==================== design 1
Design 1, clock network drawn from the DEF:
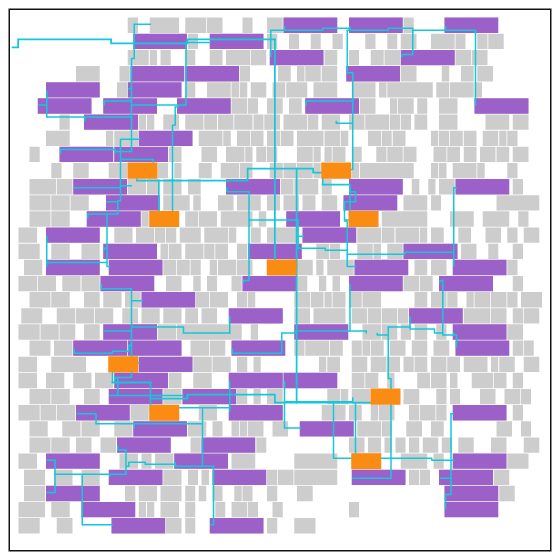
### src/rtl/hamming_decode.sv
// hamming_decode: two-stage single-error-correcting decoder for 21-bit
// Hamming codewords carrying 16 data bits. Stage 1 registers the codeword
// together with its syndrome. Stage 2 applies the correction, extracts the
// data and raises the error flags. Two saturating counters record how many
// words were corrected and how many were uncorrectable.
// All flops update on the falling edge of clk.
module hamming_decode #(
   parameter int data_width     = 16,
   parameter int encoding_width = 21,
   parameter int count_width    = 16
) (
   input  logic                      clk,
   input  logic                      rst,
   input  logic [encoding_width-1:0] encoded_data,
   input  logic                      valid_in,
   input  logic                      cnt_clr,
   output logic [data_width-1:0]     raw_data,
   output logic                      valid_out,
   output logic                      err_corrected,
   output logic                      err_uncorrectable,
   output logic [4:0]                syndrome_out,
   output logic [count_width-1:0]    corr_count,
   output logic [count_width-1:0]    uncorr_count
);

   // Each mask selects the codeword bits whose 1-indexed position has
   // syndrome bit k set (bit b holds position b+1).
   localparam logic [20:0] SYN_MASK0 = 21'h155555;
   localparam logic [20:0] SYN_MASK1 = 21'h066666;
   localparam logic [20:0] SYN_MASK2 = 21'h187878;
   localparam logic [20:0] SYN_MASK3 = 21'h007F80;
   localparam logic [20:0] SYN_MASK4 = 21'h1F8000;

   localparam logic [4:0] LAST_POS = 5'd21;

   // Stage 1 state
   logic [20:0]            cw_q, cw_d;
   logic [4:0]             syn_q, syn_d;
   logic                   v1_q, v1_d;

   // Stage 2 state
   logic [15:0]            raw_q, raw_d;
   logic [4:0]             syn_out_q, syn_out_d;
   logic                   vo_q, vo_d;
   logic                   ec_q, ec_d;
   logic                   eu_q, eu_d;
   logic [count_width-1:0] cc_q, cc_d;
   logic [count_width-1:0] uc_q, uc_d;

   // Correction datapath between the stages
   logic [20:0]            cw_fix;
   logic                   syn_in_range;
   logic                   syn_nonzero;

   // Syndrome from the incoming codeword; stage valid follows valid_in.
   always_comb begin
      syn_d[0] = ^(encoded_data & SYN_MASK0);
      syn_d[1] = ^(encoded_data & SYN_MASK1);
      syn_d[2] = ^(encoded_data & SYN_MASK2);
      syn_d[3] = ^(encoded_data & SYN_MASK3);
      syn_d[4] = ^(encoded_data & SYN_MASK4);
      cw_d     = encoded_data;
      v1_d     = valid_in;
   end

   // Flip the addressed bit for an in-range syndrome; otherwise pass through.
   always_comb begin
      syn_nonzero  = (syn_q != 5'd0);
      syn_in_range = syn_nonzero && (syn_q <= LAST_POS);
      cw_fix       = cw_q;
      if (syn_in_range) begin
         cw_fix = cw_q ^ (21'd1 << (syn_q - 5'd1));
      end
   end

   // Stage 2 outputs and saturating counters; data and syndrome hold when idle.
   always_comb begin
      raw_d     = raw_q;
      syn_out_d = syn_out_q;
      vo_d      = 1'b0;
      ec_d      = 1'b0;
      eu_d      = 1'b0;
      cc_d      = cc_q;
      uc_d      = uc_q;

      if (v1_q) begin
         raw_d     = {cw_fix[20:16], cw_fix[14:8], cw_fix[6:4], cw_fix[2]};
         syn_out_d = syn_q;
         vo_d      = 1'b1;
         ec_d      = syn_in_range;
         eu_d      = syn_nonzero && !syn_in_range;
      end

      if (cnt_clr) begin
         cc_d = '0;
         uc_d = '0;
      end else begin
         if (ec_d && (cc_q != '1)) begin
            cc_d = cc_q + count_width'(1);
         end
         if (eu_d && (uc_q != '1)) begin
            uc_d = uc_q + count_width'(1);
         end
      end
   end

   // Pipeline registers, falling-edge clocked, asynchronous reset.
   always_ff @(negedge clk or posedge rst) begin
      if (rst) begin
         cw_q      <= '0;
         syn_q     <= '0;
         v1_q      <= 1'b0;
         raw_q     <= '0;
         syn_out_q <= '0;
         vo_q      <= 1'b0;
         ec_q      <= 1'b0;
         eu_q      <= 1'b0;
         cc_q      <= '0;
         uc_q      <= '0;
      end else begin
         cw_q      <= cw_d;
         syn_q     <= syn_d;
         v1_q      <= v1_d;
         raw_q     <= raw_d;
         syn_out_q <= syn_out_d;
         vo_q      <= vo_d;
         ec_q      <= ec_d;
         eu_q      <= eu_d;
         cc_q      <= cc_d;
         uc_q      <= uc_d;
      end
   end

   assign raw_data          = raw_q;
   assign valid_out         = vo_q;
   assign err_corrected     = ec_q;
   assign err_uncorrectable = eu_q;
   assign syndrome_out      = syn_out_q;
   assign corr_count        = cc_q;
   assign uncorr_count      = uc_q;

endmodule

### config.mk
export PLATFORM = sky130hd
export DESIGN_NAME = hamming_decode
export DESIGN_NICKNAME = d
export VERILOG_FILES = /design/src/rtl/hamming_decode.sv
export SDC_FILE = /design/constraint.sdc
export NUM_CORES = 1
export LEC_CHECK = 0
export CORE_UTILIZATION = 52
export DETAILED_ROUTE_END_ITERATION = 6
export PLACE_DENSITY = 0.8
export SLEW_MARGIN = 15
export SYNTH_ARGS = -nofsm -noshare
export SYNTH_HDL_FRONTEND = slang
export SYNTH_SLANG_ARGS = --single-unit
### constraint.sdc
create_clock -name clk -period 2.55 [get_ports clk]
set_clock_uncertainty 0.05 [all_clocks]
set_input_delay 0.255 -clock clk [delete_from_list [all_inputs] [get_ports clk]]
set_output_delay 0.255 -clock clk [all_outputs]
set_load 0.005 [all_outputs]
==> run summary <==
Physical implementation

The flow ran to the end, and the final reports show no timing, DRC or antenna violations. The number of nets in the synthesized netlist is 425. The insertion delay at the late pin of the worst-skew pair is 340 ps. The kind of start point of the critical path is a flip-flop. The most critical setup path has its startpoint at corr_count[12]. The met1 track utilization from global routing is 0.303. For this design, the CTS-stage hold fixing added 0 buffers. Per the synth stats, the proportion of register bits with asynchronous set or reset is 1.00.

The number of antenna diodes is 0. Once layout is complete, the cells apart from fillers number 656. The most frequently used cell type in the post-synthesis netlist is sky130_fd_sc_hd__dfrtn_1. The largest single stage delay on the critical path is 410 ps. Global routing finished with a remaining overflow of 0. The endpoint of the worst-slack reg-to-reg timing path is raw_data[2]. The total power per unit cell area is 635 nW/µm².

The internal power summed over all cells is 0.00238 W. The final standard cell utilization of the core is 0.723. The startpoint of the lowest-slack hold path is syndrome_out[4]. At the end of the flow, the number of nets in the layout was 577. In this run, placement finished with an instance count of 613.
Notes on 'clock network drawn from the DEF' of design 1 above:
clock wires -> cyan  # length 983 µm
clock drivers -> orange  # count 9
flip-flops -> purple  # count 78
routed clock nets = 10

-- area by class of cell --
cell class,instances,area [µm²]
Sequential cell,78,1950
Tap cell,102,128
Clock inverter,6,70.1
Inverter,8,33.8
Multi-Input combinational cell,292,2050
Clock buffer,10,138
Fill cell,601,2130
Timing Repair Buffer,160,1190
-- flip-flops by register name (all words and copies together) (netlist names) --
signal,cells
syndrome_out,5
err_uncorrectable,1
raw_data,16
valid_out,1
v1_q,1
uncorr_count,16
corr_count,16
cw_q,16
err_corrected,1
syn_q,5

==================== design 2
<file path="config.mk">
export PLATFORM = sky130hd
export DESIGN_NAME = mod_exp
export DESIGN_NICKNAME = d
export VERILOG_FILES = /design/src/rtl/rsa_pkg.sv /design/src/rtl/mod_mul.sv /design/src/rtl/mod_exp.sv
export SDC_FILE = /design/constraint.sdc
export NUM_CORES = 2
export LEC_CHECK = 0
export CORE_ASPECT_RATIO = 0.7
export CORE_MARGIN = 2
export CORE_UTILIZATION = 60
export DETAILED_ROUTE_END_ITERATION = 10
export PLACE_DENSITY = 0.75
export SYNTH_ARGS = -nofsm -noshare
export SYNTH_HDL_FRONTEND = slang
export SYNTH_HIERARCHICAL = 1
export SYNTH_SLANG_ARGS = --single-unit
export TNS_END_PERCENT = 30
</file>
<file path="constraint.sdc">
create_clock -name clk -period 21.4 [get_ports clk]
set_input_delay 5.35 -clock clk [delete_from_list [all_inputs] [get_ports clk]]
set_output_delay 5.35 -clock clk [all_outputs]
set_load 0.005 [all_outputs]
</file>
<file path="src/rtl/rsa_pkg.sv">
// Shared RSA datapath types and defaults.
// Used by the modular exponentiator and its multiplier.
package rsa_pkg;

  localparam int KEY_WIDTH_DEF = 64;

  typedef enum logic [1:0] {
    IDLE,
    CHECK,
    RUN,
    FIN
  } state_t;

  typedef enum logic {
    PH_LAUNCH,
    PH_WAIT
  } phase_t;

endpackage

</file>
<file path="src/rtl/mod_mul.sv">
// Interleaved MSB-first shift-add modular multiplier.
// One multiplier bit per cycle; done pulses after KEY_WIDTH cycles.
module mod_mul
  import rsa_pkg::*;
#(
  parameter int KEY_WIDTH = KEY_WIDTH_DEF
) (
  input  logic                 clk,
  input  logic                 rst,
  input  logic                 start,
  input  logic [KEY_WIDTH-1:0] a,
  input  logic [KEY_WIDTH-1:0] b,
  input  logic [KEY_WIDTH-1:0] n,
  output logic                 done,
  output logic [KEY_WIDTH-1:0] r
);

  localparam int CW = $clog2(KEY_WIDTH + 1);
  localparam logic [CW-1:0] LAST = CW'(KEY_WIDTH - 1);

  logic                 run;
  logic [CW-1:0]        cnt;
  logic [KEY_WIDTH:0]   r_q;
  logic [KEY_WIDTH:0]   a_q;
  logic [KEY_WIDTH:0]   n_q;
  logic [KEY_WIDTH-1:0] b_q;
  logic [KEY_WIDTH:0]   dbl;
  logic [KEY_WIDTH:0]   dbl_r;
  logic [KEY_WIDTH:0]   add;
  logic [KEY_WIDTH:0]   add_r;

  assign r = r_q[KEY_WIDTH-1:0];

  // One iteration: double, reduce, conditionally add a, reduce.
  // r_q < n always, so one extra bit is enough for 2r and r+a.
  always_comb begin
    dbl   = r_q << 1;
    dbl_r = (dbl >= n_q) ? dbl - n_q : dbl;
    add   = b_q[KEY_WIDTH-1] ? dbl_r + a_q : dbl_r;
    add_r = (add >= n_q) ? add - n_q : add;
  end

  // Operand load on start, then KEY_WIDTH iterations.
  always_ff @(posedge clk) begin
    done <= 1'b0;
    if (rst) begin
      run <= 1'b0;
      cnt <= '0;
      r_q <= '0;
      a_q <= '0;
      n_q <= '0;
      b_q <= '0;
    end else if (start && !run) begin
      run <= 1'b1;
      cnt <= '0;
      r_q <= '0;
      a_q <= {1'b0, a};
      n_q <= {1'b0, n};
      b_q <= b;
    end else if (run) begin
      r_q <= add_r;
      b_q <= b_q << 1;
      if (cnt == LAST) begin
        run  <= 1'b0;
        done <= 1'b1;
        cnt  <= '0;
      end else begin
        cnt <= cnt + 1'b1;
      end
    end
  end

endmodule

</file>
<file path="src/rtl/mod_exp.sv">
// Constant-time right-to-left modular exponentiation.
// Square and product run concurrently on two multipliers.
module mod_exp
  import rsa_pkg::*;
#(
  parameter int KEY_WIDTH = KEY_WIDTH_DEF
) (
  input  logic                 clk,
  input  logic                 rst,
  input  logic                 start,
  input  logic [KEY_WIDTH-1:0] msg,
  input  logic [KEY_WIDTH-1:0] exp,
  input  logic [KEY_WIDTH-1:0] n,
  output logic                 busy,
  output logic                 done,
  output logic                 err,
  output logic [KEY_WIDTH-1:0] result
);

  localparam int CW = $clog2(KEY_WIDTH + 1);
  localparam logic [CW-1:0] LAST = CW'(KEY_WIDTH - 1);
  localparam logic [KEY_WIDTH-1:0] ONE = KEY_WIDTH'(1);
  localparam logic [KEY_WIDTH-1:0] TWO = KEY_WIDTH'(2);

  state_t               state;
  phase_t               phase;
  logic [KEY_WIDTH-1:0] base;
  logic [KEY_WIDTH-1:0] acc;
  logic [KEY_WIDTH-1:0] e_sh;
  logic [KEY_WIDTH-1:0] n_q;
  logic [CW-1:0]        bitcnt;
  logic                 err_q;
  logic                 mul_go;
  logic                 sq_done;
  logic                 pr_done;
  logic [KEY_WIDTH-1:0] sq;
  logic [KEY_WIDTH-1:0] pr;

  assign mul_go = (state == RUN) && (phase == PH_LAUNCH);

  mod_mul #(.KEY_WIDTH(KEY_WIDTH)) u_sq (
    .clk  (clk),
    .rst  (rst),
    .start(mul_go),
    .a    (base),
    .b    (base),
    .n    (n_q),
    .done (sq_done),
    .r    (sq)
  );

  mod_mul #(.KEY_WIDTH(KEY_WIDTH)) u_pr (
    .clk  (clk),
    .rst  (rst),
    .start(mul_go),
    .a    (acc),
    .b    (base),
    .n    (n_q),
    .done (pr_done),
    .r    (pr)
  );

  // Control FSM: latch, validate, one bit per K+2 cycles, publish.
  always_ff @(posedge clk) begin
    if (rst) begin
      state  <= IDLE;
      phase  <= PH_LAUNCH;
      busy   <= 1'b0;
      done   <= 1'b0;
      err    <= 1'b0;
      result <= '0;
      bitcnt <= '0;
      base   <= '0;
      acc    <= '0;
      e_sh   <= '0;
      n_q    <= '0;
      err_q  <= 1'b0;
    end else begin
      done <= 1'b0;
      unique case (state)
        IDLE: begin
          if (start) begin
            base  <= msg;
            e_sh  <= exp;
            n_q   <= n;
            busy  <= 1'b1;
            state <= CHECK;
          end
        end
        CHECK: begin
          bitcnt <= '0;
          phase  <= PH_LAUNCH;
          if (n_q < TWO || base >= n_q) begin
            err_q <= 1'b1;
            acc   <= '0;
            state <= FIN;
          end else begin
            err_q <= 1'b0;
            acc   <= ONE;
            state <= RUN;
          end
        end
        RUN: begin
          unique case (phase)
            PH_LAUNCH: phase <= PH_WAIT;
            PH_WAIT: begin
              if (sq_done && pr_done) begin
                base  <= sq;
                if (e_sh[0]) acc <= pr;
                e_sh  <= e_sh >> 1;
                phase <= PH_LAUNCH;
                if (bitcnt == LAST) begin
                  bitcnt <= '0;
                  state  <= FIN;
                end else begin
                  bitcnt <= bitcnt + 1'b1;
                end
              end
            end
            default: phase <= PH_LAUNCH;
          endcase
        end
        FIN: begin
          result <= acc;
          err    <= err_q;
          done   <= 1'b1;
          busy   <= 1'b0;
          state  <= IDLE;
        end
        default: state <= IDLE;
      endcase
    end
  end

endmodule

</file>
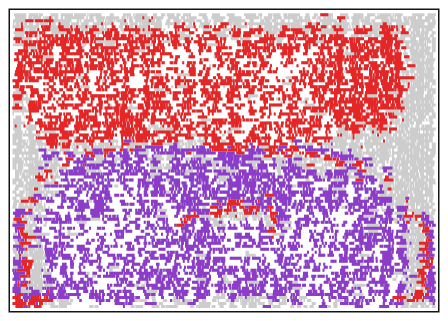
Design 2: sub-block map
Other cells in grey.
`u_pr` -> red  # cells 3107
`u_sq` -> purple  # cells 3058
not coloured = 2008
final design utilization: 0.664
Cell Count, Final, Fillers Out: 9526
total die size: 105000 µm²

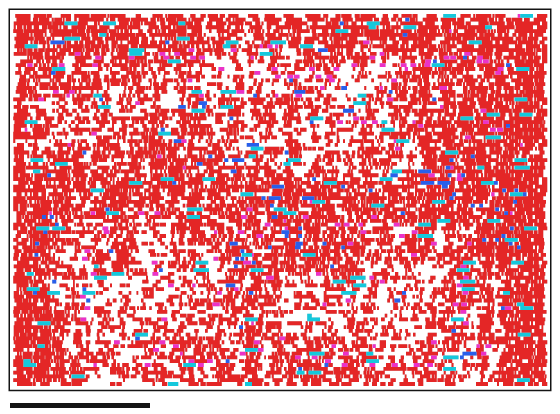
Design 2: cells by drive strength
Bar = 100 µm.
_0 and _1 cells -> red  # cells 7744, share 95%
_3 and _4 cells -> blue  # cells 119, share 1.5%
_2 cells -> magenta  # cells 181, share 2.2%
_6 and larger -> cyan  # cells 129, share 1.6%
Final Instance Area: 67700 µm²
Setup WS post-layout: 9200 ps

==> run summary <==
Physical implementation

The transition time recorded at the tightest slew-check pin is 1640 ps. The total buffers and inverters traversed by the critical path is 4. The CTS tree is yes. The final critical-path share of the clock period is 0.570. The layout net count is 8757. Across all hold checks on the routed design, the worst slack comes to 454 ps.

The startpoint of the lowest-slack hold path is u_pr/n_q[42]. Fill cells in the final layout number 8690. The max-slew violation count is 3. The flow ran to the end, but the final reports show violations.

The remaining number of nets flagged by the antenna check after routing is 0. The final reports fail on capacitance limit, slew limit.

Per the final layout report, the fraction of cells sized above drive strength 1 comes to 0.0525. The reported max-cap violation count is 2. Per the OpenROAD timing report, the critical path contains 32 cells. In this run, the synthesized area fraction spent on adder and majority cells is recorded as 0.0943.

The flow inserted 1350 tap cells. Looking at the worst setup and hold paths, the clock pins of their registers show a slew of 70 ps. The fraction of cell area in multi-input combinational cells is reported as 0.609. The chip height is 272 µm. The clock skew after layout is 50.9 ps. The number of vias per cell after detailed routing is 6.55. The flow reports an fmax of 81.9 MHz.
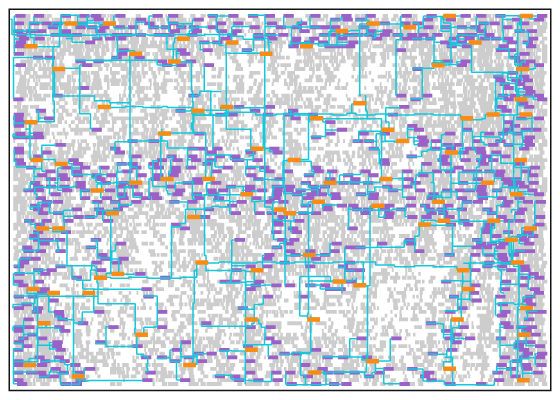
Design 2: clock network drawn from the DEF
clock drivers -> orange  # count 88
flip-flops -> purple  # count 864
clock wires -> cyan  # length 11900 µm
flops lie = widely spread
routed clock nets = 89

## layer usage
layer  global-route usage  vias up  share of wire  wire length [µm]
li1                     -    29000              -                 -
met1                0.603    29400           0.45            101000
met2                0.569     3587           0.39             88300
met3                0.120      452           0.13             28700
met4                0.126        8          0.033              7550
met5              0.00710        -        0.00064               145

==================== design 3
Design 3, port wiring:
Bar = 50 µm.
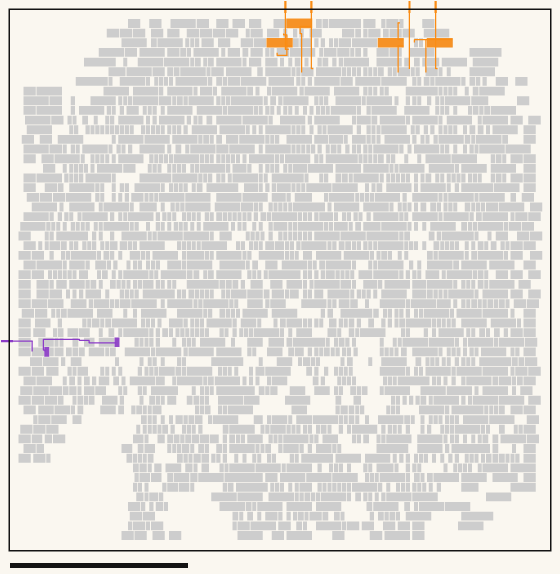
Design 3, the clock network:
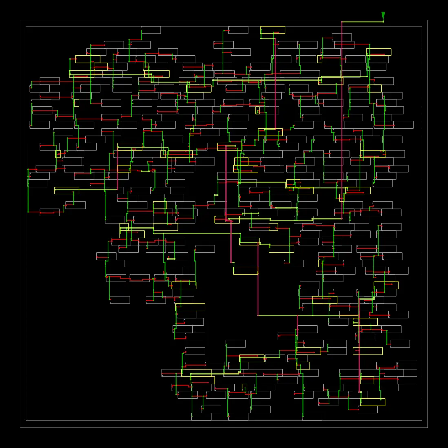
Design 3, clock network drawn from the DEF:
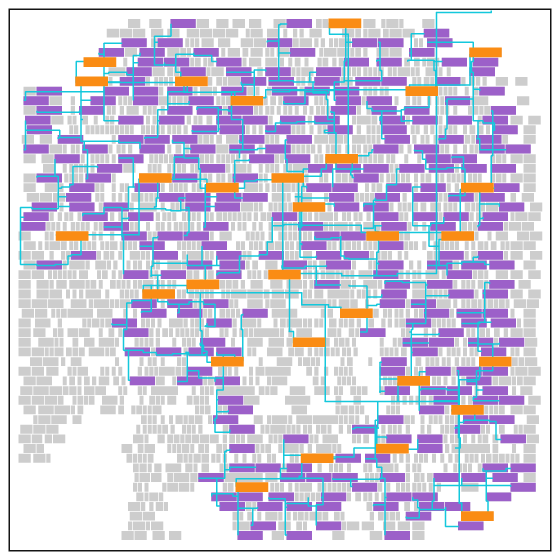
==> config.mk <==
export PLATFORM = sky130hd
export DESIGN_NAME = platform_scanner_multi
export DESIGN_NICKNAME = d
export VERILOG_FILES = /design/src/rtl/platform_scanner_multi.sv
export SDC_FILE = /design/constraint.sdc
export NUM_CORES = 1
export LEC_CHECK = 0
export ABC_AREA = 1
export CORE_MARGIN = 2
export CORE_UTILIZATION = 59
export CTS_CLUSTER_DIAMETER = 50
export DETAILED_ROUTE_END_ITERATION = 6
export GPL_TIMING_DRIVEN = 0
export PLACE_DENSITY = 0.92
export SYNTH_ARGS = -nofsm -noshare
export SYNTH_HDL_FRONTEND = slang
export SYNTH_SLANG_ARGS = --single-unit
==> constraint.sdc <==
create_clock -name Clk -period 10.73 [get_ports Clk]
set_clock_uncertainty 0.15 [all_clocks]
set_input_delay 2.146 -clock Clk [delete_from_list [all_inputs] [get_ports Clk]]
set_output_delay 2.146 -clock Clk [all_outputs]
set_load 0.02 [all_outputs]
==> src/rtl/platform_scanner_multi.sv <==
// Raster-synchronous scanner collecting up to NUM_SLOTS platform runs below the player per frame.
// The working set is committed to stable outputs on the VS falling edge.
module platform_scanner_multi #(
    parameter int unsigned         NUM_SLOTS    = 4,
    parameter int unsigned         COORD_W      = 10,
    parameter int unsigned         COLOR_W      = 5,
    parameter logic [COLOR_W-1:0]  PLAT_COLOR_A = 5'h17,
    parameter logic [COLOR_W-1:0]  PLAT_COLOR_B = 5'h18,
    parameter int unsigned         X_LIMIT      = 500,
    parameter int unsigned         MIN_RUN      = 2,
    parameter int unsigned         PIX_LAT      = 1,
    parameter bit                  SAME_ROW     = 1'b1
) (
    input  logic                           Clk,
    input  logic                           Reset,
    input  logic                           VS,
    input  logic                           blank,
    input  logic                           ScanEnable,
    input  logic [COORD_W-1:0]             DrawX,
    input  logic [COORD_W-1:0]             DrawY,
    input  logic [COORD_W-1:0]             PlayerY,
    input  logic [COORD_W-1:0]             PlayerHeight,
    input  logic [COLOR_W-1:0]             backgroundPixel,
    output logic [NUM_SLOTS*COORD_W-1:0]   PlatformX1,
    output logic [NUM_SLOTS*COORD_W-1:0]   PlatformX2,
    output logic [NUM_SLOTS*COORD_W-1:0]   PlatformY,
    output logic [NUM_SLOTS-1:0]           PlatformValid,
    output logic [3:0]                     PlatformCount,
    output logic                           FrameDone
);

    localparam logic [1:0] StIdle  = 2'd0;
    localparam logic [1:0] StRun   = 2'd1;
    localparam logic [1:0] StClose = 2'd2;

    localparam logic [COORD_W-1:0] XLim    = COORD_W'(X_LIMIT);
    localparam logic [COORD_W-1:0] PixLat  = COORD_W'(PIX_LAT);
    localparam logic [COORD_W-1:0] One     = COORD_W'(1);
    localparam logic [COORD_W:0]   MinRun  = (COORD_W+1)'(MIN_RUN);
    localparam logic [COORD_W:0]   OneW    = (COORD_W+1)'(1);
    localparam logic [3:0]         NumSlot = 4'(NUM_SLOTS);

    logic                         vs_q;
    logic [1:0]                   state_q, state_d;
    logic [COORD_W-1:0]           run_x1_q, run_x1_d;
    logic [COORD_W-1:0]           run_x2_q, run_x2_d;
    logic [COORD_W-1:0]           run_y_q, run_y_d;
    logic [NUM_SLOTS*COORD_W-1:0] wx1_q, wx1_d, wx2_q, wx2_d, wy_q, wy_d;
    logic [3:0]                   wcnt_q, wcnt_d;
    logic                         lock_v_q, lock_v_d;
    logic [COORD_W-1:0]           lock_y_q, lock_y_d;
    logic [NUM_SLOTS*COORD_W-1:0] ox1_q, ox1_d, ox2_q, ox2_d, oy_q, oy_d;
    logic [NUM_SLOTS-1:0]         oval_q, oval_d;
    logic [3:0]                   ocnt_q, ocnt_d;
    logic                         fd_q, fd_d;

    logic               commit;
    logic               match;
    logic               below;
    logic               row_ok;
    logic               gate;
    logic [COORD_W:0]   floor_y;
    logic [COORD_W:0]   run_len;
    logic               run_long;

    assign commit   = vs_q & ~VS;
    assign match    = ((backgroundPixel == PLAT_COLOR_A) || (backgroundPixel == PLAT_COLOR_B))
                      && blank;
    assign floor_y  = {1'b0, PlayerY} + {1'b0, PlayerHeight};
    assign below    = {1'b0, DrawY} >= floor_y;
    assign row_ok   = !SAME_ROW || !lock_v_q || (DrawY == lock_y_q);
    // VS low counts as a closed gate so nothing is scanned during vertical blanking.
    assign gate     = below && ScanEnable && VS && (wcnt_q < NumSlot) && row_ok;
    assign run_len  = {1'b0, run_x2_q} - {1'b0, run_x1_q} + OneW;
    assign run_long = (run_x2_q >= run_x1_q) && (run_len >= MinRun);

    always_comb begin
        state_d  = state_q;
        run_x1_d = run_x1_q;
        run_x2_d = run_x2_q;
        run_y_d  = run_y_q;
        wx1_d    = wx1_q;
        wx2_d    = wx2_q;
        wy_d     = wy_q;
        wcnt_d   = wcnt_q;
        lock_v_d = lock_v_q;
        lock_y_d = lock_y_q;
        ox1_d    = ox1_q;
        ox2_d    = ox2_q;
        oy_d     = oy_q;
        oval_d   = oval_q;
        ocnt_d   = ocnt_q;
        fd_d     = 1'b0;

        case (state_q)
            StIdle: begin
                if (gate && match && (DrawX <= XLim)) begin
                    run_x1_d = DrawX - PixLat;
                    run_y_d  = DrawY;
                    state_d  = StRun;
                end
            end
            StRun: begin
                if (!gate) begin
                    state_d = StIdle;
                end else if (!match) begin
                    run_x2_d = DrawX - PixLat - One;
                    state_d  = StClose;
                end else if (DrawX >= XLim) begin
                    run_x2_d = XLim;
                    state_d  = StClose;
                end
            end
            StClose: begin
                state_d = StIdle;
                if (run_long && (wcnt_q < NumSlot)) begin
                    for (int i = 0; i < int'(NUM_SLOTS); i++) begin
                        if (4'(i) == wcnt_q) begin
                            wx1_d[i*COORD_W +: COORD_W] = run_x1_q;
                            wx2_d[i*COORD_W +: COORD_W] = run_x2_q;
                            wy_d[i*COORD_W +: COORD_W]  = run_y_q;
                        end
                    end
                    wcnt_d = wcnt_q + 4'd1;
                    if (!lock_v_q) begin
                        lock_v_d = 1'b1;
                        lock_y_d = run_y_q;
                    end
                end
            end
            default: state_d = StIdle;
        endcase

        // Commit copies the pre-update working set; any run in flight is dropped.
        if (commit) begin
            for (int i = 0; i < int'(NUM_SLOTS); i++) begin
                if (4'(i) < wcnt_q) begin
                    ox1_d[i*COORD_W +: COORD_W] = wx1_q[i*COORD_W +: COORD_W];
                    ox2_d[i*COORD_W +: COORD_W] = wx2_q[i*COORD_W +: COORD_W];
                    oy_d[i*COORD_W +: COORD_W]  = wy_q[i*COORD_W +: COORD_W];
                    oval_d[i]                   = 1'b1;
                end else begin
                    ox1_d[i*COORD_W +: COORD_W] = '0;
                    ox2_d[i*COORD_W +: COORD_W] = '0;
                    oy_d[i*COORD_W +: COORD_W]  = '0;
                    oval_d[i]                   = 1'b0;
                end
            end
            ocnt_d   = wcnt_q;
            fd_d     = 1'b1;
            wx1_d    = '0;
            wx2_d    = '0;
            wy_d     = '0;
            wcnt_d   = 4'd0;
            lock_v_d = 1'b0;
            lock_y_d = '0;
            state_d  = StIdle;
        end
    end

    always_ff @(posedge Clk) begin
        if (!Reset) begin
            vs_q     <= 1'b1;
            state_q  <= StIdle;
            run_x1_q <= '0;
            run_x2_q <= '0;
            run_y_q  <= '0;
            wx1_q    <= '0;
            wx2_q    <= '0;
            wy_q     <= '0;
            wcnt_q   <= 4'd0;
            lock_v_q <= 1'b0;
            lock_y_q <= '0;
            ox1_q    <= '0;
            ox2_q    <= '0;
            oy_q     <= '0;
            oval_q   <= '0;
            ocnt_q   <= 4'd0;
            fd_q     <= 1'b0;
        end else begin
            vs_q     <= VS;
            state_q  <= state_d;
            run_x1_q <= run_x1_d;
            run_x2_q <= run_x2_d;
            run_y_q  <= run_y_d;
            wx1_q    <= wx1_d;
            wx2_q    <= wx2_d;
            wy_q     <= wy_d;
            wcnt_q   <= wcnt_d;
            lock_v_q <= lock_v_d;
            lock_y_q <= lock_y_d;
            ox1_q    <= ox1_d;
            ox2_q    <= ox2_d;
            oy_q     <= oy_d;
            oval_q   <= oval_d;
            ocnt_q   <= ocnt_d;
            fd_q     <= fd_d;
        end
    end

    assign PlatformX1    = ox1_q;
    assign PlatformX2    = ox2_q;
    assign PlatformY     = oy_q;
    assign PlatformValid = oval_q;
    assign PlatformCount = ocnt_q;
    assign FrameDone     = fd_q;

endmodule

==> run summary <==
Physical implementation

The setup TNS is 0 ps. Hold is met by 305 ps. The share of total power consumed by net switching is 0.225.

In this run the power spent charging and discharging nets is 0.000515 W. The met2 track demand over resource is 0.531. The endpoint of the worst-slack reg-to-reg timing path is wx1_q[12].

The flow ran to the end, and the final reports show no timing, DRC or antenna violations. The number of vias per cell after detailed routing is 5.31. In this run the layout overhead on the synthesized area is reported as 24.3%. The reported max-cap violation count is 0.

The post-synthesis cell type count is 40. Counting flops with a built-in enable in the synthesized netlist gives 0. The share of synthesized area in the top cell type comes to 0.460. The maximum clock path buffer count is 3.

The count of tool warnings is 35.
## Picture notes: 'port wiring' of design 3
`VS` -> purple  # direction input, end cells 2, buffers 1, wire 33.9 µm
`PlatformValid` -> orange  # direction output, end cells 4, buffers 4, wire 126 µm
top-level I/O count: 179
number of buffers inserted by port buffering: 177

## Picture notes: 'the clock network' of design 3
Latency at later pin: 560 ps
flip-flop and latch count: 297
CTS buffer count: 29

## Picture notes: 'clock network drawn from the DEF' of design 3
flip-flops -> purple  # count 297
clock wires -> cyan  # length 3110 µm
clock drivers -> orange  # count 29
routed clock nets = 30
flops lie = widely spread
clock network fraction of total power: 0.463
Power Clock: 0.00106 W

[state kept, by name, indices dropped and copies added, names as in the netlist, 10 cells and up]
signal      cells
wx1_q          40
run_x1_q       10
wx2_q          40
PlatformY      40
PlatformX2     40
lock_y_q       10
run_x2_q       10
wy_q           40
run_y_q        10
PlatformX1     40
[worst reg2reg max path, delay by kind of cell (launching register included)]
family	cells	cell delay [ps]
simple gates	10	1200
fa+ha+maj	3	920
buf+inv	5	570
compound gates	1	180
flops	1	500

==================== design 4
--- config.mk ---
export PLATFORM = sky130hd
export DESIGN_NAME = estagio_id_ex
export DESIGN_NICKNAME = d
export VERILOG_FILES = /design/src/rtl/estagio_id_ex.sv
export SDC_FILE = /design/constraint.sdc
export NUM_CORES = 1
export LEC_CHECK = 0
export CORE_UTILIZATION = 45
export DETAILED_ROUTE_END_ITERATION = 16
export PLACE_DENSITY = 0.87
export SLEW_MARGIN = 15
export SYNTH_ARGS = -nofsm -noshare
export SYNTH_HDL_FRONTEND = slang
export SYNTH_SLANG_ARGS = --single-unit
--- constraint.sdc ---
create_clock -name clock -period 5.5 [get_ports clock]
set_clock_uncertainty 0.05 [all_clocks]
set_input_delay 1.1 -clock clock [delete_from_list [all_inputs] [get_ports clock]]
set_output_delay 1.1 -clock clock [all_outputs]
set_load 0.05 [all_outputs]
--- src/rtl/estagio_id_ex.sv ---
// ID/EX pipeline register of the 5-stage MIPS pipeline, with operand forwarding
// from EX/MEM and MEM/WB and load-use hazard detection with bubble insertion.
module estagio_id_ex #(
    parameter int LARGURA = 32
) (
    input  logic               clock,
    input  logic               reset,
    input  logic [4:0]         id_rs,
    input  logic [4:0]         id_rt,
    input  logic [4:0]         id_rd,
    input  logic [LARGURA-1:0] id_dadoA,
    input  logic [LARGURA-1:0] id_dadoB,
    input  logic [LARGURA-1:0] id_imediato,
    input  logic [3:0]         id_ctrlULA,
    input  logic               id_usaImediato,
    input  logic               id_regDst,
    input  logic               id_memLe,
    input  logic               id_memEscreve,
    input  logic               id_escreveReg,
    input  logic               id_memParaReg,
    input  logic               flush,
    input  logic               exmem_escreveReg,
    input  logic [4:0]         exmem_regDestino,
    input  logic [LARGURA-1:0] exmem_resultado,
    input  logic               memwb_escreveReg,
    input  logic [4:0]         memwb_regDestino,
    input  logic [LARGURA-1:0] memwb_dado,
    output logic [LARGURA-1:0] entradaA,
    output logic [LARGURA-1:0] entradaB,
    output logic [3:0]         ctrlULA,
    output logic [LARGURA-1:0] ex_dadoEscrita,
    output logic [4:0]         ex_regDestino,
    output logic               ex_memLe,
    output logic               ex_memEscreve,
    output logic               ex_escreveReg,
    output logic               ex_memParaReg,
    output logic               stall
);

    logic [4:0]         rs_q, rs_d, rt_q, rt_d, rd_q, rd_d;
    logic [LARGURA-1:0] dadoA_q, dadoA_d, dadoB_q, dadoB_d, imed_q, imed_d;
    logic [3:0]         ctrl_q, ctrl_d;
    logic               usaImed_q, usaImed_d, regDst_q, regDst_d;
    logic               memLe_q, memLe_d, memEsc_q, memEsc_d;
    logic               escReg_q, escReg_d, memParaReg_q, memParaReg_d;
    logic               stall_s;
    logic [LARGURA-1:0] fwdA_s, fwdB_s;

    // Newest in-flight result wins; register 0 is hardwired and never forwarded.
    function automatic logic [LARGURA-1:0] encaminha(
        input logic [4:0]         reg_n,
        input logic [LARGURA-1:0] base,
        input logic               em_w,
        input logic [4:0]         em_r,
        input logic [LARGURA-1:0] em_v,
        input logic               mw_w,
        input logic [4:0]         mw_r,
        input logic [LARGURA-1:0] mw_v
    );
        logic [LARGURA-1:0] res;
        if (em_w && (em_r != 5'd0) && (em_r == reg_n)) begin
            res = em_v;
        end else if (mw_w && (mw_r != 5'd0) && (mw_r == reg_n)) begin
            res = mw_v;
        end else begin
            res = base;
        end
        return res;
    endfunction

    // Load-use detection: a load in EX whose target is read by the instruction in ID.
    always_comb begin
        stall_s = memLe_q && (rt_q != 5'd0) && ((rt_q == id_rs) || (rt_q == id_rt));
    end

    // Next register contents: a zeroed bubble on flush or stall, else the ID fields.
    always_comb begin
        rs_d = 5'd0;           rt_d = 5'd0;           rd_d = 5'd0;
        dadoA_d = '0;          dadoB_d = '0;          imed_d = '0;
        ctrl_d = 4'd0;         usaImed_d = 1'b0;      regDst_d = 1'b0;
        memLe_d = 1'b0;        memEsc_d = 1'b0;       escReg_d = 1'b0;
        memParaReg_d = 1'b0;
        if (flush || stall_s) begin
            ctrl_d = 4'd0;
        end else begin
            rs_d = id_rs;                 rt_d = id_rt;             rd_d = id_rd;
            dadoA_d = id_dadoA;           dadoB_d = id_dadoB;       imed_d = id_imediato;
            ctrl_d = id_ctrlULA;          usaImed_d = id_usaImediato;
            regDst_d = id_regDst;         memLe_d = id_memLe;       memEsc_d = id_memEscreve;
            escReg_d = id_escreveReg;     memParaReg_d = id_memParaReg;
        end
    end

    // ID/EX pipeline register with asynchronous clear.
    always_ff @(posedge clock or negedge reset) begin
        if (!reset) begin
            rs_q <= 5'd0;          rt_q <= 5'd0;          rd_q <= 5'd0;
            dadoA_q <= '0;         dadoB_q <= '0;         imed_q <= '0;
            ctrl_q <= 4'd0;        usaImed_q <= 1'b0;     regDst_q <= 1'b0;
            memLe_q <= 1'b0;       memEsc_q <= 1'b0;      escReg_q <= 1'b0;
            memParaReg_q <= 1'b0;
        end else begin
            rs_q <= rs_d;          rt_q <= rt_d;          rd_q <= rd_d;
            dadoA_q <= dadoA_d;    dadoB_q <= dadoB_d;    imed_q <= imed_d;
            ctrl_q <= ctrl_d;      usaImed_q <= usaImed_d; regDst_q <= regDst_d;
            memLe_q <= memLe_d;    memEsc_q <= memEsc_d;  escReg_q <= escReg_d;
            memParaReg_q <= memParaReg_d;
        end
    end

    // Operand forwarding and output selection.
    always_comb begin
        fwdA_s = encaminha(rs_q, dadoA_q, exmem_escreveReg, exmem_regDestino, exmem_resultado,
                           memwb_escreveReg, memwb_regDestino, memwb_dado);
        fwdB_s = encaminha(rt_q, dadoB_q, exmem_escreveReg, exmem_regDestino, exmem_resultado,
                           memwb_escreveReg, memwb_regDestino, memwb_dado);
        entradaA       = fwdA_s;
        ex_dadoEscrita = fwdB_s;
        if (usaImed_q) begin
            entradaB = imed_q;
        end else begin
            entradaB = fwdB_s;
        end
        if (regDst_q) begin
            ex_regDestino = rd_q;
        end else begin
            ex_regDestino = rt_q;
        end
    end

    assign ctrlULA       = ctrl_q;
    assign ex_memLe      = memLe_q;
    assign ex_memEscreve = memEsc_q;
    assign ex_escreveReg = escReg_q;
    assign ex_memParaReg = memParaReg_q;
    assign stall         = stall_s;

endmodule

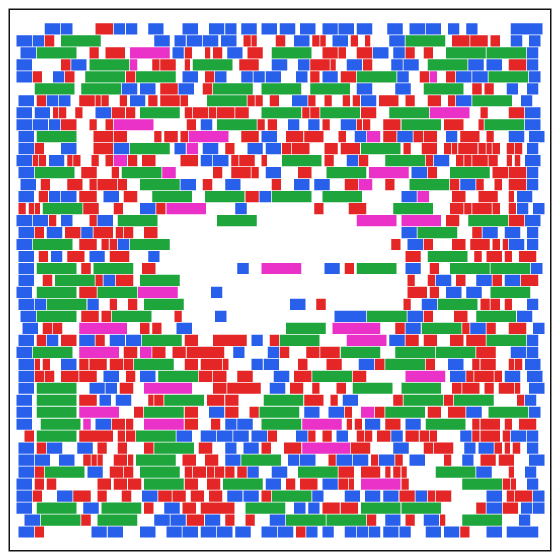
Design 4: placement by cell class
flops -> green  # cells 121, share of their area 30%
combinational and other logic -> red  # cells 437, share of their area 33%
clock drivers and dummy loads -> magenta  # cells 32, share of their area 6.3%
other buffers and delay cells -> blue  # cells 325, share of their area 31%

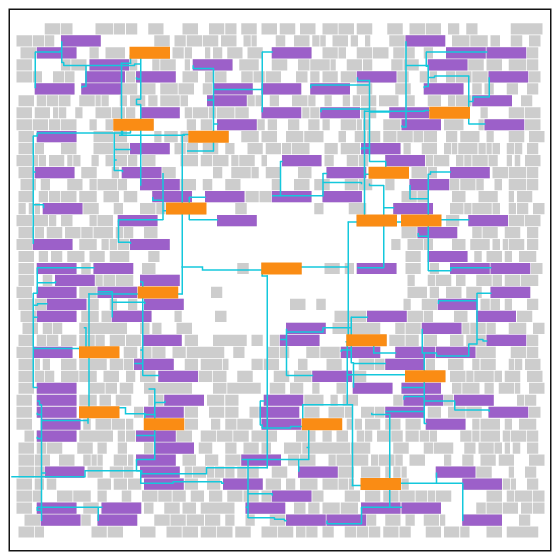
Design 4: clock network drawn from the DEF
clock wires -> cyan  # length 1560 µm
clock drivers -> orange  # count 17
flip-flops -> purple  # count 121
routed clock nets = 18
Latency at later pin: 410 ps
Power Clock: 0.00117 W
clock network fraction of total power: 0.403

==> run summary <==
Physical implementation

The flow ran to the end, and the final reports show no timing, DRC or antenna violations. Routing resource usage on met3 recorded by global route was 0.0799. Ranked by instance count, the synthesized netlist is headed by sky130_fd_sc_hd__and2_1, sky130_fd_sc_hd__dfrtp_1, sky130_fd_sc_hd__mux2_2. Counting stages on the worst path, the most repeated cell is sky130_fd_sc_hd__clkdlybuf4s50_1. The total buffers and inverters traversed by the critical path is 2. Per report_power, the top consumer among the power groups is the clock network. At the placement stage, the worst setup path has a slack of 339 ps. CTS placed an instance of sky130_fd_sc_hd__clkbuf_16 at the clock tree root.

Buffers added to address setup during post-CTS repair amount to 0. The worst setup path is captured at an output port. The net switching component of the power is 0.000891 W.

Hold-check failures listed in the final report amount to 0. The clock input transition at the sequential cells of the worst setup and hold paths is 60 ps. The count of buffers added on input and output ports is 309.

For this block, the via count after detailed routing is 5806. The initial core utilization is 0.466. The flow reports an fmax of 193 MHz. The most instantiated flip-flop cell in the synthesis netlist is sky130_fd_sc_hd__dfrtp_1. After synthesis, the cell types taking the most area are sky130_fd_sc_hd__dfrtp_1, sky130_fd_sc_hd__and2_1, sky130_fd_sc_hd__mux2_2. The first TritonRoute pass finished after 5 iterations. On met1, the global router reports a usage of 0.304.
-- state kept, by name (all words and copies together), names as in the netlist --
name,flops
dadoA_q,32
rd_q,5
ex_memEscreve,1
ctrlULA,4
ex_escreveReg,1
regDst_q,1
rt_q,5
imed_q,32
ex_memParaReg,1
usaImed_q,1
dadoB_q,32
ex_memLe,1
rs_q,5
-- layout make-up --
class                      instances  area (µm²)
clock buffer                      17         425
clock inverter                    15         201
fill                            1079        3880
multi-input combinational        437        3250
sequential                       121        3030
tap                              180         225
timing repair buffer             325        3030

==================== design 5
File: src/rtl/vga_fb_writer.sv
// Write side of the VGA frame buffer: packs 8-bit palette indices four per word
// and writes them to the frame RAM, or fills the whole frame with one index.
module vga_fb_writer #(
    parameter int WORDS = 76800,
    parameter int AW    = 19
) (
    input  logic          iCLK,
    input  logic          iRST,
    input  logic          iSTART,
    input  logic          iCLEAR,
    input  logic [7:0]    iCLEAR_IDX,
    input  logic          iPIX_VALID,
    input  logic [7:0]    iPIX,
    output logic          oPIX_READY,
    input  logic          iFLUSH,
    output logic          oWE,
    output logic [AW-1:0] oADDR,
    output logic [31:0]   oWD,
    output logic          oBUSY,
    output logic          oFRAME_DONE,
    output logic [1:0]    oSTATE
);

    typedef enum logic [1:0] {
        IDLE   = 2'd0,
        STREAM = 2'd1,
        CLEAR  = 2'd2
    } state_t;

    localparam logic [AW-1:0] LAST_ADDR = AW'(WORDS - 1);
    localparam logic [AW-1:0] ADDR_ONE  = AW'(1);

    state_t        state;
    logic [1:0]    lane;
    logic [31:0]   pack;
    logic [AW-1:0] waddr;
    logic [7:0]    clear_idx;

    logic          accept;
    logic [1:0]    lane_nx;
    logic [31:0]   pack_nx;
    logic          stream_wr;

    // Handshake: a pixel transfers on any clock edge where iPIX_VALID and
    // oPIX_READY are both high; the producer holds iPIX stable until then.
    always_comb begin
        accept  = iPIX_VALID && oPIX_READY;
        lane_nx = lane;
        pack_nx = pack;
        if (accept) begin
            pack_nx[{lane, 3'b000} +: 8] = iPIX;
            lane_nx = lane + 2'd1;
        end
        // A flush only matters if, after this cycle's pixel, some lane is filled.
        stream_wr = (state == STREAM) &&
                    ((accept && lane == 2'd3) || (iFLUSH && lane_nx != 2'd0));
    end

    always_ff @(posedge iCLK) begin
        if (iRST) begin
            state       <= IDLE;
            lane        <= 2'd0;
            pack        <= 32'd0;
            waddr       <= '0;
            clear_idx   <= 8'd0;
            oWE         <= 1'b0;
            oADDR       <= '0;
            oWD         <= 32'd0;
            oPIX_READY  <= 1'b0;
            oBUSY       <= 1'b0;
            oFRAME_DONE <= 1'b0;
        end else begin
            oWE         <= 1'b0;
            oFRAME_DONE <= 1'b0;
            case (state)
                IDLE: begin
                    if (iCLEAR) begin
                        // Word 0 of the clear goes out on the entry edge.
                        clear_idx <= iCLEAR_IDX;
                        lane      <= 2'd0;
                        pack      <= 32'd0;
                        oWE       <= 1'b1;
                        oADDR     <= '0;
                        oWD       <= {4{iCLEAR_IDX}};
                        if (LAST_ADDR == '0) begin
                            oFRAME_DONE <= 1'b1;
                            waddr       <= '0;
                        end else begin
                            state <= CLEAR;
                            oBUSY <= 1'b1;
                            waddr <= ADDR_ONE;
                        end
                    end else if (iSTART) begin
                        state      <= STREAM;
                        oPIX_READY <= 1'b1;
                        oBUSY      <= 1'b1;
                        waddr      <= '0;
                        lane       <= 2'd0;
                        pack       <= 32'd0;
                    end
                end
                STREAM: begin
                    if (stream_wr) begin
                        oWE   <= 1'b1;
                        oADDR <= waddr;
                        oWD   <= pack_nx;
                        lane  <= 2'd0;
                        pack  <= 32'd0;
                        if (waddr == LAST_ADDR) begin
                            oFRAME_DONE <= 1'b1;
                            oPIX_READY  <= 1'b0;
                            oBUSY       <= 1'b0;
                            waddr       <= '0;
                            state       <= IDLE;
                        end else begin
                            waddr <= waddr + ADDR_ONE;
                        end
                    end else begin
                        lane <= lane_nx;
                        pack <= pack_nx;
                    end
                end
                CLEAR: begin
                    oWE   <= 1'b1;
                    oADDR <= waddr;
                    oWD   <= {4{clear_idx}};
                    if (waddr == LAST_ADDR) begin
                        oFRAME_DONE <= 1'b1;
                        oBUSY       <= 1'b0;
                        waddr       <= '0;
                        state       <= IDLE;
                    end else begin
                        waddr <= waddr + ADDR_ONE;
                    end
                end
                default: state <= IDLE;
            endcase
        end
    end

    assign oSTATE = state;

endmodule

File: config.mk
export PLATFORM = sky130hd
export DESIGN_NAME = vga_fb_writer
export DESIGN_NICKNAME = d
export VERILOG_FILES = /design/src/rtl/vga_fb_writer.sv
export SDC_FILE = /design/constraint.sdc
export NUM_CORES = 1
export LEC_CHECK = 0
export CORE_MARGIN = 4
export CORE_UTILIZATION = 25
export DETAILED_ROUTE_END_ITERATION = 10
export GPL_TIMING_DRIVEN = 0
export PLACE_DENSITY_LB_ADDON = 0.2
export SETUP_SLACK_MARGIN = 0.4
export SKIP_LAST_GASP = 1
export SLEW_MARGIN = 20
export SYNTH_ARGS = -nofsm -noshare
export SYNTH_HDL_FRONTEND = slang
export SYNTH_SLANG_ARGS = --single-unit
File: constraint.sdc
create_clock -name iCLK -period 4 [get_ports iCLK]
set_clock_uncertainty 0.15 [all_clocks]
set_input_delay 0.4 -clock iCLK [delete_from_list [all_inputs] [get_ports iCLK]]
set_output_delay 0.4 -clock iCLK [all_outputs]
set_load 0.03 [all_outputs]
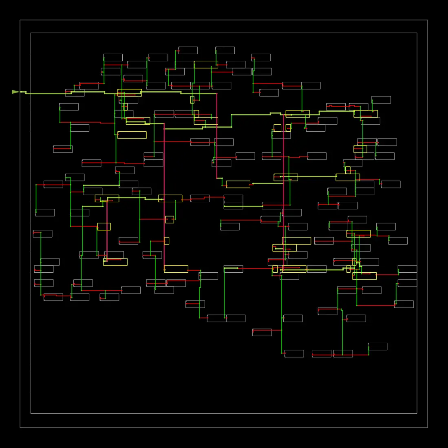
Design 5: the clock network
Power Clock: 0.00151 W
Latency at later pin: 430 ps

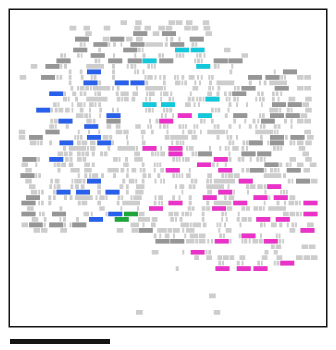
Design 5: sequential cells coloured by netlist name
Bar = 50 µm. Other sequential cells in the stronger grey, the rest of the logic in the fainter grey.
`pack` -> magenta  # placed flops 32
`clear_idx` -> cyan  # placed flops 8, where north
`waddr` -> blue  # placed flops 19
`oSTATE` -> green  # placed flops 2
not coloured = 57

==> run summary <==
Physical implementation

The total CTS buffers is 17. According to the floorplan report, the die height is 157 µm. The initial antenna violation count is 0.

The number of warnings printed during yosys synthesis is 0. The post-layout instance area is 7260 µm². Detailed placement ended at an HPWL of 14700 µm.

The average wire per cell in the routed design is 18.1 µm. The number of violations reported at the end of detailed-routing iteration 0 is 321. The static leakage is 2.34 nW. The share of power burned in registers is 0.270. The portion of the post-synthesis area used by sequential elements is 0.424. The count of sequential standard cells is 118. In this run, the synthesized area fraction spent on AND-OR/OR-AND gates is recorded as 0.186. The number of global-route vias before repair was 5386. The clock drives 118 sinks. The count of tool warnings is 33. The worst-case IR drop observed on VDD is 0.000311 V. Listed in order, past its start point the critical path passes ha_1 -> buf_2 -> nand3_1 -> buf_1 -> o31ai_1 -> nor2_1 -> nand3_1 -> buf_1 -> o21ai_0. The first global-routing pass estimated 31000 µm of wire. Among cell families on the critical path, the largest total delay comes from simple AND/OR/NAND/NOR gates.

The core region area is 21900 µm². The die footprint is 24700 µm². The flow ran to the end, and the final reports show no timing, DRC or antenna violations. The met3 track demand over resource is 0.0349. Cell internal power was estimated by the tool at 0.00307 W. According to the Yosys statistics, the synthesized design has a chip area of 5570 µm².
-- layer usage --
metal	routed length [µm]	up-vias
met3	1120	17
met4	273	0
li1	-	2800
met2	9600	179
met1	9240	2657
met5	0	-
-- flip-flops by register name, indices dropped and copies added, names as in the netlist --
name and count:
oWD 32, oBUSY 1, oPIX_READY 1, clear_idx 8, oADDR 19, oWE 1
pack 32, oFRAME_DONE 1, oSTATE 2, waddr 19, lane 2
-- path summary, 6_finish.rpt --
check,to,cells after the start,startpoint
min reg2reg,oADDR[16],2,oADDR[16]
max,pack[12],9,lane[0]
max reg2reg,pack[12],9,lane[0]
min,oADDR[16],2,oADDR[16]

==================== design 6
[src/rtl/usb4_lane_pkg.sv]
// rtl/usb4_lane_pkg.sv - shared constants and helpers for the lane distributer
package usb4_lane_pkg;

    // Mode encoding for mode_q / lane_mode
    localparam logic MODE_ALL_LANES   = 1'b0;
    localparam logic MODE_SINGLE_LANE = 1'b1;

    // Width of a lane index; at least one bit so a single-lane build still has a counter
    function automatic int lane_idx_w(input int num_lanes);
        return (num_lanes > 1) ? $clog2(num_lanes) : 1;
    endfunction

endpackage

[src/rtl/lane_word_serializer.sv]
// rtl/lane_word_serializer.sv - re-serialises aligned lane words into a byte stream
module lane_word_serializer
    import usb4_lane_pkg::*;
#(
    parameter int DATA_W    = 8,
    parameter int NUM_LANES = 2
) (
    input  logic                        clk,
    input  logic                        rst,
    input  logic                        rx_enable_i,
    input  logic                        single_lane_i,
    input  logic [NUM_LANES*DATA_W-1:0] rx_lanes_i,
    input  logic                        rx_lanes_valid_i,
    output logic                        rx_lanes_ready_o,
    output logic [DATA_W-1:0]           rx_data_out_o,
    output logic                        rx_out_valid_o,
    input  logic                        rx_out_ready_i
);

    localparam int IDX_W  = lane_idx_w(NUM_LANES);
    localparam int WORD_W = NUM_LANES * DATA_W;
    localparam logic [IDX_W-1:0] LAST_ALL = IDX_W'(NUM_LANES - 1);

    logic              full_q, full_d;
    logic [IDX_W-1:0]  idx_q, idx_d;
    logic [WORD_W-1:0] buf_q, buf_d;
    logic [IDX_W-1:0]  last_idx;
    logic              capture;

    assign last_idx = single_lane_i ? '0 : LAST_ALL;

    // Accept a new word when empty, or when the last byte leaves this very cycle
    assign rx_lanes_ready_o = rx_enable_i && (!full_q || ((idx_q == last_idx) && rx_out_ready_i));
    assign capture          = rx_lanes_valid_i && rx_lanes_ready_o;
    assign rx_out_valid_o   = full_q;

    // Present the buffered lane selected by the byte index
    always_comb begin
        rx_data_out_o = '0;
        if (full_q) begin
            for (int k = 0; k < NUM_LANES; k++) begin
                if (idx_q == IDX_W'(k)) begin
                    rx_data_out_o = buf_q[k*DATA_W +: DATA_W];
                end
            end
        end
    end

    // Buffer fill/drain: capture wins over drain since it only happens on the last byte
    always_comb begin
        full_d = full_q;
        idx_d  = idx_q;
        buf_d  = buf_q;
        if (!rx_enable_i) begin
            full_d = 1'b0;
            idx_d  = '0;
            buf_d  = '0;
        end else if (capture) begin
            full_d = 1'b1;
            idx_d  = '0;
            buf_d  = rx_lanes_i;
        end else if (full_q && rx_out_ready_i) begin
            if (idx_q == last_idx) begin
                full_d = 1'b0;
                idx_d  = '0;
            end else begin
                idx_d = idx_q + 1'b1;
            end
        end
    end

    // State registers
    always_ff @(posedge clk) begin
        if (rst) begin
            full_q <= 1'b0;
            idx_q  <= '0;
            buf_q  <= '0;
        end else begin
            full_q <= full_d;
            idx_q  <= idx_d;
            buf_q  <= buf_d;
        end
    end

endmodule

[src/rtl/multi_lane_distributer.sv]
// rtl/multi_lane_distributer.sv - round-robin byte striping across lanes plus RX re-serialisation
module multi_lane_distributer
    import usb4_lane_pkg::*;
#(
    parameter int DATA_W    = 8,
    parameter int NUM_LANES = 2
) (
    input  logic                        clk,
    input  logic                        rst,
    input  logic                        tx_enable,
    input  logic                        rx_enable,
    input  logic                        lane_mode,
    input  logic [DATA_W-1:0]           tx_data_in,
    input  logic                        tx_in_valid,
    output logic                        tx_in_ready,
    output logic [NUM_LANES*DATA_W-1:0] tx_lanes,
    output logic                        tx_lanes_valid,
    input  logic [NUM_LANES*DATA_W-1:0] rx_lanes,
    input  logic                        rx_lanes_valid,
    output logic                        rx_lanes_ready,
    output logic [DATA_W-1:0]           rx_data_out,
    output logic                        rx_out_valid,
    input  logic                        rx_out_ready,
    output logic                        mode_q
);

    localparam int IDX_W  = lane_idx_w(NUM_LANES);
    localparam int WORD_W = NUM_LANES * DATA_W;
    localparam logic [IDX_W-1:0] LAST_ALL = IDX_W'(NUM_LANES - 1);

    logic              mode_d;
    logic [IDX_W-1:0]  tx_idx_q, tx_idx_d;
    logic [WORD_W-1:0] shadow_q, shadow_d;
    logic [WORD_W-1:0] tx_lanes_q, tx_lanes_d;
    logic              tx_valid_q, tx_valid_d;
    logic [IDX_W-1:0]  last_idx;
    logic              single_lane;
    logic              tx_accept;

    assign tx_in_ready    = tx_enable;
    assign tx_accept      = tx_in_valid && tx_in_ready;
    assign single_lane    = (mode_q == MODE_SINGLE_LANE);
    assign last_idx       = single_lane ? '0 : LAST_ALL;
    assign tx_lanes       = tx_lanes_q;
    assign tx_lanes_valid = tx_valid_q;

    // Mode only reloads while both directions are idle, so it cannot change mid-stripe
    always_comb begin
        mode_d = mode_q;
        if (!tx_enable && !rx_enable) begin
            mode_d = lane_mode;
        end
    end

    // TX striping: fill shadow slots, publish the word when the last active slot is written
    always_comb begin
        shadow_d   = shadow_q;
        tx_idx_d   = tx_idx_q;
        tx_lanes_d = tx_lanes_q;
        tx_valid_d = 1'b0;
        if (!tx_enable) begin
            shadow_d   = '0;
            tx_idx_d   = '0;
            tx_lanes_d = '0;
        end else if (tx_accept) begin
            for (int k = 0; k < NUM_LANES; k++) begin
                if (tx_idx_q == IDX_W'(k)) begin
                    shadow_d[k*DATA_W +: DATA_W] = tx_data_in;
                end
            end
            if (tx_idx_q == last_idx) begin
                tx_idx_d   = '0;
                tx_valid_d = 1'b1;
                if (single_lane) begin
                    tx_lanes_d                = '0;
                    tx_lanes_d[DATA_W-1:0]    = shadow_d[DATA_W-1:0];
                end else begin
                    tx_lanes_d = shadow_d;
                end
            end else begin
                tx_idx_d = tx_idx_q + 1'b1;
            end
        end
    end

    // State registers for mode and TX striping
    always_ff @(posedge clk) begin
        if (rst) begin
            mode_q     <= MODE_ALL_LANES;
            tx_idx_q   <= '0;
            shadow_q   <= '0;
            tx_lanes_q <= '0;
            tx_valid_q <= 1'b0;
        end else begin
            mode_q     <= mode_d;
            tx_idx_q   <= tx_idx_d;
            shadow_q   <= shadow_d;
            tx_lanes_q <= tx_lanes_d;
            tx_valid_q <= tx_valid_d;
        end
    end

    lane_word_serializer #(
        .DATA_W    (DATA_W),
        .NUM_LANES (NUM_LANES)
    ) u_rx_ser (
        .clk              (clk),
        .rst              (rst),
        .rx_enable_i      (rx_enable),
        .single_lane_i    (single_lane),
        .rx_lanes_i       (rx_lanes),
        .rx_lanes_valid_i (rx_lanes_valid),
        .rx_lanes_ready_o (rx_lanes_ready),
        .rx_data_out_o    (rx_data_out),
        .rx_out_valid_o   (rx_out_valid),
        .rx_out_ready_i   (rx_out_ready)
    );

endmodule

[config.mk]
export PLATFORM = sky130hd
export DESIGN_NAME = multi_lane_distributer
export DESIGN_NICKNAME = d
export VERILOG_FILES = /design/src/rtl/usb4_lane_pkg.sv /design/src/rtl/lane_word_serializer.sv /design/src/rtl/multi_lane_distributer.sv
export SDC_FILE = /design/constraint.sdc
export NUM_CORES = 1
export LEC_CHECK = 0
export ABC_CLOCK_PERIOD_IN_PS = 1700
export CORE_MARGIN = 4
export CORE_UTILIZATION = 40
export DETAILED_ROUTE_END_ITERATION = 7
export PLACE_DENSITY = 0.7
export REMOVE_ABC_BUFFERS = 1
export SLEW_MARGIN = 25
export SYNTH_ARGS = -nofsm -noshare
export SYNTH_HDL_FRONTEND = slang
export SYNTH_SLANG_ARGS = --single-unit
[constraint.sdc]
create_clock -name clk -period 1.7 [get_ports clk]
set_input_delay 0.34 -clock clk [delete_from_list [all_inputs] [get_ports clk]]
set_output_delay 0.34 -clock clk [all_outputs]
set_load 0.005 [all_outputs]
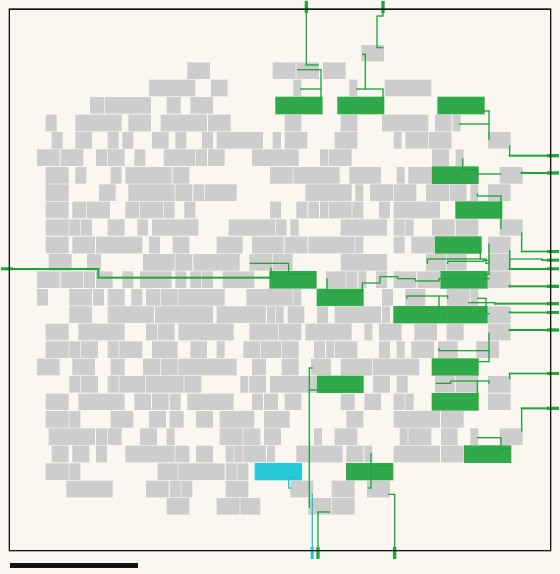
Design 6: port wiring
Bar = 20 µm.
`tx_lanes` -> green  # direction output, end cells 16, buffers 16, wire 359 µm
`tx_lanes_valid` -> cyan  # direction output, end cells 1, buffers 1, wire 12.3 µm

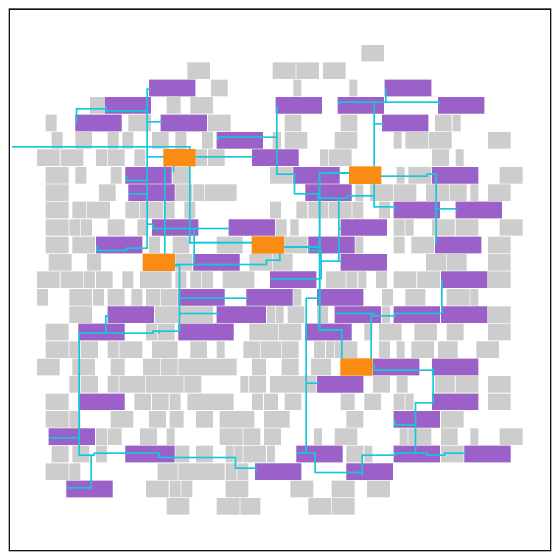
Design 6: clock network drawn from the DEF
flip-flops -> purple  # count 53
clock wires -> cyan  # length 599 µm
clock drivers -> orange  # count 5
flops lie = widely spread
routed clock nets = 6
Fin Clk Skew: 4.78 ps
Latency at later pin: 300 ps
Power Clock: 0.000701 W
clock network fraction of total power: 0.304

==> run summary <==
Physical implementation

The run finished, with violations left. The checks that failed: setup timing. The area fraction in compound gates is 0.187.

The critical path data arrival time is 1410 ps. Hold-check failures listed in the final report amount to 0. The die covers 7100 µm². The number of H-tree branching levels is 2.

The number of top-level design ports is 61. The total met3 wirelength after detailed routing is 320 µm. Relative to the synthesized area, the layout overhead comes to 40.5%. The global router's overall resource usage is 0.149. The worst hold path endpoint is shadow_q[11]. The post-route worst setup slack is -45.0 ps. Of the total power, the share spent switching nets is 0.246. Nets still carrying antenna violations after routing amount to 0. The static leakage is 1.12 nW. Per report_power, the top consumer among the power groups is registers. The timing report gives the clock slew at the launch and capture registers of the worst setup and hold paths as 90 ps.

In the hold timing report, the worst path depth is 2. The largest net degree at the start of global routing is 28. Endpoints with negative setup slack in the final report add up to 1. The worst-case max-slew headroom was logged as 0.720. The end point of the critical path is rx_lanes_ready. The type of element capturing the critical path is an output port.

The initial antenna violation count is 0. Across all layers, the routed design uses 1968 vias. The tightest hold margin is 459 ps. For met1 alone, demand over resource in global routing was 0.186. The combinational share of power is 0.143.
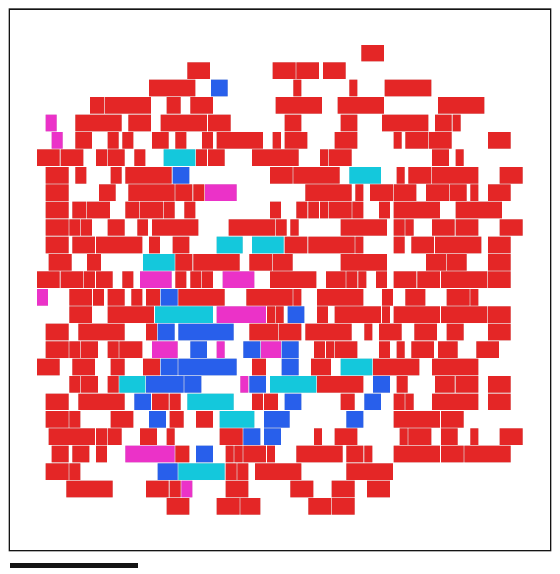
Design 6: cells by drive strength
Bar = 20 µm.
_3 and _4 cells -> blue  # cells 26, share 8.1%
_2 cells -> magenta  # cells 13, share 4.0%
_6 and larger -> cyan  # cells 12, share 3.7%
_0 and _1 cells -> red  # cells 270, share 84%

==> through the flow <==
| step | setup TNS [ps] | instance area [µm²] | power [W] |
|---|---|---|---|
| after floorplan | -7290 | 2200 | 0.00144 |
| after global placement | -635 | 3100 | 0.00163 |
| after detailed placement | -759 | 3100 | 0.00163 |
| after CTS | -294 | 3190 | 0.00233 |
| after global routing | -160 | 3270 | 0.00241 |
| final | -45.0 | 3270 | 0.00231 |

==================== design 7
Design 7, placement by cell class:
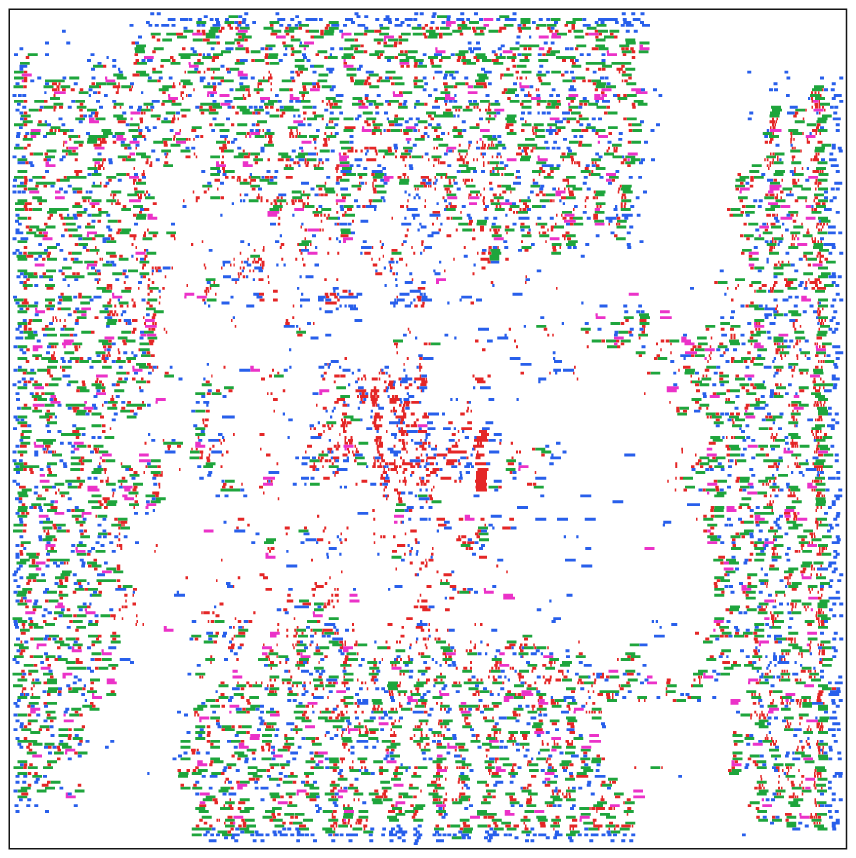
[config.mk]
export PLATFORM = sky130hd
export DESIGN_NAME = svm_feature_packer_flat
export DESIGN_NICKNAME = d
export VERILOG_FILES = /design/src/rtl/svm_pkg.sv /design/src/rtl/svm_feature_packer_if.sv /design/src/rtl/feature_quantize.sv /design/src/rtl/svm_feature_packer.sv /design/src/flat_wrapper.sv
export SDC_FILE = /design/constraint.sdc
export NUM_CORES = 2
export LEC_CHECK = 0
export CAP_MARGIN = 10
export CORE_AREA = 2 2 776 778
export DETAILED_ROUTE_END_ITERATION = 10
export DIE_AREA = 0 0 778 780
export GPL_TIMING_DRIVEN = 0
export PLACE_DENSITY_LB_ADDON = 0.12
export SKIP_LAST_GASP = 1
export SYNTH_ARGS = -nofsm -noshare
export SYNTH_HDL_FRONTEND = slang
export SYNTH_SLANG_ARGS = --single-unit
[constraint.sdc]
create_clock -name clk -period 151.3 [get_ports clk]
set_clock_uncertainty 0.1 [all_clocks]
set_input_delay 30.26 -clock clk [delete_from_list [all_inputs] [get_ports clk]]
set_output_delay 30.26 -clock clk [all_outputs]
set_load 0.01 [all_outputs]
[src/rtl/svm_pkg.sv]
// rtl/svm_pkg.sv - shared SVM constants and feature packer state encoding
package svm_pkg;

    localparam int SVM_NBITS   = 9;
    localparam int SVM_F_WIDTH = 214;

    typedef enum logic [1:0] {
        FILL   = 2'b00,
        SEND_V = 2'b01,
        SEND_A = 2'b11
    } packer_state_t;

endpackage

[src/rtl/svm_feature_packer_if.sv]
// rtl/svm_feature_packer_if.sv - feature input stream, packed vector output and status
interface svm_feature_packer_if
    import svm_pkg::*;
#(
    parameter int NBITS   = SVM_NBITS,
    parameter int IN_BITS = 16,
    parameter int F_WIDTH = SVM_F_WIDTH
);

    logic signed [IN_BITS-1:0]   s_feature;
    logic                        s_valid;
    logic                        s_last;
    logic                        s_ready;
    logic [NBITS*F_WIDTH-1:0]    out_features;
    logic                        fout_valid;
    logic                        fout_ready;
    logic                        frame_err;
    logic [15:0]                 frame_cnt;

    modport master (
        output s_feature, s_valid, s_last, fout_ready,
        input  s_ready, out_features, fout_valid, frame_err, frame_cnt
    );

    modport slave (
        input  s_feature, s_valid, s_last, fout_ready,
        output s_ready, out_features, fout_valid, frame_err, frame_cnt
    );

endinterface

[src/rtl/feature_quantize.sv]
// rtl/feature_quantize.sv - arithmetic shift then clamp (SVM_FEATURE_SAT_EN) or wrap to NBITS
module feature_quantize
    import svm_pkg::*;
#(
    parameter int IN_BITS = 16,
    parameter int NBITS   = SVM_NBITS,
    parameter int SHIFT   = 4
) (
    input  logic signed [IN_BITS-1:0] feature,
    output logic signed [NBITS-1:0]   q
);

`ifdef SVM_FEATURE_SAT_EN
    localparam logic signed [IN_BITS-1:0] Q_MAX = IN_BITS'((1 << (NBITS-1)) - 1);
    localparam logic signed [IN_BITS-1:0] Q_MIN = IN_BITS'(-(1 << (NBITS-1)));

    logic signed [IN_BITS-1:0] shifted;

    assign shifted = feature >>> SHIFT;

    always_comb begin
        q = NBITS'(shifted);
        if (shifted > Q_MAX) begin
            q = NBITS'(Q_MAX);
        end else if (shifted < Q_MIN) begin
            q = NBITS'(Q_MIN);
        end
    end
`else
    assign q = NBITS'(feature >>> SHIFT);
`endif

endmodule

[src/rtl/svm_feature_packer.sv]
// rtl/svm_feature_packer.sv - packs F_WIDTH quantized features, presents each vector twice (SVM_FEATURE_SAT_EN selects clamping)
module svm_feature_packer
    import svm_pkg::*;
#(
    parameter int NBITS       = SVM_NBITS,
    parameter int IN_BITS     = 16,
    parameter int SHIFT       = 4,
    parameter int F_WIDTH     = SVM_F_WIDTH,
    parameter int LOG_F_WIDTH = $clog2(F_WIDTH)
) (
    input  logic                 clk,
    input  logic                 rst,
    svm_feature_packer_if.slave  bus
);

    localparam logic [LOG_F_WIDTH-1:0] LAST_IDX = LOG_F_WIDTH'(F_WIDTH - 1);

    packer_state_t            state;
    logic [LOG_F_WIDTH-1:0]   index;
    logic                     s_ready_r;
    logic                     fout_valid_r;
    logic                     frame_err_r;
    logic [15:0]              frame_cnt_r;
    logic [NBITS*F_WIDTH-1:0] features_r;
    logic signed [NBITS-1:0]  q;

    feature_quantize #(
        .IN_BITS (IN_BITS),
        .NBITS   (NBITS),
        .SHIFT   (SHIFT)
    ) u_quantize (
        .feature (bus.s_feature),
        .q       (q)
    );

    assign bus.s_ready      = s_ready_r;
    assign bus.fout_valid   = fout_valid_r;
    assign bus.out_features = features_r;
    assign bus.frame_err    = frame_err_r;
    assign bus.frame_cnt    = frame_cnt_r;

    // The vector is zeroed as the second presentation retires, so a frame
    // cut short by an early s_last leaves its unwritten slots at zero.
    always_ff @(posedge clk or posedge rst) begin
        if (rst) begin
            state        <= FILL;
            index        <= '0;
            s_ready_r    <= 1'b1;
            fout_valid_r <= 1'b0;
            features_r   <= '0;
            frame_err_r  <= 1'b0;
            frame_cnt_r  <= '0;
        end else begin
            case (state)
                FILL: begin
                    if (bus.s_valid) begin
                        features_r[index*NBITS +: NBITS] <= q;
                        if ((index == LAST_IDX) || bus.s_last) begin
                            if ((index != LAST_IDX) || !bus.s_last) begin
                                frame_err_r <= 1'b1;
                            end
                            index        <= '0;
                            state        <= SEND_V;
                            s_ready_r    <= 1'b0;
                            fout_valid_r <= 1'b1;
                        end else begin
                            index <= index + 1'b1;
                        end
                    end
                end
                SEND_V: begin
                    if (bus.fout_ready) begin
                        state <= SEND_A;
                    end
                end
                SEND_A: begin
                    if (bus.fout_ready) begin
                        state        <= FILL;
                        frame_cnt_r  <= frame_cnt_r + 1'b1;
                        fout_valid_r <= 1'b0;
                        s_ready_r    <= 1'b1;
                        features_r   <= '0;
                    end
                end
                default: begin
                    state        <= FILL;
                    index        <= '0;
                    s_ready_r    <= 1'b1;
                    fout_valid_r <= 1'b0;
                end
            endcase
        end
    end

endmodule

[src/flat_wrapper.sv]
// flat-port wrapper written by rule: the top's interface ports become plain ports
module svm_feature_packer_flat import svm_pkg::*;
#(
    parameter int NBITS       = SVM_NBITS,
    parameter int IN_BITS     = 16,
    parameter int SHIFT       = 4,
    parameter int F_WIDTH     = SVM_F_WIDTH,
    parameter int LOG_F_WIDTH = $clog2(F_WIDTH)
)
  (clk, rst, bus_s_feature, bus_s_valid, bus_s_last, bus_fout_ready, bus_s_ready, bus_out_features, bus_fout_valid, bus_frame_err, bus_frame_cnt);
  svm_feature_packer_if #(.NBITS(NBITS), .IN_BITS(IN_BITS), .F_WIDTH(F_WIDTH)) bus_i ();
  input  logic clk;
  input  logic rst;
  input wire logic [$bits(bus_i.s_feature)-1:0] bus_s_feature;
  input wire logic [$bits(bus_i.s_valid)-1:0] bus_s_valid;
  input wire logic [$bits(bus_i.s_last)-1:0] bus_s_last;
  input wire logic [$bits(bus_i.fout_ready)-1:0] bus_fout_ready;
  output wire logic [$bits(bus_i.s_ready)-1:0] bus_s_ready;
  output wire logic [$bits(bus_i.out_features)-1:0] bus_out_features;
  output wire logic [$bits(bus_i.fout_valid)-1:0] bus_fout_valid;
  output wire logic [$bits(bus_i.frame_err)-1:0] bus_frame_err;
  output wire logic [$bits(bus_i.frame_cnt)-1:0] bus_frame_cnt;
  assign bus_i.s_feature = bus_s_feature;
  assign bus_i.s_valid = bus_s_valid;
  assign bus_i.s_last = bus_s_last;
  assign bus_i.fout_ready = bus_fout_ready;
  assign bus_s_ready = bus_i.s_ready;
  assign bus_out_features = bus_i.out_features;
  assign bus_fout_valid = bus_i.fout_valid;
  assign bus_frame_err = bus_i.frame_err;
  assign bus_frame_cnt = bus_i.frame_cnt;
  svm_feature_packer #(.NBITS(NBITS), .IN_BITS(IN_BITS), .SHIFT(SHIFT), .F_WIDTH(F_WIDTH), .LOG_F_WIDTH(LOG_F_WIDTH)) u_core (.clk(clk), .rst(rst), .bus(bus_i));
endmodule
==> run summary <==
Physical implementation

The hold violation total from the final report is 0. The post-synth tally of flip-flops with integrated enable is 0. The global-route wire length before repair is 953000 µm. The number of post-CTS setup repair buffers is 0. The number of clock buffers in the layout is 411. Once routing completed, OpenROAD measured the worst setup slack at 114950 ps. In this design, the largest share of critical-path delay is due to buffers and inverters. The number of hold buffers added after CTS was 0. The logic depth of the worst setup path including buffers is 9. The synthesis-to-finish area growth is 58.0%. Walking the worst path, the cells encountered are clkdlybuf4s50_1 -> clkbuf_1 -> nor3b_1 -> clkbuf_1 -> nand3_1 -> nor2_1 -> buf_2 -> buf_1 -> a22o_1. The count of tool warnings is 100.

For this run, the register share of the synthesized area comes to 0.630. The cell area after synthesis is 77600 µm². For this run, the chip area from Yosys synthesis comes to 77600 µm².

The clock root buffer is sky130_fd_sc_hd__clkbuf_16. The flow ran to the end, and the final reports show no timing, DRC or antenna violations. The total via count after detailed routing is 73500. The most frequently used cell type in the post-synthesis netlist is sky130_fd_sc_hd__dfrtp_1.

The worst hold path cell count is 2. During placement, the flow inserted port buffers numbering 1957. The fraction of area in non-clock buffers is 0.216. The buffer count excluding the clock tree in the final layout is 2677. The longest clock path from root to sink contains 4 buffers.
About 'placement by cell class' of design 7:
other buffers and delay cells -> blue  # cells 2677, share of their area 24%
flops -> green  # cells 1955, share of their area 43%
combinational and other logic -> red  # cells 4301, share of their area 25%
clock drivers and dummy loads -> magenta  # cells 500, share of their area 8.4%
Final Instance Area: 123000 µm²
count of standard-cell rows: 285
Placeable Area: 599000 µm²
final design utilization: 0.205
sequential portion of the cell area: 0.399

-- power by group --
group	switching [W]	total (W)	internal, W
registers	0.0000143	0.000554	0.000540
clock network	0.000290	0.000690	0.000400
logic	0.000454	0.000564	0.000110
-- state kept, by name, indices dropped and copies added (netlist names) --
name	count
u_core.bus.fout_valid	1
u_core.bus.frame_cnt	16
u_core.bus.frame_err	1
u_core.bus.out_features	1926
u_core.bus.s_ready	1
u_core.index	8
u_core.state	2
-- stage by stage --
stage	util	total power, W
finish	0.205	0.00181
global route	0.204	0.00186
CTS	0.204	0.00184
detailed placement	0.188	0.00114
global placement	0.179	0.00108
floorplan	-	0.000724

==================== design 8
### config.mk
export PLATFORM = sky130hd
export DESIGN_NAME = run_ctrl_eot
export DESIGN_NICKNAME = d
export VERILOG_FILES = /design/src/rtl/run_ctrl_eot.sv
export SDC_FILE = /design/constraint.sdc
export NUM_CORES = 1
export LEC_CHECK = 0
export CELL_PAD_IN_SITES_DETAIL_PLACEMENT = 0
export CELL_PAD_IN_SITES_GLOBAL_PLACEMENT = 2
export CORE_UTILIZATION = 27
export CTS_BUF_LIST = sky130_fd_sc_hd__clkbuf_16
export DETAILED_ROUTE_END_ITERATION = 7
export PLACE_DENSITY = 0.77
export SYNTH_ARGS = -nofsm -noshare
export SYNTH_HDL_FRONTEND = slang
export SYNTH_SLANG_ARGS = --single-unit
### constraint.sdc
create_clock -name clk -period 2.32 [get_ports clk]
set_input_delay 0.464 -clock clk [delete_from_list [all_inputs] [get_ports clk]]
set_output_delay 0.464 -clock clk [all_outputs]
set_load 0.05 [all_outputs]
### src/rtl/run_ctrl_eot.sv
// Run controller and end-of-test monitor: sequences core start-up (PC hold, NOP
// injection, register-file clear), counts run cycles and watches for an EOT write.
module run_ctrl_eot #(
    parameter int          AW             = 16,
    parameter int          DW             = 16,
    parameter int          CW             = 32,
    parameter int unsigned EOT_ADDR       = 32'h0000_d074,
    parameter int unsigned EOT_DATA       = 32'h0000_d074,
    parameter int unsigned HOLD_CYCLES    = 10,
    parameter int unsigned PC_HOLD_CYCLES = 9,
    parameter int unsigned DRAIN_CYCLES   = 5,
    parameter int unsigned TIMEOUT_CYCLES = 0
) (
    input  logic          clk,
    input  logic          rst_n,
    input  logic          start,
    input  logic          mem_wr_en,
    input  logic [AW-1:0] mem_wr_dest,
    input  logic [DW-1:0] mem_wr_data,
    output logic          hold_pc,
    output logic          hold_instr,
    output logic          rf_clear,
    output logic          running,
    output logic          done,
    output logic          timeout,
    output logic [CW-1:0] cycle_count
);

    typedef enum logic [2:0] {
        IDLE,
        HOLD,
        RUN,
        DRAIN,
        DONE
    } state_t;

    // One phase counter serves both HOLD and DRAIN, so size it for the longer one.
    localparam int unsigned PMAX = (HOLD_CYCLES > DRAIN_CYCLES) ? HOLD_CYCLES : DRAIN_CYCLES;
    localparam int          PW   = $clog2(PMAX + 1);

    localparam logic [PW-1:0] HOLD_LAST  = PW'(HOLD_CYCLES - 1);
    localparam logic [PW-1:0] PC_HOLD    = PW'(PC_HOLD_CYCLES);
    localparam logic [PW-1:0] DRAIN_LAST = PW'(DRAIN_CYCLES - 1);
    localparam logic [AW-1:0] EOT_A      = AW'(EOT_ADDR);
    localparam logic [DW-1:0] EOT_D      = DW'(EOT_DATA);
    localparam logic [CW-1:0] TO_LIMIT   = CW'(TIMEOUT_CYCLES);
    localparam bit            TO_EN      = (TIMEOUT_CYCLES != 0);

    state_t          state_q, state_d;
    logic [PW-1:0]   phase_q, phase_d;
    logic [CW-1:0]   count_q, count_d;
    logic            timeout_q, timeout_d;
    logic [CW-1:0]   count_inc;
    logic            eot_match;

    always_ff @(posedge clk or negedge rst_n) begin
        if (!rst_n) begin
            state_q   <= IDLE;
            phase_q   <= '0;
            count_q   <= '0;
            timeout_q <= 1'b0;
        end else begin
            state_q   <= state_d;
            phase_q   <= phase_d;
            count_q   <= count_d;
            timeout_q <= timeout_d;
        end
    end

    assign count_inc = (count_q == '1) ? count_q : count_q + 1'b1;
    assign eot_match = mem_wr_en && (mem_wr_dest == EOT_A) && (mem_wr_data == EOT_D);

    always_comb begin
        state_d   = state_q;
        phase_d   = phase_q;
        count_d   = count_q;
        timeout_d = timeout_q;
        case (state_q)
            IDLE: begin
                phase_d   = '0;
                count_d   = '0;
                timeout_d = 1'b0;
                if (start) begin
                    state_d = HOLD;
                end
            end
            HOLD: begin
                if (phase_q == HOLD_LAST) begin
                    phase_d = '0;
                    state_d = RUN;
                end else begin
                    phase_d = phase_q + 1'b1;
                end
            end
            RUN: begin
                // The match cycle is still counted; a match beats a simultaneous timeout.
                count_d = count_inc;
                if (eot_match) begin
                    phase_d = '0;
                    state_d = DRAIN;
                end else if (TO_EN && (count_inc == TO_LIMIT)) begin
                    timeout_d = 1'b1;
                    state_d   = DONE;
                end
            end
            DRAIN: begin
                if (phase_q == DRAIN_LAST) begin
                    phase_d = '0;
                    state_d = DONE;
                end else begin
                    phase_d = phase_q + 1'b1;
                end
            end
            DONE: begin
                if (start) begin
                    phase_d   = '0;
                    count_d   = '0;
                    timeout_d = 1'b0;
                    state_d   = HOLD;
                end
            end
            default: begin
                state_d = IDLE;
            end
        endcase
    end

    assign hold_instr  = (state_q == HOLD);
    assign hold_pc     = (state_q == HOLD) && (phase_q < PC_HOLD);
    assign rf_clear    = (state_q == HOLD) && (phase_q == HOLD_LAST);
    assign running     = (state_q == RUN) || (state_q == DRAIN);
    assign done        = (state_q == DONE);
    assign timeout     = timeout_q;
    assign cycle_count = count_q;

endmodule

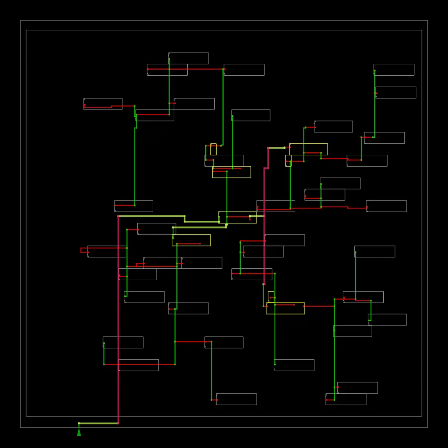
Design 8: the clock network
Latency at later pin: 280 ps
flip-flop and latch count: 39
clock tree buffer count of the final layout: 5
Fin Clk Skew: 4.10 ps
total clock sinks: 39

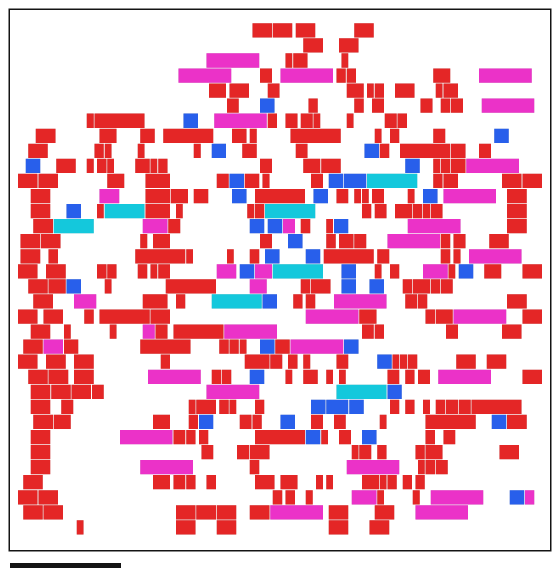
Design 8: cells by drive strength
Bar = 20 µm.
_3 and _4 cells -> blue  # cells 41, share 11%
_2 cells -> magenta  # cells 37, share 9.5%
_6 and larger -> cyan  # cells 7, share 1.8%
_0 and _1 cells -> red  # cells 303, share 78%
Final Instance Area: 3710 µm²
Setup WS post-layout: 135 ps

==> run summary <==
Physical implementation

Combinational cells consume a total of 0.00126 W. The number of global-route vias before repair came to 2630. The cell type with the largest total area after synthesis is sky130_fd_sc_hd__dfrtp_1.

The largest net degree at the start of global routing is 40. The total via count after detailed routing is 2654. In the layout the commonest cells are sky130_fd_sc_hd__clkdlybuf4s50_1, sky130_fd_sc_hd__buf_4, sky130_fd_sc_hd__dfrtp_2. The wire length on met2 is 3840 µm. Of all the cell area in the finished design, the clock network holds 0.0368. Buffers inserted during clock tree synthesis total 5. The clock H-tree reported by CTS has 2 levels. Per the OpenROAD floorplan log, the height of the die is 97.5 µm. The flow ran to the end, and the final reports show no timing, DRC or antenna violations. The number of violations reported at the end of detailed-routing iteration 0 is 104. The critical path data arrival time is 2390 ps. Summing over the stages, the warning tally comes to 29. Per the synthesis report, the simple-gate share of the synthesized area is 0.286. Per the layout report, the design carries 108 non-clock buffers. The number of antenna diodes is 0.
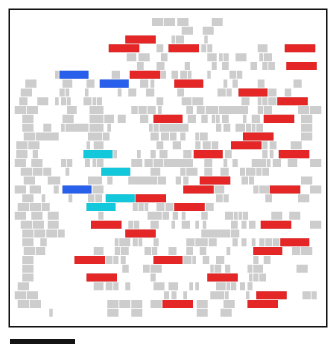
Design 8: sequential cells coloured by netlist name
Bar = 20 µm. Other cells in grey.
`phase_q` -> cyan  # placed flops 4
`cycle_count` -> red  # placed flops 32
`state_q` -> blue  # placed flops 3
power in sequential cells: 0.000837 W
sequential portion of the cell area: 0.272
final design utilization: 0.423
Reg area: 1010 µm²

## state kept, by name, summed over array words and instances, names as in the netlist
name,flops
cycle_count,32
state_q,3
phase_q,4
## per-stage QoR
stage                     cells  total power (W)  cell area (µm²)   util  hold slack, ps
after global routing        496          0.00292             3710  0.423             304
after floorplan             285          0.00159             2500      -             168
after CTS                   496          0.00278             3710  0.423             272
final                       496          0.00276             3710  0.423             245
after global placement      488          0.00209             3570  0.407             516
after detailed placement    488          0.00211             3570  0.407             518

==================== design 9
[src/rtl/nibble_adder_seq.sv]
// WIDTH-bit add/subtract built from one shared 4-bit ripple-carry slice,
// one nibble per clock from the LSB up, with valid/ready request and response.

module nibble_add4 (
   input  logic [3:0] a,
   input  logic [3:0] b,
   input  logic       ci,
   output logic [3:0] s,
   output logic       co
);
   logic [4:0] c;

   assign c[0] = ci;
   for (genvar i = 0; i < 4; i++) begin : g_fa
      assign s[i]   = a[i] ^ b[i] ^ c[i];
      assign c[i+1] = (a[i] & b[i]) | (c[i] & (a[i] ^ b[i]));
   end
   assign co = c[4];
endmodule

module nibble_adder_seq #(
   parameter int WIDTH = 16
) (
   input  logic             clk,
   input  logic             rst_n,
   input  logic             start_valid,
   output logic             start_ready,
   input  logic             op_sub,
   input  logic [WIDTH-1:0] A,
   input  logic [WIDTH-1:0] B,
   input  logic             Cin,
   output logic             res_valid,
   input  logic             res_ready,
   output logic [WIDTH-1:0] S,
   output logic             Cout,
   output logic             ovf,
   output logic             busy
);
   localparam int NIB = WIDTH / 4;
   localparam int IW  = (NIB > 1) ? $clog2(NIB) : 1;

   typedef enum logic [1:0] {IDLE, RUN, DONE} state_t;

   state_t           state_q, state_d;
   logic [IW-1:0]    idx_q, idx_d;
   logic             carry_q, carry_d;
   logic [WIDTH-1:0] a_q, a_d, b_q, b_d, s_q, s_d;
   logic             cout_q, cout_d, ovf_q, ovf_d;

   logic [3:0] a_nib, b_nib, nib;
   logic       c4, last;

   assign a_nib = a_q[4*idx_q +: 4];
   assign b_nib = b_q[4*idx_q +: 4];
   assign last  = (idx_q == IW'(NIB - 1));

   nibble_add4 u_slice (
      .a  (a_nib),
      .b  (b_nib),
      .ci (carry_q),
      .s  (nib),
      .co (c4)
   );

   always_comb begin
      state_d = state_q;
      idx_d   = idx_q;
      carry_d = carry_q;
      a_d     = a_q;
      b_d     = b_q;
      s_d     = s_q;
      cout_d  = cout_q;
      ovf_d   = ovf_q;
      unique case (state_q)
         IDLE: begin
            if (start_valid) begin
               // Subtract is folded into the add path as A + ~B + 1.
               a_d     = A;
               b_d     = op_sub ? ~B : B;
               carry_d = op_sub ? 1'b1 : Cin;
               idx_d   = '0;
               s_d     = '0;
               state_d = RUN;
            end
         end
         RUN: begin
            s_d[4*idx_q +: 4] = nib;
            carry_d           = c4;
            idx_d             = idx_q + 1'b1;
            if (last) begin
               cout_d  = c4;
               ovf_d   = (a_q[WIDTH-1] == b_q[WIDTH-1]) && (nib[3] != a_q[WIDTH-1]);
               state_d = DONE;
            end
         end
         DONE: begin
            if (res_ready) state_d = IDLE;
         end
         default: state_d = IDLE;
      endcase
   end

   always_ff @(posedge clk) begin
      if (!rst_n) begin
         state_q <= IDLE;
         idx_q   <= '0;
         carry_q <= 1'b0;
         a_q     <= '0;
         b_q     <= '0;
         s_q     <= '0;
         cout_q  <= 1'b0;
         ovf_q   <= 1'b0;
      end else begin
         state_q <= state_d;
         idx_q   <= idx_d;
         carry_q <= carry_d;
         a_q     <= a_d;
         b_q     <= b_d;
         s_q     <= s_d;
         cout_q  <= cout_d;
         ovf_q   <= ovf_d;
      end
   end

   assign start_ready = (state_q == IDLE);
   assign res_valid   = (state_q == DONE);
   assign busy        = (state_q != IDLE);
   assign S           = s_q;
   assign Cout        = cout_q;
   assign ovf         = ovf_q;
endmodule
[config.mk]
export PLATFORM = sky130hd
export DESIGN_NAME = nibble_adder_seq
export DESIGN_NICKNAME = d
export VERILOG_FILES = /design/src/rtl/nibble_adder_seq.sv
export SDC_FILE = /design/constraint.sdc
export NUM_CORES = 1
export LEC_CHECK = 0
export CORE_MARGIN = 8
export CORE_UTILIZATION = 30
export CTS_CLUSTER_SIZE = 8
export DETAILED_ROUTE_END_ITERATION = 7
export GPL_TIMING_DRIVEN = 0
export SYNTH_ARGS = -nofsm -noshare
export SYNTH_HDL_FRONTEND = slang
export SYNTH_SLANG_ARGS = --single-unit
[constraint.sdc]
create_clock -name clk -period 3.6 [get_ports clk]
set_input_delay 0.72 -clock clk [delete_from_list [all_inputs] [get_ports clk]]
set_output_delay 0.72 -clock clk [all_outputs]
set_load 0.05 [all_outputs]
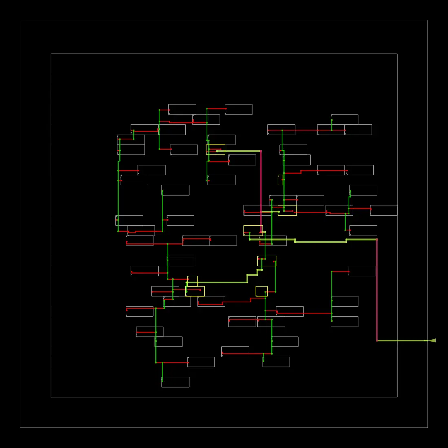
Design 9: the clock network
CTS buffer count: 5
Power Clock: 0.000346 W

-- worst min-delay path, cell delays in order, from the launching register on --
cell	delay, ps
sky130_fd_sc_hd__dfxtp_1	320
sky130_fd_sc_hd__nand2_1	50
sky130_fd_sc_hd__a21boi_1	50
-- layout make-up --
type | count | share of cell area
flip-flops and latches | 55 | 0.322
clock inverters | 2 | 0.00475
inverters | 15 | 0.0165
multi-input cells | 189 | 0.403
plain buffers | 19 | 0.0296
clock buffers | 6 | 0.0212
repair buffers | 56 | 0.164
well taps | 108 | 0.0395
==> run summary <==
Physical implementation

The share of cell area taken by muxes after synthesis is 0.0759. Combinational power for this build is 0.000273 W. The final antenna diode tally reported by the flow is 0. The script logs the ratio of routed vias to standard cells as 4.76. The tally of filler cells in the layout is 900. The flow ran to the end, and the final reports show no timing, DRC or antenna violations. The dominant kind of combinational cell is AND-OR/OR-AND gates. The die covers 12000 µm². The placement-stage cell area is 3330 µm². The worst register-to-register path has a depth of 12. The number of cells on the worst hold path is listed as 2.

The number of global-route vias before repair was 2208. The initial antenna violation count is 0. Per report_power, the top consumer among the power groups is registers.

The number of violations reported at the end of detailed-routing iteration 0 is 70. Among cell families on the critical path, the largest total delay comes from adder cells.

==================== design 10
**config.mk**
```make
export PLATFORM = sky130hd
export DESIGN_NAME = dco_fll_ctrl_flat
export DESIGN_NICKNAME = d
export VERILOG_FILES = /design/src/rtl/dco_fll_ctrl_if.sv /design/src/rtl/dco_fll_ctrl.sv /design/src/flat_wrapper.sv
export SDC_FILE = /design/constraint.sdc
export NUM_CORES = 1
export LEC_CHECK = 0
export ABC_CLOCK_PERIOD_IN_PS = 4300
export CORE_MARGIN = 5
export CORE_UTILIZATION = 50
export CTS_BUF_LIST = sky130_fd_sc_hd__clkbuf_8
export DETAILED_ROUTE_END_ITERATION = 10
export PLACE_DENSITY = 0.74
export SLEW_MARGIN = 20
export SYNTH_ARGS = -nofsm -noshare
export SYNTH_HDL_FRONTEND = slang
export SYNTH_SLANG_ARGS = --single-unit
```
**constraint.sdc**
```tcl
create_clock -name clk -period 4.3 [get_ports clk]
set_input_delay 1.29 -clock clk [delete_from_list [all_inputs] [get_ports clk]]
set_output_delay 1.29 -clock clk [all_outputs]
set_load 0.005 [all_outputs]
```
**src/rtl/dco_fll_ctrl_if.sv**
```systemverilog
// Control/status bundle between the FLL controller and its host or testbench.
// count_valid is a strobe with no ready: it is high for exactly one clk cycle when count_out
// takes a new window result, cannot be back-pressured, and count_out holds until the next strobe.
interface dco_fll_ctrl_if #(
  parameter int CODE_W  = 6,
  parameter int RANGE_W = 2,
  parameter int CNT_W   = 12
);
  logic               en;
  logic               osc_in;
  logic [CNT_W-1:0]   target;
  logic [RANGE_W-1:0] range_init;
  logic [CODE_W-1:0]  code_out;
  logic [RANGE_W-1:0] range_out;
  logic [CNT_W-1:0]   count_out;
  logic               count_valid;
  logic               locked;
  logic               saturated;

  modport master (
    output en, osc_in, target, range_init,
    input  code_out, range_out, count_out, count_valid, locked, saturated
  );

  modport slave (
    input  en, osc_in, target, range_init,
    output code_out, range_out, count_out, count_valid, locked, saturated
  );
endinterface

```
**src/rtl/dco_fll_ctrl.sv**
```systemverilog
// Frequency-locked-loop controller for the ring-oscillator DCO: counts oscillator edges over a
// fixed gate window, then steps the fine code and coarse range so the count approaches target.
module dco_fll_ctrl #(
  parameter int CODE_W    = 6,
  parameter int RANGE_W   = 2,
  parameter int CNT_W     = 12,
  parameter int GATE_LOG2 = 10,
  parameter int LOCK_N    = 4,
  parameter int TOL       = 1
) (
  input  logic          clk,
  input  logic          rst_n,
  dco_fll_ctrl_if.slave ctl_if,
  output logic [1:0]    dbg_state_o
);

  typedef enum logic [1:0] {
    S_IDLE    = 2'd0,
    S_MEASURE = 2'd1,
    S_ADJUST  = 2'd2
  } state_e;

  localparam int LOCK_W = $clog2(LOCK_N + 1);

  localparam logic [CODE_W-1:0]    CODE_MID  = CODE_W'(1) << (CODE_W - 1);
  localparam logic [CODE_W-1:0]    CODE_MAX  = '1;
  localparam logic [CODE_W-1:0]    CODE_MIN  = '0;
  localparam logic [RANGE_W-1:0]   RANGE_MAX = '1;
  localparam logic [RANGE_W-1:0]   RANGE_MIN = '0;
  localparam logic [CNT_W-1:0]     EDGE_MAX  = '1;
  localparam logic [GATE_LOG2-1:0] GATE_LAST = '1;
  localparam logic [LOCK_W-1:0]    LOCK_MAX  = LOCK_W'(LOCK_N);
  localparam logic signed [CNT_W:0] TOL_P    = (CNT_W + 1)'(TOL);
  localparam logic signed [CNT_W:0] TOL_N    = -TOL_P;

  state_e               state_q, state_d;
  logic                 sync1_q, sync2_q, sync3_q;
  logic [GATE_LOG2-1:0] gate_q, gate_d;
  logic [CNT_W-1:0]     edge_q, edge_d;
  logic [CODE_W-1:0]    code_q, code_d;
  logic [RANGE_W-1:0]   range_q, range_d;
  logic [CNT_W-1:0]     count_q, count_d;
  logic                 valid_q, valid_d;
  logic                 locked_q, locked_d;
  logic                 sat_q, sat_d;
  logic [LOCK_W-1:0]    lock_cnt_q, lock_cnt_d;

  logic                 rise;
  logic [CNT_W-1:0]     edge_next;
  logic [LOCK_W-1:0]    lock_inc;
  logic signed [CNT_W:0] err;
  logic                 too_slow;
  logic                 too_fast;

  // osc_in is asynchronous: two flops resolve metastability, the third gives the edge history.
  always_ff @(posedge clk or negedge rst_n) begin
    if (!rst_n) begin
      sync1_q <= 1'b0;
      sync2_q <= 1'b0;
      sync3_q <= 1'b0;
    end else begin
      sync1_q <= ctl_if.osc_in;
      sync2_q <= sync1_q;
      sync3_q <= sync2_q;
    end
  end

  assign rise = sync2_q & ~sync3_q;

  always_ff @(posedge clk or negedge rst_n) begin
    if (!rst_n) begin
      state_q    <= S_IDLE;
      gate_q     <= '0;
      edge_q     <= '0;
      code_q     <= CODE_MID;
      range_q    <= '0;
      count_q    <= '0;
      valid_q    <= 1'b0;
      locked_q   <= 1'b0;
      sat_q      <= 1'b0;
      lock_cnt_q <= '0;
    end else begin
      state_q    <= state_d;
      gate_q     <= gate_d;
      edge_q     <= edge_d;
      code_q     <= code_d;
      range_q    <= range_d;
      count_q    <= count_d;
      valid_q    <= valid_d;
      locked_q   <= locked_d;
      sat_q      <= sat_d;
      lock_cnt_q <= lock_cnt_d;
    end
  end

  // The edge counter sticks at full scale so an over-fast oscillator reads as "too fast", not small.
  assign edge_next = (rise && (edge_q != EDGE_MAX)) ? edge_q + CNT_W'(1) : edge_q;
  assign lock_inc  = (lock_cnt_q == LOCK_MAX) ? lock_cnt_q : lock_cnt_q + LOCK_W'(1);
  assign err       = $signed({1'b0, ctl_if.target}) - $signed({1'b0, count_q});
  assign too_slow  = (err > TOL_P);
  assign too_fast  = (err < TOL_N);

  always_comb begin
    state_d    = state_q;
    gate_d     = gate_q;
    edge_d     = edge_q;
    code_d     = code_q;
    range_d    = range_q;
    count_d    = count_q;
    valid_d    = 1'b0;
    locked_d   = locked_q;
    sat_d      = sat_q;
    lock_cnt_d = lock_cnt_q;

    case (state_q)
      S_IDLE: begin
        if (ctl_if.en) begin
          state_d    = S_MEASURE;
          range_d    = ctl_if.range_init;
          code_d     = CODE_MID;
          locked_d   = 1'b0;
          sat_d      = 1'b0;
          gate_d     = '0;
          edge_d     = '0;
          lock_cnt_d = '0;
        end
      end

      S_MEASURE: begin
        if (!ctl_if.en) begin
          state_d    = S_IDLE;
          locked_d   = 1'b0;
          gate_d     = '0;
          edge_d     = '0;
          lock_cnt_d = '0;
        end else if (gate_q == GATE_LAST) begin
          // The edge seen on the last gate cycle still belongs to this window.
          count_d = edge_next;
          valid_d = 1'b1;
          state_d = S_ADJUST;
          gate_d  = '0;
          edge_d  = '0;
        end else begin
          gate_d = gate_q + GATE_LOG2'(1);
          edge_d = edge_next;
        end
      end

      S_ADJUST: begin
        if (!ctl_if.en) begin
          state_d    = S_IDLE;
          locked_d   = 1'b0;
          lock_cnt_d = '0;
        end else begin
          state_d = S_MEASURE;
          gate_d  = '0;
          edge_d  = '0;
          if (too_slow) begin
            lock_cnt_d = '0;
            locked_d   = 1'b0;
            sat_d      = 1'b0;
            if (code_q != CODE_MAX) begin
              code_d = code_q + CODE_W'(1);
            end else if (range_q != RANGE_MAX) begin
              range_d = range_q + RANGE_W'(1);
              code_d  = CODE_MID;
            end else begin
              sat_d = 1'b1;
            end
          end else if (too_fast) begin
            lock_cnt_d = '0;
            locked_d   = 1'b0;
            sat_d      = 1'b0;
            if (code_q != CODE_MIN) begin
              code_d = code_q - CODE_W'(1);
            end else if (range_q != RANGE_MIN) begin
              range_d = range_q - RANGE_W'(1);
              code_d  = CODE_MID;
            end else begin
              sat_d = 1'b1;
            end
          end else begin
            lock_cnt_d = lock_inc;
            locked_d   = (lock_inc == LOCK_MAX);
            sat_d      = 1'b0;
          end
        end
      end

      default: begin
        state_d = S_IDLE;
      end
    endcase
  end

  assign ctl_if.code_out    = code_q;
  assign ctl_if.range_out   = range_q;
  assign ctl_if.count_out   = count_q;
  assign ctl_if.count_valid = valid_q;
  assign ctl_if.locked      = locked_q;
  assign ctl_if.saturated   = sat_q;
  assign dbg_state_o        = state_q;

endmodule

```
**src/flat_wrapper.sv**
```systemverilog
// flat-port wrapper written by rule: the top's interface ports become plain ports
module dco_fll_ctrl_flat 
#(
  parameter int CODE_W    = 6,
  parameter int RANGE_W   = 2,
  parameter int CNT_W     = 12,
  parameter int GATE_LOG2 = 10,
  parameter int LOCK_N    = 4,
  parameter int TOL       = 1
)
  (clk, rst_n, dbg_state_o, ctl_if_en, ctl_if_osc_in, ctl_if_target, ctl_if_range_init, ctl_if_code_out, ctl_if_range_out, ctl_if_count_out, ctl_if_count_valid, ctl_if_locked, ctl_if_saturated);
  dco_fll_ctrl_if #(.CODE_W(CODE_W), .RANGE_W(RANGE_W), .CNT_W(CNT_W)) ctl_if_i ();
  input  logic clk;
  input  logic rst_n;
  output logic [1:0] dbg_state_o;
  input wire logic [$bits(ctl_if_i.en)-1:0] ctl_if_en;
  input wire logic [$bits(ctl_if_i.osc_in)-1:0] ctl_if_osc_in;
  input wire logic [$bits(ctl_if_i.target)-1:0] ctl_if_target;
  input wire logic [$bits(ctl_if_i.range_init)-1:0] ctl_if_range_init;
  output wire logic [$bits(ctl_if_i.code_out)-1:0] ctl_if_code_out;
  output wire logic [$bits(ctl_if_i.range_out)-1:0] ctl_if_range_out;
  output wire logic [$bits(ctl_if_i.count_out)-1:0] ctl_if_count_out;
  output wire logic [$bits(ctl_if_i.count_valid)-1:0] ctl_if_count_valid;
  output wire logic [$bits(ctl_if_i.locked)-1:0] ctl_if_locked;
  output wire logic [$bits(ctl_if_i.saturated)-1:0] ctl_if_saturated;
  assign ctl_if_i.en = ctl_if_en;
  assign ctl_if_i.osc_in = ctl_if_osc_in;
  assign ctl_if_i.target = ctl_if_target;
  assign ctl_if_i.range_init = ctl_if_range_init;
  assign ctl_if_code_out = ctl_if_i.code_out;
  assign ctl_if_range_out = ctl_if_i.range_out;
  assign ctl_if_count_out = ctl_if_i.count_out;
  assign ctl_if_count_valid = ctl_if_i.count_valid;
  assign ctl_if_locked = ctl_if_i.locked;
  assign ctl_if_saturated = ctl_if_i.saturated;
  dco_fll_ctrl #(.CODE_W(CODE_W), .RANGE_W(RANGE_W), .CNT_W(CNT_W), .GATE_LOG2(GATE_LOG2), .LOCK_N(LOCK_N), .TOL(TOL)) u_core (.clk(clk), .rst_n(rst_n), .ctl_if(ctl_if_i), .dbg_state_o(dbg_state_o));
endmodule
```
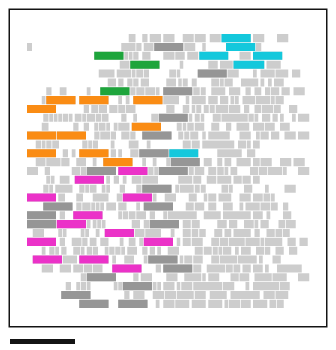
Design 10: sequential cells coloured by netlist name
Bar = 20 µm. Other sequential cells in the stronger grey, the rest of the logic in the fainter grey.
`u_core.edge_q` -> magenta  # placed flops 12
`u_core.ctl_if.code_out` -> cyan  # placed flops 6, where north-east
`u_core.lock_cnt_q` -> green  # placed flops 3
`u_core.gate_q` -> orange  # placed flops 10
Reg area: 1330 µm²
final design utilization: 0.654
power in sequential cells: 0.000533 W
sequential portion of the cell area: 0.277

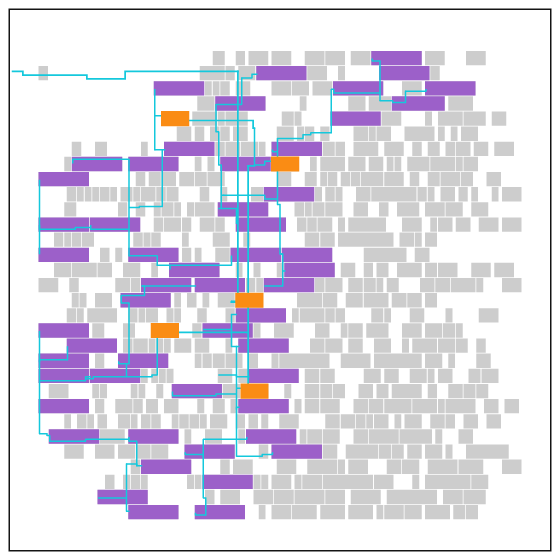
Design 10: clock network drawn from the DEF
clock wires -> cyan  # length 655 µm
flip-flops -> purple  # count 53
clock drivers -> orange  # count 5
routed clock nets = 6

==> run summary <==
Physical implementation

Looking at the worst setup and hold paths, the clock pins of their registers show a slew of 100 ps. The proportion of register bits with asynchronous set or reset after synthesis is 1.00. The combinational share of power is 0.231. The endpoint of the worst-slack reg-to-reg timing path is u_core.ctl_if.code_out[1]. Counting cells, the worst reg-to-reg path comes to 10. The final estimated routing congestion in global placement is 0.890. The commonest cells after synthesis are sky130_fd_sc_hd__nand2_1, sky130_fd_sc_hd__dfrtp_1, sky130_fd_sc_hd__o21ai_0.

In this run, the synthesized area fraction spent on and/or/nand/nor cells is recorded as 0.226. After synthesis, the share of cell area in mux cells is 0.0311. The share of power burned in registers is 0.505. The average wire per cell in the routed design is 15.6 µm. Clock network power for this build is 0.000279 W. The CTS tree is yes.

The final reports fail on setup timing. The chip occupies 9420 µm². The post-route worst setup slack is -1.31 ps. The final global-route overflow total is 0. Looking at area per cell type in the netlist, the leader is sky130_fd_sc_hd__dfrtp_1.

The total buffers and inverters traversed by the critical path is 1. The number of H-tree branching levels is 2. The arrival time of data at the worst endpoint is listed as 4500 ps. The busiest layer in global routing is met2. The met3 track demand over resource is 0.0281. The run finished, with violations left. The last timing report of the flow puts the setup violation total at 1.
-- final cells by class --
| type | instances | area (µm²) | share of cell area |
|---|---|---|---|
| clock buffers | 5 | 68.8 | 0.0144 |
| clock inverters | 3 | 18.8 | 0.00391 |
| inverters | 22 | 82.6 | 0.0172 |
| multi-input cells | 345 | 2440 | 0.510 |
| flip-flops and latches | 53 | 1330 | 0.277 |
| well taps | 99 | 124 | 0.0258 |
| repair buffers | 82 | 728 | 0.152 |
-- through the flow --
step	hold slack [ps]	area, µm²
floorplan	331	3790
global placement	348	4510
detailed placement	348	4510
CTS	371	4600
global route	392	4790
finish	377	4790

==================== design 11
$ cat src/rtl/lt24_pixel_writer.sv
// LT24 pixel writer: accepts pixels over a ready/valid handshake and issues
// 8080-style 16-bit bus writes (column set, page set, RAM write, data) to the
// ILI9341. Optional feature macro LT24_PIXEL_WRITER_SKIP_ADDR_EN tracks the
// panel's auto-increment pointer and skips the address writes for pixels
// arriving in raster order.
module lt24_pixel_writer #(
    parameter int unsigned LCD_WIDTH      = 240,
    parameter int unsigned LCD_HEIGHT     = 320,
    parameter int unsigned WR_LOW_CYCLES  = 1,
    parameter int unsigned WR_HIGH_CYCLES = 1
) (
    input  logic        clock,
    input  logic        reset,
    input  logic        initDone,
    input  logic [7:0]  xAddr,
    input  logic [8:0]  yAddr,
    input  logic [15:0] pixelData,
    input  logic        pixelWrite,
    output logic        pixelReady,
    output logic        LT24Wr_n,
    output logic        LT24Rd_n,
    output logic        LT24CS_n,
    output logic        LT24RS,
    output logic [15:0] LT24Data
);

    localparam int unsigned PERIOD  = WR_LOW_CYCLES + WR_HIGH_CYCLES;
    localparam int unsigned PH_W    = $clog2(PERIOD + 1);
    localparam logic [15:0] COL_END = 16'(LCD_WIDTH - 1);
    localparam logic [15:0] ROW_END = 16'(LCD_HEIGHT - 1);
    localparam logic [3:0]  LAST_IDX = 4'd10;

    typedef enum logic [1:0] {StIdle, StAddr, StData, StDrop} state_t;

    state_t          state_q, state_d;
    logic [3:0]      idx_q, idx_d;
    logic [PH_W-1:0] ph_q, ph_d;
    logic [7:0]      px_q;
    logic [8:0]      py_q;
    logic [15:0]     pd_q;
    logic            transfer;
    logic            in_range;
    logic            hit;
    logic            write_last;
    logic [15:0]     x16;
    logic [15:0]     y16;

    assign write_last = (32'(ph_q) == PERIOD - 1);
    assign transfer   = pixelWrite && pixelReady;
    assign in_range   = (32'(xAddr) < LCD_WIDTH) && (32'(yAddr) < LCD_HEIGHT);
    assign x16        = {8'h00, px_q};
    assign y16        = {7'h00, py_q};
    assign LT24Rd_n   = 1'b1;

`ifdef LT24_PIXEL_WRITER_SKIP_ADDR_EN
    logic       pred_valid_q;
    logic [7:0] nx;
    logic [8:0] ny;
    logic       pred_ok;

    // Address the panel pointer will hold after the last latched pixel is written
    always_comb begin
        nx = px_q + 8'd1;
        ny = py_q;
        if (32'(px_q) == LCD_WIDTH - 1) begin
            nx = 8'd0;
            ny = (32'(py_q) == LCD_HEIGHT - 1) ? 9'd0 : py_q + 9'd1;
        end
    end

    // A transfer taken in the last DATA cycle follows a write that is completing now
    assign pred_ok = pred_valid_q || (state_q == StData);
    assign hit     = pred_ok && (xAddr == nx) && (yAddr == ny);

    // Prediction valid after a completed data write; dropped pixels invalidate it
    always_ff @(posedge clock) begin
        if (reset) begin
            pred_valid_q <= 1'b0;
        end else if (state_q == StDrop) begin
            pred_valid_q <= 1'b0;
        end else if (state_q == StData && write_last) begin
            pred_valid_q <= 1'b1;
        end
    end
`else
    assign hit = 1'b0;
`endif

    // State, sequencing counters and latched pixel
    always_ff @(posedge clock) begin
        if (reset) begin
            state_q <= StIdle;
            idx_q   <= '0;
            ph_q    <= '0;
            px_q    <= '0;
            py_q    <= '0;
            pd_q    <= '0;
        end else begin
            state_q <= state_d;
            idx_q   <= idx_d;
            ph_q    <= ph_d;
            if (transfer) begin
                px_q <= xAddr;
                py_q <= yAddr;
                pd_q <= pixelData;
            end
        end
    end

    // Next state: walk the write phases, then the address writes, then data
    always_comb begin
        state_d = state_q;
        idx_d   = idx_q;
        ph_d    = ph_q;
        unique case (state_q)
            StIdle: begin
                if (transfer) begin
                    idx_d   = '0;
                    ph_d    = '0;
                    state_d = !in_range ? StDrop : (hit ? StData : StAddr);
                end
            end
            StAddr: begin
                if (write_last) begin
                    ph_d = '0;
                    if (idx_q == LAST_IDX) begin
                        state_d = StData;
                    end else begin
                        idx_d = idx_q + 4'd1;
                    end
                end else begin
                    ph_d = ph_q + PH_W'(1);
                end
            end
            StData: begin
                if (write_last) begin
                    ph_d  = '0;
                    idx_d = '0;
                    if (transfer) begin
                        state_d = !in_range ? StDrop : (hit ? StData : StAddr);
                    end else begin
                        state_d = StIdle;
                    end
                end else begin
                    ph_d = ph_q + PH_W'(1);
                end
            end
            StDrop: begin
                state_d = StIdle;
            end
            default: begin
                state_d = StIdle;
            end
        endcase
    end

    // Bus outputs: data/RS held for a whole write, strobe low for the first phase
    always_comb begin
        pixelReady = 1'b0;
        LT24Wr_n   = 1'b1;
        LT24CS_n   = 1'b1;
        LT24RS     = 1'b1;
        LT24Data   = 16'h0000;
        unique case (state_q)
            StIdle: begin
                pixelReady = initDone && !reset;
            end
            StAddr: begin
                LT24CS_n = 1'b0;
                LT24Wr_n = !(32'(ph_q) < WR_LOW_CYCLES);
                unique case (idx_q)
                    4'd0:    begin LT24RS = 1'b0; LT24Data = 16'h002A; end
                    4'd1:    LT24Data = {8'h00, x16[15:8]};
                    4'd2:    LT24Data = {8'h00, x16[7:0]};
                    4'd3:    LT24Data = {8'h00, COL_END[15:8]};
                    4'd4:    LT24Data = {8'h00, COL_END[7:0]};
                    4'd5:    begin LT24RS = 1'b0; LT24Data = 16'h002B; end
                    4'd6:    LT24Data = {8'h00, y16[15:8]};
                    4'd7:    LT24Data = {8'h00, y16[7:0]};
                    4'd8:    LT24Data = {8'h00, ROW_END[15:8]};
                    4'd9:    LT24Data = {8'h00, ROW_END[7:0]};
                    4'd10:   begin LT24RS = 1'b0; LT24Data = 16'h002C; end
                    default: LT24Data = 16'h0000;
                endcase
            end
            StData: begin
                LT24CS_n   = 1'b0;
                LT24Wr_n   = !(32'(ph_q) < WR_LOW_CYCLES);
                LT24Data   = pd_q;
                pixelReady = write_last && initDone && !reset;
            end
            StDrop: begin
                pixelReady = 1'b0;
            end
            default: begin
                pixelReady = 1'b0;
            end
        endcase
    end

endmodule

$ cat config.mk
export PLATFORM = sky130hd
export DESIGN_NAME = lt24_pixel_writer
export DESIGN_NICKNAME = d
export VERILOG_FILES = /design/src/rtl/lt24_pixel_writer.sv
export SDC_FILE = /design/constraint.sdc
export NUM_CORES = 1
export LEC_CHECK = 0
export ABC_AREA = 1
export CAP_MARGIN = 40
export CORE_MARGIN = 10
export CORE_UTILIZATION = 40
export DETAILED_ROUTE_END_ITERATION = 10
export PLACE_DENSITY = 0.68
export SLEW_MARGIN = 20
export SYNTH_ARGS = -nofsm -noshare
export SYNTH_HDL_FRONTEND = slang
export SYNTH_SLANG_ARGS = --single-unit
$ cat constraint.sdc
create_clock -name clock -period 3.6 [get_ports clock]
set_input_delay 0.9 -clock clock [delete_from_list [all_inputs] [get_ports clock]]
set_output_delay 0.9 -clock clock [all_outputs]
set_load 0.005 [all_outputs]
==> run summary <==
Physical implementation

The static leakage is 1.06 nW. The tally of filler cells in the layout is 516. The flow ran to the end, and the final reports show no timing, DRC or antenna violations. The fraction of final cell area spent on clock buffers and inverters in this run is 0.0413.

The routed layout has 2289 vias. The cell count in the Yosys report is 327. The share of synthesized area in the top cell type comes to 0.374. For this run, the detailed router's first-pass iteration total came to 4. For this design, the CTS-stage hold fixing added 0 buffers. The quantity of I/O buffers inserted on ports is 56. In this run the register-to-register setup slack is 1220 ps. In this run the critical path is formed by inv_1 -> ha_1 -> inv_1 -> nor3_2 -> nand2_1 -> nand3_1 -> nand3_1 -> a21oi_1 -> clkdlybuf4s50_1. The share of cell area taken by muxes after synthesis is 0. The multi-input combinational cell count is 234. The number of clock buffers in the layout is 6. The worst hold path cell count is 2.

The post-cts repair resize count is 0. Setup slack on the worst path after placement came out at 233 ps. STA puts the critical path data arrival time at 2500 ps. The number of cells in the finished layout apart from fillers is 448.

Ranked by instance count, the synthesized netlist is headed by sky130_fd_sc_hd__nand2_1, sky130_fd_sc_hd__a21oi_1, sky130_fd_sc_hd__dfxtp_1, sky130_fd_sc_hd__nand3_1, sky130_fd_sc_hd__inv_1. The fraction of layout instances using a drive strength above 1 is 0.0608. In this run the worst path has a maximum fanout of 8. The transition time at the pin with the least slew margin is 535 ps. Of all the cell area in the finished design, non-clock buffers hold 0.205. The final layout report lists a non-clock inverter count of 34.

The combinational share of power is 0.400. The number of top-level design ports is 58.
-- sequential cells by signal (all words and copies together) (netlist names) --
register	flops
pd_q	16
py_q	9
px_q	8
idx_q	4
ph_q	2
state_q	2
-- metal layers --
layer	wire length, µm	global-route usage	vias to the layer above
met5	0	0	-
met4	126	0.0595	0
met3	263	0.0344	11
met2	3170	0.236	46
met1	2900	0.183	1059
li1	-	-	1173
-- worst min-delay path, stage by stage (launching register included) --
cell and delay [ps]:
sky130_fd_sc_hd__dfxtp_1 300, sky130_fd_sc_hd__inv_1 60, sky130_fd_sc_hd__a21oi_1 50
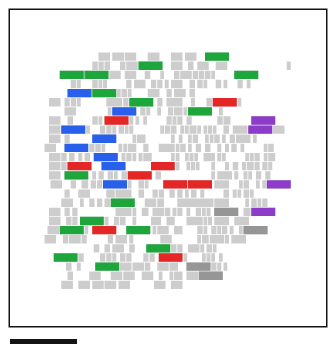
Design 11: sequential cells coloured by netlist name
Bar = 20 µm. Other sequential cells in the stronger grey, the rest of the logic in the fainter grey.
`pd_q` -> green  # placed flops 16
`px_q` -> blue  # placed flops 8
`idx_q` -> purple  # placed flops 4, where east
`py_q` -> red  # placed flops 9, where centre
not coloured = 4

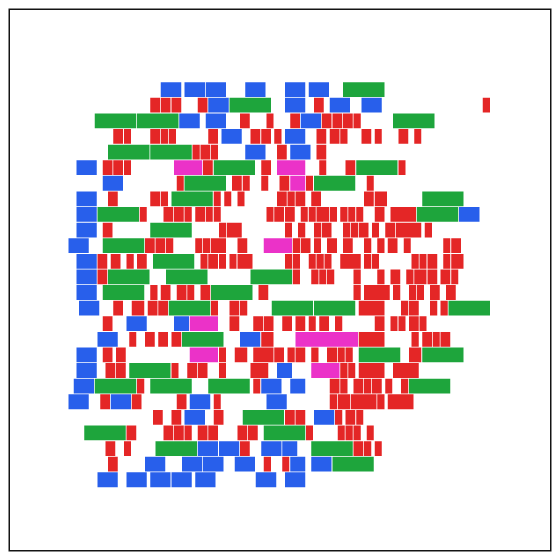
Design 11: placement by cell class
combinational and other logic -> red  # cells 268, share of their area 46%
clock drivers and dummy loads -> magenta  # cells 8, share of their area 4.3%
flops -> green  # cells 41, share of their area 29%
other buffers and delay cells -> blue  # cells 61, share of their area 21%
Placeable Area: 5200 µm²
sequential portion of the cell area: 0.282

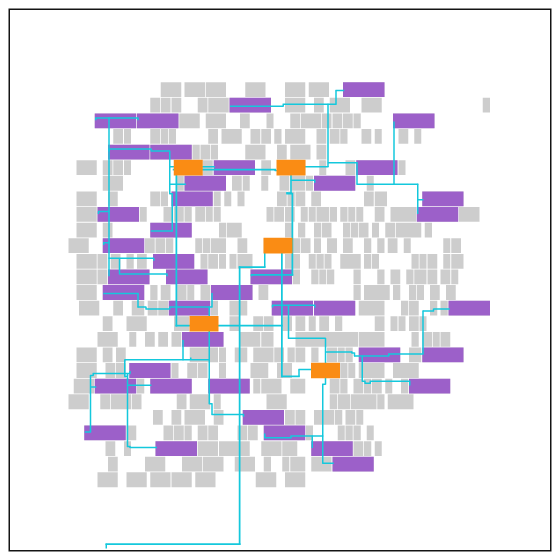
Design 11: clock network drawn from the DEF
clock drivers -> orange  # count 5
clock wires -> cyan  # length 598 µm
flip-flops -> purple  # count 41
routed clock nets = 6
Latency at later pin: 300 ps
Fin Clk Skew: 3.58 ps
Power Clock: 0.000402 W
clock network fraction of total power: 0.256


==================== design 12
## config.mk

```make
export PLATFORM = sky130hd
export DESIGN_NAME = fp8_round_pack_flat
export DESIGN_NICKNAME = d
export VERILOG_FILES = /design/src/rtl/fp8_round_pack_if.sv /design/src/rtl/fp8_round_pack.sv /design/src/flat_wrapper.sv
export SDC_FILE = /design/constraint.sdc
export NUM_CORES = 1
export LEC_CHECK = 0
export CORE_MARGIN = 1
export CORE_UTILIZATION = 50
export CTS_CLUSTER_SIZE = 24
export DETAILED_ROUTE_END_ITERATION = 10
export GPL_TIMING_DRIVEN = 0
export PLACE_DENSITY = 0.86
export SLEW_MARGIN = 10
export SYNTH_ARGS = -nofsm -noshare
export SYNTH_HDL_FRONTEND = slang
export SYNTH_SLANG_ARGS = --single-unit
```

## constraint.sdc

```tcl
create_clock -name clk -period 3.66 [get_ports clk]
set_input_delay 0.732 -clock clk [delete_from_list [all_inputs] [get_ports clk]]
set_output_delay 0.732 -clock clk [all_outputs]
set_load 0.05 [all_outputs]
```

## src/rtl/fp8_round_pack_if.sv

```systemverilog
// Handshake and data bus of the fp8 round/pack stage: the upstream result
// interface and the downstream FIFO-head interface.
interface fp8_round_pack_if;
  logic       in_valid;
  logic       in_ready;
  logic       in_sign;
  logic [2:0] in_big_exp;
  logic [2:0] in_shift;
  logic [7:0] in_mant;
  logic       out_valid;
  logic       out_ready;
  logic [7:0] out_data;
  logic [2:0] out_flags;

  modport master (
    output in_valid, in_sign, in_big_exp, in_shift, in_mant, out_ready,
    input  in_ready, out_valid, out_data, out_flags
  );

  modport slave (
    input  in_valid, in_sign, in_big_exp, in_shift, in_mant, out_ready,
    output in_ready, out_valid, out_data, out_flags
  );
endinterface

```

## src/rtl/fp8_round_pack.sv

```systemverilog
// Output stage of the fp8 add/sub datapath: round-to-nearest-even, exception
// classification, result packing, 2-entry output FIFO and exception counters.
module fp8_round_pack #(
  parameter int FIFO_DEPTH = 2,
  parameter int CNT_W      = 8
) (
  input  logic             clk,
  input  logic             rst_n,
  fp8_round_pack_if.slave  bus,
  input  logic             clr_stats,
  output logic [CNT_W-1:0] ovf_cnt,
  output logic [CNT_W-1:0] unf_cnt
);

  typedef enum logic [1:0] {
    EMPTY = 2'd0,
    ONE   = 2'd1,
    FULL  = 2'd2
  } occ_t;

  occ_t state;
  occ_t state_next;

  logic              [3:0] frac;
  logic                    guard;
  logic                    rnd;
  logic                    sticky;
  logic                    round_up;
  logic              [4:0] frac_sum;
  logic signed       [4:0] exp_pre;
  logic signed       [4:0] exp_fin;
  logic                    is_zero;
  logic                    is_unf;
  logic                    is_ovf;
  logic              [7:0] res_data;
  logic              [2:0] res_flags;

  logic       ready_int;
  logic       valid_int;
  logic       push;
  logic       pop;
  logic       load_head_in;
  logic       load_head_tail;
  logic       load_tail;
  logic [7:0] head_data;
  logic [2:0] head_flags;
  logic [7:0] tail_data;
  logic [2:0] tail_flags;

  // Underflow is judged on the pre-rounding exponent; overflow on the exponent
  // after a possible rounding carry out of the fraction.
  always_comb begin
    frac   = bus.in_mant[6:3];
    guard  = bus.in_mant[2];
    rnd    = bus.in_mant[1];
    sticky = bus.in_mant[0];

    if (bus.in_shift == 3'd7) begin
      exp_pre = $signed({2'b00, bus.in_big_exp}) + 5'sd1;
    end else begin
      exp_pre = $signed({2'b00, bus.in_big_exp}) - $signed({2'b00, bus.in_shift});
    end

    round_up = guard & (rnd | sticky | frac[0]);
    frac_sum = {1'b0, frac} + {4'd0, round_up};
    exp_fin  = exp_pre + $signed({4'd0, frac_sum[4]});

    is_zero = (bus.in_mant == 8'h00);
    is_unf  = !is_zero && (exp_pre < 5'sd0);
    is_ovf  = !is_zero && !is_unf && (exp_fin > 5'sd7);

    res_data  = {bus.in_sign, exp_fin[2:0], frac_sum[3:0]};
    res_flags = 3'b000;
    if (is_zero) begin
      res_data  = 8'h00;
      res_flags = 3'b001;
    end else if (is_unf) begin
      res_data  = {bus.in_sign, 7'b000_0000};
      res_flags = 3'b010;
    end else if (is_ovf) begin
      res_data  = {bus.in_sign, 7'b111_1111};
      res_flags = 3'b100;
    end
  end

  assign ready_int = (int'(state) != FIFO_DEPTH);
  assign valid_int = (state != EMPTY);
  assign push      = bus.in_valid & ready_int;
  assign pop       = valid_int & bus.out_ready;

  assign bus.in_ready  = ready_int;
  assign bus.out_valid = valid_int;
  assign bus.out_data  = head_data;
  assign bus.out_flags = head_flags;

  always_ff @(posedge clk) begin
    if (!rst_n) begin
      state <= EMPTY;
    end else begin
      state <= state_next;
    end
  end

  // The head register is the visible output, so it is only reloaded when a new
  // entry becomes the head; draining to empty leaves the last result showing.
  always_comb begin
    state_next     = state;
    load_head_in   = 1'b0;
    load_head_tail = 1'b0;
    load_tail      = 1'b0;
    case (state)
      EMPTY: begin
        if (push) begin
          load_head_in = 1'b1;
          state_next   = ONE;
        end
      end
      ONE: begin
        if (push && pop) begin
          load_head_in = 1'b1;
        end else if (push) begin
          load_tail  = 1'b1;
          state_next = FULL;
        end else if (pop) begin
          state_next = EMPTY;
        end
      end
      FULL: begin
        if (pop) begin
          load_head_tail = 1'b1;
          state_next     = ONE;
        end
      end
      default: begin
        state_next = EMPTY;
      end
    endcase
  end

  always_ff @(posedge clk) begin
    if (!rst_n) begin
      head_data  <= 8'h00;
      head_flags <= 3'b000;
      tail_data  <= 8'h00;
      tail_flags <= 3'b000;
    end else begin
      if (load_head_in) begin
        head_data  <= res_data;
        head_flags <= res_flags;
      end else if (load_head_tail) begin
        head_data  <= tail_data;
        head_flags <= tail_flags;
      end
      if (load_tail) begin
        tail_data  <= res_data;
        tail_flags <= res_flags;
      end
    end
  end

  // Clear wins over a same-cycle increment; counts stick at all-ones.
  always_ff @(posedge clk) begin
    if (!rst_n) begin
      ovf_cnt <= '0;
      unf_cnt <= '0;
    end else if (clr_stats) begin
      ovf_cnt <= '0;
      unf_cnt <= '0;
    end else begin
      if (push && res_flags[2] && (ovf_cnt != '1)) begin
        ovf_cnt <= ovf_cnt + 1'b1;
      end
      if (push && res_flags[1] && (unf_cnt != '1)) begin
        unf_cnt <= unf_cnt + 1'b1;
      end
    end
  end

endmodule

```

## src/flat_wrapper.sv

```systemverilog
// flat-port wrapper written by rule: the top's interface ports become plain ports
module fp8_round_pack_flat 
#(
  parameter int FIFO_DEPTH = 2,
  parameter int CNT_W      = 8
)
  (clk, rst_n, clr_stats, ovf_cnt, unf_cnt, bus_in_valid, bus_in_sign, bus_in_big_exp, bus_in_shift, bus_in_mant, bus_out_ready, bus_in_ready, bus_out_valid, bus_out_data, bus_out_flags);
  fp8_round_pack_if bus_i ();
  input  logic clk;
  input  logic rst_n;
  input  logic clr_stats;
  output logic [CNT_W-1:0] ovf_cnt;
  output logic [CNT_W-1:0] unf_cnt;
  input wire logic [$bits(bus_i.in_valid)-1:0] bus_in_valid;
  input wire logic [$bits(bus_i.in_sign)-1:0] bus_in_sign;
  input wire logic [$bits(bus_i.in_big_exp)-1:0] bus_in_big_exp;
  input wire logic [$bits(bus_i.in_shift)-1:0] bus_in_shift;
  input wire logic [$bits(bus_i.in_mant)-1:0] bus_in_mant;
  input wire logic [$bits(bus_i.out_ready)-1:0] bus_out_ready;
  output wire logic [$bits(bus_i.in_ready)-1:0] bus_in_ready;
  output wire logic [$bits(bus_i.out_valid)-1:0] bus_out_valid;
  output wire logic [$bits(bus_i.out_data)-1:0] bus_out_data;
  output wire logic [$bits(bus_i.out_flags)-1:0] bus_out_flags;
  assign bus_i.in_valid = bus_in_valid;
  assign bus_i.in_sign = bus_in_sign;
  assign bus_i.in_big_exp = bus_in_big_exp;
  assign bus_i.in_shift = bus_in_shift;
  assign bus_i.in_mant = bus_in_mant;
  assign bus_i.out_ready = bus_out_ready;
  assign bus_in_ready = bus_i.in_ready;
  assign bus_out_valid = bus_i.out_valid;
  assign bus_out_data = bus_i.out_data;
  assign bus_out_flags = bus_i.out_flags;
  fp8_round_pack #(.FIFO_DEPTH(FIFO_DEPTH), .CNT_W(CNT_W)) u_core (.clk(clk), .rst_n(rst_n), .bus(bus_i), .clr_stats(clr_stats), .ovf_cnt(ovf_cnt), .unf_cnt(unf_cnt));
endmodule
```

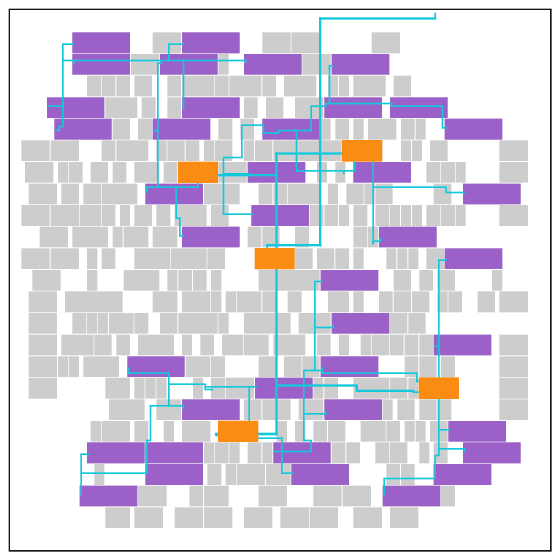
Design 12: clock network drawn from the DEF
flip-flops -> purple  # count 40
clock drivers -> orange  # count 5
clock wires -> cyan  # length 491 µm
routed clock nets = 6

==> run summary <==
Physical implementation

The fraction of layout instances using a drive strength above 1 is 0.0815. The cell count after synthesis is 265. The script computed a power per unit cell area of 348 nW/µm². The number of H-tree branching levels is 2. During placement, the flow inserted port buffers numbering 47. The chip height is 68.1 µm.

The layout net count is 349. The flow ran to the end, and the final reports show no timing, DRC or antenna violations. The clock skew after layout is 8.00 ps. The worst-case vdd ir drop is 0.000176 V. The average wire per cell in the routed design is 13.4 µm. The power report attributes to the sequential group a share of 0.478. The final critical-path share of the clock period is 0.902. At the worst endpoint, the arrival time is 3470 ps. The required time at the worst endpoint is listed as 3830 ps.

The number of warnings printed during yosys synthesis is 0. The post-synth tally of flip-flops with integrated enable is 0. The total buffers and inverters traversed by the critical path is 2. The global-route wire length before repair is 8390 µm. The flow inserted 50 tap cells.

The area fraction in compound gates is 0.169. On met1, the global router reports a usage of 0.331.
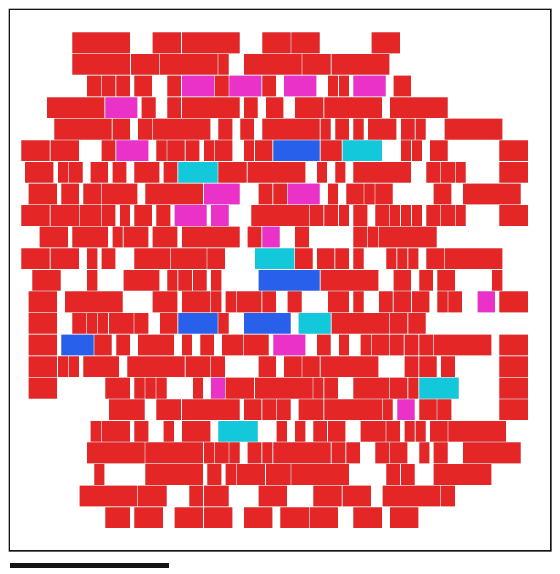
Design 12: cells by drive strength
Bar = 20 µm.
_2 cells -> magenta  # cells 15, share 4.7%
_6 and larger -> cyan  # cells 6, share 1.9%
_3 and _4 cells -> blue  # cells 5, share 1.6%
_0 and _1 cells -> red  # cells 293, share 92%
Setup WS post-layout: 359 ps
Final Instance Area: 2790 µm²
Layout Area Growth over Synthesis: 28.0%
count of plain and timing-repair buffers: 55

sequential cells by signal, summed over array words and instances (netlist names):
register	flops
u_core.bus.out_data	8
u_core.tail_data	8
u_core.bus.out_flags	3
u_core.unf_cnt	8
u_core.state	2
u_core.ovf_cnt	8
u_core.tail_flags	3
per-stage QoR:
stage / instances / util / total power [W] / worst slack (ps)
final: 369 / 0.683 / 0.000971 / 359
after global routing: 369 / 0.683 / 0.00101 / 239
after CTS: 369 / 0.683 / 0.000968 / 357
after detailed placement: 362 / 0.664 / 0.000698 / 70.0
after global placement: 362 / 0.664 / 0.000691 / 119
after floorplan: 265 / - / 0.000619 / 789

==================== design 13
[config.mk]
export PLATFORM = sky130hd
export DESIGN_NAME = axis_out_packer
export DESIGN_NICKNAME = d
export VERILOG_FILES = /design/src/rtl/axis_out_packer.sv
export SDC_FILE = /design/constraint.sdc
export NUM_CORES = 1
export LEC_CHECK = 0
export ABC_AREA = 1
export CORE_ASPECT_RATIO = 0.75
export CORE_MARGIN = 2
export CORE_UTILIZATION = 45
export CTS_CLUSTER_DIAMETER = 120
export CTS_CLUSTER_SIZE = 40
export DETAILED_ROUTE_END_ITERATION = 10
export PLACE_DENSITY = 0.76
export RECOVER_POWER = 50
export SKIP_LAST_GASP = 1
export SYNTH_ARGS = -nofsm -noshare
export SYNTH_HDL_FRONTEND = slang
export SYNTH_SLANG_ARGS = --single-unit
[constraint.sdc]
create_clock -name aclk -period 5.5 [get_ports aclk]
set_input_delay 0.825 -clock aclk [delete_from_list [all_inputs] [get_ports aclk]]
set_output_delay 0.825 -clock aclk [all_outputs]
set_load 0.02 [all_outputs]
[src/rtl/axis_out_packer.sv]
// axis_out_packer
//   Requantizes the accelerator's signed WORD_WIDTH_ACC accumulator stream to
//   signed WORD_WIDTH words (round-half-up arithmetic right shift followed by
//   saturation). Packs BEATS input beats into one M_DATA_WIDTH output beat and
//   restarts packing at slot 0 after every tlast. Counts completed packets.
//
//   Ports
//     aclk, aresetn        clock, synchronous active-low reset
//     cfg_shift            right-shift amount, latched on the first beat of a packet
//     s_axis_*             input stream (tdata word 0 at LSB, one tkeep bit per word)
//     m_axis_*             packed output stream (one tkeep bit per output word)
//     pkt_count            completed output packets, wraps
//
//   Build option
//     OUT_PACKER_RELU_EN   when defined, negative quantized words are forced to 0
module axis_out_packer #(
  parameter int WORD_WIDTH_ACC = 32,
  parameter int WORD_WIDTH     = 8,
  parameter int S_DATA_WIDTH   = 64,
  parameter int M_DATA_WIDTH   = 64,
  parameter int SHIFT_BITS     = 5,
  parameter int CNT_BITS       = 16
) (
  input  logic                                   aclk,
  input  logic                                   aresetn,
  input  logic [SHIFT_BITS-1:0]                  cfg_shift,
  output logic                                   s_axis_tready,
  input  logic                                   s_axis_tvalid,
  input  logic                                   s_axis_tlast,
  input  logic [S_DATA_WIDTH-1:0]                s_axis_tdata,
  input  logic [S_DATA_WIDTH/WORD_WIDTH_ACC-1:0] s_axis_tkeep,
  input  logic                                   m_axis_tready,
  output logic                                   m_axis_tvalid,
  output logic                                   m_axis_tlast,
  output logic [M_DATA_WIDTH-1:0]                m_axis_tdata,
  output logic [M_DATA_WIDTH/WORD_WIDTH-1:0]     m_axis_tkeep,
  output logic [CNT_BITS-1:0]                    pkt_count
);

  localparam int S_WORDS = S_DATA_WIDTH / WORD_WIDTH_ACC;
  localparam int M_WORDS = M_DATA_WIDTH / WORD_WIDTH;
  localparam int BEATS   = M_WORDS / S_WORDS;
  localparam int Q_WIDTH = S_WORDS * WORD_WIDTH;
  localparam int IDX_W   = (BEATS > 1) ? $clog2(BEATS) : 1;

  localparam logic [IDX_W-1:0] IDX_LAST = IDX_W'(BEATS - 1);

  // Saturation bounds and the rounding seed, all in WORD_WIDTH_ACC+1 bits.
  localparam logic signed [WORD_WIDTH_ACC:0] SAT_MAX =
    $signed({{(WORD_WIDTH_ACC-WORD_WIDTH+2){1'b0}}, {(WORD_WIDTH-1){1'b1}}});
  localparam logic signed [WORD_WIDTH_ACC:0] SAT_MIN =
    $signed({{(WORD_WIDTH_ACC-WORD_WIDTH+2){1'b1}}, {(WORD_WIDTH-1){1'b0}}});
  localparam logic [WORD_WIDTH-1:0] SAT_MAX_W = {1'b0, {(WORD_WIDTH-1){1'b1}}};
  localparam logic [WORD_WIDTH-1:0] SAT_MIN_W = {1'b1, {(WORD_WIDTH-1){1'b0}}};
  localparam logic [WORD_WIDTH_ACC:0] RND_ONE = {{WORD_WIDTH_ACC{1'b0}}, 1'b1};

  // Shift capture
  logic                  first_beat;
  logic [SHIFT_BITS-1:0] shift_hold;
  logic [SHIFT_BITS-1:0] shift_eff;

  // Stage Q
  logic                 q_valid;
  logic                 q_last;
  logic [Q_WIDTH-1:0]   q_data;
  logic [S_WORDS-1:0]   q_keep;
  logic [Q_WIDTH-1:0]   quant_data;

  logic signed [WORD_WIDTH_ACC:0] ext;
  logic signed [WORD_WIDTH_ACC:0] rnd;
  logic signed [WORD_WIDTH_ACC:0] sum;
  logic signed [WORD_WIDTH_ACC:0] shr;
  logic [WORD_WIDTH-1:0]          word;

  // Stage P
  logic [IDX_W-1:0]        idx;
  logic [M_DATA_WIDTH-1:0] acc_data;
  logic [M_WORDS-1:0]      acc_keep;
  logic [M_DATA_WIDTH-1:0] merged_data;
  logic [M_WORDS-1:0]      merged_keep;

  logic s_hs;
  logic m_hs;
  logic completing;
  logic q_adv;

  // The first beat of a packet uses the live cfg_shift; later beats use the
  // value captured with that first beat.
  assign shift_eff = first_beat ? cfg_shift : shift_hold;

  always_comb begin
    quant_data = '0;
    ext        = '0;
    rnd        = '0;
    sum        = '0;
    shr        = '0;
    word       = '0;
    for (int unsigned w = 0; w < S_WORDS; w++) begin
      ext = $signed({s_axis_tdata[w*WORD_WIDTH_ACC + WORD_WIDTH_ACC - 1],
                     s_axis_tdata[w*WORD_WIDTH_ACC +: WORD_WIDTH_ACC]});
      // 2^(shift-1) for shift>0, 0 for shift==0
      rnd = $signed((RND_ONE << shift_eff) >> 1);
      sum = ext + rnd;
      shr = sum >>> shift_eff;
      if (shr > SAT_MAX) begin
        word = SAT_MAX_W;
      end else if (shr < SAT_MIN) begin
        word = SAT_MIN_W;
      end else begin
        word = shr[WORD_WIDTH-1:0];
      end
`ifdef OUT_PACKER_RELU_EN
      if (word[WORD_WIDTH-1]) begin
        word = '0;
      end
`endif
      // Unkept words are zeroed here so unwritten output slots read as 0.
      if (!s_axis_tkeep[w]) begin
        word = '0;
      end
      quant_data[w*WORD_WIDTH +: WORD_WIDTH] = word;
    end
  end

  always_comb begin
    merged_data = acc_data;
    merged_keep = acc_keep;
    for (int unsigned b = 0; b < BEATS; b++) begin
      if (idx == IDX_W'(b)) begin
        merged_data[b*Q_WIDTH +: Q_WIDTH] = q_data;
        merged_keep[b*S_WORDS +: S_WORDS] = q_keep;
      end
    end
  end

  assign completing    = (idx == IDX_LAST) | q_last;
  assign q_adv         = q_valid & (~completing | ~m_axis_tvalid | m_axis_tready);
  assign s_axis_tready = ~q_valid | q_adv;
  assign s_hs          = s_axis_tvalid & s_axis_tready;
  assign m_hs          = m_axis_tvalid & m_axis_tready;

  always_ff @(posedge aclk) begin
    if (!aresetn) begin
      first_beat    <= 1'b1;
      shift_hold    <= '0;
      q_valid       <= 1'b0;
      q_last        <= 1'b0;
      q_data        <= '0;
      q_keep        <= '0;
      idx           <= '0;
      acc_data      <= '0;
      acc_keep      <= '0;
      m_axis_tvalid <= 1'b0;
      m_axis_tlast  <= 1'b0;
      m_axis_tdata  <= '0;
      m_axis_tkeep  <= '0;
      pkt_count     <= '0;
    end else begin
      if (s_hs) begin
        q_data     <= quant_data;
        q_keep     <= s_axis_tkeep;
        q_last     <= s_axis_tlast;
        q_valid    <= 1'b1;
        first_beat <= s_axis_tlast;
        if (first_beat) begin
          shift_hold <= cfg_shift;
        end
      end else if (q_adv) begin
        q_valid <= 1'b0;
      end

      if (q_adv) begin
        if (completing) begin
          m_axis_tdata <= merged_data;
          m_axis_tkeep <= merged_keep;
          m_axis_tlast <= q_last;
          acc_data     <= '0;
          acc_keep     <= '0;
          idx          <= '0;
        end else begin
          acc_data <= merged_data;
          acc_keep <= merged_keep;
          idx      <= idx + 1'b1;
        end
      end

      if (q_adv && completing) begin
        m_axis_tvalid <= 1'b1;
      end else if (m_hs) begin
        m_axis_tvalid <= 1'b0;
      end

      if (m_hs && m_axis_tlast) begin
        pkt_count <= pkt_count + 1'b1;
      end
    end
  end

endmodule

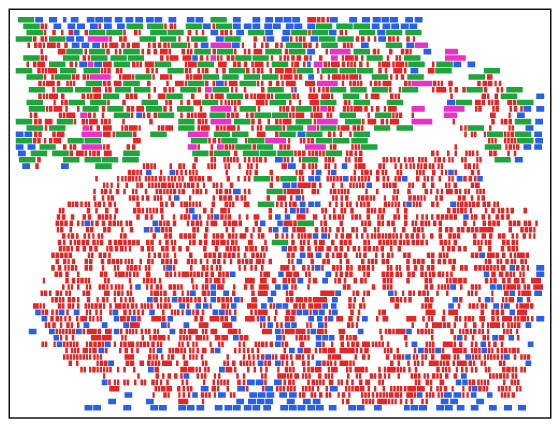
Design 13: placement by cell class
other buffers and delay cells -> blue  # cells 350, share of their area 15%
clock drivers and dummy loads -> magenta  # cells 32, share of their area 2.9%
flops -> green  # cells 190, share of their area 19%
combinational and other logic -> red  # cells 2767, share of their area 64%
sequential portion of the cell area: 0.180
Final Instance Area: 21100 µm²
Placeable Area: 38200 µm²

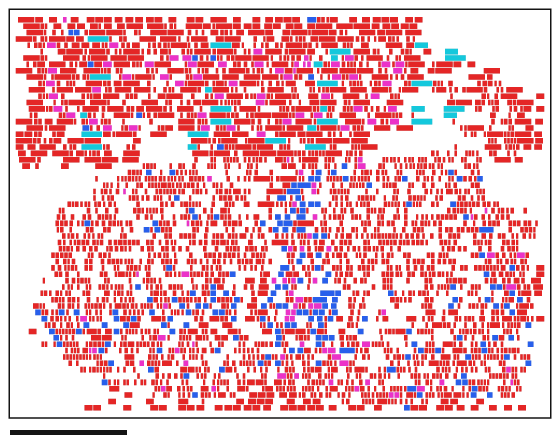
Design 13: cells by drive strength
Bar = 50 µm.
_3 and _4 cells -> blue  # cells 199, share 6.0%
_2 cells -> magenta  # cells 122, share 3.7%
_0 and _1 cells -> red  # cells 2990, share 90%
_6 and larger -> cyan  # cells 28, share 0.84%

==> run summary <==
Physical implementation

The flow ran to the end, but the final reports show violations. The checks that failed: capacitance limit, slew limit. The total power draw is 0.00412 W. The CTS tree is yes. Pins over their slew limit in the final report were tallied at 152. The cell-mix breakdown from Yosys lists the simple-gate area share as 0.475. In the CTS report, the clock slew at the register clock pins of the worst setup and hold paths is listed as 70 ps. Per STA, the worst path accumulates the most delay in the family simple AND/OR/NAND/NOR gates. The sequential cell area is 3800 µm². The initial core utilization is 0.455. The reported max-cap violation count is 3. The endpoint of the worst-slack reg-to-reg timing path is q_data[6].

The die boundary width is 231 µm. Yosys mapped a number of flops with a built-in enable equal to 0. The chip height is 174 µm. The cell area after synthesis is 17400 µm².

Once layout is complete, the cells apart from fillers number 3855.
-- layer usage --
layer | track usage | part of all wire
met1 | 0.462 | 0.47
met5 | 0 | 0
met2 | 0.461 | 0.41
met3 | 0.0643 | 0.098
met4 | 0.0790 | 0.021
-- sequential cells by signal (all words and copies together), names as in the netlist --
name and flops:
acc_data 64, m_axis_tdata 64, pkt_count 16, q_data 16, acc_keep 8, m_axis_tkeep 8, shift_hold 5, idx 2
q_keep 2, first_beat 1, m_axis_tlast 1, m_axis_tvalid 1, q_last 1, q_valid 1

==================== design 14
[config.mk]
export PLATFORM = sky130hd
export DESIGN_NAME = membus_arbiter
export DESIGN_NICKNAME = d
export VERILOG_FILES = /design/src/rtl/membus_arbiter.sv
export SDC_FILE = /design/constraint.sdc
export NUM_CORES = 1
export LEC_CHECK = 0
export ABC_AREA = 0
export CAP_MARGIN = 40
export CORE_MARGIN = 3
export CORE_UTILIZATION = 40
export DETAILED_ROUTE_END_ITERATION = 7
export PLACE_DENSITY_LB_ADDON = 0.08
export SYNTH_ARGS = -nofsm -noshare
export SYNTH_HDL_FRONTEND = slang
export SYNTH_SLANG_ARGS = --single-unit
[constraint.sdc]
create_clock -name clk -period 2.45 [get_ports clk]
set_input_delay 0.6125 -clock clk [delete_from_list [all_inputs] [get_ports clk]]
set_output_delay 0.6125 -clock clk [all_outputs]
set_load 0.02 [all_outputs]
[src/rtl/membus_arbiter.sv]
// membus_arbiter: shares one single-ported data RAM between the MEM-stage
// data port (M0) and the instruction-fetch port (M1). M0 normally wins, but a
// burst counter forces an M1 grant after MAX_M0_BURST back-to-back M0 grants
// while M1 is waiting. Each access is IDLE/RESP -> ACCESS (WAIT_CYCLES+1) -> RESP.
module membus_arbiter #(
    parameter int ADDR_W       = 32,
    parameter int DATA_W       = 32,
    parameter int WAIT_CYCLES  = 0,
    parameter int MAX_M0_BURST = 4
) (
    input  logic              clk,
    input  logic              rst_n,

    input  logic              m0_req,
    input  logic              m0_we,
    input  logic [ADDR_W-1:0] m0_addr,
    input  logic [DATA_W-1:0] m0_wdata,
    input  logic [3:0]        m0_sel,
    output logic              m0_ack,
    output logic [DATA_W-1:0] m0_rdata,
    output logic              m0_stall,

    input  logic              m1_req,
    input  logic              m1_we,
    input  logic [ADDR_W-1:0] m1_addr,
    input  logic [DATA_W-1:0] m1_wdata,
    input  logic [3:0]        m1_sel,
    output logic              m1_ack,
    output logic [DATA_W-1:0] m1_rdata,
    output logic              m1_stall,

    output logic              ram_ce,
    output logic              ram_we,
    output logic [ADDR_W-1:0] ram_addr,
    output logic [DATA_W-1:0] ram_wdata,
    output logic [3:0]        ram_sel,
    input  logic [DATA_W-1:0] ram_rdata
);

    // RAM chip-enable polarity in one place so a different macro is a one-line change.
    localparam logic CHIP_ENABLE  = 1'b1;
    localparam logic CHIP_DISABLE = 1'b0;

    localparam logic [2:0] WAIT_LAST = 3'(WAIT_CYCLES);
    localparam logic [3:0] BURST_MAX = 4'(MAX_M0_BURST);

    typedef enum logic [1:0] {
        S_IDLE   = 2'd0,
        S_ACCESS = 2'd1,
        S_RESP   = 2'd2
    } state_t;

    state_t              state_q, state_d;
    logic                owner_q, owner_d;     // 0 = M0, 1 = M1
    logic                we_q, we_d;
    logic [ADDR_W-1:0]   addr_q, addr_d;
    logic [DATA_W-1:0]   wdata_q, wdata_d;
    logic [3:0]          sel_q, sel_d;
    logic [3:0]          burst_q, burst_d;
    logic [2:0]          wait_q, wait_d;
    logic [DATA_W-1:0]   m0_rdata_q, m0_rdata_d;
    logic [DATA_W-1:0]   m1_rdata_q, m1_rdata_d;

    logic                arb_en;
    logic                force_m1;
    logic                grant_m0;
    logic                grant_m1;

    // Grant decision: M0 priority unless M1 has waited through a full M0 burst.
    always_comb begin
        arb_en   = (state_q == S_IDLE) || (state_q == S_RESP);
        force_m1 = m1_req && (burst_q == BURST_MAX);
        grant_m0 = arb_en && m0_req && !force_m1;
        grant_m1 = arb_en && m1_req && (force_m1 || !m0_req);
    end

    // Next state, payload capture, wait counting and read-data capture.
    always_comb begin
        state_d    = state_q;
        owner_d    = owner_q;
        we_d       = we_q;
        addr_d     = addr_q;
        wdata_d    = wdata_q;
        sel_d      = sel_q;
        wait_d     = wait_q;
        m0_rdata_d = m0_rdata_q;
        m1_rdata_d = m1_rdata_q;

        case (state_q)
            S_IDLE, S_RESP: begin
                wait_d = 3'd0;
                if (grant_m0) begin
                    owner_d = 1'b0;
                    we_d    = m0_we;
                    addr_d  = m0_addr;
                    wdata_d = m0_wdata;
                    sel_d   = m0_sel;
                    state_d = S_ACCESS;
                end else if (grant_m1) begin
                    owner_d = 1'b1;
                    we_d    = m1_we;
                    addr_d  = m1_addr;
                    wdata_d = m1_wdata;
                    sel_d   = m1_sel;
                    state_d = S_ACCESS;
                end else begin
                    state_d = S_IDLE;
                end
            end
            S_ACCESS: begin
                if (wait_q == WAIT_LAST) begin
                    wait_d  = 3'd0;
                    state_d = S_RESP;
                    if (!we_q) begin
                        if (owner_q) begin
                            m1_rdata_d = ram_rdata;
                        end else begin
                            m0_rdata_d = ram_rdata;
                        end
                    end
                end else begin
                    wait_d = wait_q + 3'd1;
                end
            end
            default: begin
                state_d = S_IDLE;
                wait_d  = 3'd0;
            end
        endcase
    end

    // Burst counter: counts M0 grants made while M1 waits, saturating at the limit.
    always_comb begin
        burst_d = burst_q;
        if (!m1_req || grant_m1) begin
            burst_d = 4'd0;
        end else if (grant_m0 && (burst_q != BURST_MAX)) begin
            burst_d = burst_q + 4'd1;
        end
    end

    // State and payload registers; reset aborts any access in flight.
    always_ff @(posedge clk or negedge rst_n) begin
        if (!rst_n) begin
            state_q    <= S_IDLE;
            owner_q    <= 1'b0;
            we_q       <= 1'b0;
            addr_q     <= '0;
            wdata_q    <= '0;
            sel_q      <= 4'd0;
            burst_q    <= 4'd0;
            wait_q     <= 3'd0;
            m0_rdata_q <= '0;
            m1_rdata_q <= '0;
        end else begin
            state_q    <= state_d;
            owner_q    <= owner_d;
            we_q       <= we_d;
            addr_q     <= addr_d;
            wdata_q    <= wdata_d;
            sel_q      <= sel_d;
            burst_q    <= burst_d;
            wait_q     <= wait_d;
            m0_rdata_q <= m0_rdata_d;
            m1_rdata_q <= m1_rdata_d;
        end
    end

    // RAM controls decode straight from the state register, so reset drops ce at once.
    always_comb begin
        ram_ce    = (state_q == S_ACCESS) ? CHIP_ENABLE : CHIP_DISABLE;
        ram_we    = (state_q == S_ACCESS) && we_q;
        ram_sel   = (state_q == S_ACCESS) ? (we_q ? sel_q : 4'hF) : 4'h0;
        ram_addr  = addr_q;
        ram_wdata = wdata_q;
    end

    // Handshake outputs: ack for the owner during RESP, stall until that ack.
    always_comb begin
        m0_ack   = (state_q == S_RESP) && !owner_q;
        m1_ack   = (state_q == S_RESP) &&  owner_q;
        m0_rdata = m0_rdata_q;
        m1_rdata = m1_rdata_q;
        m0_stall = m0_req & ~m0_ack;
        m1_stall = m1_req & ~m1_ack;
    end

endmodule

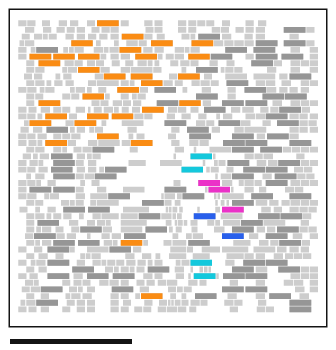
Design 14: sequential cells coloured by netlist name
Bar = 50 µm. Other sequential cells in the stronger grey, the rest of the logic in the fainter grey.
`ram_wdata` -> orange  # placed flops 32
`wait_q` -> magenta  # placed flops 3
`state_q` -> blue  # placed flops 2
`sel_q` -> cyan  # placed flops 4

==> run summary <==
Physical implementation

The run finished with clean final reports. On the critical path the largest part of the delay comes from buffers and inverters. The kind of critical path is flip-flop to output port.

According to the timing report, the data required time at the worst endpoint equals 1840 ps. The total area inside the core boundary comes to 14700 µm². The highest cell delay on the worst timing path is 400 ps. The number of violations reported at the end of detailed-routing iteration 0 is 204. The inverter count of the layout excluding clock inverters is 11. The highest supply drop recorded on VDD is 0.000478 V.

The largest driver fanout on the critical path is 7. The register-to-register setup slack is 490 ps. The clock skew after layout is 5.84 ps. The number of detailed-routing iterations run before antenna repair is 5. The synthesized netlist has a Yosys-reported chip area of 6070 µm². The combinational power is 0.00407 W. The leakage power in the latest report is 4.09 nW. Per the synthesis report, the AND-OR/OR-AND share of the synthesized area is 0.141.

Counting only logic cells after layout, the most numerous master is sky130_fd_sc_hd__clkdlybuf4s50_1.
-- flip-flops by register name, indices dropped and copies added, names as in the netlist, 2 cells and up --
| name | count |
|---|---|
| m1_rdata | 32 |
| wait_q | 3 |
| m0_rdata | 32 |
| burst_q | 4 |
| ram_addr | 32 |
| state_q | 2 |
| ram_wdata | 32 |
| sel_q | 4 |
-- metrics by stage --
stage / cells / util / area, µm²
4_1_cts: 941 / 0.684 / 10100
6_report: 941 / 0.685 / 10100
2_1_floorplan: 430 / - / 6070
3_3_place_gp: 909 / 0.643 / 9450
3_5_place_dp: 909 / 0.643 / 9450
5_1_grt: 941 / 0.685 / 10100

==================== design 15
Design 15, clock network drawn from the DEF:
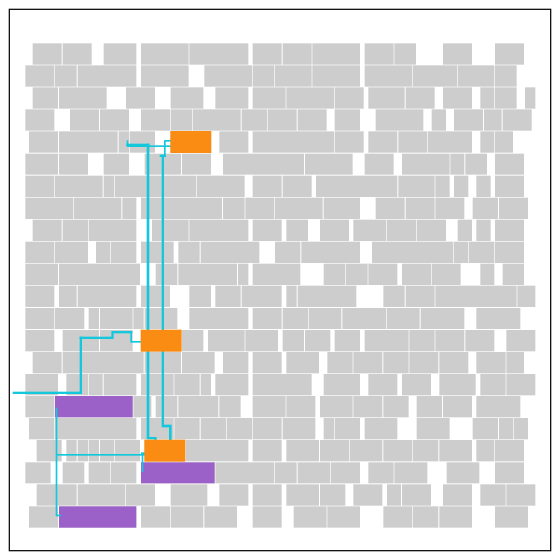
Design 15, the clock network:
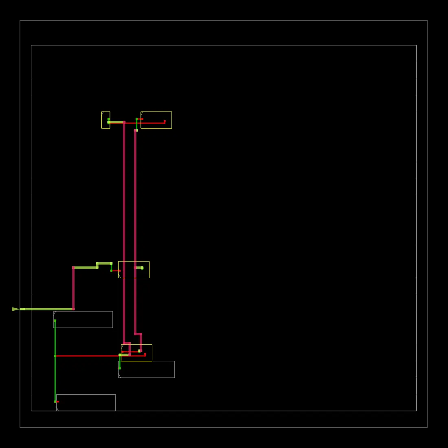
$ cat config.mk
export PLATFORM = sky130hd
export DESIGN_NAME = sdram_arbit
export DESIGN_NICKNAME = d
export VERILOG_FILES = /design/src/rtl/sdram_pkg.sv /design/src/rtl/sdram_arb_prio.sv /design/src/rtl/sdram_arbit.sv
export SDC_FILE = /design/constraint.sdc
export NUM_CORES = 1
export LEC_CHECK = 0
export CORE_MARGIN = 1.5
export CORE_UTILIZATION = 23
export DETAILED_ROUTE_END_ITERATION = 7
export PLACE_DENSITY = 0.81
export SETUP_SLACK_MARGIN = 0.4
export SYNTH_ARGS = -nofsm -noshare
export SYNTH_HDL_FRONTEND = slang
export SYNTH_SLANG_ARGS = --single-unit
$ cat constraint.sdc
create_clock -name sys_clk -period 1.74 [get_ports sys_clk]
set_input_delay 0.435 -clock sys_clk [delete_from_list [all_inputs] [get_ports sys_clk]]
set_output_delay 0.435 -clock sys_clk [all_outputs]
set_load 0.02 [all_outputs]
$ cat src/rtl/sdram_pkg.sv
// -----------------------------------------------------------------------------
// sdram_pkg
// Shared definitions for the SDRAM pin arbiter:
//   - SDRAM command encodings as 4-bit {cs#, ras#, cas#, we#}
//   - arbiter state encoding
//   - grant encoding produced by the priority block
// -----------------------------------------------------------------------------
package sdram_pkg;

    localparam logic [3:0] CMD_NOP          = 4'b0111;
    localparam logic [3:0] CMD_PRECHARGE    = 4'b0010;
    localparam logic [3:0] CMD_AUTO_REFRESH = 4'b0001;
    localparam logic [3:0] CMD_LOAD_MODE    = 4'b0000;
    localparam logic [3:0] CMD_ACTIVE       = 4'b0011;
    localparam logic [3:0] CMD_WRITE        = 4'b0100;
    localparam logic [3:0] CMD_READ         = 4'b0101;

    typedef enum logic [2:0] {
        ST_INIT  = 3'd0,
        ST_ARBIT = 3'd1,
        ST_AREF  = 3'd2,
        ST_WRITE = 3'd3,
        ST_READ  = 3'd4
    } arb_state_e;

    typedef enum logic [1:0] {
        GNT_NONE  = 2'd0,
        GNT_AREF  = 2'd1,
        GNT_WRITE = 2'd2,
        GNT_READ  = 2'd3
    } grant_e;

endpackage

$ cat src/rtl/sdram_arb_prio.sv
// -----------------------------------------------------------------------------
// sdram_arb_prio
// Combinational grant selection for the SDRAM arbiter.
// Refresh always wins. A write/read tie goes to write, or, when the build
// defines SDRAM_ARB_RR_EN, to whichever of write/read was not served last.
// Ports:
//   aref_req, wr_req, rd_req  in   pending requests
//   last_served_wr            in   (SDRAM_ARB_RR_EN only) 1 = write served last
//   grant                     out  selected engine, GNT_NONE if no request
// -----------------------------------------------------------------------------
module sdram_arb_prio
    import sdram_pkg::*;
(
    input  logic   aref_req,
    input  logic   wr_req,
    input  logic   rd_req,
`ifdef SDRAM_ARB_RR_EN
    input  logic   last_served_wr,
`endif
    output grant_e grant
);

    always_comb begin
        grant = GNT_NONE;
        if (aref_req) begin
            grant = GNT_AREF;
        end else if (wr_req && rd_req) begin
`ifdef SDRAM_ARB_RR_EN
            grant = last_served_wr ? GNT_READ : GNT_WRITE;
`else
            grant = GNT_WRITE;
`endif
        end else if (wr_req) begin
            grant = GNT_WRITE;
        end else if (rd_req) begin
            grant = GNT_READ;
        end
    end

endmodule

$ cat src/rtl/sdram_arbit.sv
// -----------------------------------------------------------------------------
// sdram_arbit
// Owns the SDRAM command/address/data pins. Passes the init sequencer through
// until init_end, then grants one of refresh/write/read engines at a time and
// muxes its command, bank and address onto the pins. Every grant is separated
// by at least one ARBIT cycle that issues NOP.
// Optional build macro: SDRAM_ARB_RR_EN (write/read alternate on a tie).
// Ports:
//   sys_clk, sys_rst_n                      clock, async active-low reset
//   init_cmd/ba/addr, init_end              init sequencer interface
//   aref_req/cmd/ba/addr/end, aref_en       refresh engine interface + grant
//   wr_req/cmd/ba/addr/end, wr_en           write engine interface + grant
//   wr_sdram_en, wr_sdram_data              write data for DQ
//   rd_req/cmd/ba/addr/end, rd_en           read engine interface + grant
//   sdram_cke, sdram_cs_n/ras_n/cas_n/we_n  SDRAM control pins
//   sdram_ba, sdram_addr                    SDRAM bank/address pins
//   sdram_dq_out, sdram_dq_oe               DQ drive value and enable
// -----------------------------------------------------------------------------
module sdram_arbit
    import sdram_pkg::*;
#(
    parameter int ADDR_W = 13,
    parameter int BA_W   = 2,
    parameter int DATA_W = 16
) (
    input  logic              sys_clk,
    input  logic              sys_rst_n,
    input  logic [3:0]        init_cmd,
    input  logic [BA_W-1:0]   init_ba,
    input  logic [ADDR_W-1:0] init_addr,
    input  logic              init_end,
    input  logic              aref_req,
    input  logic [3:0]        aref_cmd,
    input  logic [BA_W-1:0]   aref_ba,
    input  logic [ADDR_W-1:0] aref_addr,
    input  logic              aref_end,
    input  logic              wr_req,
    input  logic [3:0]        wr_cmd,
    input  logic [BA_W-1:0]   wr_ba,
    input  logic [ADDR_W-1:0] wr_addr,
    input  logic              wr_end,
    input  logic              wr_sdram_en,
    input  logic [DATA_W-1:0] wr_sdram_data,
    input  logic              rd_req,
    input  logic [3:0]        rd_cmd,
    input  logic [BA_W-1:0]   rd_ba,
    input  logic [ADDR_W-1:0] rd_addr,
    input  logic              rd_end,
    output logic              aref_en,
    output logic              wr_en,
    output logic              rd_en,
    output logic              sdram_cke,
    output logic              sdram_cs_n,
    output logic              sdram_ras_n,
    output logic              sdram_cas_n,
    output logic              sdram_we_n,
    output logic [BA_W-1:0]   sdram_ba,
    output logic [ADDR_W-1:0] sdram_addr,
    output logic [DATA_W-1:0] sdram_dq_out,
    output logic              sdram_dq_oe
);

    arb_state_e  state_q, state_d;
    grant_e      grant;
    logic [3:0]  cmd;

`ifdef SDRAM_ARB_RR_EN
    logic last_wr_q, last_wr_d;
`endif

    sdram_arb_prio u_prio (
        .aref_req       (aref_req),
        .wr_req         (wr_req),
        .rd_req         (rd_req),
`ifdef SDRAM_ARB_RR_EN
        .last_served_wr (last_wr_q),
`endif
        .grant          (grant)
    );

    // Next-state logic. Requests are only looked at in ARBIT; in a granted
    // state only the owning engine's end pulse matters.
    always_comb begin
        state_d = state_q;
        unique case (state_q)
            ST_INIT:  if (init_end) state_d = ST_ARBIT;
            ST_ARBIT: begin
                unique case (grant)
                    GNT_AREF:  state_d = ST_AREF;
                    GNT_WRITE: state_d = ST_WRITE;
                    GNT_READ:  state_d = ST_READ;
                    default:   state_d = ST_ARBIT;
                endcase
            end
            ST_AREF:  if (aref_end) state_d = ST_ARBIT;
            ST_WRITE: if (wr_end)   state_d = ST_ARBIT;
            ST_READ:  if (rd_end)   state_d = ST_ARBIT;
            default:  state_d = ST_INIT;
        endcase
    end

    always_ff @(posedge sys_clk or negedge sys_rst_n) begin
        if (!sys_rst_n) begin
            state_q <= ST_INIT;
        end else begin
            state_q <= state_d;
        end
    end

`ifdef SDRAM_ARB_RR_EN
    // Remembers whether write or read was granted most recently; resets to
    // "read" so that the first write/read tie goes to write.
    always_comb begin
        last_wr_d = last_wr_q;
        if (state_q == ST_ARBIT) begin
            if (grant == GNT_WRITE) last_wr_d = 1'b1;
            if (grant == GNT_READ)  last_wr_d = 1'b0;
        end
    end

    always_ff @(posedge sys_clk or negedge sys_rst_n) begin
        if (!sys_rst_n) begin
            last_wr_q <= 1'b0;
        end else begin
            last_wr_q <= last_wr_d;
        end
    end
`endif

    // Grants are decoded straight from the state register.
    assign aref_en = (state_q == ST_AREF);
    assign wr_en   = (state_q == ST_WRITE);
    assign rd_en   = (state_q == ST_READ);

    // Pin mux. ARBIT (and anything unexpected) parks the bus on NOP with
    // bank/address all-ones. While reset is held the state is already INIT,
    // so the init pass-through is gated by sys_rst_n to make the pins show
    // NOP in the same instant reset asserts.
    always_comb begin
        cmd        = CMD_NOP;
        sdram_ba   = '1;
        sdram_addr = '1;
        unique case (state_q)
            ST_INIT: begin
                if (sys_rst_n) begin
                    cmd        = init_cmd;
                    sdram_ba   = init_ba;
                    sdram_addr = init_addr;
                end
            end
            ST_AREF: begin
                cmd        = aref_cmd;
                sdram_ba   = aref_ba;
                sdram_addr = aref_addr;
            end
            ST_WRITE: begin
                cmd        = wr_cmd;
                sdram_ba   = wr_ba;
                sdram_addr = wr_addr;
            end
            ST_READ: begin
                cmd        = rd_cmd;
                sdram_ba   = rd_ba;
                sdram_addr = rd_addr;
            end
            default: ;
        endcase
    end

    assign {sdram_cs_n, sdram_ras_n, sdram_cas_n, sdram_we_n} = cmd;
    assign sdram_cke    = 1'b1;
    assign sdram_dq_oe  = (state_q == ST_WRITE) && wr_sdram_en;
    assign sdram_dq_out = sdram_dq_oe ? wr_sdram_data : '0;

endmodule
==> run summary <==
Physical implementation

The half-perimeter wire length of the detailed placement result is 4160 µm. The insertion delay at the late pin of the worst-skew pair is 240 ps. The number of global-route vias before repair is 1964. The checks that failed: setup timing. After layout, the minimum clock period comes to 1970 ps.

The detailed-route DRC error count is 0. The register fraction of the total cell area is 0.0229. Measured on the finished design, the core utilization comes to 0.897. The setup violation total in the final timing report is 37.

The inverter count of the layout excluding clock inverters is 5. The run finished, with violations left. The kind of cell with the highest combined delay on the critical path is simple AND/OR/NAND/NOR gates. The sequential cell power is 0.000151 W.

The routed layout has 1887 vias. Timing would allow up to 507 MHz. The maximum clock path buffer count is 2. Ranking logic cells in the layout by count gives the top entries sky130_fd_sc_hd__clkdlybuf4s50_1, sky130_fd_sc_hd__buf_6, sky130_fd_sc_hd__buf_4. The final wirelength is 7470 µm. Across all setup checks in the final design, the least slack found is -232 ps.

The tap cell instance count is 48. The total met3 wirelength after detailed routing is 633 µm. The met2 track demand over resource is 0.546. The share of the Yosys chip area taken by registers is 0.0806. The clock root buffer is sky130_fd_sc_hd__clkbuf_8.
## Picture notes: 'clock network drawn from the DEF' of design 15
flip-flops -> purple  # count 3
clock drivers -> orange  # count 3
clock wires -> cyan  # length 153 µm
routed clock nets = 4

## Picture notes: 'the clock network' of design 15
flip-flop and latch count: 3
Power Clock: 0.000233 W
Fin Clk Skew: 9.17 ps

## kinds of logic (layout without fill, tap and decap cells)
| kind of cell | Yosys count | after routing | share of synthesized area |
|---|---|---|---|
| buffers and inverters | 21 | 181 | 0.124 |
| other | 1 | 1 | 0.00403 |
| AOI/OAI and AO/OA | 79 | 79 | 0.539 |
| adders and majority gates | 1 | 1 | 0.0134 |
| DFF | 3 | 3 | 0.0806 |
| and+or+nand+nor | 33 | 33 | 0.216 |
| muxes | 2 | 2 | 0.0228 |

==================== design 16
Design 16, the clock network:
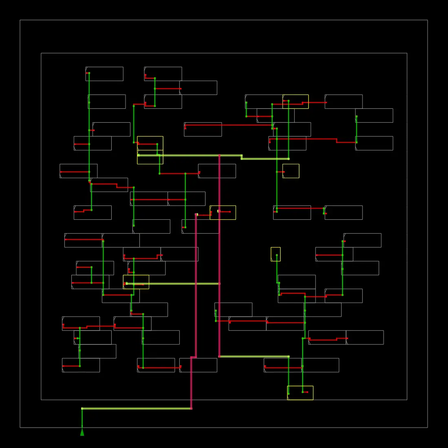
[config.mk]
export PLATFORM = sky130hd
export DESIGN_NAME = instr_fetch_unit
export DESIGN_NICKNAME = d
export VERILOG_FILES = /design/src/rtl/fetch_pkg.sv /design/src/rtl/fetch_timeout_ctr.sv /design/src/rtl/instr_fetch_unit.sv
export SDC_FILE = /design/constraint.sdc
export NUM_CORES = 1
export LEC_CHECK = 0
export CAP_MARGIN = 20
export CORE_MARGIN = 4
export CORE_UTILIZATION = 50
export CTS_CLUSTER_DIAMETER = 40
export CTS_CLUSTER_SIZE = 16
export DETAILED_ROUTE_END_ITERATION = 10
export GPL_ROUTABILITY_DRIVEN = 0
export PLACE_DENSITY = 0.9
export SYNTH_ARGS = -nofsm -noshare
export SYNTH_HDL_FRONTEND = slang
export SYNTH_HIERARCHICAL = 1
export SYNTH_SLANG_ARGS = --single-unit
[constraint.sdc]
create_clock -name clk -period 6.1 [get_ports clk]
set_clock_uncertainty 0.15 [all_clocks]
set_input_delay 1.22 -clock clk [delete_from_list [all_inputs] [get_ports clk]]
set_output_delay 1.22 -clock clk [all_outputs]
set_load 0.01 [all_outputs]
[src/rtl/fetch_pkg.sv]
// Shared types and defaults for the instruction fetch unit.
// Holds the FSM state encoding and default widths, reset PC and timeout.
package fetch_pkg;

    localparam int unsigned ADDR_W_DEF   = 8;
    localparam int unsigned DATA_W_DEF   = 8;
    localparam logic [7:0]  RESET_PC_DEF = 8'h00;
    localparam int unsigned TIMEOUT_DEF  = 15;

    typedef enum logic [2:0] {
        S_INIT   = 3'd0,
        S_SETTLE = 3'd1,
        S_FETCH  = 3'd2,
        S_WAIT   = 3'd3,
        S_HOLD   = 3'd4,
        S_UPDATE = 3'd5,
        S_ERROR  = 3'd6
    } fetch_state_e;

endpackage

[src/rtl/fetch_timeout_ctr.sv]
// Memory-ack timeout counter: cleared on clr, counts while en.
// Ports: clk, rst (sync, active-high), clr, en in; hit out when the
// current enabled cycle is the TIMEOUT-th one without an ack.
module fetch_timeout_ctr #(
    parameter int unsigned TIMEOUT = 15
) (
    input  logic clk,
    input  logic rst,
    input  logic clr,
    input  logic en,
    output logic hit
);

    localparam logic [7:0] LIMIT = 8'(TIMEOUT - 1);

    logic [7:0] cnt_q;
    logic [7:0] cnt_d;

    always_comb begin
        cnt_d = cnt_q;
        if (clr) begin
            cnt_d = '0;
        end else if (en) begin
            cnt_d = cnt_q + 8'd1;
        end
    end

    assign hit = en && (cnt_q == LIMIT);

    always_ff @(posedge clk) begin
        if (rst) begin
            cnt_q <= '0;
        end else begin
            cnt_q <= cnt_d;
        end
    end

endmodule

[src/rtl/instr_fetch_unit.sv]
// Instruction fetch FSM: initialises and advances the PC, reads
// instruction memory via req/ack and presents instructions valid/ready.
// Ports: clk, rst; pc_in / pc_wr_en / pc_next (PC side);
// mem_req / mem_addr / mem_ack / mem_rdata (memory side);
// instr_valid / instr_ready / instr_out / instr_pc (downstream);
// branch_valid / branch_target (redirect); fetch_err (sticky timeout).
module instr_fetch_unit
    import fetch_pkg::*;
#(
    parameter int unsigned        ADDR_W   = ADDR_W_DEF,
    parameter int unsigned        DATA_W   = DATA_W_DEF,
    parameter logic [ADDR_W-1:0]  RESET_PC = ADDR_W'(RESET_PC_DEF),
    parameter int unsigned        TIMEOUT  = TIMEOUT_DEF
) (
    input  logic              clk,
    input  logic              rst,
    input  logic [ADDR_W-1:0] pc_in,
    output logic              pc_wr_en,
    output logic [ADDR_W-1:0] pc_next,
    output logic              mem_req,
    output logic [ADDR_W-1:0] mem_addr,
    input  logic              mem_ack,
    input  logic [DATA_W-1:0] mem_rdata,
    output logic              instr_valid,
    input  logic              instr_ready,
    output logic [DATA_W-1:0] instr_out,
    output logic [ADDR_W-1:0] instr_pc,
    input  logic              branch_valid,
    input  logic [ADDR_W-1:0] branch_target,
    output logic              fetch_err
);

    fetch_state_e      state_q, state_d;
    logic [ADDR_W-1:0] addr_q, addr_d;
    logic [ADDR_W-1:0] tgt_q, tgt_d;
    logic              redir_q, redir_d;
    logic              pc_wr_en_q, pc_wr_en_d;
    logic [ADDR_W-1:0] pc_next_q, pc_next_d;
    logic              mem_req_q, mem_req_d;
    logic [ADDR_W-1:0] mem_addr_q, mem_addr_d;
    logic              instr_valid_q, instr_valid_d;
    logic [DATA_W-1:0] instr_out_q, instr_out_d;
    logic [ADDR_W-1:0] instr_pc_q, instr_pc_d;
    logic              fetch_err_q, fetch_err_d;

    logic              ctr_clr, ctr_en, ctr_hit;
    logic              redir_pend;
    logic [ADDR_W-1:0] redir_addr;

    // A branch arriving this very cycle counts as pending and wins
    // over any previously latched target.
    assign redir_pend = redir_q | branch_valid;
    assign redir_addr = branch_valid ? branch_target : tgt_q;

    assign ctr_clr = (state_q == S_FETCH);
    assign ctr_en  = (state_q == S_WAIT) && !mem_ack;

    fetch_timeout_ctr #(
        .TIMEOUT(TIMEOUT)
    ) u_ctr (
        .clk(clk),
        .rst(rst),
        .clr(ctr_clr),
        .en (ctr_en),
        .hit(ctr_hit)
    );

    // Outputs are registered: each state computes what the outputs
    // show in the following cycle, so pc_wr_en lands in SETTLE and
    // mem_req/instr_valid line up with WAIT/HOLD.
    always_comb begin
        state_d       = state_q;
        addr_d        = addr_q;
        tgt_d         = tgt_q;
        redir_d       = redir_q;
        pc_wr_en_d    = 1'b0;
        pc_next_d     = pc_next_q;
        mem_req_d     = 1'b0;
        mem_addr_d    = mem_addr_q;
        instr_valid_d = 1'b0;
        instr_out_d   = instr_out_q;
        instr_pc_d    = instr_pc_q;
        fetch_err_d   = fetch_err_q;

        if (branch_valid && state_q != S_INIT && state_q != S_ERROR) begin
            redir_d = 1'b1;
            tgt_d   = branch_target;
        end

        unique case (state_q)
            S_INIT: begin
                pc_wr_en_d = 1'b1;
                pc_next_d  = RESET_PC;
                state_d    = S_SETTLE;
            end
            S_SETTLE: begin
                state_d = S_FETCH;
            end
            S_FETCH: begin
                addr_d     = pc_in;
                mem_req_d  = 1'b1;
                mem_addr_d = pc_in;
                state_d    = S_WAIT;
            end
            S_WAIT: begin
                if (mem_ack) begin
                    if (redir_pend) begin
                        pc_wr_en_d = 1'b1;
                        pc_next_d  = redir_addr;
                        redir_d    = 1'b0;
                        state_d    = S_SETTLE;
                    end else begin
                        instr_valid_d = 1'b1;
                        instr_out_d   = mem_rdata;
                        instr_pc_d    = addr_q;
                        state_d       = S_HOLD;
                    end
                end else if (ctr_hit) begin
                    fetch_err_d = 1'b1;
                    state_d     = S_ERROR;
                end else begin
                    mem_req_d = 1'b1;
                end
            end
            S_HOLD: begin
                if (instr_ready) begin
                    state_d = S_UPDATE;
                end else begin
                    instr_valid_d = 1'b1;
                end
            end
            S_UPDATE: begin
                pc_wr_en_d = 1'b1;
                pc_next_d  = redir_pend ? redir_addr
                                        : instr_pc_q + ADDR_W'(1);
                redir_d    = 1'b0;
                state_d    = S_SETTLE;
            end
            S_ERROR: begin
                fetch_err_d = 1'b1;
            end
            default: begin
                state_d = S_INIT;
            end
        endcase
    end

    always_ff @(posedge clk) begin
        if (rst) begin
            state_q       <= S_INIT;
            addr_q        <= '0;
            tgt_q         <= '0;
            redir_q       <= 1'b0;
            pc_wr_en_q    <= 1'b0;
            pc_next_q     <= '0;
            mem_req_q     <= 1'b0;
            mem_addr_q    <= '0;
            instr_valid_q <= 1'b0;
            instr_out_q   <= '0;
            instr_pc_q    <= '0;
            fetch_err_q   <= 1'b0;
        end else begin
            state_q       <= state_d;
            addr_q        <= addr_d;
            tgt_q         <= tgt_d;
            redir_q       <= redir_d;
            pc_wr_en_q    <= pc_wr_en_d;
            pc_next_q     <= pc_next_d;
            mem_req_q     <= mem_req_d;
            mem_addr_q    <= mem_addr_d;
            instr_valid_q <= instr_valid_d;
            instr_out_q   <= instr_out_d;
            instr_pc_q    <= instr_pc_d;
            fetch_err_q   <= fetch_err_d;
        end
    end

    assign pc_wr_en    = pc_wr_en_q;
    assign pc_next     = pc_next_q;
    assign mem_req     = mem_req_q;
    assign mem_addr    = mem_addr_q;
    assign instr_valid = instr_valid_q;
    assign instr_out   = instr_out_q;
    assign instr_pc    = instr_pc_q;
    assign fetch_err   = fetch_err_q;

endmodule

==> run summary <==
Physical implementation

Excluding fillers, the count of instances in the completed layout stands at 417. The max-slew violation count is 0. The critical path data required time is 6160 ps. The core region is 4880 µm². The register-to-register setup slack is 3440 ps. The initial antenna violation count is 0. The number of vias per cell after detailed routing is 5.54.

The count of tool warnings is 27. The initial core utilization is 0.530. In the final layout, the multi-input gates occupy 1330 µm². Among the non-sequential cells, simple AND/OR/NAND/NOR gates take the most area. Detailed routing inserted a total of 2310 vias.

The die footprint is 6390 µm². In the layout the commonest cells are sky130_fd_sc_hd__clkdlybuf4s50_1, sky130_fd_sc_hd__dfxtp_1, sky130_fd_sc_hd__nand2_1. The share of total power consumed by net switching is 0.274.

The synthesis report lists the most area-consuming cells as sky130_fd_sc_hd__dfxtp_1, sky130_fd_sc_hd__mux2i_1, sky130_fd_sc_hd__nand2_1. The transition time at the pin with the least slew margin is 904 ps. The run finished with clean final reports.

In the final layout, excluding clock buffers the buffer count is 67. Per STA, the highest per-stage delay on the worst path measures 740 ps. The clock network power consumption is 0.000214 W.

Entering global routing, the biggest net connects 29 pins. The area fraction of clock buffers and clock inverters is 0.0292. The layout has 3 inverters outside the clock class. Along the critical path, the tally of buffer and inverter instances is 1.

The cell count after synthesis is 295.
Notes on 'the clock network' of design 16 above:
flip-flop and latch count: 56
CTS buffer count: 5
clock tree buffer count of the final layout: 6
total clock sinks: 56

-- state kept, by name (all words and copies together) (netlist names) --
signal / cells
pc_next: 8
mem_req: 1
tgt_q: 8
instr_valid: 1
u_ctr/cnt_q: 8
fetch_err: 1
state_q: 3
instr_out: 8
instr_pc: 8
pc_wr_en: 1
redir_q: 1
mem_addr: 8
-- kinds of logic after synthesis --
kind of cell,after synthesis
and+or+nand+nor,127
AOI/OAI and AO/OA,60
DFF,56
buffers and inverters,23
muxes,20
xor gates and xnor gates,6
adders and majority gates,3

==================== design 17
### src/rtl/exu_div_mbpta_sched.sv
// exu_div_mbpta_sched: shares one divider between two issue pipes,
// answering a fixed LATENCY cycles after acceptance.
module exu_div_mbpta_sched #(
  parameter int unsigned LATENCY  = 34,
  parameter int unsigned PRIO_RST = 0
) (
  input  logic        clk,
  input  logic        rst,
  input  logic [1:0]  req_valid,
  output logic [1:0]  req_ready,
  input  logic [63:0] req_dividend,
  input  logic [63:0] req_divisor,
  input  logic [1:0]  req_sign,
  input  logic [1:0]  req_rem,
  input  logic [1:0]  req_flush,
  output logic [1:0]  rsp_valid,
  output logic [31:0] rsp_data,
  output logic        div_start,
  output logic [31:0] div_dividend,
  output logic [31:0] div_divisor,
  output logic        div_sign,
  output logic        div_rem,
  output logic        div_cancel,
  input  logic        div_finish,
  input  logic [31:0] div_out,
  output logic        busy,
  output logic        owner,
  output logic        timeout_err
);

  typedef enum logic [1:0] {
    S_IDLE,
    S_RUN,
    S_RESP
  } state_e;

  localparam logic [5:0] LAT_M1  = 6'(LATENCY - 1);
  localparam logic [5:0] LAT_SAT = 6'(LATENCY);
  localparam logic       PRIO0   = 1'(PRIO_RST);

  state_e      state_q;
  logic [5:0]  cnt_q;
  logic        prio_q;
  logic        owner_q;
  logic        start_q;
  logic        cancel_q;
  logic        canc_q;
  logic        seen_q;
  logic        terr_q;
  logic        sign_q;
  logic        rem_q;
  logic [31:0] dvd_q;
  logic [31:0] dvs_q;
  logic [31:0] res_q;
  logic [31:0] rdat_q;

  logic [1:0]  elig;
  logic        win;
  logic        idle;
  logic        resp;
  logic        acc;
  logic        oflush;
  logic        kill;
  logic        fire;
  logic        tmo;
  logic [31:0] rsp_c;

  assign elig   = req_valid & ~req_flush;
  assign win    = (elig == 2'b11) ? prio_q : elig[1];
  assign idle   = (state_q == S_IDLE);
  assign resp   = (state_q == S_RESP);
  assign acc    = idle & (|elig);
  assign oflush = ~idle & req_flush[owner_q];
  // a flush landing in the response cycle still suppresses it
  assign kill   = canc_q | (resp & req_flush[owner_q]);
  assign fire   = resp & ~kill;
  assign tmo    = resp & ~seen_q & ~div_finish & ~kill;
  // late finish in the response cycle is forwarded directly
  assign rsp_c  = seen_q ? res_q :
                  (div_finish ? div_out : 32'd0);

  assign req_ready    = (rst | ~acc) ? 2'b00 :
                        (win ? 2'b10 : 2'b01);
  assign rsp_valid    = (rst | ~fire) ? 2'b00 :
                        (owner_q ? 2'b10 : 2'b01);
  assign rsp_data     = rst ? 32'd0 : (fire ? rsp_c : rdat_q);
  assign div_start    = ~rst & start_q;
  assign div_cancel   = ~rst & cancel_q;
  assign div_dividend = rst ? 32'd0 : dvd_q;
  assign div_divisor  = rst ? 32'd0 : dvs_q;
  assign div_sign     = ~rst & sign_q;
  assign div_rem      = ~rst & rem_q;
  assign busy         = ~rst & ~idle;
  assign owner        = rst ? PRIO0 : owner_q;
  assign timeout_err  = ~rst & terr_q;

  // FSM, operand/result capture, cancel sequencing and sticky error
  always_ff @(posedge clk) begin
    if (rst) begin
      state_q  <= S_IDLE;
      cnt_q    <= 6'd0;
      prio_q   <= PRIO0;
      owner_q  <= PRIO0;
      start_q  <= 1'b0;
      cancel_q <= 1'b0;
      canc_q   <= 1'b0;
      seen_q   <= 1'b0;
      terr_q   <= 1'b0;
      sign_q   <= 1'b0;
      rem_q    <= 1'b0;
      dvd_q    <= 32'd0;
      dvs_q    <= 32'd0;
      res_q    <= 32'd0;
      rdat_q   <= 32'd0;
    end else begin
      start_q  <= 1'b0;
      cancel_q <= 1'b0;
      case (state_q)
        S_IDLE: begin
          if (acc) begin
            state_q <= S_RUN;
            cnt_q   <= 6'd1;
            owner_q <= win;
            prio_q  <= ~win;
            start_q <= 1'b1;
            canc_q  <= 1'b0;
            seen_q  <= 1'b0;
            dvd_q   <= win ? req_dividend[63:32] : req_dividend[31:0];
            dvs_q   <= win ? req_divisor[63:32] : req_divisor[31:0];
            sign_q  <= req_sign[win];
            rem_q   <= req_rem[win];
          end
        end
        S_RUN: begin
          cnt_q <= cnt_q + 6'd1;
          if (cnt_q == LAT_M1) begin
            state_q <= S_RESP;
            cnt_q   <= LAT_SAT;
          end
        end
        S_RESP: begin
          state_q <= S_IDLE;
          cnt_q   <= 6'd0;
        end
        default: begin
          state_q <= S_IDLE;
          cnt_q   <= 6'd0;
        end
      endcase
      if (oflush) begin
        canc_q <= 1'b1;
        if (~canc_q & ~seen_q & ~div_finish)
          cancel_q <= 1'b1;
      end
      if (~idle & div_finish & ~seen_q) begin
        seen_q <= 1'b1;
        res_q  <= div_out;
      end
      if (fire)
        rdat_q <= rsp_c;
      if (tmo)
        terr_q <= 1'b1;
    end
  end

endmodule

### config.mk
export PLATFORM = sky130hd
export DESIGN_NAME = exu_div_mbpta_sched
export DESIGN_NICKNAME = d
export VERILOG_FILES = /design/src/rtl/exu_div_mbpta_sched.sv
export SDC_FILE = /design/constraint.sdc
export NUM_CORES = 1
export LEC_CHECK = 0
export CELL_PAD_IN_SITES_DETAIL_PLACEMENT = 1
export CELL_PAD_IN_SITES_GLOBAL_PLACEMENT = 1
export CORE_MARGIN = 2
export CORE_UTILIZATION = 25
export DETAILED_ROUTE_END_ITERATION = 16
export PLACE_DENSITY = 0.7
export SETUP_SLACK_MARGIN = 0.05
export SYNTH_ARGS = -nofsm -noshare
export SYNTH_HDL_FRONTEND = slang
export SYNTH_SLANG_ARGS = --single-unit
### constraint.sdc
create_clock -name clk -period 1.7 [get_ports clk]
set_input_delay 0.17 -clock clk [delete_from_list [all_inputs] [get_ports clk]]
set_output_delay 0.17 -clock clk [all_outputs]
set_load 0.01 [all_outputs]
==> run summary <==
Physical implementation

The flow ran to the end, but the final reports show violations. The checks that failed: setup timing. The fraction of cell area in multi-input combinational cells is reported as 0.318.

The synthesized netlist was found by Yosys to have 735 cells. No sink is reached through more buffers than the 2 on the longest clock path. Logic depth along the worst register-to-register path is recorded as 10. The setup violation total in the final timing report is 100. After detailed placement, the design holds a cell count of 1341. After layout, the worst setup slack is -471 ps.

The design draws 0.00942 W. The met2 track demand over resource is 0.395. The type of the most critical hold path is input port to flip-flop. The CTS report gives the tree buffer count as 17.

After synthesis, the most frequently instantiated cells are sky130_fd_sc_hd__dfxtp_1, sky130_fd_sc_hd__nand2_1, sky130_fd_sc_hd__nor2_1. The kind of critical path is flip-flop to output port.
## power groups by stage
stage	Clock (W)	Combinational [W]	Sequential [W]
final	0.00400	0.00178	0.00363
after global placement	0	0.00144	0.00369
after global routing	0.00427	0.00191	0.00365
after detailed placement	0	0.00145	0.00370
after floorplan	0	0.000567	0.00368
after CTS	0.00409	0.00175	0.00363
## worst paths after layout
path                                     to
worst max-delay path            rsp_data[1]
worst min-delay path                start_q
worst max register to register    dvs_q[11]
worst min register to register    res_q[26]
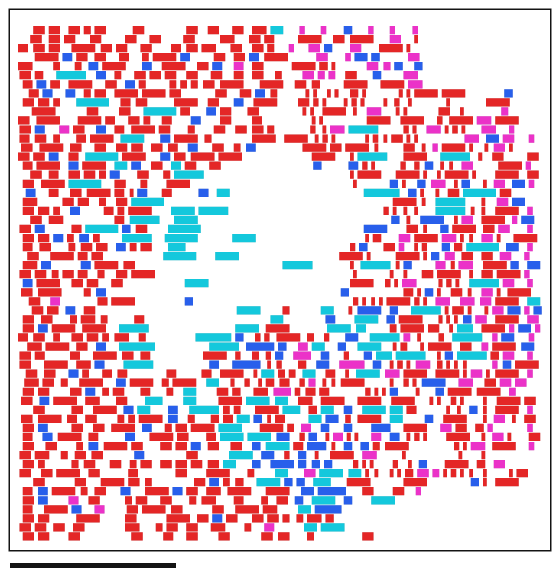
Design 17: cells by drive strength
Bar = 50 µm.
_2 cells -> magenta  # cells 109, share 9.9%
_0 and _1 cells -> red  # cells 743, share 68%
_3 and _4 cells -> blue  # cells 154, share 14%
_6 and larger -> cyan  # cells 92, share 8.4%

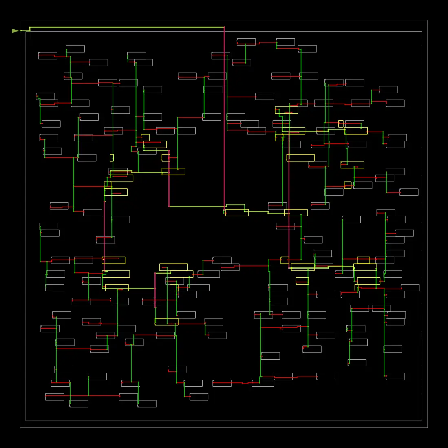
Design 17: the clock network
Latency at later pin: 430 ps
Fin Clk Skew: 14.2 ps


==================== design 18
### src/rtl/mux_phase_sequencer.sv
// Sequencer around a combinational halving mux. It latches one input word, then
// steps mux_sel through 0 and 1 and emits one registered half-width beat per select.
module mux_phase_sequencer #(
    parameter int NUM_INPUTS  = 16,
    parameter int HOLD_CYCLES = 2
) (
    input  logic                    clk,
    input  logic                    rst_n,
    input  logic                    in_valid,
    output logic                    in_ready,
    input  logic [NUM_INPUTS-1:0]   in_data,
    output logic [NUM_INPUTS-1:0]   mux_a,
    output logic                    mux_sel,
    input  logic [NUM_INPUTS/2-1:0] mux_z,
    output logic                    out_valid,
    input  logic                    out_ready,
    output logic [NUM_INPUTS/2-1:0] out_data,
    output logic                    out_last
);

    localparam int HALF = NUM_INPUTS / 2;
    localparam int CW   = (HOLD_CYCLES > 1) ? $clog2(HOLD_CYCLES) : 1;
    localparam logic [CW-1:0] CNT_LAST = CW'(HOLD_CYCLES - 1);

    typedef enum logic [1:0] {
        IDLE   = 2'd0,
        SETTLE = 2'd1,
        OUT    = 2'd2
    } state_t;

    state_t          state, state_nxt;
    logic            phase, phase_nxt;
    logic [CW-1:0]   cnt, cnt_nxt;
    logic [NUM_INPUTS-1:0] mux_a_nxt;
    logic            mux_sel_nxt;
    logic [HALF-1:0] out_data_nxt;
    logic            out_valid_nxt;
    logic            out_last_nxt;

    assign in_ready = (state == IDLE);

    always_ff @(posedge clk or negedge rst_n) begin
        if (!rst_n) begin
            state     <= IDLE;
            phase     <= 1'b0;
            cnt       <= '0;
            mux_a     <= '0;
            mux_sel   <= 1'b0;
            out_data  <= '0;
            out_valid <= 1'b0;
            out_last  <= 1'b0;
        end else begin
            state     <= state_nxt;
            phase     <= phase_nxt;
            cnt       <= cnt_nxt;
            mux_a     <= mux_a_nxt;
            mux_sel   <= mux_sel_nxt;
            out_data  <= out_data_nxt;
            out_valid <= out_valid_nxt;
            out_last  <= out_last_nxt;
        end
    end

    // mux_z is only captured once the select has been stable for the full hold window.
    always_comb begin
        state_nxt     = state;
        phase_nxt     = phase;
        cnt_nxt       = cnt;
        mux_a_nxt     = mux_a;
        mux_sel_nxt   = mux_sel;
        out_data_nxt  = out_data;
        out_valid_nxt = out_valid;
        out_last_nxt  = out_last;
        case (state)
            IDLE: begin
                if (in_valid) begin
                    mux_a_nxt   = in_data;
                    mux_sel_nxt = 1'b0;
                    phase_nxt   = 1'b0;
                    cnt_nxt     = '0;
                    state_nxt   = SETTLE;
                end
            end
            SETTLE: begin
                cnt_nxt = cnt + CW'(1);
                if (cnt == CNT_LAST) begin
                    out_data_nxt  = mux_z;
                    out_valid_nxt = 1'b1;
                    out_last_nxt  = phase;
                    state_nxt     = OUT;
                end
            end
            OUT: begin
                if (out_ready) begin
                    out_valid_nxt = 1'b0;
                    if (!phase) begin
                        mux_sel_nxt = 1'b1;
                        phase_nxt   = 1'b1;
                        cnt_nxt     = '0;
                        state_nxt   = SETTLE;
                    end else begin
                        mux_sel_nxt  = 1'b0;
                        out_last_nxt = 1'b0;
                        state_nxt    = IDLE;
                    end
                end
            end
            default: state_nxt = IDLE;
        endcase
    end

endmodule

### config.mk
export PLATFORM = sky130hd
export DESIGN_NAME = mux_phase_sequencer
export DESIGN_NICKNAME = d
export VERILOG_FILES = /design/src/rtl/mux_phase_sequencer.sv
export SDC_FILE = /design/constraint.sdc
export NUM_CORES = 1
export LEC_CHECK = 0
export ABC_AREA = 1
export CORE_AREA = 2 2 74 76
export DETAILED_ROUTE_END_ITERATION = 8
export DIE_AREA = 0 0 76 78
export SETUP_SLACK_MARGIN = 0.4
export SYNTH_ARGS = -nofsm -noshare
export SYNTH_HDL_FRONTEND = slang
export SYNTH_SLANG_ARGS = --single-unit
### constraint.sdc
create_clock -name clk -period 1.6 [get_ports clk]
set_input_delay 0.16 -clock clk [delete_from_list [all_inputs] [get_ports clk]]
set_output_delay 0.16 -clock clk [all_outputs]
set_load 0.01 [all_outputs]
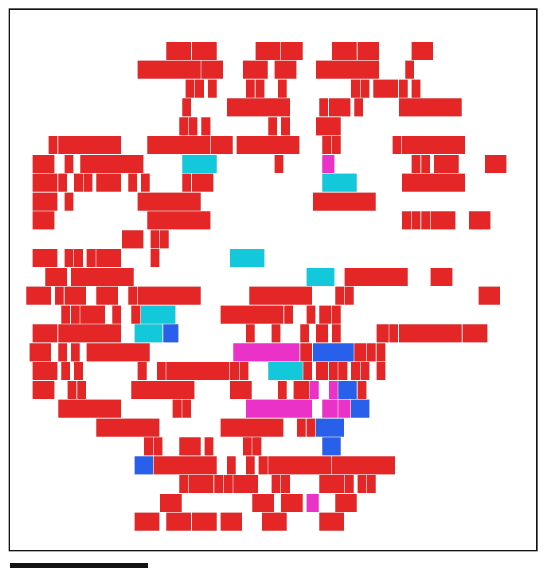
Design 18: cells by drive strength
Bar = 20 µm.
_0 and _1 cells -> red  # cells 189, share 90%
_2 cells -> magenta  # cells 8, share 3.8%
_6 and larger -> cyan  # cells 7, share 3.3%
_3 and _4 cells -> blue  # cells 7, share 3.3%
count of plain and timing-repair buffers: 61
Setup WS post-layout: 440 ps
Layout Area Growth over Synthesis: 57.3%
Final Instance Area: 1960 µm²

==> run summary <==
Physical implementation

The run finished with clean final reports. After detailed routing, the number of vias per cell comes to 4.05. The multi-input combinational cell count is 104. The final standard cell utilization of the core is 0.390. Port buffering added 55 buffers. The report lists the cells along the critical path as nor2_4 -> clkbuf_2.

Based on the critical path, the design can be clocked at up to 862 MHz. The number of violations reported at the end of detailed-routing iteration 0 is 34. The share of synthesized area in the top cell type comes to 0.621. The setup slack at placement is 296 ps. The pre-antenna-repair detailed-routing pass consisted of 4 iterations. The detail route stage leaves a number of antenna-violating nets equal to 0. The area fraction of clock buffers and clock inverters is 0.0414. The chip area from the yosys synthesis statistics is 1250 µm². The global-route wire length before repair is 4930 µm. The hold violation total from the final report is 0. The placed instances occupy a cell area of 1900 µm². The number of antenna diodes is 0. The share of power burned in registers is 0.396. RePlAce ended its routability-driven mode at a weighted congestion of 0.834. Per the synthesis report, the simple-gate share of the synthesized area is 0.335. The cell group occupying the most layout area is flip-flops and latches.
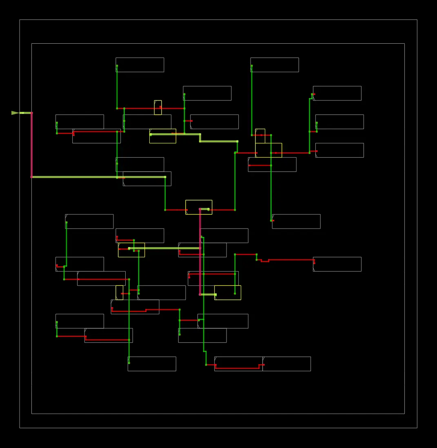
Design 18: the clock network
flip-flop and latch count: 31
CTS buffer count: 5
total clock sinks: 31
Power Clock: 0.000583 W

synthesized netlist by cell type, drive strengths merged:
master / n
nand2: 94
nand3: 5
buf: 3
nor3: 2
dfrtp: 31
nor2: 2
inv: 7
nand4: 1
power groups by stage:
stage          combinational [W]  clock, W  sequential (W)
6_report                 0.00150  0.000583         0.00136
5_1_grt                  0.00167  0.000646         0.00141
4_1_cts                  0.00150  0.000607         0.00137
3_5_place_dp             0.00171         0         0.00139
3_3_place_gp             0.00169         0         0.00140
2_1_floorplan           0.000636         0         0.00154

==================== design 19
===== src/rtl/lcd_spi_rx.sv =====
// lcd_spi_rx: oversampling receiver for the 4-wire LCD serial bus, feeding a FWFT {dc, byte} FIFO.
// Define LCD_RX_PIXCNT_EN to enable the RAMWR data-byte counter on pix_bytes (tied to 0 otherwise).
module lcd_spi_rx #(
    parameter  int FIFO_DEPTH = 16,
    localparam int CW         = $clog2(FIFO_DEPTH) + 1
) (
    input  logic          clk,
    input  logic          rst,
    input  logic          lcd_clk_in,
    input  logic          lcd_data_in,
    input  logic          lcd_cs_n_in,
    input  logic          lcd_dc_in,
    input  logic          rx_ready,
    output logic          rx_valid,
    output logic [7:0]    rx_data,
    output logic          rx_dc,
    output logic [CW-1:0] fifo_count,
    output logic          overflow,
    output logic          frame_err,
    output logic          frame_active,
    output logic [23:0]   pix_bytes
);

    localparam int AW = $clog2(FIFO_DEPTH);

    typedef enum logic {
        ST_IDLE,
        ST_SHIFT
    } state_t;

    logic cs_s1_q, cs_s2_q;
    logic sck_s1_q, sck_s2_q, sck_s3_q;
    logic dat_s1_q, dat_s2_q;
    logic dc_s1_q, dc_s2_q;
    logic sclk_rise;

    // NOTE: registers are updated with <= so every flop samples the pre-edge value of its source.
    always_ff @(posedge clk) begin
        if (!rst) begin
            cs_s1_q  <= 1'b1;
            cs_s2_q  <= 1'b1;
            sck_s1_q <= 1'b0;
            sck_s2_q <= 1'b0;
            sck_s3_q <= 1'b0;
            dat_s1_q <= 1'b0;
            dat_s2_q <= 1'b0;
            dc_s1_q  <= 1'b0;
            dc_s2_q  <= 1'b0;
        end else begin
            cs_s1_q  <= lcd_cs_n_in;
            cs_s2_q  <= cs_s1_q;
            sck_s1_q <= lcd_clk_in;
            sck_s2_q <= sck_s1_q;
            sck_s3_q <= sck_s2_q;
            dat_s1_q <= lcd_data_in;
            dat_s2_q <= dat_s1_q;
            dc_s1_q  <= lcd_dc_in;
            dc_s2_q  <= dc_s1_q;
        end
    end

    assign sclk_rise = sck_s2_q & ~sck_s3_q;

    state_t     state_q, state_d;
    logic [2:0] bit_cnt_q, bit_cnt_d;
    logic [6:0] sh_q, sh_d;
    logic [7:0] byte_q, byte_d;
    logic       bdc_q, bdc_d;
    logic       cap_q, cap_d;
    logic       push_q;
    logic       frame_err_q, frame_err_d;

    // NOTE: every signal gets a default before the case so no path can infer a latch.
    always_comb begin
        state_d     = state_q;
        bit_cnt_d   = bit_cnt_q;
        sh_d        = sh_q;
        byte_d      = byte_q;
        bdc_d       = bdc_q;
        cap_d       = 1'b0;
        frame_err_d = 1'b0;
        case (state_q)
            ST_IDLE: begin
                bit_cnt_d = 3'd0;
                if (!cs_s2_q) state_d = ST_SHIFT;
            end
            ST_SHIFT: begin
                if (sclk_rise) begin
                    sh_d = {sh_q[5:0], dat_s2_q};
                    if (bit_cnt_q == 3'd7) begin
                        byte_d    = {sh_q, dat_s2_q};
                        bdc_d     = dc_s2_q;
                        cap_d     = 1'b1;
                        bit_cnt_d = 3'd0;
                    end else begin
                        bit_cnt_d = bit_cnt_q + 3'd1;
                    end
                end
                // A byte completing on the same cycle cs_n rises is kept without error.
                if (cs_s2_q) begin
                    state_d     = ST_IDLE;
                    frame_err_d = !cap_d && (bit_cnt_q != 3'd0);
                    bit_cnt_d   = 3'd0;
                end
            end
            default: state_d = ST_IDLE;
        endcase
    end

    always_ff @(posedge clk) begin
        if (!rst) begin
            state_q     <= ST_IDLE;
            bit_cnt_q   <= 3'd0;
            sh_q        <= 7'd0;
            byte_q      <= 8'd0;
            bdc_q       <= 1'b0;
            cap_q       <= 1'b0;
            push_q      <= 1'b0;
            frame_err_q <= 1'b0;
        end else begin
            state_q     <= state_d;
            bit_cnt_q   <= bit_cnt_d;
            sh_q        <= sh_d;
            byte_q      <= byte_d;
            bdc_q       <= bdc_d;
            cap_q       <= cap_d;
            push_q      <= cap_q;
            frame_err_q <= frame_err_d;
        end
    end

    logic [8:0]    mem [FIFO_DEPTH];
    logic [AW-1:0] wr_ptr_q, wr_ptr_d, rd_ptr_q, rd_ptr_d;
    logic [CW-1:0] count_q, count_d;
    logic          rx_valid_q, overflow_q, overflow_d;
    logic [8:0]    head_q, head_d;
    logic          full, pop, push_ok;
    logic [8:0]    push_word;

    assign push_word = {bdc_q, byte_q};
    assign full      = (count_q == CW'(FIFO_DEPTH));
    assign pop       = rx_valid_q & rx_ready;
    assign push_ok   = push_q & (~full | pop);

    always_comb begin
        wr_ptr_d   = push_ok ? wr_ptr_q + AW'(1) : wr_ptr_q;
        rd_ptr_d   = pop ? rd_ptr_q + AW'(1) : rd_ptr_q;
        count_d    = count_q;
        if (push_ok && !pop) count_d = count_q + CW'(1);
        if (pop && !push_ok) count_d = count_q - CW'(1);
        overflow_d = overflow_q | (push_q & full & ~pop);
        // The incoming word bypasses storage when it becomes the new head.
        head_d = 9'd0;
        if (count_d != '0) begin
            if (push_ok && wr_ptr_q == rd_ptr_d) head_d = push_word;
            else head_d = mem[rd_ptr_d];
        end
    end

    // NOTE: storage is not reset; pointers and count define which entries are meaningful.
    always_ff @(posedge clk) begin
        if (rst && push_ok) mem[wr_ptr_q] <= push_word;
    end

    always_ff @(posedge clk) begin
        if (!rst) begin
            wr_ptr_q   <= '0;
            rd_ptr_q   <= '0;
            count_q    <= '0;
            rx_valid_q <= 1'b0;
            head_q     <= 9'd0;
            overflow_q <= 1'b0;
        end else begin
            wr_ptr_q   <= wr_ptr_d;
            rd_ptr_q   <= rd_ptr_d;
            count_q    <= count_d;
            rx_valid_q <= (count_d != '0);
            head_q     <= head_d;
            overflow_q <= overflow_d;
        end
    end

`ifdef LCD_RX_PIXCNT_EN
    logic        armed_q, armed_d;
    logic [23:0] pix_q, pix_d;

    always_comb begin
        armed_d = armed_q;
        pix_d   = pix_q;
        if (cap_d) begin
            if (!bdc_d) begin
                armed_d = (byte_d == 8'h2C);
                if (byte_d == 8'h2C) pix_d = 24'd0;
            end else if (armed_q && pix_q != 24'hFF_FFFF) begin
                pix_d = pix_q + 24'd1;
            end
        end
    end

    always_ff @(posedge clk) begin
        if (!rst) begin
            armed_q <= 1'b0;
            pix_q   <= 24'd0;
        end else begin
            armed_q <= armed_d;
            pix_q   <= pix_d;
        end
    end

    assign pix_bytes = pix_q;
`else
    assign pix_bytes = 24'd0;
`endif

    assign rx_valid     = rx_valid_q;
    assign rx_data      = head_q[7:0];
    assign rx_dc        = head_q[8];
    assign fifo_count   = count_q;
    assign overflow     = overflow_q;
    assign frame_err    = frame_err_q;
    assign frame_active = ~cs_s2_q;

endmodule

===== config.mk =====
export PLATFORM = sky130hd
export DESIGN_NAME = lcd_spi_rx
export DESIGN_NICKNAME = d
export VERILOG_FILES = /design/src/rtl/lcd_spi_rx.sv
export SDC_FILE = /design/constraint.sdc
export NUM_CORES = 1
export LEC_CHECK = 0
export CORE_AREA = 2 2 167 169
export DETAILED_ROUTE_END_ITERATION = 8
export DIE_AREA = 0 0 169 171
export GPL_TIMING_DRIVEN = 0
export HOLD_SLACK_MARGIN = 0.1
export PLACE_DENSITY = 0.54
export SLEW_MARGIN = 20
export SYNTH_ARGS = -nofsm -noshare
export SYNTH_HDL_FRONTEND = slang
export SYNTH_SLANG_ARGS = --single-unit

===== constraint.sdc =====
create_clock -name clk -period 2.7 [get_ports clk]
set_input_delay 0.27 -clock clk [delete_from_list [all_inputs] [get_ports clk]]
set_output_delay 0.27 -clock clk [all_outputs]
set_load 0.02 [all_outputs]

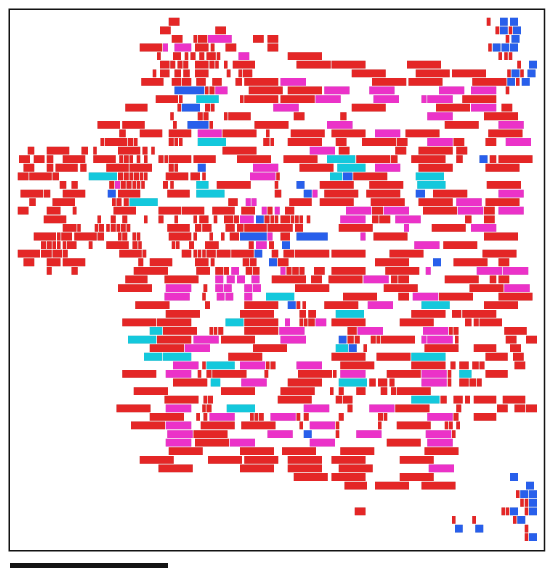
Design 19: cells by drive strength
Bar = 50 µm.
_3 and _4 cells -> blue  # cells 45, share 6.2%
_2 cells -> magenta  # cells 105, share 15%
_6 and larger -> cyan  # cells 27, share 3.7%
_0 and _1 cells -> red  # cells 546, share 76%

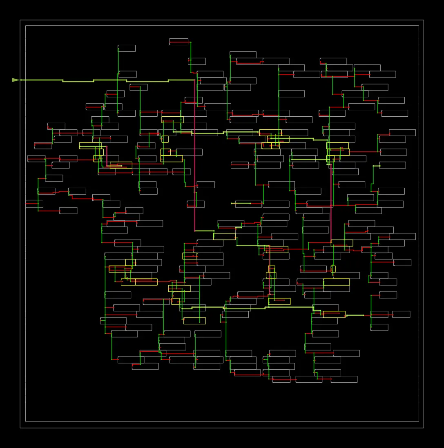
Design 19: the clock network
Latency at later pin: 450 ps
Fin Clk Skew: 20.7 ps
total clock sinks: 200
CTS buffer count: 17
Power Clock: 0.00255 W

==> run summary <==
Physical implementation

In the final design, more cell area goes to flip-flops and latches than to any other class. IR analysis of the VDD net gives a maximum drop of 0.000288 V. The type of the most critical hold path is input port to flip-flop. Measured against the total synthesized area, the mux share comes to 0.194. In this build the clock could be raised as far as 384 MHz. The tightest hold margin is 378 ps. The share of power burned in registers is 0.427. sky130_fd_sc_hd__edfxtp_1 is the most common cell in the netlist.

Overall routing resource usage recorded by global route was 0.164. The synthesized design contains 200 register bits. The area fraction in full adders, half adders and majority gates is 0.0148. After floorplanning, the core was sized to cover 27300 µm². Dividing the detail-routed wire length by the instance count gives 21.4 µm. There are 200 flip-flops and latches.

In this run, post-CTS repair resized a total of 16 instances. The flip-flop count of the largest register, all copies and words added is 144. The run finished with clean final reports. The worst setup path is captured at a flip-flop. The maximum clock path buffer count is 2. Counting distinct cell types in the post-synthesis netlist gives 48. The report shows a maximum critical-path fanout of 10. The share of total power consumed by net switching is 0.298.
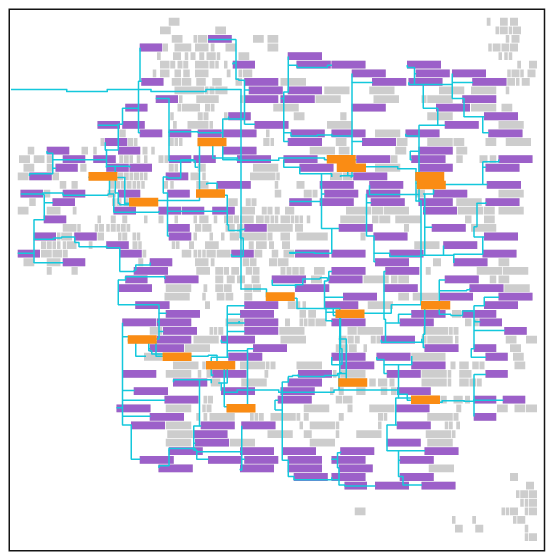
Design 19: clock network drawn from the DEF
clock wires -> cyan  # length 2380 µm
flip-flops -> purple  # count 200
clock drivers -> orange  # count 17
routed clock nets = 18

## worst max-delay path, stage by stage, from the launching register on
cell and delay [ps]:
sky130_fd_sc_hd__dfxtp_1 350, sky130_fd_sc_hd__ha_1 320, sky130_fd_sc_hd__buf_2 320, sky130_fd_sc_hd__buf_2 390
sky130_fd_sc_hd__mux4_2 360, sky130_fd_sc_hd__mux2i_1 150, sky130_fd_sc_hd__o22ai_1 130, sky130_fd_sc_hd__a311oi_1 320
sky130_fd_sc_hd__nor3_1 120

==================== design 20
Design 20, sequential cells coloured by netlist name:
Bar = 20 µm. Other sequential cells in the stronger grey, the rest of the logic in the fainter grey.
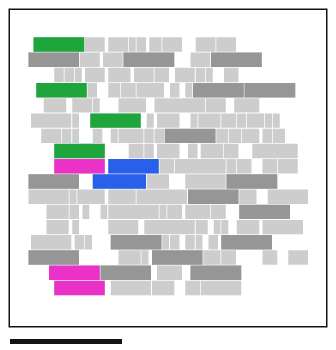
<file path="config.mk">
export PLATFORM = sky130hd
export DESIGN_NAME = serial_semiadder_seq
export DESIGN_NICKNAME = d
export VERILOG_FILES = /design/src/rtl/serial_semiadder_seq.sv
export SDC_FILE = /design/constraint.sdc
export NUM_CORES = 1
export LEC_CHECK = 0
export CORE_MARGIN = 3
export CORE_UTILIZATION = 47
export CTS_BUF_LIST = sky130_fd_sc_hd__clkbuf_8 sky130_fd_sc_hd__clkbuf_16
export CTS_CLUSTER_SIZE = 14
export DETAILED_ROUTE_END_ITERATION = 8
export GPL_ROUTABILITY_DRIVEN = 0
export PLACE_DENSITY = 0.76
export SLEW_MARGIN = 20
export SYNTH_ARGS = -nofsm -noshare
export SYNTH_HDL_FRONTEND = slang
export SYNTH_SLANG_ARGS = --single-unit
</file>
<file path="constraint.sdc">
create_clock -name clk -period 1.7 [get_ports clk]
set_clock_uncertainty 0.1 [all_clocks]
set_input_delay 0.34 -clock clk [delete_from_list [all_inputs] [get_ports clk]]
set_output_delay 0.34 -clock clk [all_outputs]
set_load 0.1 [all_outputs]
</file>
<file path="src/rtl/serial_semiadder_seq.sv">
// Bit-serial adder: a single half-adder cell is reused twice per bit
// (a_i + b_i, then partial sum + running carry) to form {cout, sum} = a + b.
// Start/busy/done handshake; sum/cout only change when an addition finishes.

// Half adder cell: C = a0 & b0, s0 = a0 ^ b0.
module semiadder (
  input  logic a0,
  input  logic b0,
  output logic c,
  output logic s0
);

  assign c  = a0 & b0;
  assign s0 = a0 ^ b0;

endmodule

module serial_semiadder_seq #(
  parameter int WIDTH = 4
) (
  input  logic             clk,
  input  logic             rst_n,
  input  logic             start,
  input  logic [WIDTH-1:0] a,
  input  logic [WIDTH-1:0] b,
  output logic             busy,
  output logic             done,
  output logic [WIDTH-1:0] sum,
  output logic             cout
);

  // Bit-index width is derived from WIDTH; kept local so it cannot drift.
  localparam int IDXW = (WIDTH > 1) ? $clog2(WIDTH) : 1;
  localparam logic [IDXW-1:0] LAST_IDX = IDXW'(WIDTH - 1);

  typedef enum logic [1:0] {
    IDLE = 2'd0,
    H1   = 2'd1,
    H2   = 2'd2,
    DONE = 2'd3
  } state_t;

  state_t            state;
  logic [WIDTH-1:0]  a_sh;
  logic [WIDTH-1:0]  b_sh;
  logic [WIDTH-1:0]  res_sh;
  logic              carry;
  logic              p;
  logic              g;
  logic [IDXW-1:0]   idx;

  logic              cell_a;
  logic              cell_b;
  logic              cell_c;
  logic              cell_s;
  logic [WIDTH-1:0]  res_next;
  logic              carry_next;

  // Steer the shared cell: operand bits in H1, partial sum + carry in H2.
  always_comb begin
    cell_a = 1'b0;
    cell_b = 1'b0;
    case (state)
      H1: begin
        cell_a = a_sh[0];
        cell_b = b_sh[0];
      end
      H2: begin
        cell_a = p;
        cell_b = carry;
      end
      default: begin
        cell_a = 1'b0;
        cell_b = 1'b0;
      end
    endcase
  end

  semiadder u_cell (
    .a0 (cell_a),
    .b0 (cell_b),
    .c  (cell_c),
    .s0 (cell_s)
  );

  // Result shift-in at the MSB; written as shifts so WIDTH=1 needs no slice.
  always_comb begin
    res_next   = (res_sh >> 1) | (WIDTH'(cell_s) << (WIDTH - 1));
    carry_next = g | cell_c;
  end

  // Controller, datapath registers and registered handshake outputs.
  always_ff @(posedge clk or negedge rst_n) begin
    if (!rst_n) begin
      state  <= IDLE;
      a_sh   <= '0;
      b_sh   <= '0;
      res_sh <= '0;
      carry  <= 1'b0;
      p      <= 1'b0;
      g      <= 1'b0;
      idx    <= '0;
      busy   <= 1'b0;
      done   <= 1'b0;
      sum    <= '0;
      cout   <= 1'b0;
    end else begin
      case (state)
        IDLE: begin
          done <= 1'b0;
          if (start) begin
            a_sh   <= a;
            b_sh   <= b;
            carry  <= 1'b0;
            idx    <= '0;
            res_sh <= '0;
            busy   <= 1'b1;
            state  <= H1;
          end
        end
        H1: begin
          p     <= cell_s;
          g     <= cell_c;
          state <= H2;
        end
        H2: begin
          res_sh <= res_next;
          carry  <= carry_next;
          a_sh   <= a_sh >> 1;
          b_sh   <= b_sh >> 1;
          if (idx == LAST_IDX) begin
            sum   <= res_next;
            cout  <= carry_next;
            busy  <= 1'b0;
            done  <= 1'b1;
            state <= DONE;
          end else begin
            idx   <= idx + 1'b1;
            state <= H1;
          end
        end
        DONE: begin
          done  <= 1'b0;
          state <= IDLE;
        end
        default: begin
          busy  <= 1'b0;
          done  <= 1'b0;
          state <= IDLE;
        end
      endcase
    end
  end

endmodule
</file>
==> run summary <==
Physical implementation

The run finished, with violations left. The final reports fail on setup timing. The largest registers in the layout are a_sh: 4 flops, b_sh: 4 flops, sum: 4 flops. The critical path endpoint has a required time of 1750 ps. The kind of cell with the highest combined delay on the critical path is flip-flops.

The top cell types in the final layout, fill and taps aside, are sky130_fd_sc_hd__dfrtp_1, sky130_fd_sc_hd__nand2_1, sky130_fd_sc_hd__o21ai_1, sky130_fd_sc_hd__buf_4, sky130_fd_sc_hd__clkdlybuf4s50_1. The tap cell instance count is 28. The cell seen most often among critical-path stages is sky130_fd_sc_hd__ha_4. The share of cell area taken by muxes after synthesis is 0.135. Entering global routing, the biggest net connects 26 pins. The final timing report gives a worst setup slack of -2.02 ps. The global router's overall resource usage is 0.161. Per the placement report, the placed cell count is 158. The fraction of area in non-clock buffers is 0.235.

The end point of the critical path is sum[3]. The number of H-tree branching levels is 1. Setup violations remaining at the end of the flow were counted as 2. The critical path goes through inv_2 -> ha_4 -> a22oi_2 -> nor2b_4 -> ha_4 -> mux2_2.

The remaining number of nets flagged by the antenna check after routing is 0. The met2 track demand over resource is 0.264. In this run the worst hold path is classified as input port to asynchronous set/reset pin.
About 'sequential cells coloured by netlist name' of design 20:
`res_sh` -> magenta  # placed flops 3
`state` -> blue  # placed flops 2
`a_sh` -> green  # placed flops 4
not coloured = 16

power by group through the flow:
stage	Clock, W	Combinational [W]	Sequential [W]
3_3_place_gp	0	0.00133	0.000907
2_1_floorplan	0	0.000791	0.00107
3_5_place_dp	0	0.00138	0.000925
4_1_cts	0.000348	0.00161	0.000932
5_1_grt	0.000375	0.00203	0.000963
6_report	0.000336	0.00190	0.000941

==================== design 21
[src/rtl/adder_arbiter_pkg.sv]
// adder_arbiter_pkg
// Shared types and constants for the shared-adder round-robin controller.
//   state_t   : controller FSM states (IDLE, CALC, RESP)
//   req_id_t  : requester identifier (two requesters -> 1 bit)
//   RESET_PTR : requester favoured by the arbiter after reset
package adder_arbiter_pkg;

    typedef enum logic [1:0] {
        IDLE = 2'd0,
        CALC = 2'd1,
        RESP = 2'd2
    } state_t;

    typedef logic req_id_t;

    localparam req_id_t RESET_PTR = 1'b0;

endpackage : adder_arbiter_pkg

[src/rtl/rr_arbiter2.sv]
// rr_arbiter2
// Two-way round-robin arbiter with its own priority pointer.
// Ports:
//   clk        in   clock
//   rst        in   asynchronous active-high reset (pointer -> RESET_PTR)
//   enable_i   in   grants are only issued while enabled
//   req_i      in   [1:0] request vector
//   update_i   in   a grant was accepted this cycle; pointer moves past it
//   grant_o    out  [1:0] one-hot grant (0 when disabled or no request)
//   grant_id_o out  index of the granted requester
module rr_arbiter2
    import adder_arbiter_pkg::*;
(
    input  logic       clk,
    input  logic       rst,
    input  logic       enable_i,
    input  logic [1:0] req_i,
    input  logic       update_i,
    output logic [1:0] grant_o,
    output req_id_t    grant_id_o
);

    req_id_t ptr_q;
    req_id_t ptr_d;

    always_comb begin
        grant_o    = 2'b00;
        grant_id_o = ptr_q;
        if (enable_i) begin
            case (req_i)
                2'b01: begin
                    grant_o    = 2'b01;
                    grant_id_o = 1'b0;
                end
                2'b10: begin
                    grant_o    = 2'b10;
                    grant_id_o = 1'b1;
                end
                2'b11: begin
                    // Contention: the pointer names the favoured requester.
                    grant_o    = ptr_q ? 2'b10 : 2'b01;
                    grant_id_o = ptr_q;
                end
                default: begin
                    grant_o    = 2'b00;
                    grant_id_o = ptr_q;
                end
            endcase
        end
    end

    // After any accepted grant, favour the requester that was not served,
    // even if it was the only one asking.
    always_comb begin
        ptr_d = ptr_q;
        if (update_i) begin
            ptr_d = ~grant_id_o;
        end
    end

    always_ff @(posedge clk or posedge rst) begin
        if (rst) begin
            ptr_q <= RESET_PTR;
        end else begin
            ptr_q <= ptr_d;
        end
    end

endmodule : rr_arbiter2

[src/rtl/adder_arbiter.sv]
// adder_arbiter
// Shares one registered WIDTH-bit adder between two requesters. A request is
// granted round-robin in IDLE, its operands are latched, the sum is
// registered in CALC and held in RESP until the consumer accepts it.
// Optional feature: define ADDER_SAT_EN to saturate res_data to all ones on
// carry-out (res_carry still reports the overflow).
// Ports:
//   clk, rst         clock; asynchronous active-high reset
//   req_valid [1:0]  requester i presents operands
//   req_ready [1:0]  one-hot grant, only in IDLE
//   a0, b0 / a1, b1  operand pairs of requester 0 / 1
//   res_valid        result held (RESP)
//   res_ready        consumer accepts result
//   res_data         sum (wrapped, or saturated with ADDER_SAT_EN)
//   res_carry        carry-out of the full WIDTH+1-bit sum
//   res_id           requester that owns the result
//   busy             high whenever the controller is not IDLE
module adder_arbiter
    import adder_arbiter_pkg::*;
#(
    parameter int WIDTH = 8
) (
    input  logic             clk,
    input  logic             rst,
    input  logic [1:0]       req_valid,
    output logic [1:0]       req_ready,
    input  logic [WIDTH-1:0] a0,
    input  logic [WIDTH-1:0] b0,
    input  logic [WIDTH-1:0] a1,
    input  logic [WIDTH-1:0] b1,
    output logic             res_valid,
    input  logic             res_ready,
    output logic [WIDTH-1:0] res_data,
    output logic             res_carry,
    output logic             res_id,
    output logic             busy
);

    state_t           state_q, state_d;
    logic [WIDTH-1:0] op_a_q, op_b_q;
    req_id_t          op_id_q;
    logic [WIDTH-1:0] res_data_q, res_data_d;
    logic             res_carry_q, res_carry_d;
    req_id_t          res_id_q;

    logic [1:0]       grant;
    req_id_t          grant_id;
    logic             req_hs;
    logic [WIDTH:0]   sum_full;

    // Arbiter is only enabled in IDLE, so req_ready has no path from
    // res_ready and is zero while an operation is in flight.
    rr_arbiter2 u_arb (
        .clk        (clk),
        .rst        (rst),
        .enable_i   (state_q == IDLE),
        .req_i      (req_valid),
        .update_i   (req_hs),
        .grant_o    (grant),
        .grant_id_o (grant_id)
    );

    assign req_ready = grant;
    assign req_hs    = |(req_valid & grant);

    assign sum_full = {1'b0, op_a_q} + {1'b0, op_b_q};

    always_comb begin
        res_carry_d = sum_full[WIDTH];
`ifdef ADDER_SAT_EN
        res_data_d  = sum_full[WIDTH] ? {WIDTH{1'b1}} : sum_full[WIDTH-1:0];
`else
        res_data_d  = sum_full[WIDTH-1:0];
`endif
    end

    always_comb begin
        state_d = state_q;
        case (state_q)
            IDLE:    if (req_hs) state_d = CALC;
            CALC:    state_d = RESP;
            RESP:    if (res_ready) state_d = IDLE;
            default: state_d = IDLE;
        endcase
    end

    always_ff @(posedge clk or posedge rst) begin
        if (rst) begin
            state_q     <= IDLE;
            op_a_q      <= '0;
            op_b_q      <= '0;
            op_id_q     <= 1'b0;
            res_data_q  <= '0;
            res_carry_q <= 1'b0;
            res_id_q    <= 1'b0;
        end else begin
            state_q <= state_d;
            if (req_hs) begin
                op_a_q  <= grant_id ? a1 : a0;
                op_b_q  <= grant_id ? b1 : b0;
                op_id_q <= grant_id;
            end
            // Result registers only load in CALC, so they stay frozen
            // through any amount of back-pressure in RESP.
            if (state_q == CALC) begin
                res_data_q  <= res_data_d;
                res_carry_q <= res_carry_d;
                res_id_q    <= op_id_q;
            end
        end
    end

    assign res_valid = (state_q == RESP);
    assign res_data  = res_data_q;
    assign res_carry = res_carry_q;
    assign res_id    = res_id_q;
    assign busy      = (state_q != IDLE);

endmodule : adder_arbiter

[config.mk]
export PLATFORM = sky130hd
export DESIGN_NAME = adder_arbiter
export DESIGN_NICKNAME = d
export VERILOG_FILES = /design/src/rtl/adder_arbiter_pkg.sv /design/src/rtl/rr_arbiter2.sv /design/src/rtl/adder_arbiter.sv
export SDC_FILE = /design/constraint.sdc
export NUM_CORES = 1
export LEC_CHECK = 0
export CAP_MARGIN = 20
export CORE_MARGIN = 1
export CORE_UTILIZATION = 42
export CTS_CLUSTER_SIZE = 16
export DETAILED_ROUTE_END_ITERATION = 6
export PLACE_DENSITY = 0.75
export SLEW_MARGIN = 20
export SYNTH_ARGS = -nofsm -noshare
export SYNTH_HDL_FRONTEND = slang
export SYNTH_SLANG_ARGS = --single-unit
[constraint.sdc]
create_clock -name clk -period 1.8 [get_ports clk]
set_input_delay 0.36 -clock clk [delete_from_list [all_inputs] [get_ports clk]]
set_output_delay 0.36 -clock clk [all_outputs]
set_load 0.02 [all_outputs]
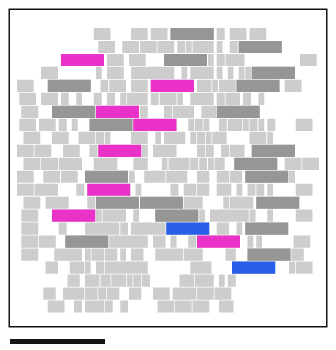
Design 21: sequential cells coloured by netlist name
Bar = 20 µm. Other sequential cells in the stronger grey, the rest of the logic in the fainter grey.
`state_q` -> blue  # placed flops 2
`op_b_q` -> magenta  # placed flops 8
not coloured = 20
sequential portion of the cell area: 0.297
power in sequential cells: 0.00123 W
Reg area: 751 µm²
final design utilization: 0.665

==> run summary <==
Physical implementation

The inverter count of the layout excluding clock inverters is 5. Measured along the x axis, the die boundary spans 66.2 µm. Synthesis produced a netlist whose cell count is 179.

The portion of the post-synthesis area used by sequential elements is 0.433. The flow ran to the end, and the final reports show no timing, DRC or antenna violations. The share of the synthesized area in the top cell type is 0.433. The critical path data required time is 1950 ps. In this run the cell area of the synthesized design comes to 1730 µm². The transition time recorded at the tightest slew-check pin is 496 ps.

The chip area from the yosys synthesis statistics is 1730 µm². The largest driver fanout on the critical path is 8. The share of power burned in registers is 0.265. After synthesis, the share of flip-flops with an asynchronous set or reset is 1.00. In the finished design the tool counted flip-flops and latches totalling 30. Per the OpenROAD floorplan log, the area of the core is 3800 µm². For this run, design rule violations remaining after detail routing come to 0. 51 I/O pins were placed. The worst register-to-register path has a depth of 6.

The tap cell instance count is 48. The post-cts repair resize count is 17. Counting the buffers created by CTS gives 5. Recorded from the global router log, the overflow total was 0. Summing all non-filler instances in the final layout gives an area of 2530 µm². Between the synthesized netlist and the finished layout, the area growth was recorded as 45.8%.

The number of global-route vias before repair is 1451.
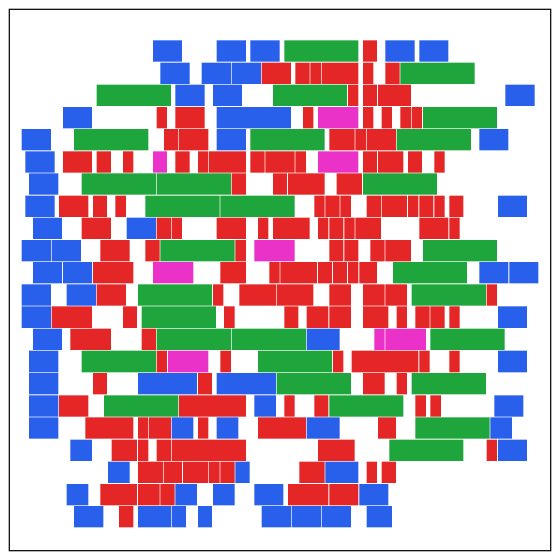
Design 21: placement by cell class
other buffers and delay cells -> blue  # cells 65, share of their area 26%
flops -> green  # cells 30, share of their area 30%
clock drivers and dummy loads -> magenta  # cells 8, share of their area 3.7%
combinational and other logic -> red  # cells 141, share of their area 39%

-- through the flow --
step                      power [W]  setup slack (ps)  TNS (ps)  std cells
final                       0.00466              33.0         0        292
after global routing        0.00505             -63.2      -371        292
after CTS                   0.00462             -44.2      -107        292
after detailed placement    0.00398              -643    -11560        283
after global placement      0.00390              -599    -10490        283
after floorplan             0.00314             -24.9      -224        179
-- cells by family after synthesis --
kind of cell             count (synthesis)
flip-flops                              30
buffers and inverters                   13
adder cells (fa/ha/maj)                 11
AND-OR/OR-AND                           42
AND/OR/NAND/NOR                         59
multiplexers                            19
XOR/XNOR                                 5

==================== design 22
Design 22, clock network drawn from the DEF:
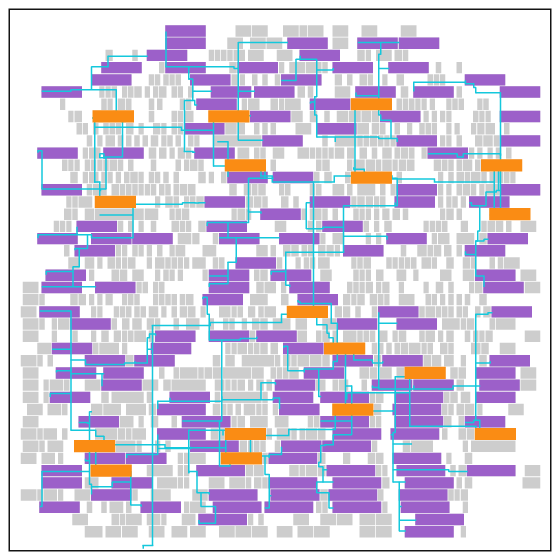
Design 22, sequential cells coloured by netlist name:
Bar = 20 µm. Other sequential cells in the stronger grey, the rest of the logic in the fainter grey.
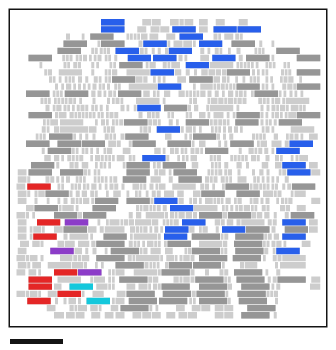
Design 22, cells by drive strength:
Bar = 20 µm.
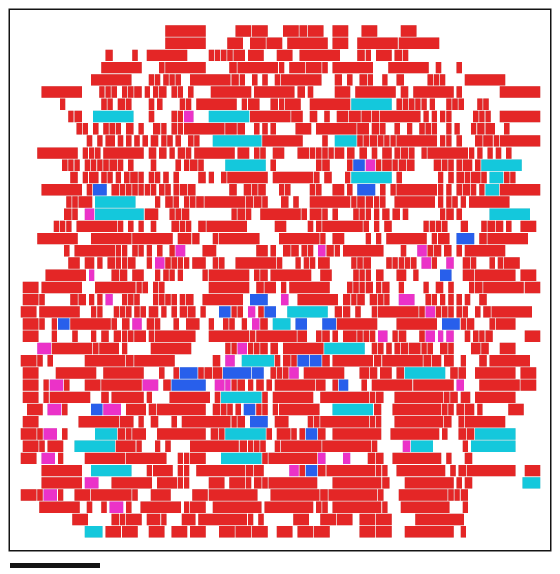
--- src/rtl/io_mmio_responder.sv ---
// Memory-mapped IO target: UART transmit/receive bridge plus cycle and
// retired-instruction counters, with registered load data.
module io_mmio_responder #(
  parameter int RX_DEPTH = 4,
  parameter int CNT_W    = 32
) (
  input  logic        clk,
  input  logic        rst_n,
  input  logic [7:0]  Addr,
  input  logic [3:0]  StoreMaskIO,
  input  logic [31:0] WriteData,
  input  logic        LoadIO,
  output logic [31:0] ReadData,
  input  logic        InstrRetire,
  output logic [7:0]  UATxData,
  output logic        UATxValid,
  input  logic        UATxReady,
  input  logic [7:0]  UARxData,
  input  logic        UARxValid,
  output logic        UARxReady
);

  localparam int AW = (RX_DEPTH > 1) ? $clog2(RX_DEPTH) : 1;
  localparam logic [AW:0] LP_FULL = (AW+1)'(RX_DEPTH);

  typedef enum logic [5:0] {
    REG_TXSTAT = 6'h00,
    REG_RXSTAT = 6'h01,
    REG_TXDATA = 6'h02,
    REG_RXDATA = 6'h03,
    REG_CYCLE  = 6'h04,
    REG_INSTR  = 6'h05
  } reg_e;

  logic [31:0]      r_readData;
  logic [7:0]       r_txData;
  logic             r_txValid;
  logic             r_txOverrun;
  logic [7:0]       r_mem [RX_DEPTH];
  logic [AW-1:0]    r_wrPtr;
  logic [AW-1:0]    r_rdPtr;
  logic [AW:0]      r_count;
  logic [CNT_W-1:0] r_cycle;
  logic [CNT_W-1:0] r_instr;

  logic [5:0]  w_word;
  logic        w_write;
  logic        w_txWrite;
  logic        w_rdTxStat;
  logic        w_full;
  logic        w_empty;
  logic        w_push;
  logic        w_pop;
  logic        w_clrCycle;
  logic        w_clrInstr;
  logic [31:0] w_cycleExt;
  logic [31:0] w_instrExt;
  logic [31:0] w_readMux;
  logic        w_unused;

  assign w_word     = Addr[7:2];
  assign w_write    = |StoreMaskIO;
  assign w_txWrite  = w_write && (w_word == REG_TXDATA) && StoreMaskIO[0];
  assign w_rdTxStat = LoadIO && (w_word == REG_TXSTAT);
  assign w_full     = (r_count == LP_FULL);
  assign w_empty    = (r_count == '0);
  assign w_push     = UARxValid && !w_full;
  assign w_pop      = LoadIO && (w_word == REG_RXDATA) && !w_empty;
  assign w_clrCycle = w_write && (w_word == REG_CYCLE);
  assign w_clrInstr = w_write && (w_word == REG_INSTR);
  assign w_unused   = &{1'b0, Addr[1:0], WriteData[31:8]};

  assign ReadData  = r_readData;
  assign UATxData  = r_txData;
  assign UATxValid = r_txValid;
  assign UARxReady = !w_full;

  always_comb begin
    w_cycleExt = '0;
    w_instrExt = '0;
    w_cycleExt[CNT_W-1:0] = r_cycle;
    w_instrExt[CNT_W-1:0] = r_instr;
  end

  // Read data always reflects pre-edge state, even when a write lands the same cycle.
  always_comb begin
    w_readMux = '0;
    case (w_word)
      REG_TXSTAT: w_readMux = {30'd0, r_txOverrun, !r_txValid};
      REG_RXSTAT: w_readMux = {30'd0, w_full, !w_empty};
      REG_RXDATA: w_readMux = w_empty ? 32'd0 : {24'd0, r_mem[r_rdPtr]};
      REG_CYCLE:  w_readMux = w_cycleExt;
      REG_INSTR:  w_readMux = w_instrExt;
      default:    w_readMux = '0;
    endcase
  end

  always_ff @(posedge clk or negedge rst_n) begin
    if (!rst_n) begin
      r_readData <= '0;
    end else if (LoadIO) begin
      r_readData <= w_readMux;
    end
  end

  // A store arriving while a byte is still pending is dropped and flagged;
  // a coincident TXSTAT read cannot hide that flag.
  always_ff @(posedge clk or negedge rst_n) begin
    if (!rst_n) begin
      r_txData    <= '0;
      r_txValid   <= 1'b0;
      r_txOverrun <= 1'b0;
    end else begin
      if (w_txWrite && !r_txValid) begin
        r_txData  <= WriteData[7:0];
        r_txValid <= 1'b1;
      end else if (r_txValid && UATxReady) begin
        r_txValid <= 1'b0;
      end
      if (w_txWrite && r_txValid) begin
        r_txOverrun <= 1'b1;
      end else if (w_rdTxStat) begin
        r_txOverrun <= 1'b0;
      end
    end
  end

  always_ff @(posedge clk) begin
    if (w_push) begin
      r_mem[r_wrPtr] <= UARxData;
    end
  end

  always_ff @(posedge clk or negedge rst_n) begin
    if (!rst_n) begin
      r_wrPtr <= '0;
      r_rdPtr <= '0;
      r_count <= '0;
    end else begin
      if (w_push) begin
        r_wrPtr <= r_wrPtr + AW'(1);
      end
      if (w_pop) begin
        r_rdPtr <= r_rdPtr + AW'(1);
      end
      if (w_push && !w_pop) begin
        r_count <= r_count + (AW+1)'(1);
      end else if (w_pop && !w_push) begin
        r_count <= r_count - (AW+1)'(1);
      end
    end
  end

  // Software clears take priority over the free-running increments.
  always_ff @(posedge clk or negedge rst_n) begin
    if (!rst_n) begin
      r_cycle <= '0;
      r_instr <= '0;
    end else begin
      r_cycle <= w_clrCycle ? '0 : r_cycle + CNT_W'(1);
      if (w_clrInstr) begin
        r_instr <= '0;
      end else if (InstrRetire) begin
        r_instr <= r_instr + CNT_W'(1);
      end
    end
  end

endmodule

--- config.mk ---
export PLATFORM = sky130hd
export DESIGN_NAME = io_mmio_responder
export DESIGN_NICKNAME = d
export VERILOG_FILES = /design/src/rtl/io_mmio_responder.sv
export SDC_FILE = /design/constraint.sdc
export NUM_CORES = 1
export LEC_CHECK = 0
export ABC_AREA = 1
export CAP_MARGIN = 20
export CORE_MARGIN = 2
export CORE_UTILIZATION = 55
export DETAILED_ROUTE_END_ITERATION = 12
export GPL_ROUTABILITY_DRIVEN = 0
export GPL_TIMING_DRIVEN = 0
export PLACE_DENSITY = 0.78
export SETUP_SLACK_MARGIN = 0.3
export SYNTH_ARGS = -nofsm -noshare
export SYNTH_HDL_FRONTEND = slang
export SYNTH_SLANG_ARGS = --single-unit
export TNS_END_PERCENT = 100
--- constraint.sdc ---
create_clock -name clk -period 2.9 [get_ports clk]
set_clock_uncertainty 0.05 [all_clocks]
set_input_delay 0.58 -clock clk [delete_from_list [all_inputs] [get_ports clk]]
set_output_delay 0.58 -clock clk [all_outputs]
set_load 0.05 [all_outputs]
==> run summary <==
Physical implementation

The flow ran to the end, and the final reports show no timing, DRC or antenna violations. The final max-slew violation count recorded for this run is 0. The global routing report lists met3 layer usage as 0.0580. The script extracted a total leakage power of 4.07 nW. The switching component of the power was reported as 0.00195 W.

The total met3 wirelength after detailed routing is 1330 µm. In this run the mean area of a mapped cell was 8.05 µm². The parity-gate share of the synthesized area counting xor and xnor cells is 0.0130.

Power comes to 0.00617 W. Of the post-synthesis cell area, the dominant cell type holds 0.380. The wire length on met2 is 8900 µm. According to the timing report, the arrival time at the worst endpoint equals 2720 ps. The script computed a power per unit cell area of 679 nW/µm². In the final layout, the multi-input gates occupy 3150 µm².

The kind of start point of the critical path is an input port. Power attributed to combinational cells is 0.00119 W. The chip area from the yosys synthesis statistics is 7440 µm².

The global-route wire length before repair is 30300 µm. The flip-flop and latch count after synthesis is 145. Setup repair after global routing left no endpoint under its margin. The post-route report lists met1 wire length as 8550 µm. The register-to-register setup slack is 490 ps. The clock network power consumption is 0.00227 W. The half-perimeter wire length of the detailed placement result is 13800 µm. The number of cells in the finished layout apart from fillers is 1213. Setup total negative slack on the finished layout was measured at 0 ps.

For this run the top cell type by instance count after synthesis was sky130_fd_sc_hd__nand2_1. The met1 track utilization from global routing is 0.389. Looking at hold timing, the worst path starts from UATxData[4].
Notes on 'clock network drawn from the DEF' of design 22 above:
flip-flops -> purple  # count 145
clock drivers -> orange  # count 17
clock wires -> cyan  # length 1760 µm
flops lie = widely spread
routed clock nets = 18

Notes on 'sequential cells coloured by netlist name' of design 22 above:
`r_count` -> purple  # placed flops 3
`ReadData` -> blue  # placed flops 32
`r_wrPtr` -> cyan  # placed flops 2
`UATxData` -> red  # placed flops 8, where south-west
not coloured = 100
Reg area: 3790 µm²
power in sequential cells: 0.00272 W
sequential portion of the cell area: 0.417
final design utilization: 0.686

Notes on 'cells by drive strength' of design 22 above:
_3 and _4 cells -> blue  # cells 24, share 2.3%
_0 and _1 cells -> red  # cells 942, share 91%
_2 cells -> magenta  # cells 41, share 4.0%
_6 and larger -> cyan  # cells 30, share 2.9%
Final Instance Area: 9090 µm²
Setup WS post-layout: 424 ps
count of plain and timing-repair buffers: 103

==> what timing repair did <==
action | in CTS | in global routing
setup endpoints to repair | 1 | 2
buffers inserted | 0 | 6
hold buffers | 1 | 0
pin swaps | 0 | 2
hold endpoints to repair | 18 | 0
resized | 1 | 1
==> flip-flops by register name, summed over array words and instances (netlist names) <==
register     flops
ReadData        32
UATxData         8
UATxValid        1
r_count          3
r_cycle         32
r_instr         32
r_mem           32
r_rdPtr          2
r_txOverrun      1
r_wrPtr          2

==================== design 23
===== src/rtl/gomoku_ui_pkg.sv =====
// Shared geometry, stone encodings and palette for the Gomoku VGA pixel path.
package gomoku_ui_pkg;

    localparam int N_DEF          = 15;
    localparam int CELL_DEF       = 30;
    localparam int X0_DEF         = 95;
    localparam int Y0_DEF         = 15;
    localparam int R2_DEF         = 144;
    localparam int BLINK_LOG2_DEF = 4;

    typedef enum logic [1:0] {
        EMPTY = 2'b00,
        BLACK = 2'b01,
        WHITE = 2'b10,
        WIN   = 2'b11
    } stone_t;

    localparam logic [11:0] COL_OFF    = 12'h000;
    localparam logic [11:0] COL_BG     = 12'h222;
    localparam logic [11:0] COL_CURSOR = 12'h0F0;
    localparam logic [11:0] COL_BLACK  = 12'h111;
    localparam logic [11:0] COL_WHITE  = 12'hEEE;
    localparam logic [11:0] COL_WIN    = 12'hF00;
    localparam logic [11:0] COL_GRID   = 12'h000;
    localparam logic [11:0] COL_WOOD   = 12'hDA6;

endpackage


===== src/rtl/board_renderer_if.sv =====
// Timing-controller inputs, board RAM read port and VGA outputs of the renderer.
interface board_renderer_if;
    logic [9:0] h_cnt;
    logic [9:0] v_cnt;
    logic       valid;
    logic       hsync_in;
    logic       vsync_in;
    logic [3:0] cur_row;
    logic [3:0] cur_col;
    logic [7:0] board_addr;
    logic [1:0] board_data;
    logic [3:0] vgaRed;
    logic [3:0] vgaGreen;
    logic [3:0] vgaBlue;
    logic       hsync;
    logic       vsync;

    modport slave (
        input  h_cnt, v_cnt, valid, hsync_in, vsync_in, cur_row, cur_col, board_data,
        output board_addr, vgaRed, vgaGreen, vgaBlue, hsync, vsync
    );

    modport master (
        output h_cnt, v_cnt, valid, hsync_in, vsync_in, cur_row, cur_col, board_data,
        input  board_addr, vgaRed, vgaGreen, vgaBlue, hsync, vsync
    );
endinterface


===== src/rtl/board_renderer_blink_timer.sv =====
// Counts vsync falling edges; the cursor is shown while the top counter bit is clear.
module blink_timer #(
    parameter int BLINK_LOG2 = 4
) (
    input  logic clk,
    input  logic rst,
    input  logic i_vsync,
    output logic o_blink_on
);

    logic                  r_vs_d;
    logic [BLINK_LOG2:0]   r_frame_cnt;
    logic                  w_vs_fall;

    assign w_vs_fall  = r_vs_d & ~i_vsync;
    assign o_blink_on = ~r_frame_cnt[BLINK_LOG2];

    always_ff @(posedge clk) begin
        if (rst) begin
            r_vs_d      <= 1'b1;
            r_frame_cnt <= '0;
        end else begin
            r_vs_d <= i_vsync;
            if (w_vs_fall)
                r_frame_cnt <= r_frame_cnt + 1'b1;
        end
    end

endmodule


===== src/rtl/board_renderer.sv =====
// Three-stage pixel colour pipeline: cell decode, board RAM read + stone geometry, colour select.
module board_renderer
    import gomoku_ui_pkg::*;
#(
    parameter int N          = N_DEF,
    parameter int CELL       = CELL_DEF,
    parameter int X0         = X0_DEF,
    parameter int Y0         = Y0_DEF,
    parameter int R2         = R2_DEF,
    parameter int BLINK_LOG2 = BLINK_LOG2_DEF
) (
    input  logic            clk,
    input  logic            rst,
    board_renderer_if.slave io_vga
);

    localparam logic [9:0]  X0_W   = 10'(X0);
    localparam logic [9:0]  Y0_W   = 10'(Y0);
    localparam logic [9:0]  X_END  = 10'(X0 + N * CELL);
    localparam logic [9:0]  Y_END  = 10'(Y0 + N * CELL);
    localparam logic [9:0]  CELL_W = 10'(CELL);
    localparam logic [3:0]  N_4    = 4'(N);
    localparam logic [7:0]  N_8    = 8'(N);
    localparam logic [4:0]  HALF   = 5'(CELL / 2);
    localparam logic [4:0]  EDGE_L = 5'd2;
    localparam logic [4:0]  EDGE_H = 5'(CELL - 2);
    localparam logic [10:0] R2_W   = 11'(R2);

    // S1 combinational decode
    logic [9:0] w_hx, w_vy;
    logic       w_in_board;
    logic [3:0] w_col, w_row;
    logic [4:0] w_xoff, w_yoff;
    logic       w_cur_match;

    assign w_hx       = io_vga.h_cnt - X0_W;
    assign w_vy       = io_vga.v_cnt - Y0_W;
    assign w_in_board = io_vga.valid
                        && (io_vga.h_cnt >= X0_W) && (io_vga.h_cnt < X_END)
                        && (io_vga.v_cnt >= Y0_W) && (io_vga.v_cnt < Y_END);
    assign w_col      = w_in_board ? 4'(w_hx / CELL_W) : 4'd0;
    assign w_row      = w_in_board ? 4'(w_vy / CELL_W) : 4'd0;
    assign w_xoff     = w_in_board ? 5'(w_hx % CELL_W) : 5'd0;
    assign w_yoff     = w_in_board ? 5'(w_vy % CELL_W) : 5'd0;
    assign w_cur_match = w_in_board && (io_vga.cur_row < N_4) && (io_vga.cur_col < N_4)
                         && (w_row == io_vga.cur_row) && (w_col == io_vga.cur_col);

    logic       r1_valid, r1_in_board, r1_cur, r1_hs, r1_vs;
    logic [3:0] r1_row, r1_col;
    logic [4:0] r1_xoff, r1_yoff;

    logic       r2_valid, r2_in_board, r2_cur, r2_hs, r2_vs;
    logic [4:0] r2_xoff, r2_yoff;

    logic [11:0] r_rgb;
    logic        r_hsync, r_vsync;

    logic w_blink_on;

    blink_timer #(.BLINK_LOG2(BLINK_LOG2)) u_blink (
        .clk        (clk),
        .rst        (rst),
        .i_vsync    (io_vga.vsync_in),
        .o_blink_on (w_blink_on)
    );

    assign io_vga.board_addr = r1_in_board ? (8'(r1_row) * N_8 + 8'(r1_col)) : 8'd0;

    // Stone geometry on S2 offsets; |d| squared equals signed d squared
    logic [4:0]  w_adx, w_ady;
    logic [10:0] w_d2;
    logic        w_in_stone, w_on_edge, w_on_grid;

    assign w_adx      = (r2_xoff >= HALF) ? (r2_xoff - HALF) : (HALF - r2_xoff);
    assign w_ady      = (r2_yoff >= HALF) ? (r2_yoff - HALF) : (HALF - r2_yoff);
    assign w_d2       = 11'(w_adx) * 11'(w_adx) + 11'(w_ady) * 11'(w_ady);
    assign w_in_stone = (w_d2 <= R2_W);
    assign w_on_edge  = (r2_xoff < EDGE_L) || (r2_xoff >= EDGE_H)
                        || (r2_yoff < EDGE_L) || (r2_yoff >= EDGE_H);
    assign w_on_grid  = (r2_xoff == HALF) || (r2_yoff == HALF);

    logic [11:0] w_rgb;

    always_comb begin
        w_rgb = COL_WOOD;
        if (!r2_valid)
            w_rgb = COL_OFF;
        else if (!r2_in_board)
            w_rgb = COL_BG;
        else if (r2_cur && w_blink_on && w_on_edge)
            w_rgb = COL_CURSOR;
        else if (w_in_stone && (stone_t'(io_vga.board_data) != EMPTY)) begin
            case (stone_t'(io_vga.board_data))
                BLACK:   w_rgb = COL_BLACK;
                WHITE:   w_rgb = COL_WHITE;
                default: w_rgb = COL_WIN;
            endcase
        end else if (w_on_grid)
            w_rgb = COL_GRID;
    end

    always_ff @(posedge clk) begin
        if (rst) begin
            r1_valid    <= 1'b0;
            r1_in_board <= 1'b0;
            r1_cur      <= 1'b0;
            r1_hs       <= 1'b1;
            r1_vs       <= 1'b1;
            r1_row      <= '0;
            r1_col      <= '0;
            r1_xoff     <= '0;
            r1_yoff     <= '0;
            r2_valid    <= 1'b0;
            r2_in_board <= 1'b0;
            r2_cur      <= 1'b0;
            r2_hs       <= 1'b1;
            r2_vs       <= 1'b1;
            r2_xoff     <= '0;
            r2_yoff     <= '0;
            r_rgb       <= COL_OFF;
            r_hsync     <= 1'b1;
            r_vsync     <= 1'b1;
        end else begin
            r1_valid    <= io_vga.valid;
            r1_in_board <= w_in_board;
            r1_cur      <= w_cur_match;
            r1_hs       <= io_vga.hsync_in;
            r1_vs       <= io_vga.vsync_in;
            r1_row      <= w_row;
            r1_col      <= w_col;
            r1_xoff     <= w_xoff;
            r1_yoff     <= w_yoff;
            r2_valid    <= r1_valid;
            r2_in_board <= r1_in_board;
            r2_cur      <= r1_cur;
            r2_hs       <= r1_hs;
            r2_vs       <= r1_vs;
            r2_xoff     <= r1_xoff;
            r2_yoff     <= r1_yoff;
            r_rgb       <= w_rgb;
            r_hsync     <= r2_hs;
            r_vsync     <= r2_vs;
        end
    end

    assign io_vga.vgaRed   = r_rgb[11:8];
    assign io_vga.vgaGreen = r_rgb[7:4];
    assign io_vga.vgaBlue  = r_rgb[3:0];
    assign io_vga.hsync    = r_hsync;
    assign io_vga.vsync    = r_vsync;

endmodule


===== src/flat_wrapper.sv =====
// flat-port wrapper written by rule: the top's interface ports become plain ports
module board_renderer_flat import gomoku_ui_pkg::*;
#(
    parameter int N          = N_DEF,
    parameter int CELL       = CELL_DEF,
    parameter int X0         = X0_DEF,
    parameter int Y0         = Y0_DEF,
    parameter int R2         = R2_DEF,
    parameter int BLINK_LOG2 = BLINK_LOG2_DEF
)
  (clk, rst, io_vga_h_cnt, io_vga_v_cnt, io_vga_valid, io_vga_hsync_in, io_vga_vsync_in, io_vga_cur_row, io_vga_cur_col, io_vga_board_data, io_vga_board_addr, io_vga_vgaRed, io_vga_vgaGreen, io_vga_vgaBlue, io_vga_hsync, io_vga_vsync);
  board_renderer_if io_vga_i ();
  input  logic clk;
  input  logic rst;
  input wire logic [$bits(io_vga_i.h_cnt)-1:0] io_vga_h_cnt;
  input wire logic [$bits(io_vga_i.v_cnt)-1:0] io_vga_v_cnt;
  input wire logic [$bits(io_vga_i.valid)-1:0] io_vga_valid;
  input wire logic [$bits(io_vga_i.hsync_in)-1:0] io_vga_hsync_in;
  input wire logic [$bits(io_vga_i.vsync_in)-1:0] io_vga_vsync_in;
  input wire logic [$bits(io_vga_i.cur_row)-1:0] io_vga_cur_row;
  input wire logic [$bits(io_vga_i.cur_col)-1:0] io_vga_cur_col;
  input wire logic [$bits(io_vga_i.board_data)-1:0] io_vga_board_data;
  output wire logic [$bits(io_vga_i.board_addr)-1:0] io_vga_board_addr;
  output wire logic [$bits(io_vga_i.vgaRed)-1:0] io_vga_vgaRed;
  output wire logic [$bits(io_vga_i.vgaGreen)-1:0] io_vga_vgaGreen;
  output wire logic [$bits(io_vga_i.vgaBlue)-1:0] io_vga_vgaBlue;
  output wire logic [$bits(io_vga_i.hsync)-1:0] io_vga_hsync;
  output wire logic [$bits(io_vga_i.vsync)-1:0] io_vga_vsync;
  assign io_vga_i.h_cnt = io_vga_h_cnt;
  assign io_vga_i.v_cnt = io_vga_v_cnt;
  assign io_vga_i.valid = io_vga_valid;
  assign io_vga_i.hsync_in = io_vga_hsync_in;
  assign io_vga_i.vsync_in = io_vga_vsync_in;
  assign io_vga_i.cur_row = io_vga_cur_row;
  assign io_vga_i.cur_col = io_vga_cur_col;
  assign io_vga_i.board_data = io_vga_board_data;
  assign io_vga_board_addr = io_vga_i.board_addr;
  assign io_vga_vgaRed = io_vga_i.vgaRed;
  assign io_vga_vgaGreen = io_vga_i.vgaGreen;
  assign io_vga_vgaBlue = io_vga_i.vgaBlue;
  assign io_vga_hsync = io_vga_i.hsync;
  assign io_vga_vsync = io_vga_i.vsync;
  board_renderer #(.N(N), .CELL(CELL), .X0(X0), .Y0(Y0), .R2(R2), .BLINK_LOG2(BLINK_LOG2)) u_core (.clk(clk), .rst(rst), .io_vga(io_vga_i));
endmodule

===== config.mk =====
export PLATFORM = sky130hd
export DESIGN_NAME = board_renderer_flat
export DESIGN_NICKNAME = d
export VERILOG_FILES = /design/src/rtl/gomoku_ui_pkg.sv /design/src/rtl/board_renderer_if.sv /design/src/rtl/board_renderer_blink_timer.sv /design/src/rtl/board_renderer.sv /design/src/flat_wrapper.sv
export SDC_FILE = /design/constraint.sdc
export NUM_CORES = 1
export LEC_CHECK = 0
export CAP_MARGIN = 30
export CORE_MARGIN = 2
export CORE_UTILIZATION = 60
export DETAILED_ROUTE_END_ITERATION = 8
export PLACE_DENSITY = 0.87
export RECOVER_POWER = 25
export SYNTH_ARGS = -nofsm -noshare
export SYNTH_HDL_FRONTEND = slang
export SYNTH_HIERARCHICAL = 1
export SYNTH_SLANG_ARGS = --single-unit

===== constraint.sdc =====
create_clock -name clk -period 8.1 [get_ports clk]
set_clock_uncertainty 0.05 [all_clocks]
set_input_delay 1.215 -clock clk [delete_from_list [all_inputs] [get_ports clk]]
set_output_delay 1.215 -clock clk [all_outputs]
set_load 0.01 [all_outputs]

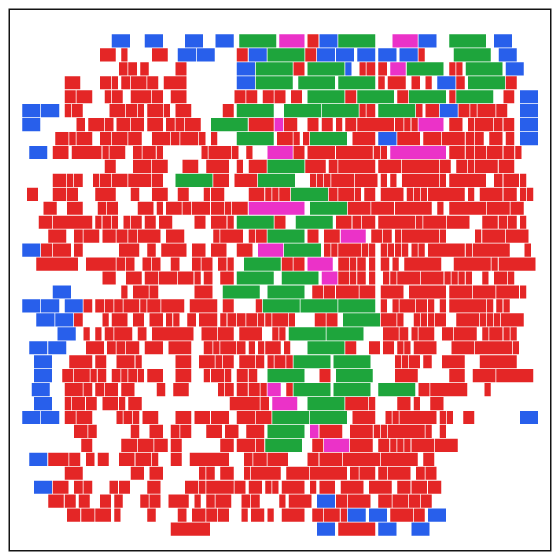
Design 23: placement by cell class
flops -> green  # cells 57, share of their area 17%
other buffers and delay cells -> blue  # cells 57, share of their area 8.3%
clock drivers and dummy loads -> magenta  # cells 16, share of their area 3.2%
combinational and other logic -> red  # cells 655, share of their area 72%
count of standard-cell rows: 36
final design utilization: 0.703
sequential portion of the cell area: 0.164
Final Instance Area: 6940 µm²

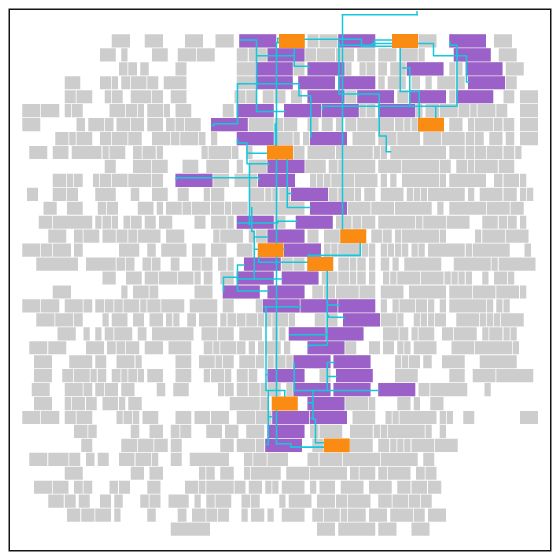
Design 23: clock network drawn from the DEF
flip-flops -> purple  # count 57
clock wires -> cyan  # length 680 µm
clock drivers -> orange  # count 9
routed clock nets = 10
Power Clock: 0.000289 W
Latency at later pin: 340 ps
clock network fraction of total power: 0.221

==> run summary <==
Physical implementation

Of the total standard cell area in the layout, the multi-input combinational portion is 0.658. Per the run summary, max-cap violations total 0. The portion of the post-synthesis area used by sequential elements is 0.185. The post-synthesis cell type count is 86. The cell count after synthesis is 741. The flow ran to the end, and the final reports show no timing, DRC or antenna violations. Yosys reported that registers with async set or reset make up 0.

The most instantiated flip-flop cell in the synthesis netlist is sky130_fd_sc_hd__dfxtp_1. Post-CTS timing repair inserted 0 buffers for setup. Looking at the global route congestion table, the highest-usage layer is met2. The synthesized area per cell is 8.31 µm². The layout has 57 buffers outside the clock class. The cell seen most often among critical-path stages is sky130_fd_sc_hd__inv_1. The library cells used most frequently in the layout, excluding fill and tap cells, are sky130_fd_sc_hd__inv_1, sky130_fd_sc_hd__ha_1, sky130_fd_sc_hd__nor2_1, sky130_fd_sc_hd__dfxtp_1, sky130_fd_sc_hd__clkdlybuf4s50_1. The fraction of area in non-clock buffers is 0.0813. Post-CTS repair ended up resizing 0 cells.
kinds of logic after synthesis:
family,Yosys count,synth area share
multiplexers,13,0.0270
XOR/XNOR,48,0.0695
adder cells (fa/ha/maj),88,0.212
buffers and inverters,105,0.0740
flip-flops,57,0.185
AND/OR/NAND/NOR,269,0.236
AND-OR/OR-AND,161,0.196
through the flow:
stage	setup WS, ps	hold WS, ps	total power [W]	cells
2_1_floorplan	1450	339	0.000858	741
3_3_place_gp	1230	341	0.000953	902
3_5_place_dp	797	343	0.00100	902
4_1_cts	774	359	0.00130	918
5_1_grt	169	377	0.00141	918
6_report	647	359	0.00131	918

==================== design 24
--- src/rtl/sdram_arbit.sv ---
// Command-bus arbiter for the SDRAM controller: the init sequencer owns the bus
// until init_end, then refresh has priority and write/read alternate on ties.
module sdram_arbit #(
    parameter int ADDR_W = 13,
    parameter int BA_W   = 2,
    parameter int DATA_W = 16
) (
    input  logic              sys_clk,
    input  logic              sys_rst_n,
    input  logic              init_end,
    input  logic [3:0]        init_cmd,
    input  logic [BA_W-1:0]   init_ba,
    input  logic [ADDR_W-1:0] init_addr,
    input  logic              aref_req,
    input  logic              aref_end,
    input  logic [3:0]        aref_cmd,
    input  logic [BA_W-1:0]   aref_ba,
    input  logic [ADDR_W-1:0] aref_addr,
    input  logic              wr_req,
    input  logic              wr_end,
    input  logic [3:0]        wr_cmd,
    input  logic [BA_W-1:0]   wr_ba,
    input  logic [ADDR_W-1:0] wr_addr,
    input  logic              wr_sdram_en,
    input  logic [DATA_W-1:0] wr_sdram_data,
    input  logic              rd_req,
    input  logic              rd_end,
    input  logic [3:0]        rd_cmd,
    input  logic [BA_W-1:0]   rd_ba,
    input  logic [ADDR_W-1:0] rd_addr,
    output logic              aref_en,
    output logic              wr_en,
    output logic              rd_en,
    output logic              sdram_cke,
    output logic              sdram_cs_n,
    output logic              sdram_ras_n,
    output logic              sdram_cas_n,
    output logic              sdram_we_n,
    output logic [BA_W-1:0]   sdram_ba,
    output logic [ADDR_W-1:0] sdram_addr,
    output logic [DATA_W-1:0] sdram_dq_out,
    output logic              sdram_dq_oe
);

    localparam logic [2:0] IDLE  = 3'd0;
    localparam logic [2:0] ARBIT = 3'd1;
    localparam logic [2:0] AREF  = 3'd2;
    localparam logic [2:0] WRITE = 3'd3;
    localparam logic [2:0] READ  = 3'd4;
    localparam logic [3:0] CMD_NOP = 4'b0111;

    logic [2:0]        state_q, state_d;
    logic              last_wr_q, last_wr_d;
    logic [3:0]        cmd_s;
    logic [BA_W-1:0]   ba_s;
    logic [ADDR_W-1:0] addr_s;

    // Next-state decision and last data-grant tracking (refresh leaves it alone)
    always_comb begin
        state_d   = state_q;
        last_wr_d = last_wr_q;
        case (state_q)
            IDLE: begin
                if (init_end) state_d = ARBIT;
                else          state_d = IDLE;
            end
            ARBIT: begin
                if (aref_req)              state_d = AREF;
                else if (wr_req && rd_req) state_d = last_wr_q ? READ : WRITE;
                else if (wr_req)           state_d = WRITE;
                else if (rd_req)           state_d = READ;
                else                       state_d = ARBIT;
                if (state_d == WRITE)     last_wr_d = 1'b1;
                else if (state_d == READ) last_wr_d = 1'b0;
                else                      last_wr_d = last_wr_q;
            end
            AREF: begin
                if (aref_end) state_d = ARBIT;
                else          state_d = AREF;
            end
            WRITE: begin
                if (wr_end) state_d = ARBIT;
                else        state_d = WRITE;
            end
            READ: begin
                if (rd_end) state_d = ARBIT;
                else        state_d = READ;
            end
            default: state_d = IDLE;
        endcase
    end

    // State and last-grant registers; reset leaves READ as the last grant so the first tie goes to WRITE
    always_ff @(posedge sys_clk or negedge sys_rst_n) begin
        if (!sys_rst_n) begin
            state_q   <= IDLE;
            last_wr_q <= 1'b0;
        end else begin
            state_q   <= state_d;
            last_wr_q <= last_wr_d;
        end
    end

    // Command/address mux selected by the current owner of the bus
    always_comb begin
        cmd_s  = CMD_NOP;
        ba_s   = {BA_W{1'b1}};
        addr_s = {ADDR_W{1'b1}};
        case (state_q)
            IDLE: begin
                cmd_s  = init_cmd;
                ba_s   = init_ba;
                addr_s = init_addr;
            end
            AREF: begin
                cmd_s  = aref_cmd;
                ba_s   = aref_ba;
                addr_s = aref_addr;
            end
            WRITE: begin
                cmd_s  = wr_cmd;
                ba_s   = wr_ba;
                addr_s = wr_addr;
            end
            READ: begin
                cmd_s  = rd_cmd;
                ba_s   = rd_ba;
                addr_s = rd_addr;
            end
            default: begin
                cmd_s  = CMD_NOP;
                ba_s   = {BA_W{1'b1}};
                addr_s = {ADDR_W{1'b1}};
            end
        endcase
    end

    // Grants follow the state register directly so a reset drops them without a clock
    assign aref_en = (state_q == AREF);
    assign wr_en   = (state_q == WRITE);
    assign rd_en   = (state_q == READ);

    assign sdram_cke = 1'b1;
    assign {sdram_cs_n, sdram_ras_n, sdram_cas_n, sdram_we_n} = cmd_s;
    assign sdram_ba    = ba_s;
    assign sdram_addr  = addr_s;
    assign sdram_dq_oe  = wr_en & wr_sdram_en;
    assign sdram_dq_out = sdram_dq_oe ? wr_sdram_data : {DATA_W{1'b0}};

endmodule

--- config.mk ---
export PLATFORM = sky130hd
export DESIGN_NAME = sdram_arbit
export DESIGN_NICKNAME = d
export VERILOG_FILES = /design/src/rtl/sdram_arbit.sv
export SDC_FILE = /design/constraint.sdc
export NUM_CORES = 1
export LEC_CHECK = 0
export CORE_AREA = 2 2 66 68
export CTS_CLUSTER_SIZE = 10
export DETAILED_ROUTE_END_ITERATION = 7
export DIE_AREA = 0 0 68 70
export PLACE_DENSITY = 0.81
export REMOVE_ABC_BUFFERS = 1
export SLEW_MARGIN = 10
export SYNTH_ARGS = -nofsm -noshare
export SYNTH_HDL_FRONTEND = slang
export SYNTH_SLANG_ARGS = --single-unit
--- constraint.sdc ---
create_clock -name sys_clk -period 3.7 [get_ports sys_clk]
set_input_delay 0.555 -clock sys_clk [delete_from_list [all_inputs] [get_ports sys_clk]]
set_output_delay 0.555 -clock sys_clk [all_outputs]
set_load 0.02 [all_outputs]
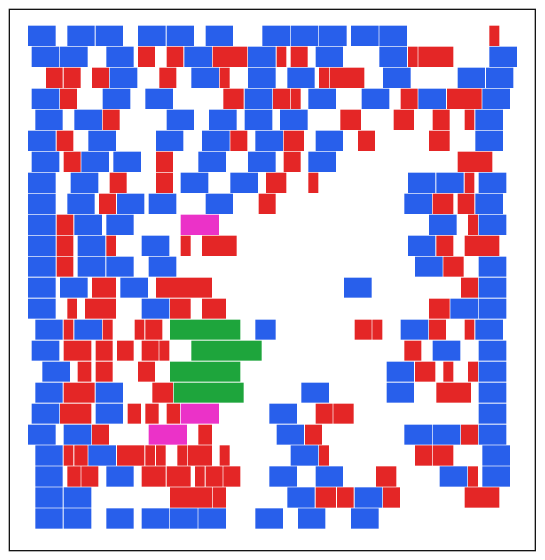
Design 24: placement by cell class
combinational and other logic -> red  # cells 121, share of their area 34%
flops -> green  # cells 4, share of their area 4.2%
other buffers and delay cells -> blue  # cells 141, share of their area 60%
clock drivers -> magenta  # cells 3, share of their area 1.8%
final design utilization: 0.585
Placeable Area: 4140 µm²

==> run summary <==
Physical implementation

The worst setup path is launched from a flip-flop. Dividing the detail-routed via count by the number of cells gives 4.93. The half-perimeter wire length of the detailed placement result is 3560 µm. The cell count after synthesis is 139. In this run the maximum-capacitance check reported violations numbering 0. The sink count of the clock tree is 4. The row count is 24. The flow ran to the end, and the final reports show no timing, DRC or antenna violations. 0 antenna diodes ended up in the layout. The share of cell area taken by muxes after synthesis is 0.0535. Summed over all nets, wire length on met2 after detailed routing comes to 2190 µm. Once detail routing completed, the nets flagged for antenna violations numbered 0. The global-route wire length before repair is 6730 µm. The global router's overall resource usage is 0.179. The number of global-route vias before repair is 1546. The final global-route overflow total is 0. The synthesized area per cell is 7.23 µm². The library cells used most frequently in the layout, excluding fill and tap cells, are sky130_fd_sc_hd__clkdlybuf4s50_1, sky130_fd_sc_hd__nor2_1, sky130_fd_sc_hd__nor2b_1, sky130_fd_sc_hd__and3_1, sky130_fd_sc_hd__a211oi_1. Yosys printed 0 warnings.

The area taken by multi-input combinational cells is reported as 786 µm². The startpoint of the lowest-slack hold path is last_wr_q. The final estimated routing congestion in global placement is 0.741.

Of the total synthesized cell area, the portion taken by AND, OR, NAND and NOR gates is 0.360.
-- state kept, by name (all words and copies together) (netlist names) --
register	flops
state_q	3
last_wr_q	1
-- where the power goes --
part	total [W]	leakage (nW)	internal [W]	switching, W
Clock	0.0000924	0.0216	0.0000694	0.0000231
Sequential	0.000120	0.0488	0.0000633	0.0000570
Combinational	0.00117	0.890	0.000582	0.000589
Total	0.00138	0.960	0.000715	0.000669
-- cells by family after synthesis --
group / after synthesis
simple gates: 63
flops: 4
compound gates: 46
buf+inv: 20
other cells: 1
mux: 5


==> layout pictures side by side <==
Clock network drawn from the DEF.
shot_01.png
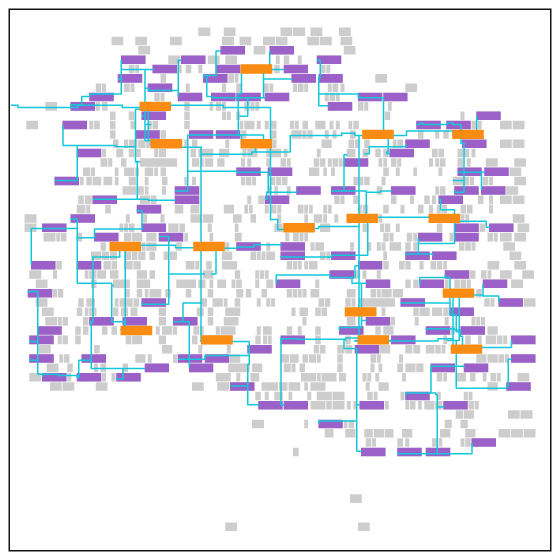
shot_02.png
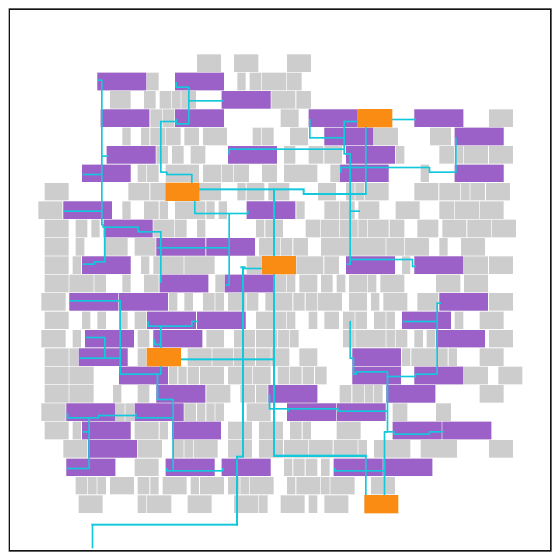
shot_03.png
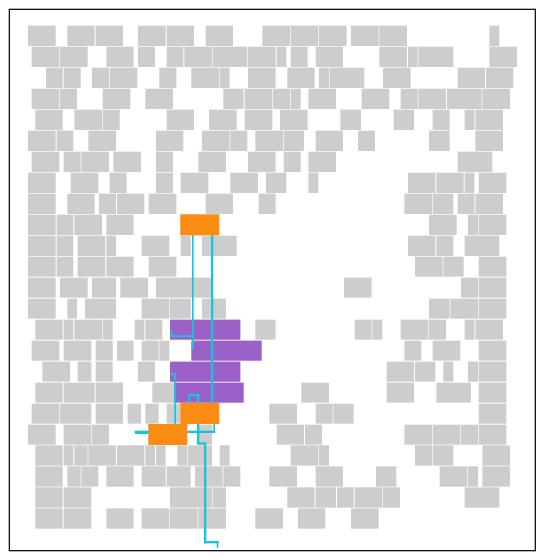
shot_04.png
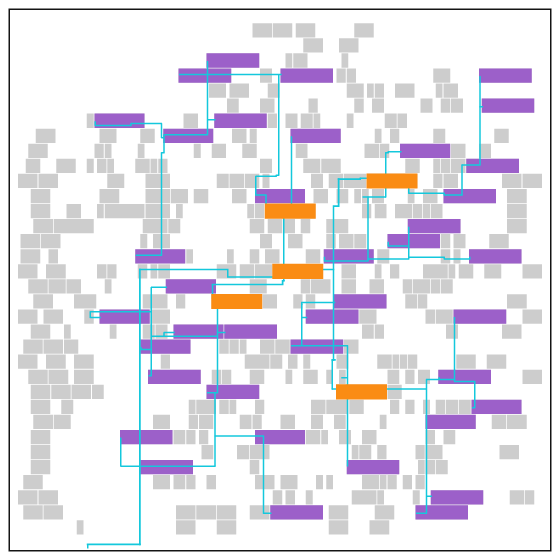
shot_05.png
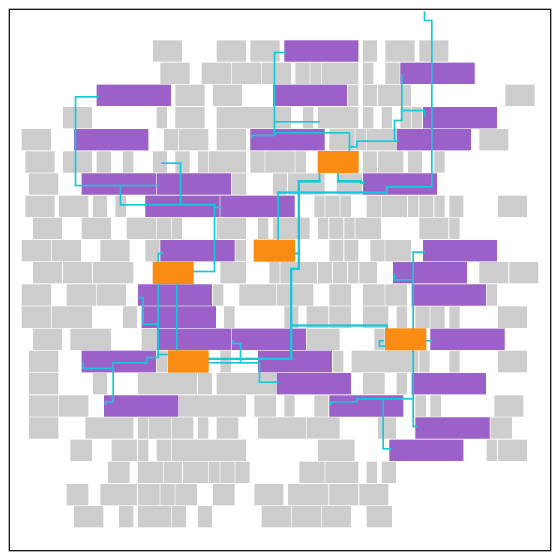
shot_06.png
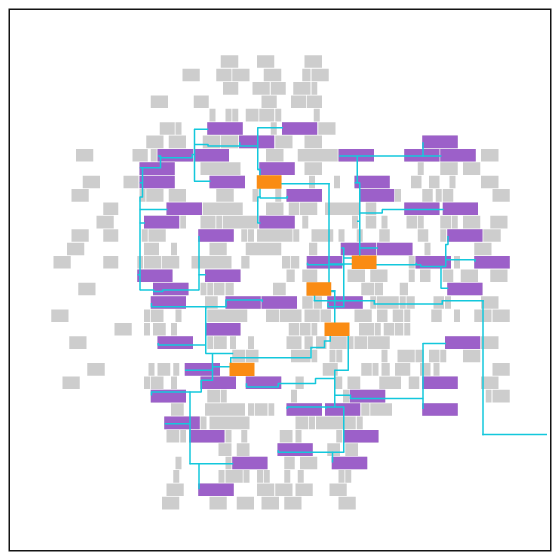
- design 5 = shot_01.png
- design 8 = shot_04.png
- design 24 = shot_03.png
- design 21 = shot_05.png
- design 9 = shot_06.png
- design 16 = shot_02.png
Of these, most sequential cells: shot_01.png

Key to shot_04.png:
flip-flops -> purple  # count 39
clock wires -> cyan  # length 657 µm
clock drivers -> orange  # count 5
flops lie = widely spread
routed clock nets = 6


==> screenshots <==
Cells by drive strength.
(a)
Bar = 20 µm.
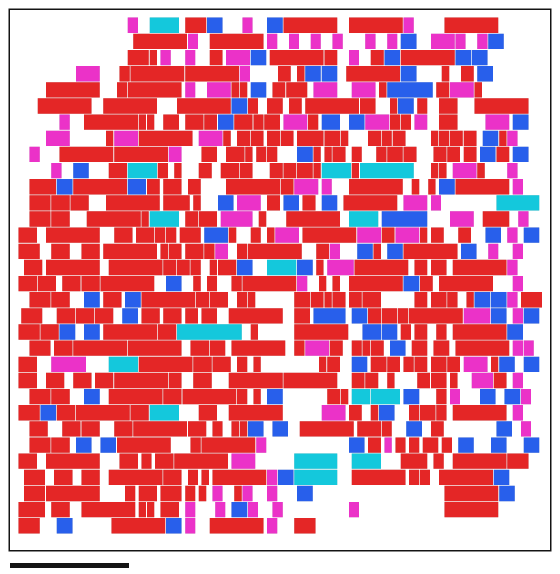
(b)
Bar = 20 µm.
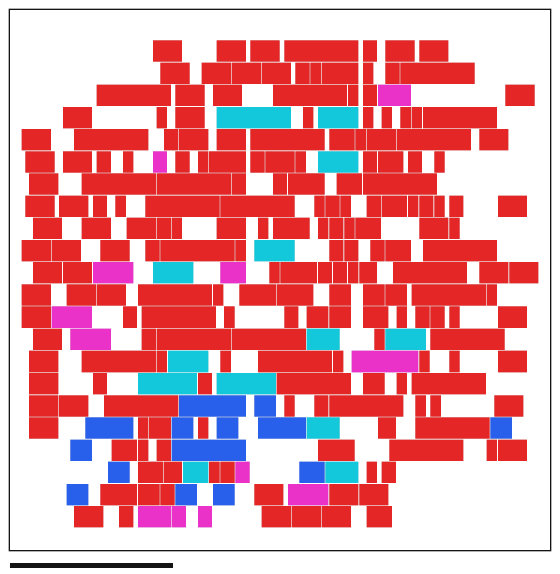
(c)
Bar = 50 µm.
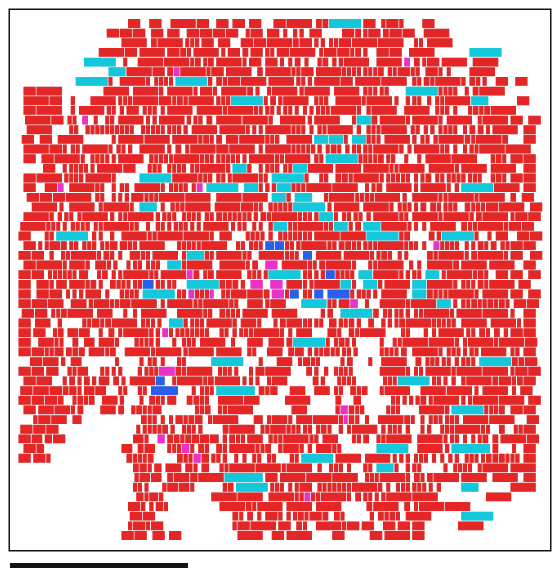
(d)
Bar = 20 µm.
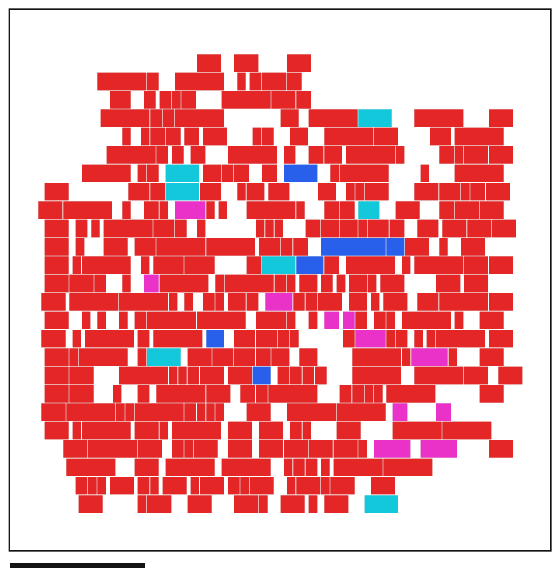
(e)
Bar = 50 µm.
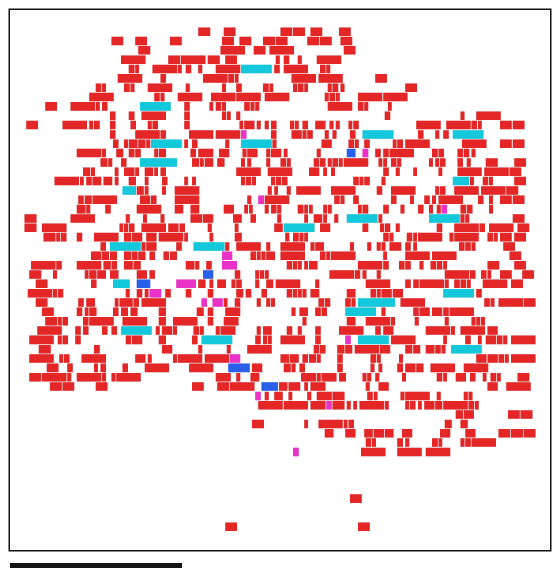
(f)
Bar = 20 µm.
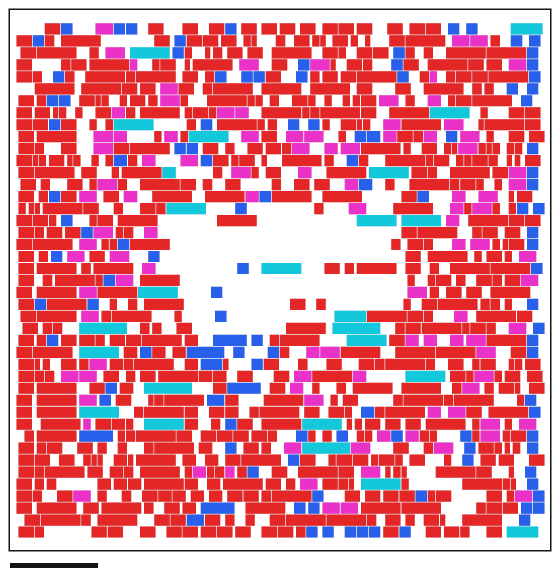
Of these, most cells: (c)
Of these, fewest cells: (b)
(a) is design 1.
(d) is design 16.
(c) is design 3.
(b) is design 21.
(f) is design 4.
(e) is design 5.

Key to (f):
_6 and larger -> cyan  # cells 25, share 2.7%
_3 and _4 cells -> blue  # cells 115, share 13%
_2 cells -> magenta  # cells 101, share 11%
_0 and _1 cells -> red  # cells 674, share 74%

Power figures rest on the tool's default switching activity, not on a simulated workload.
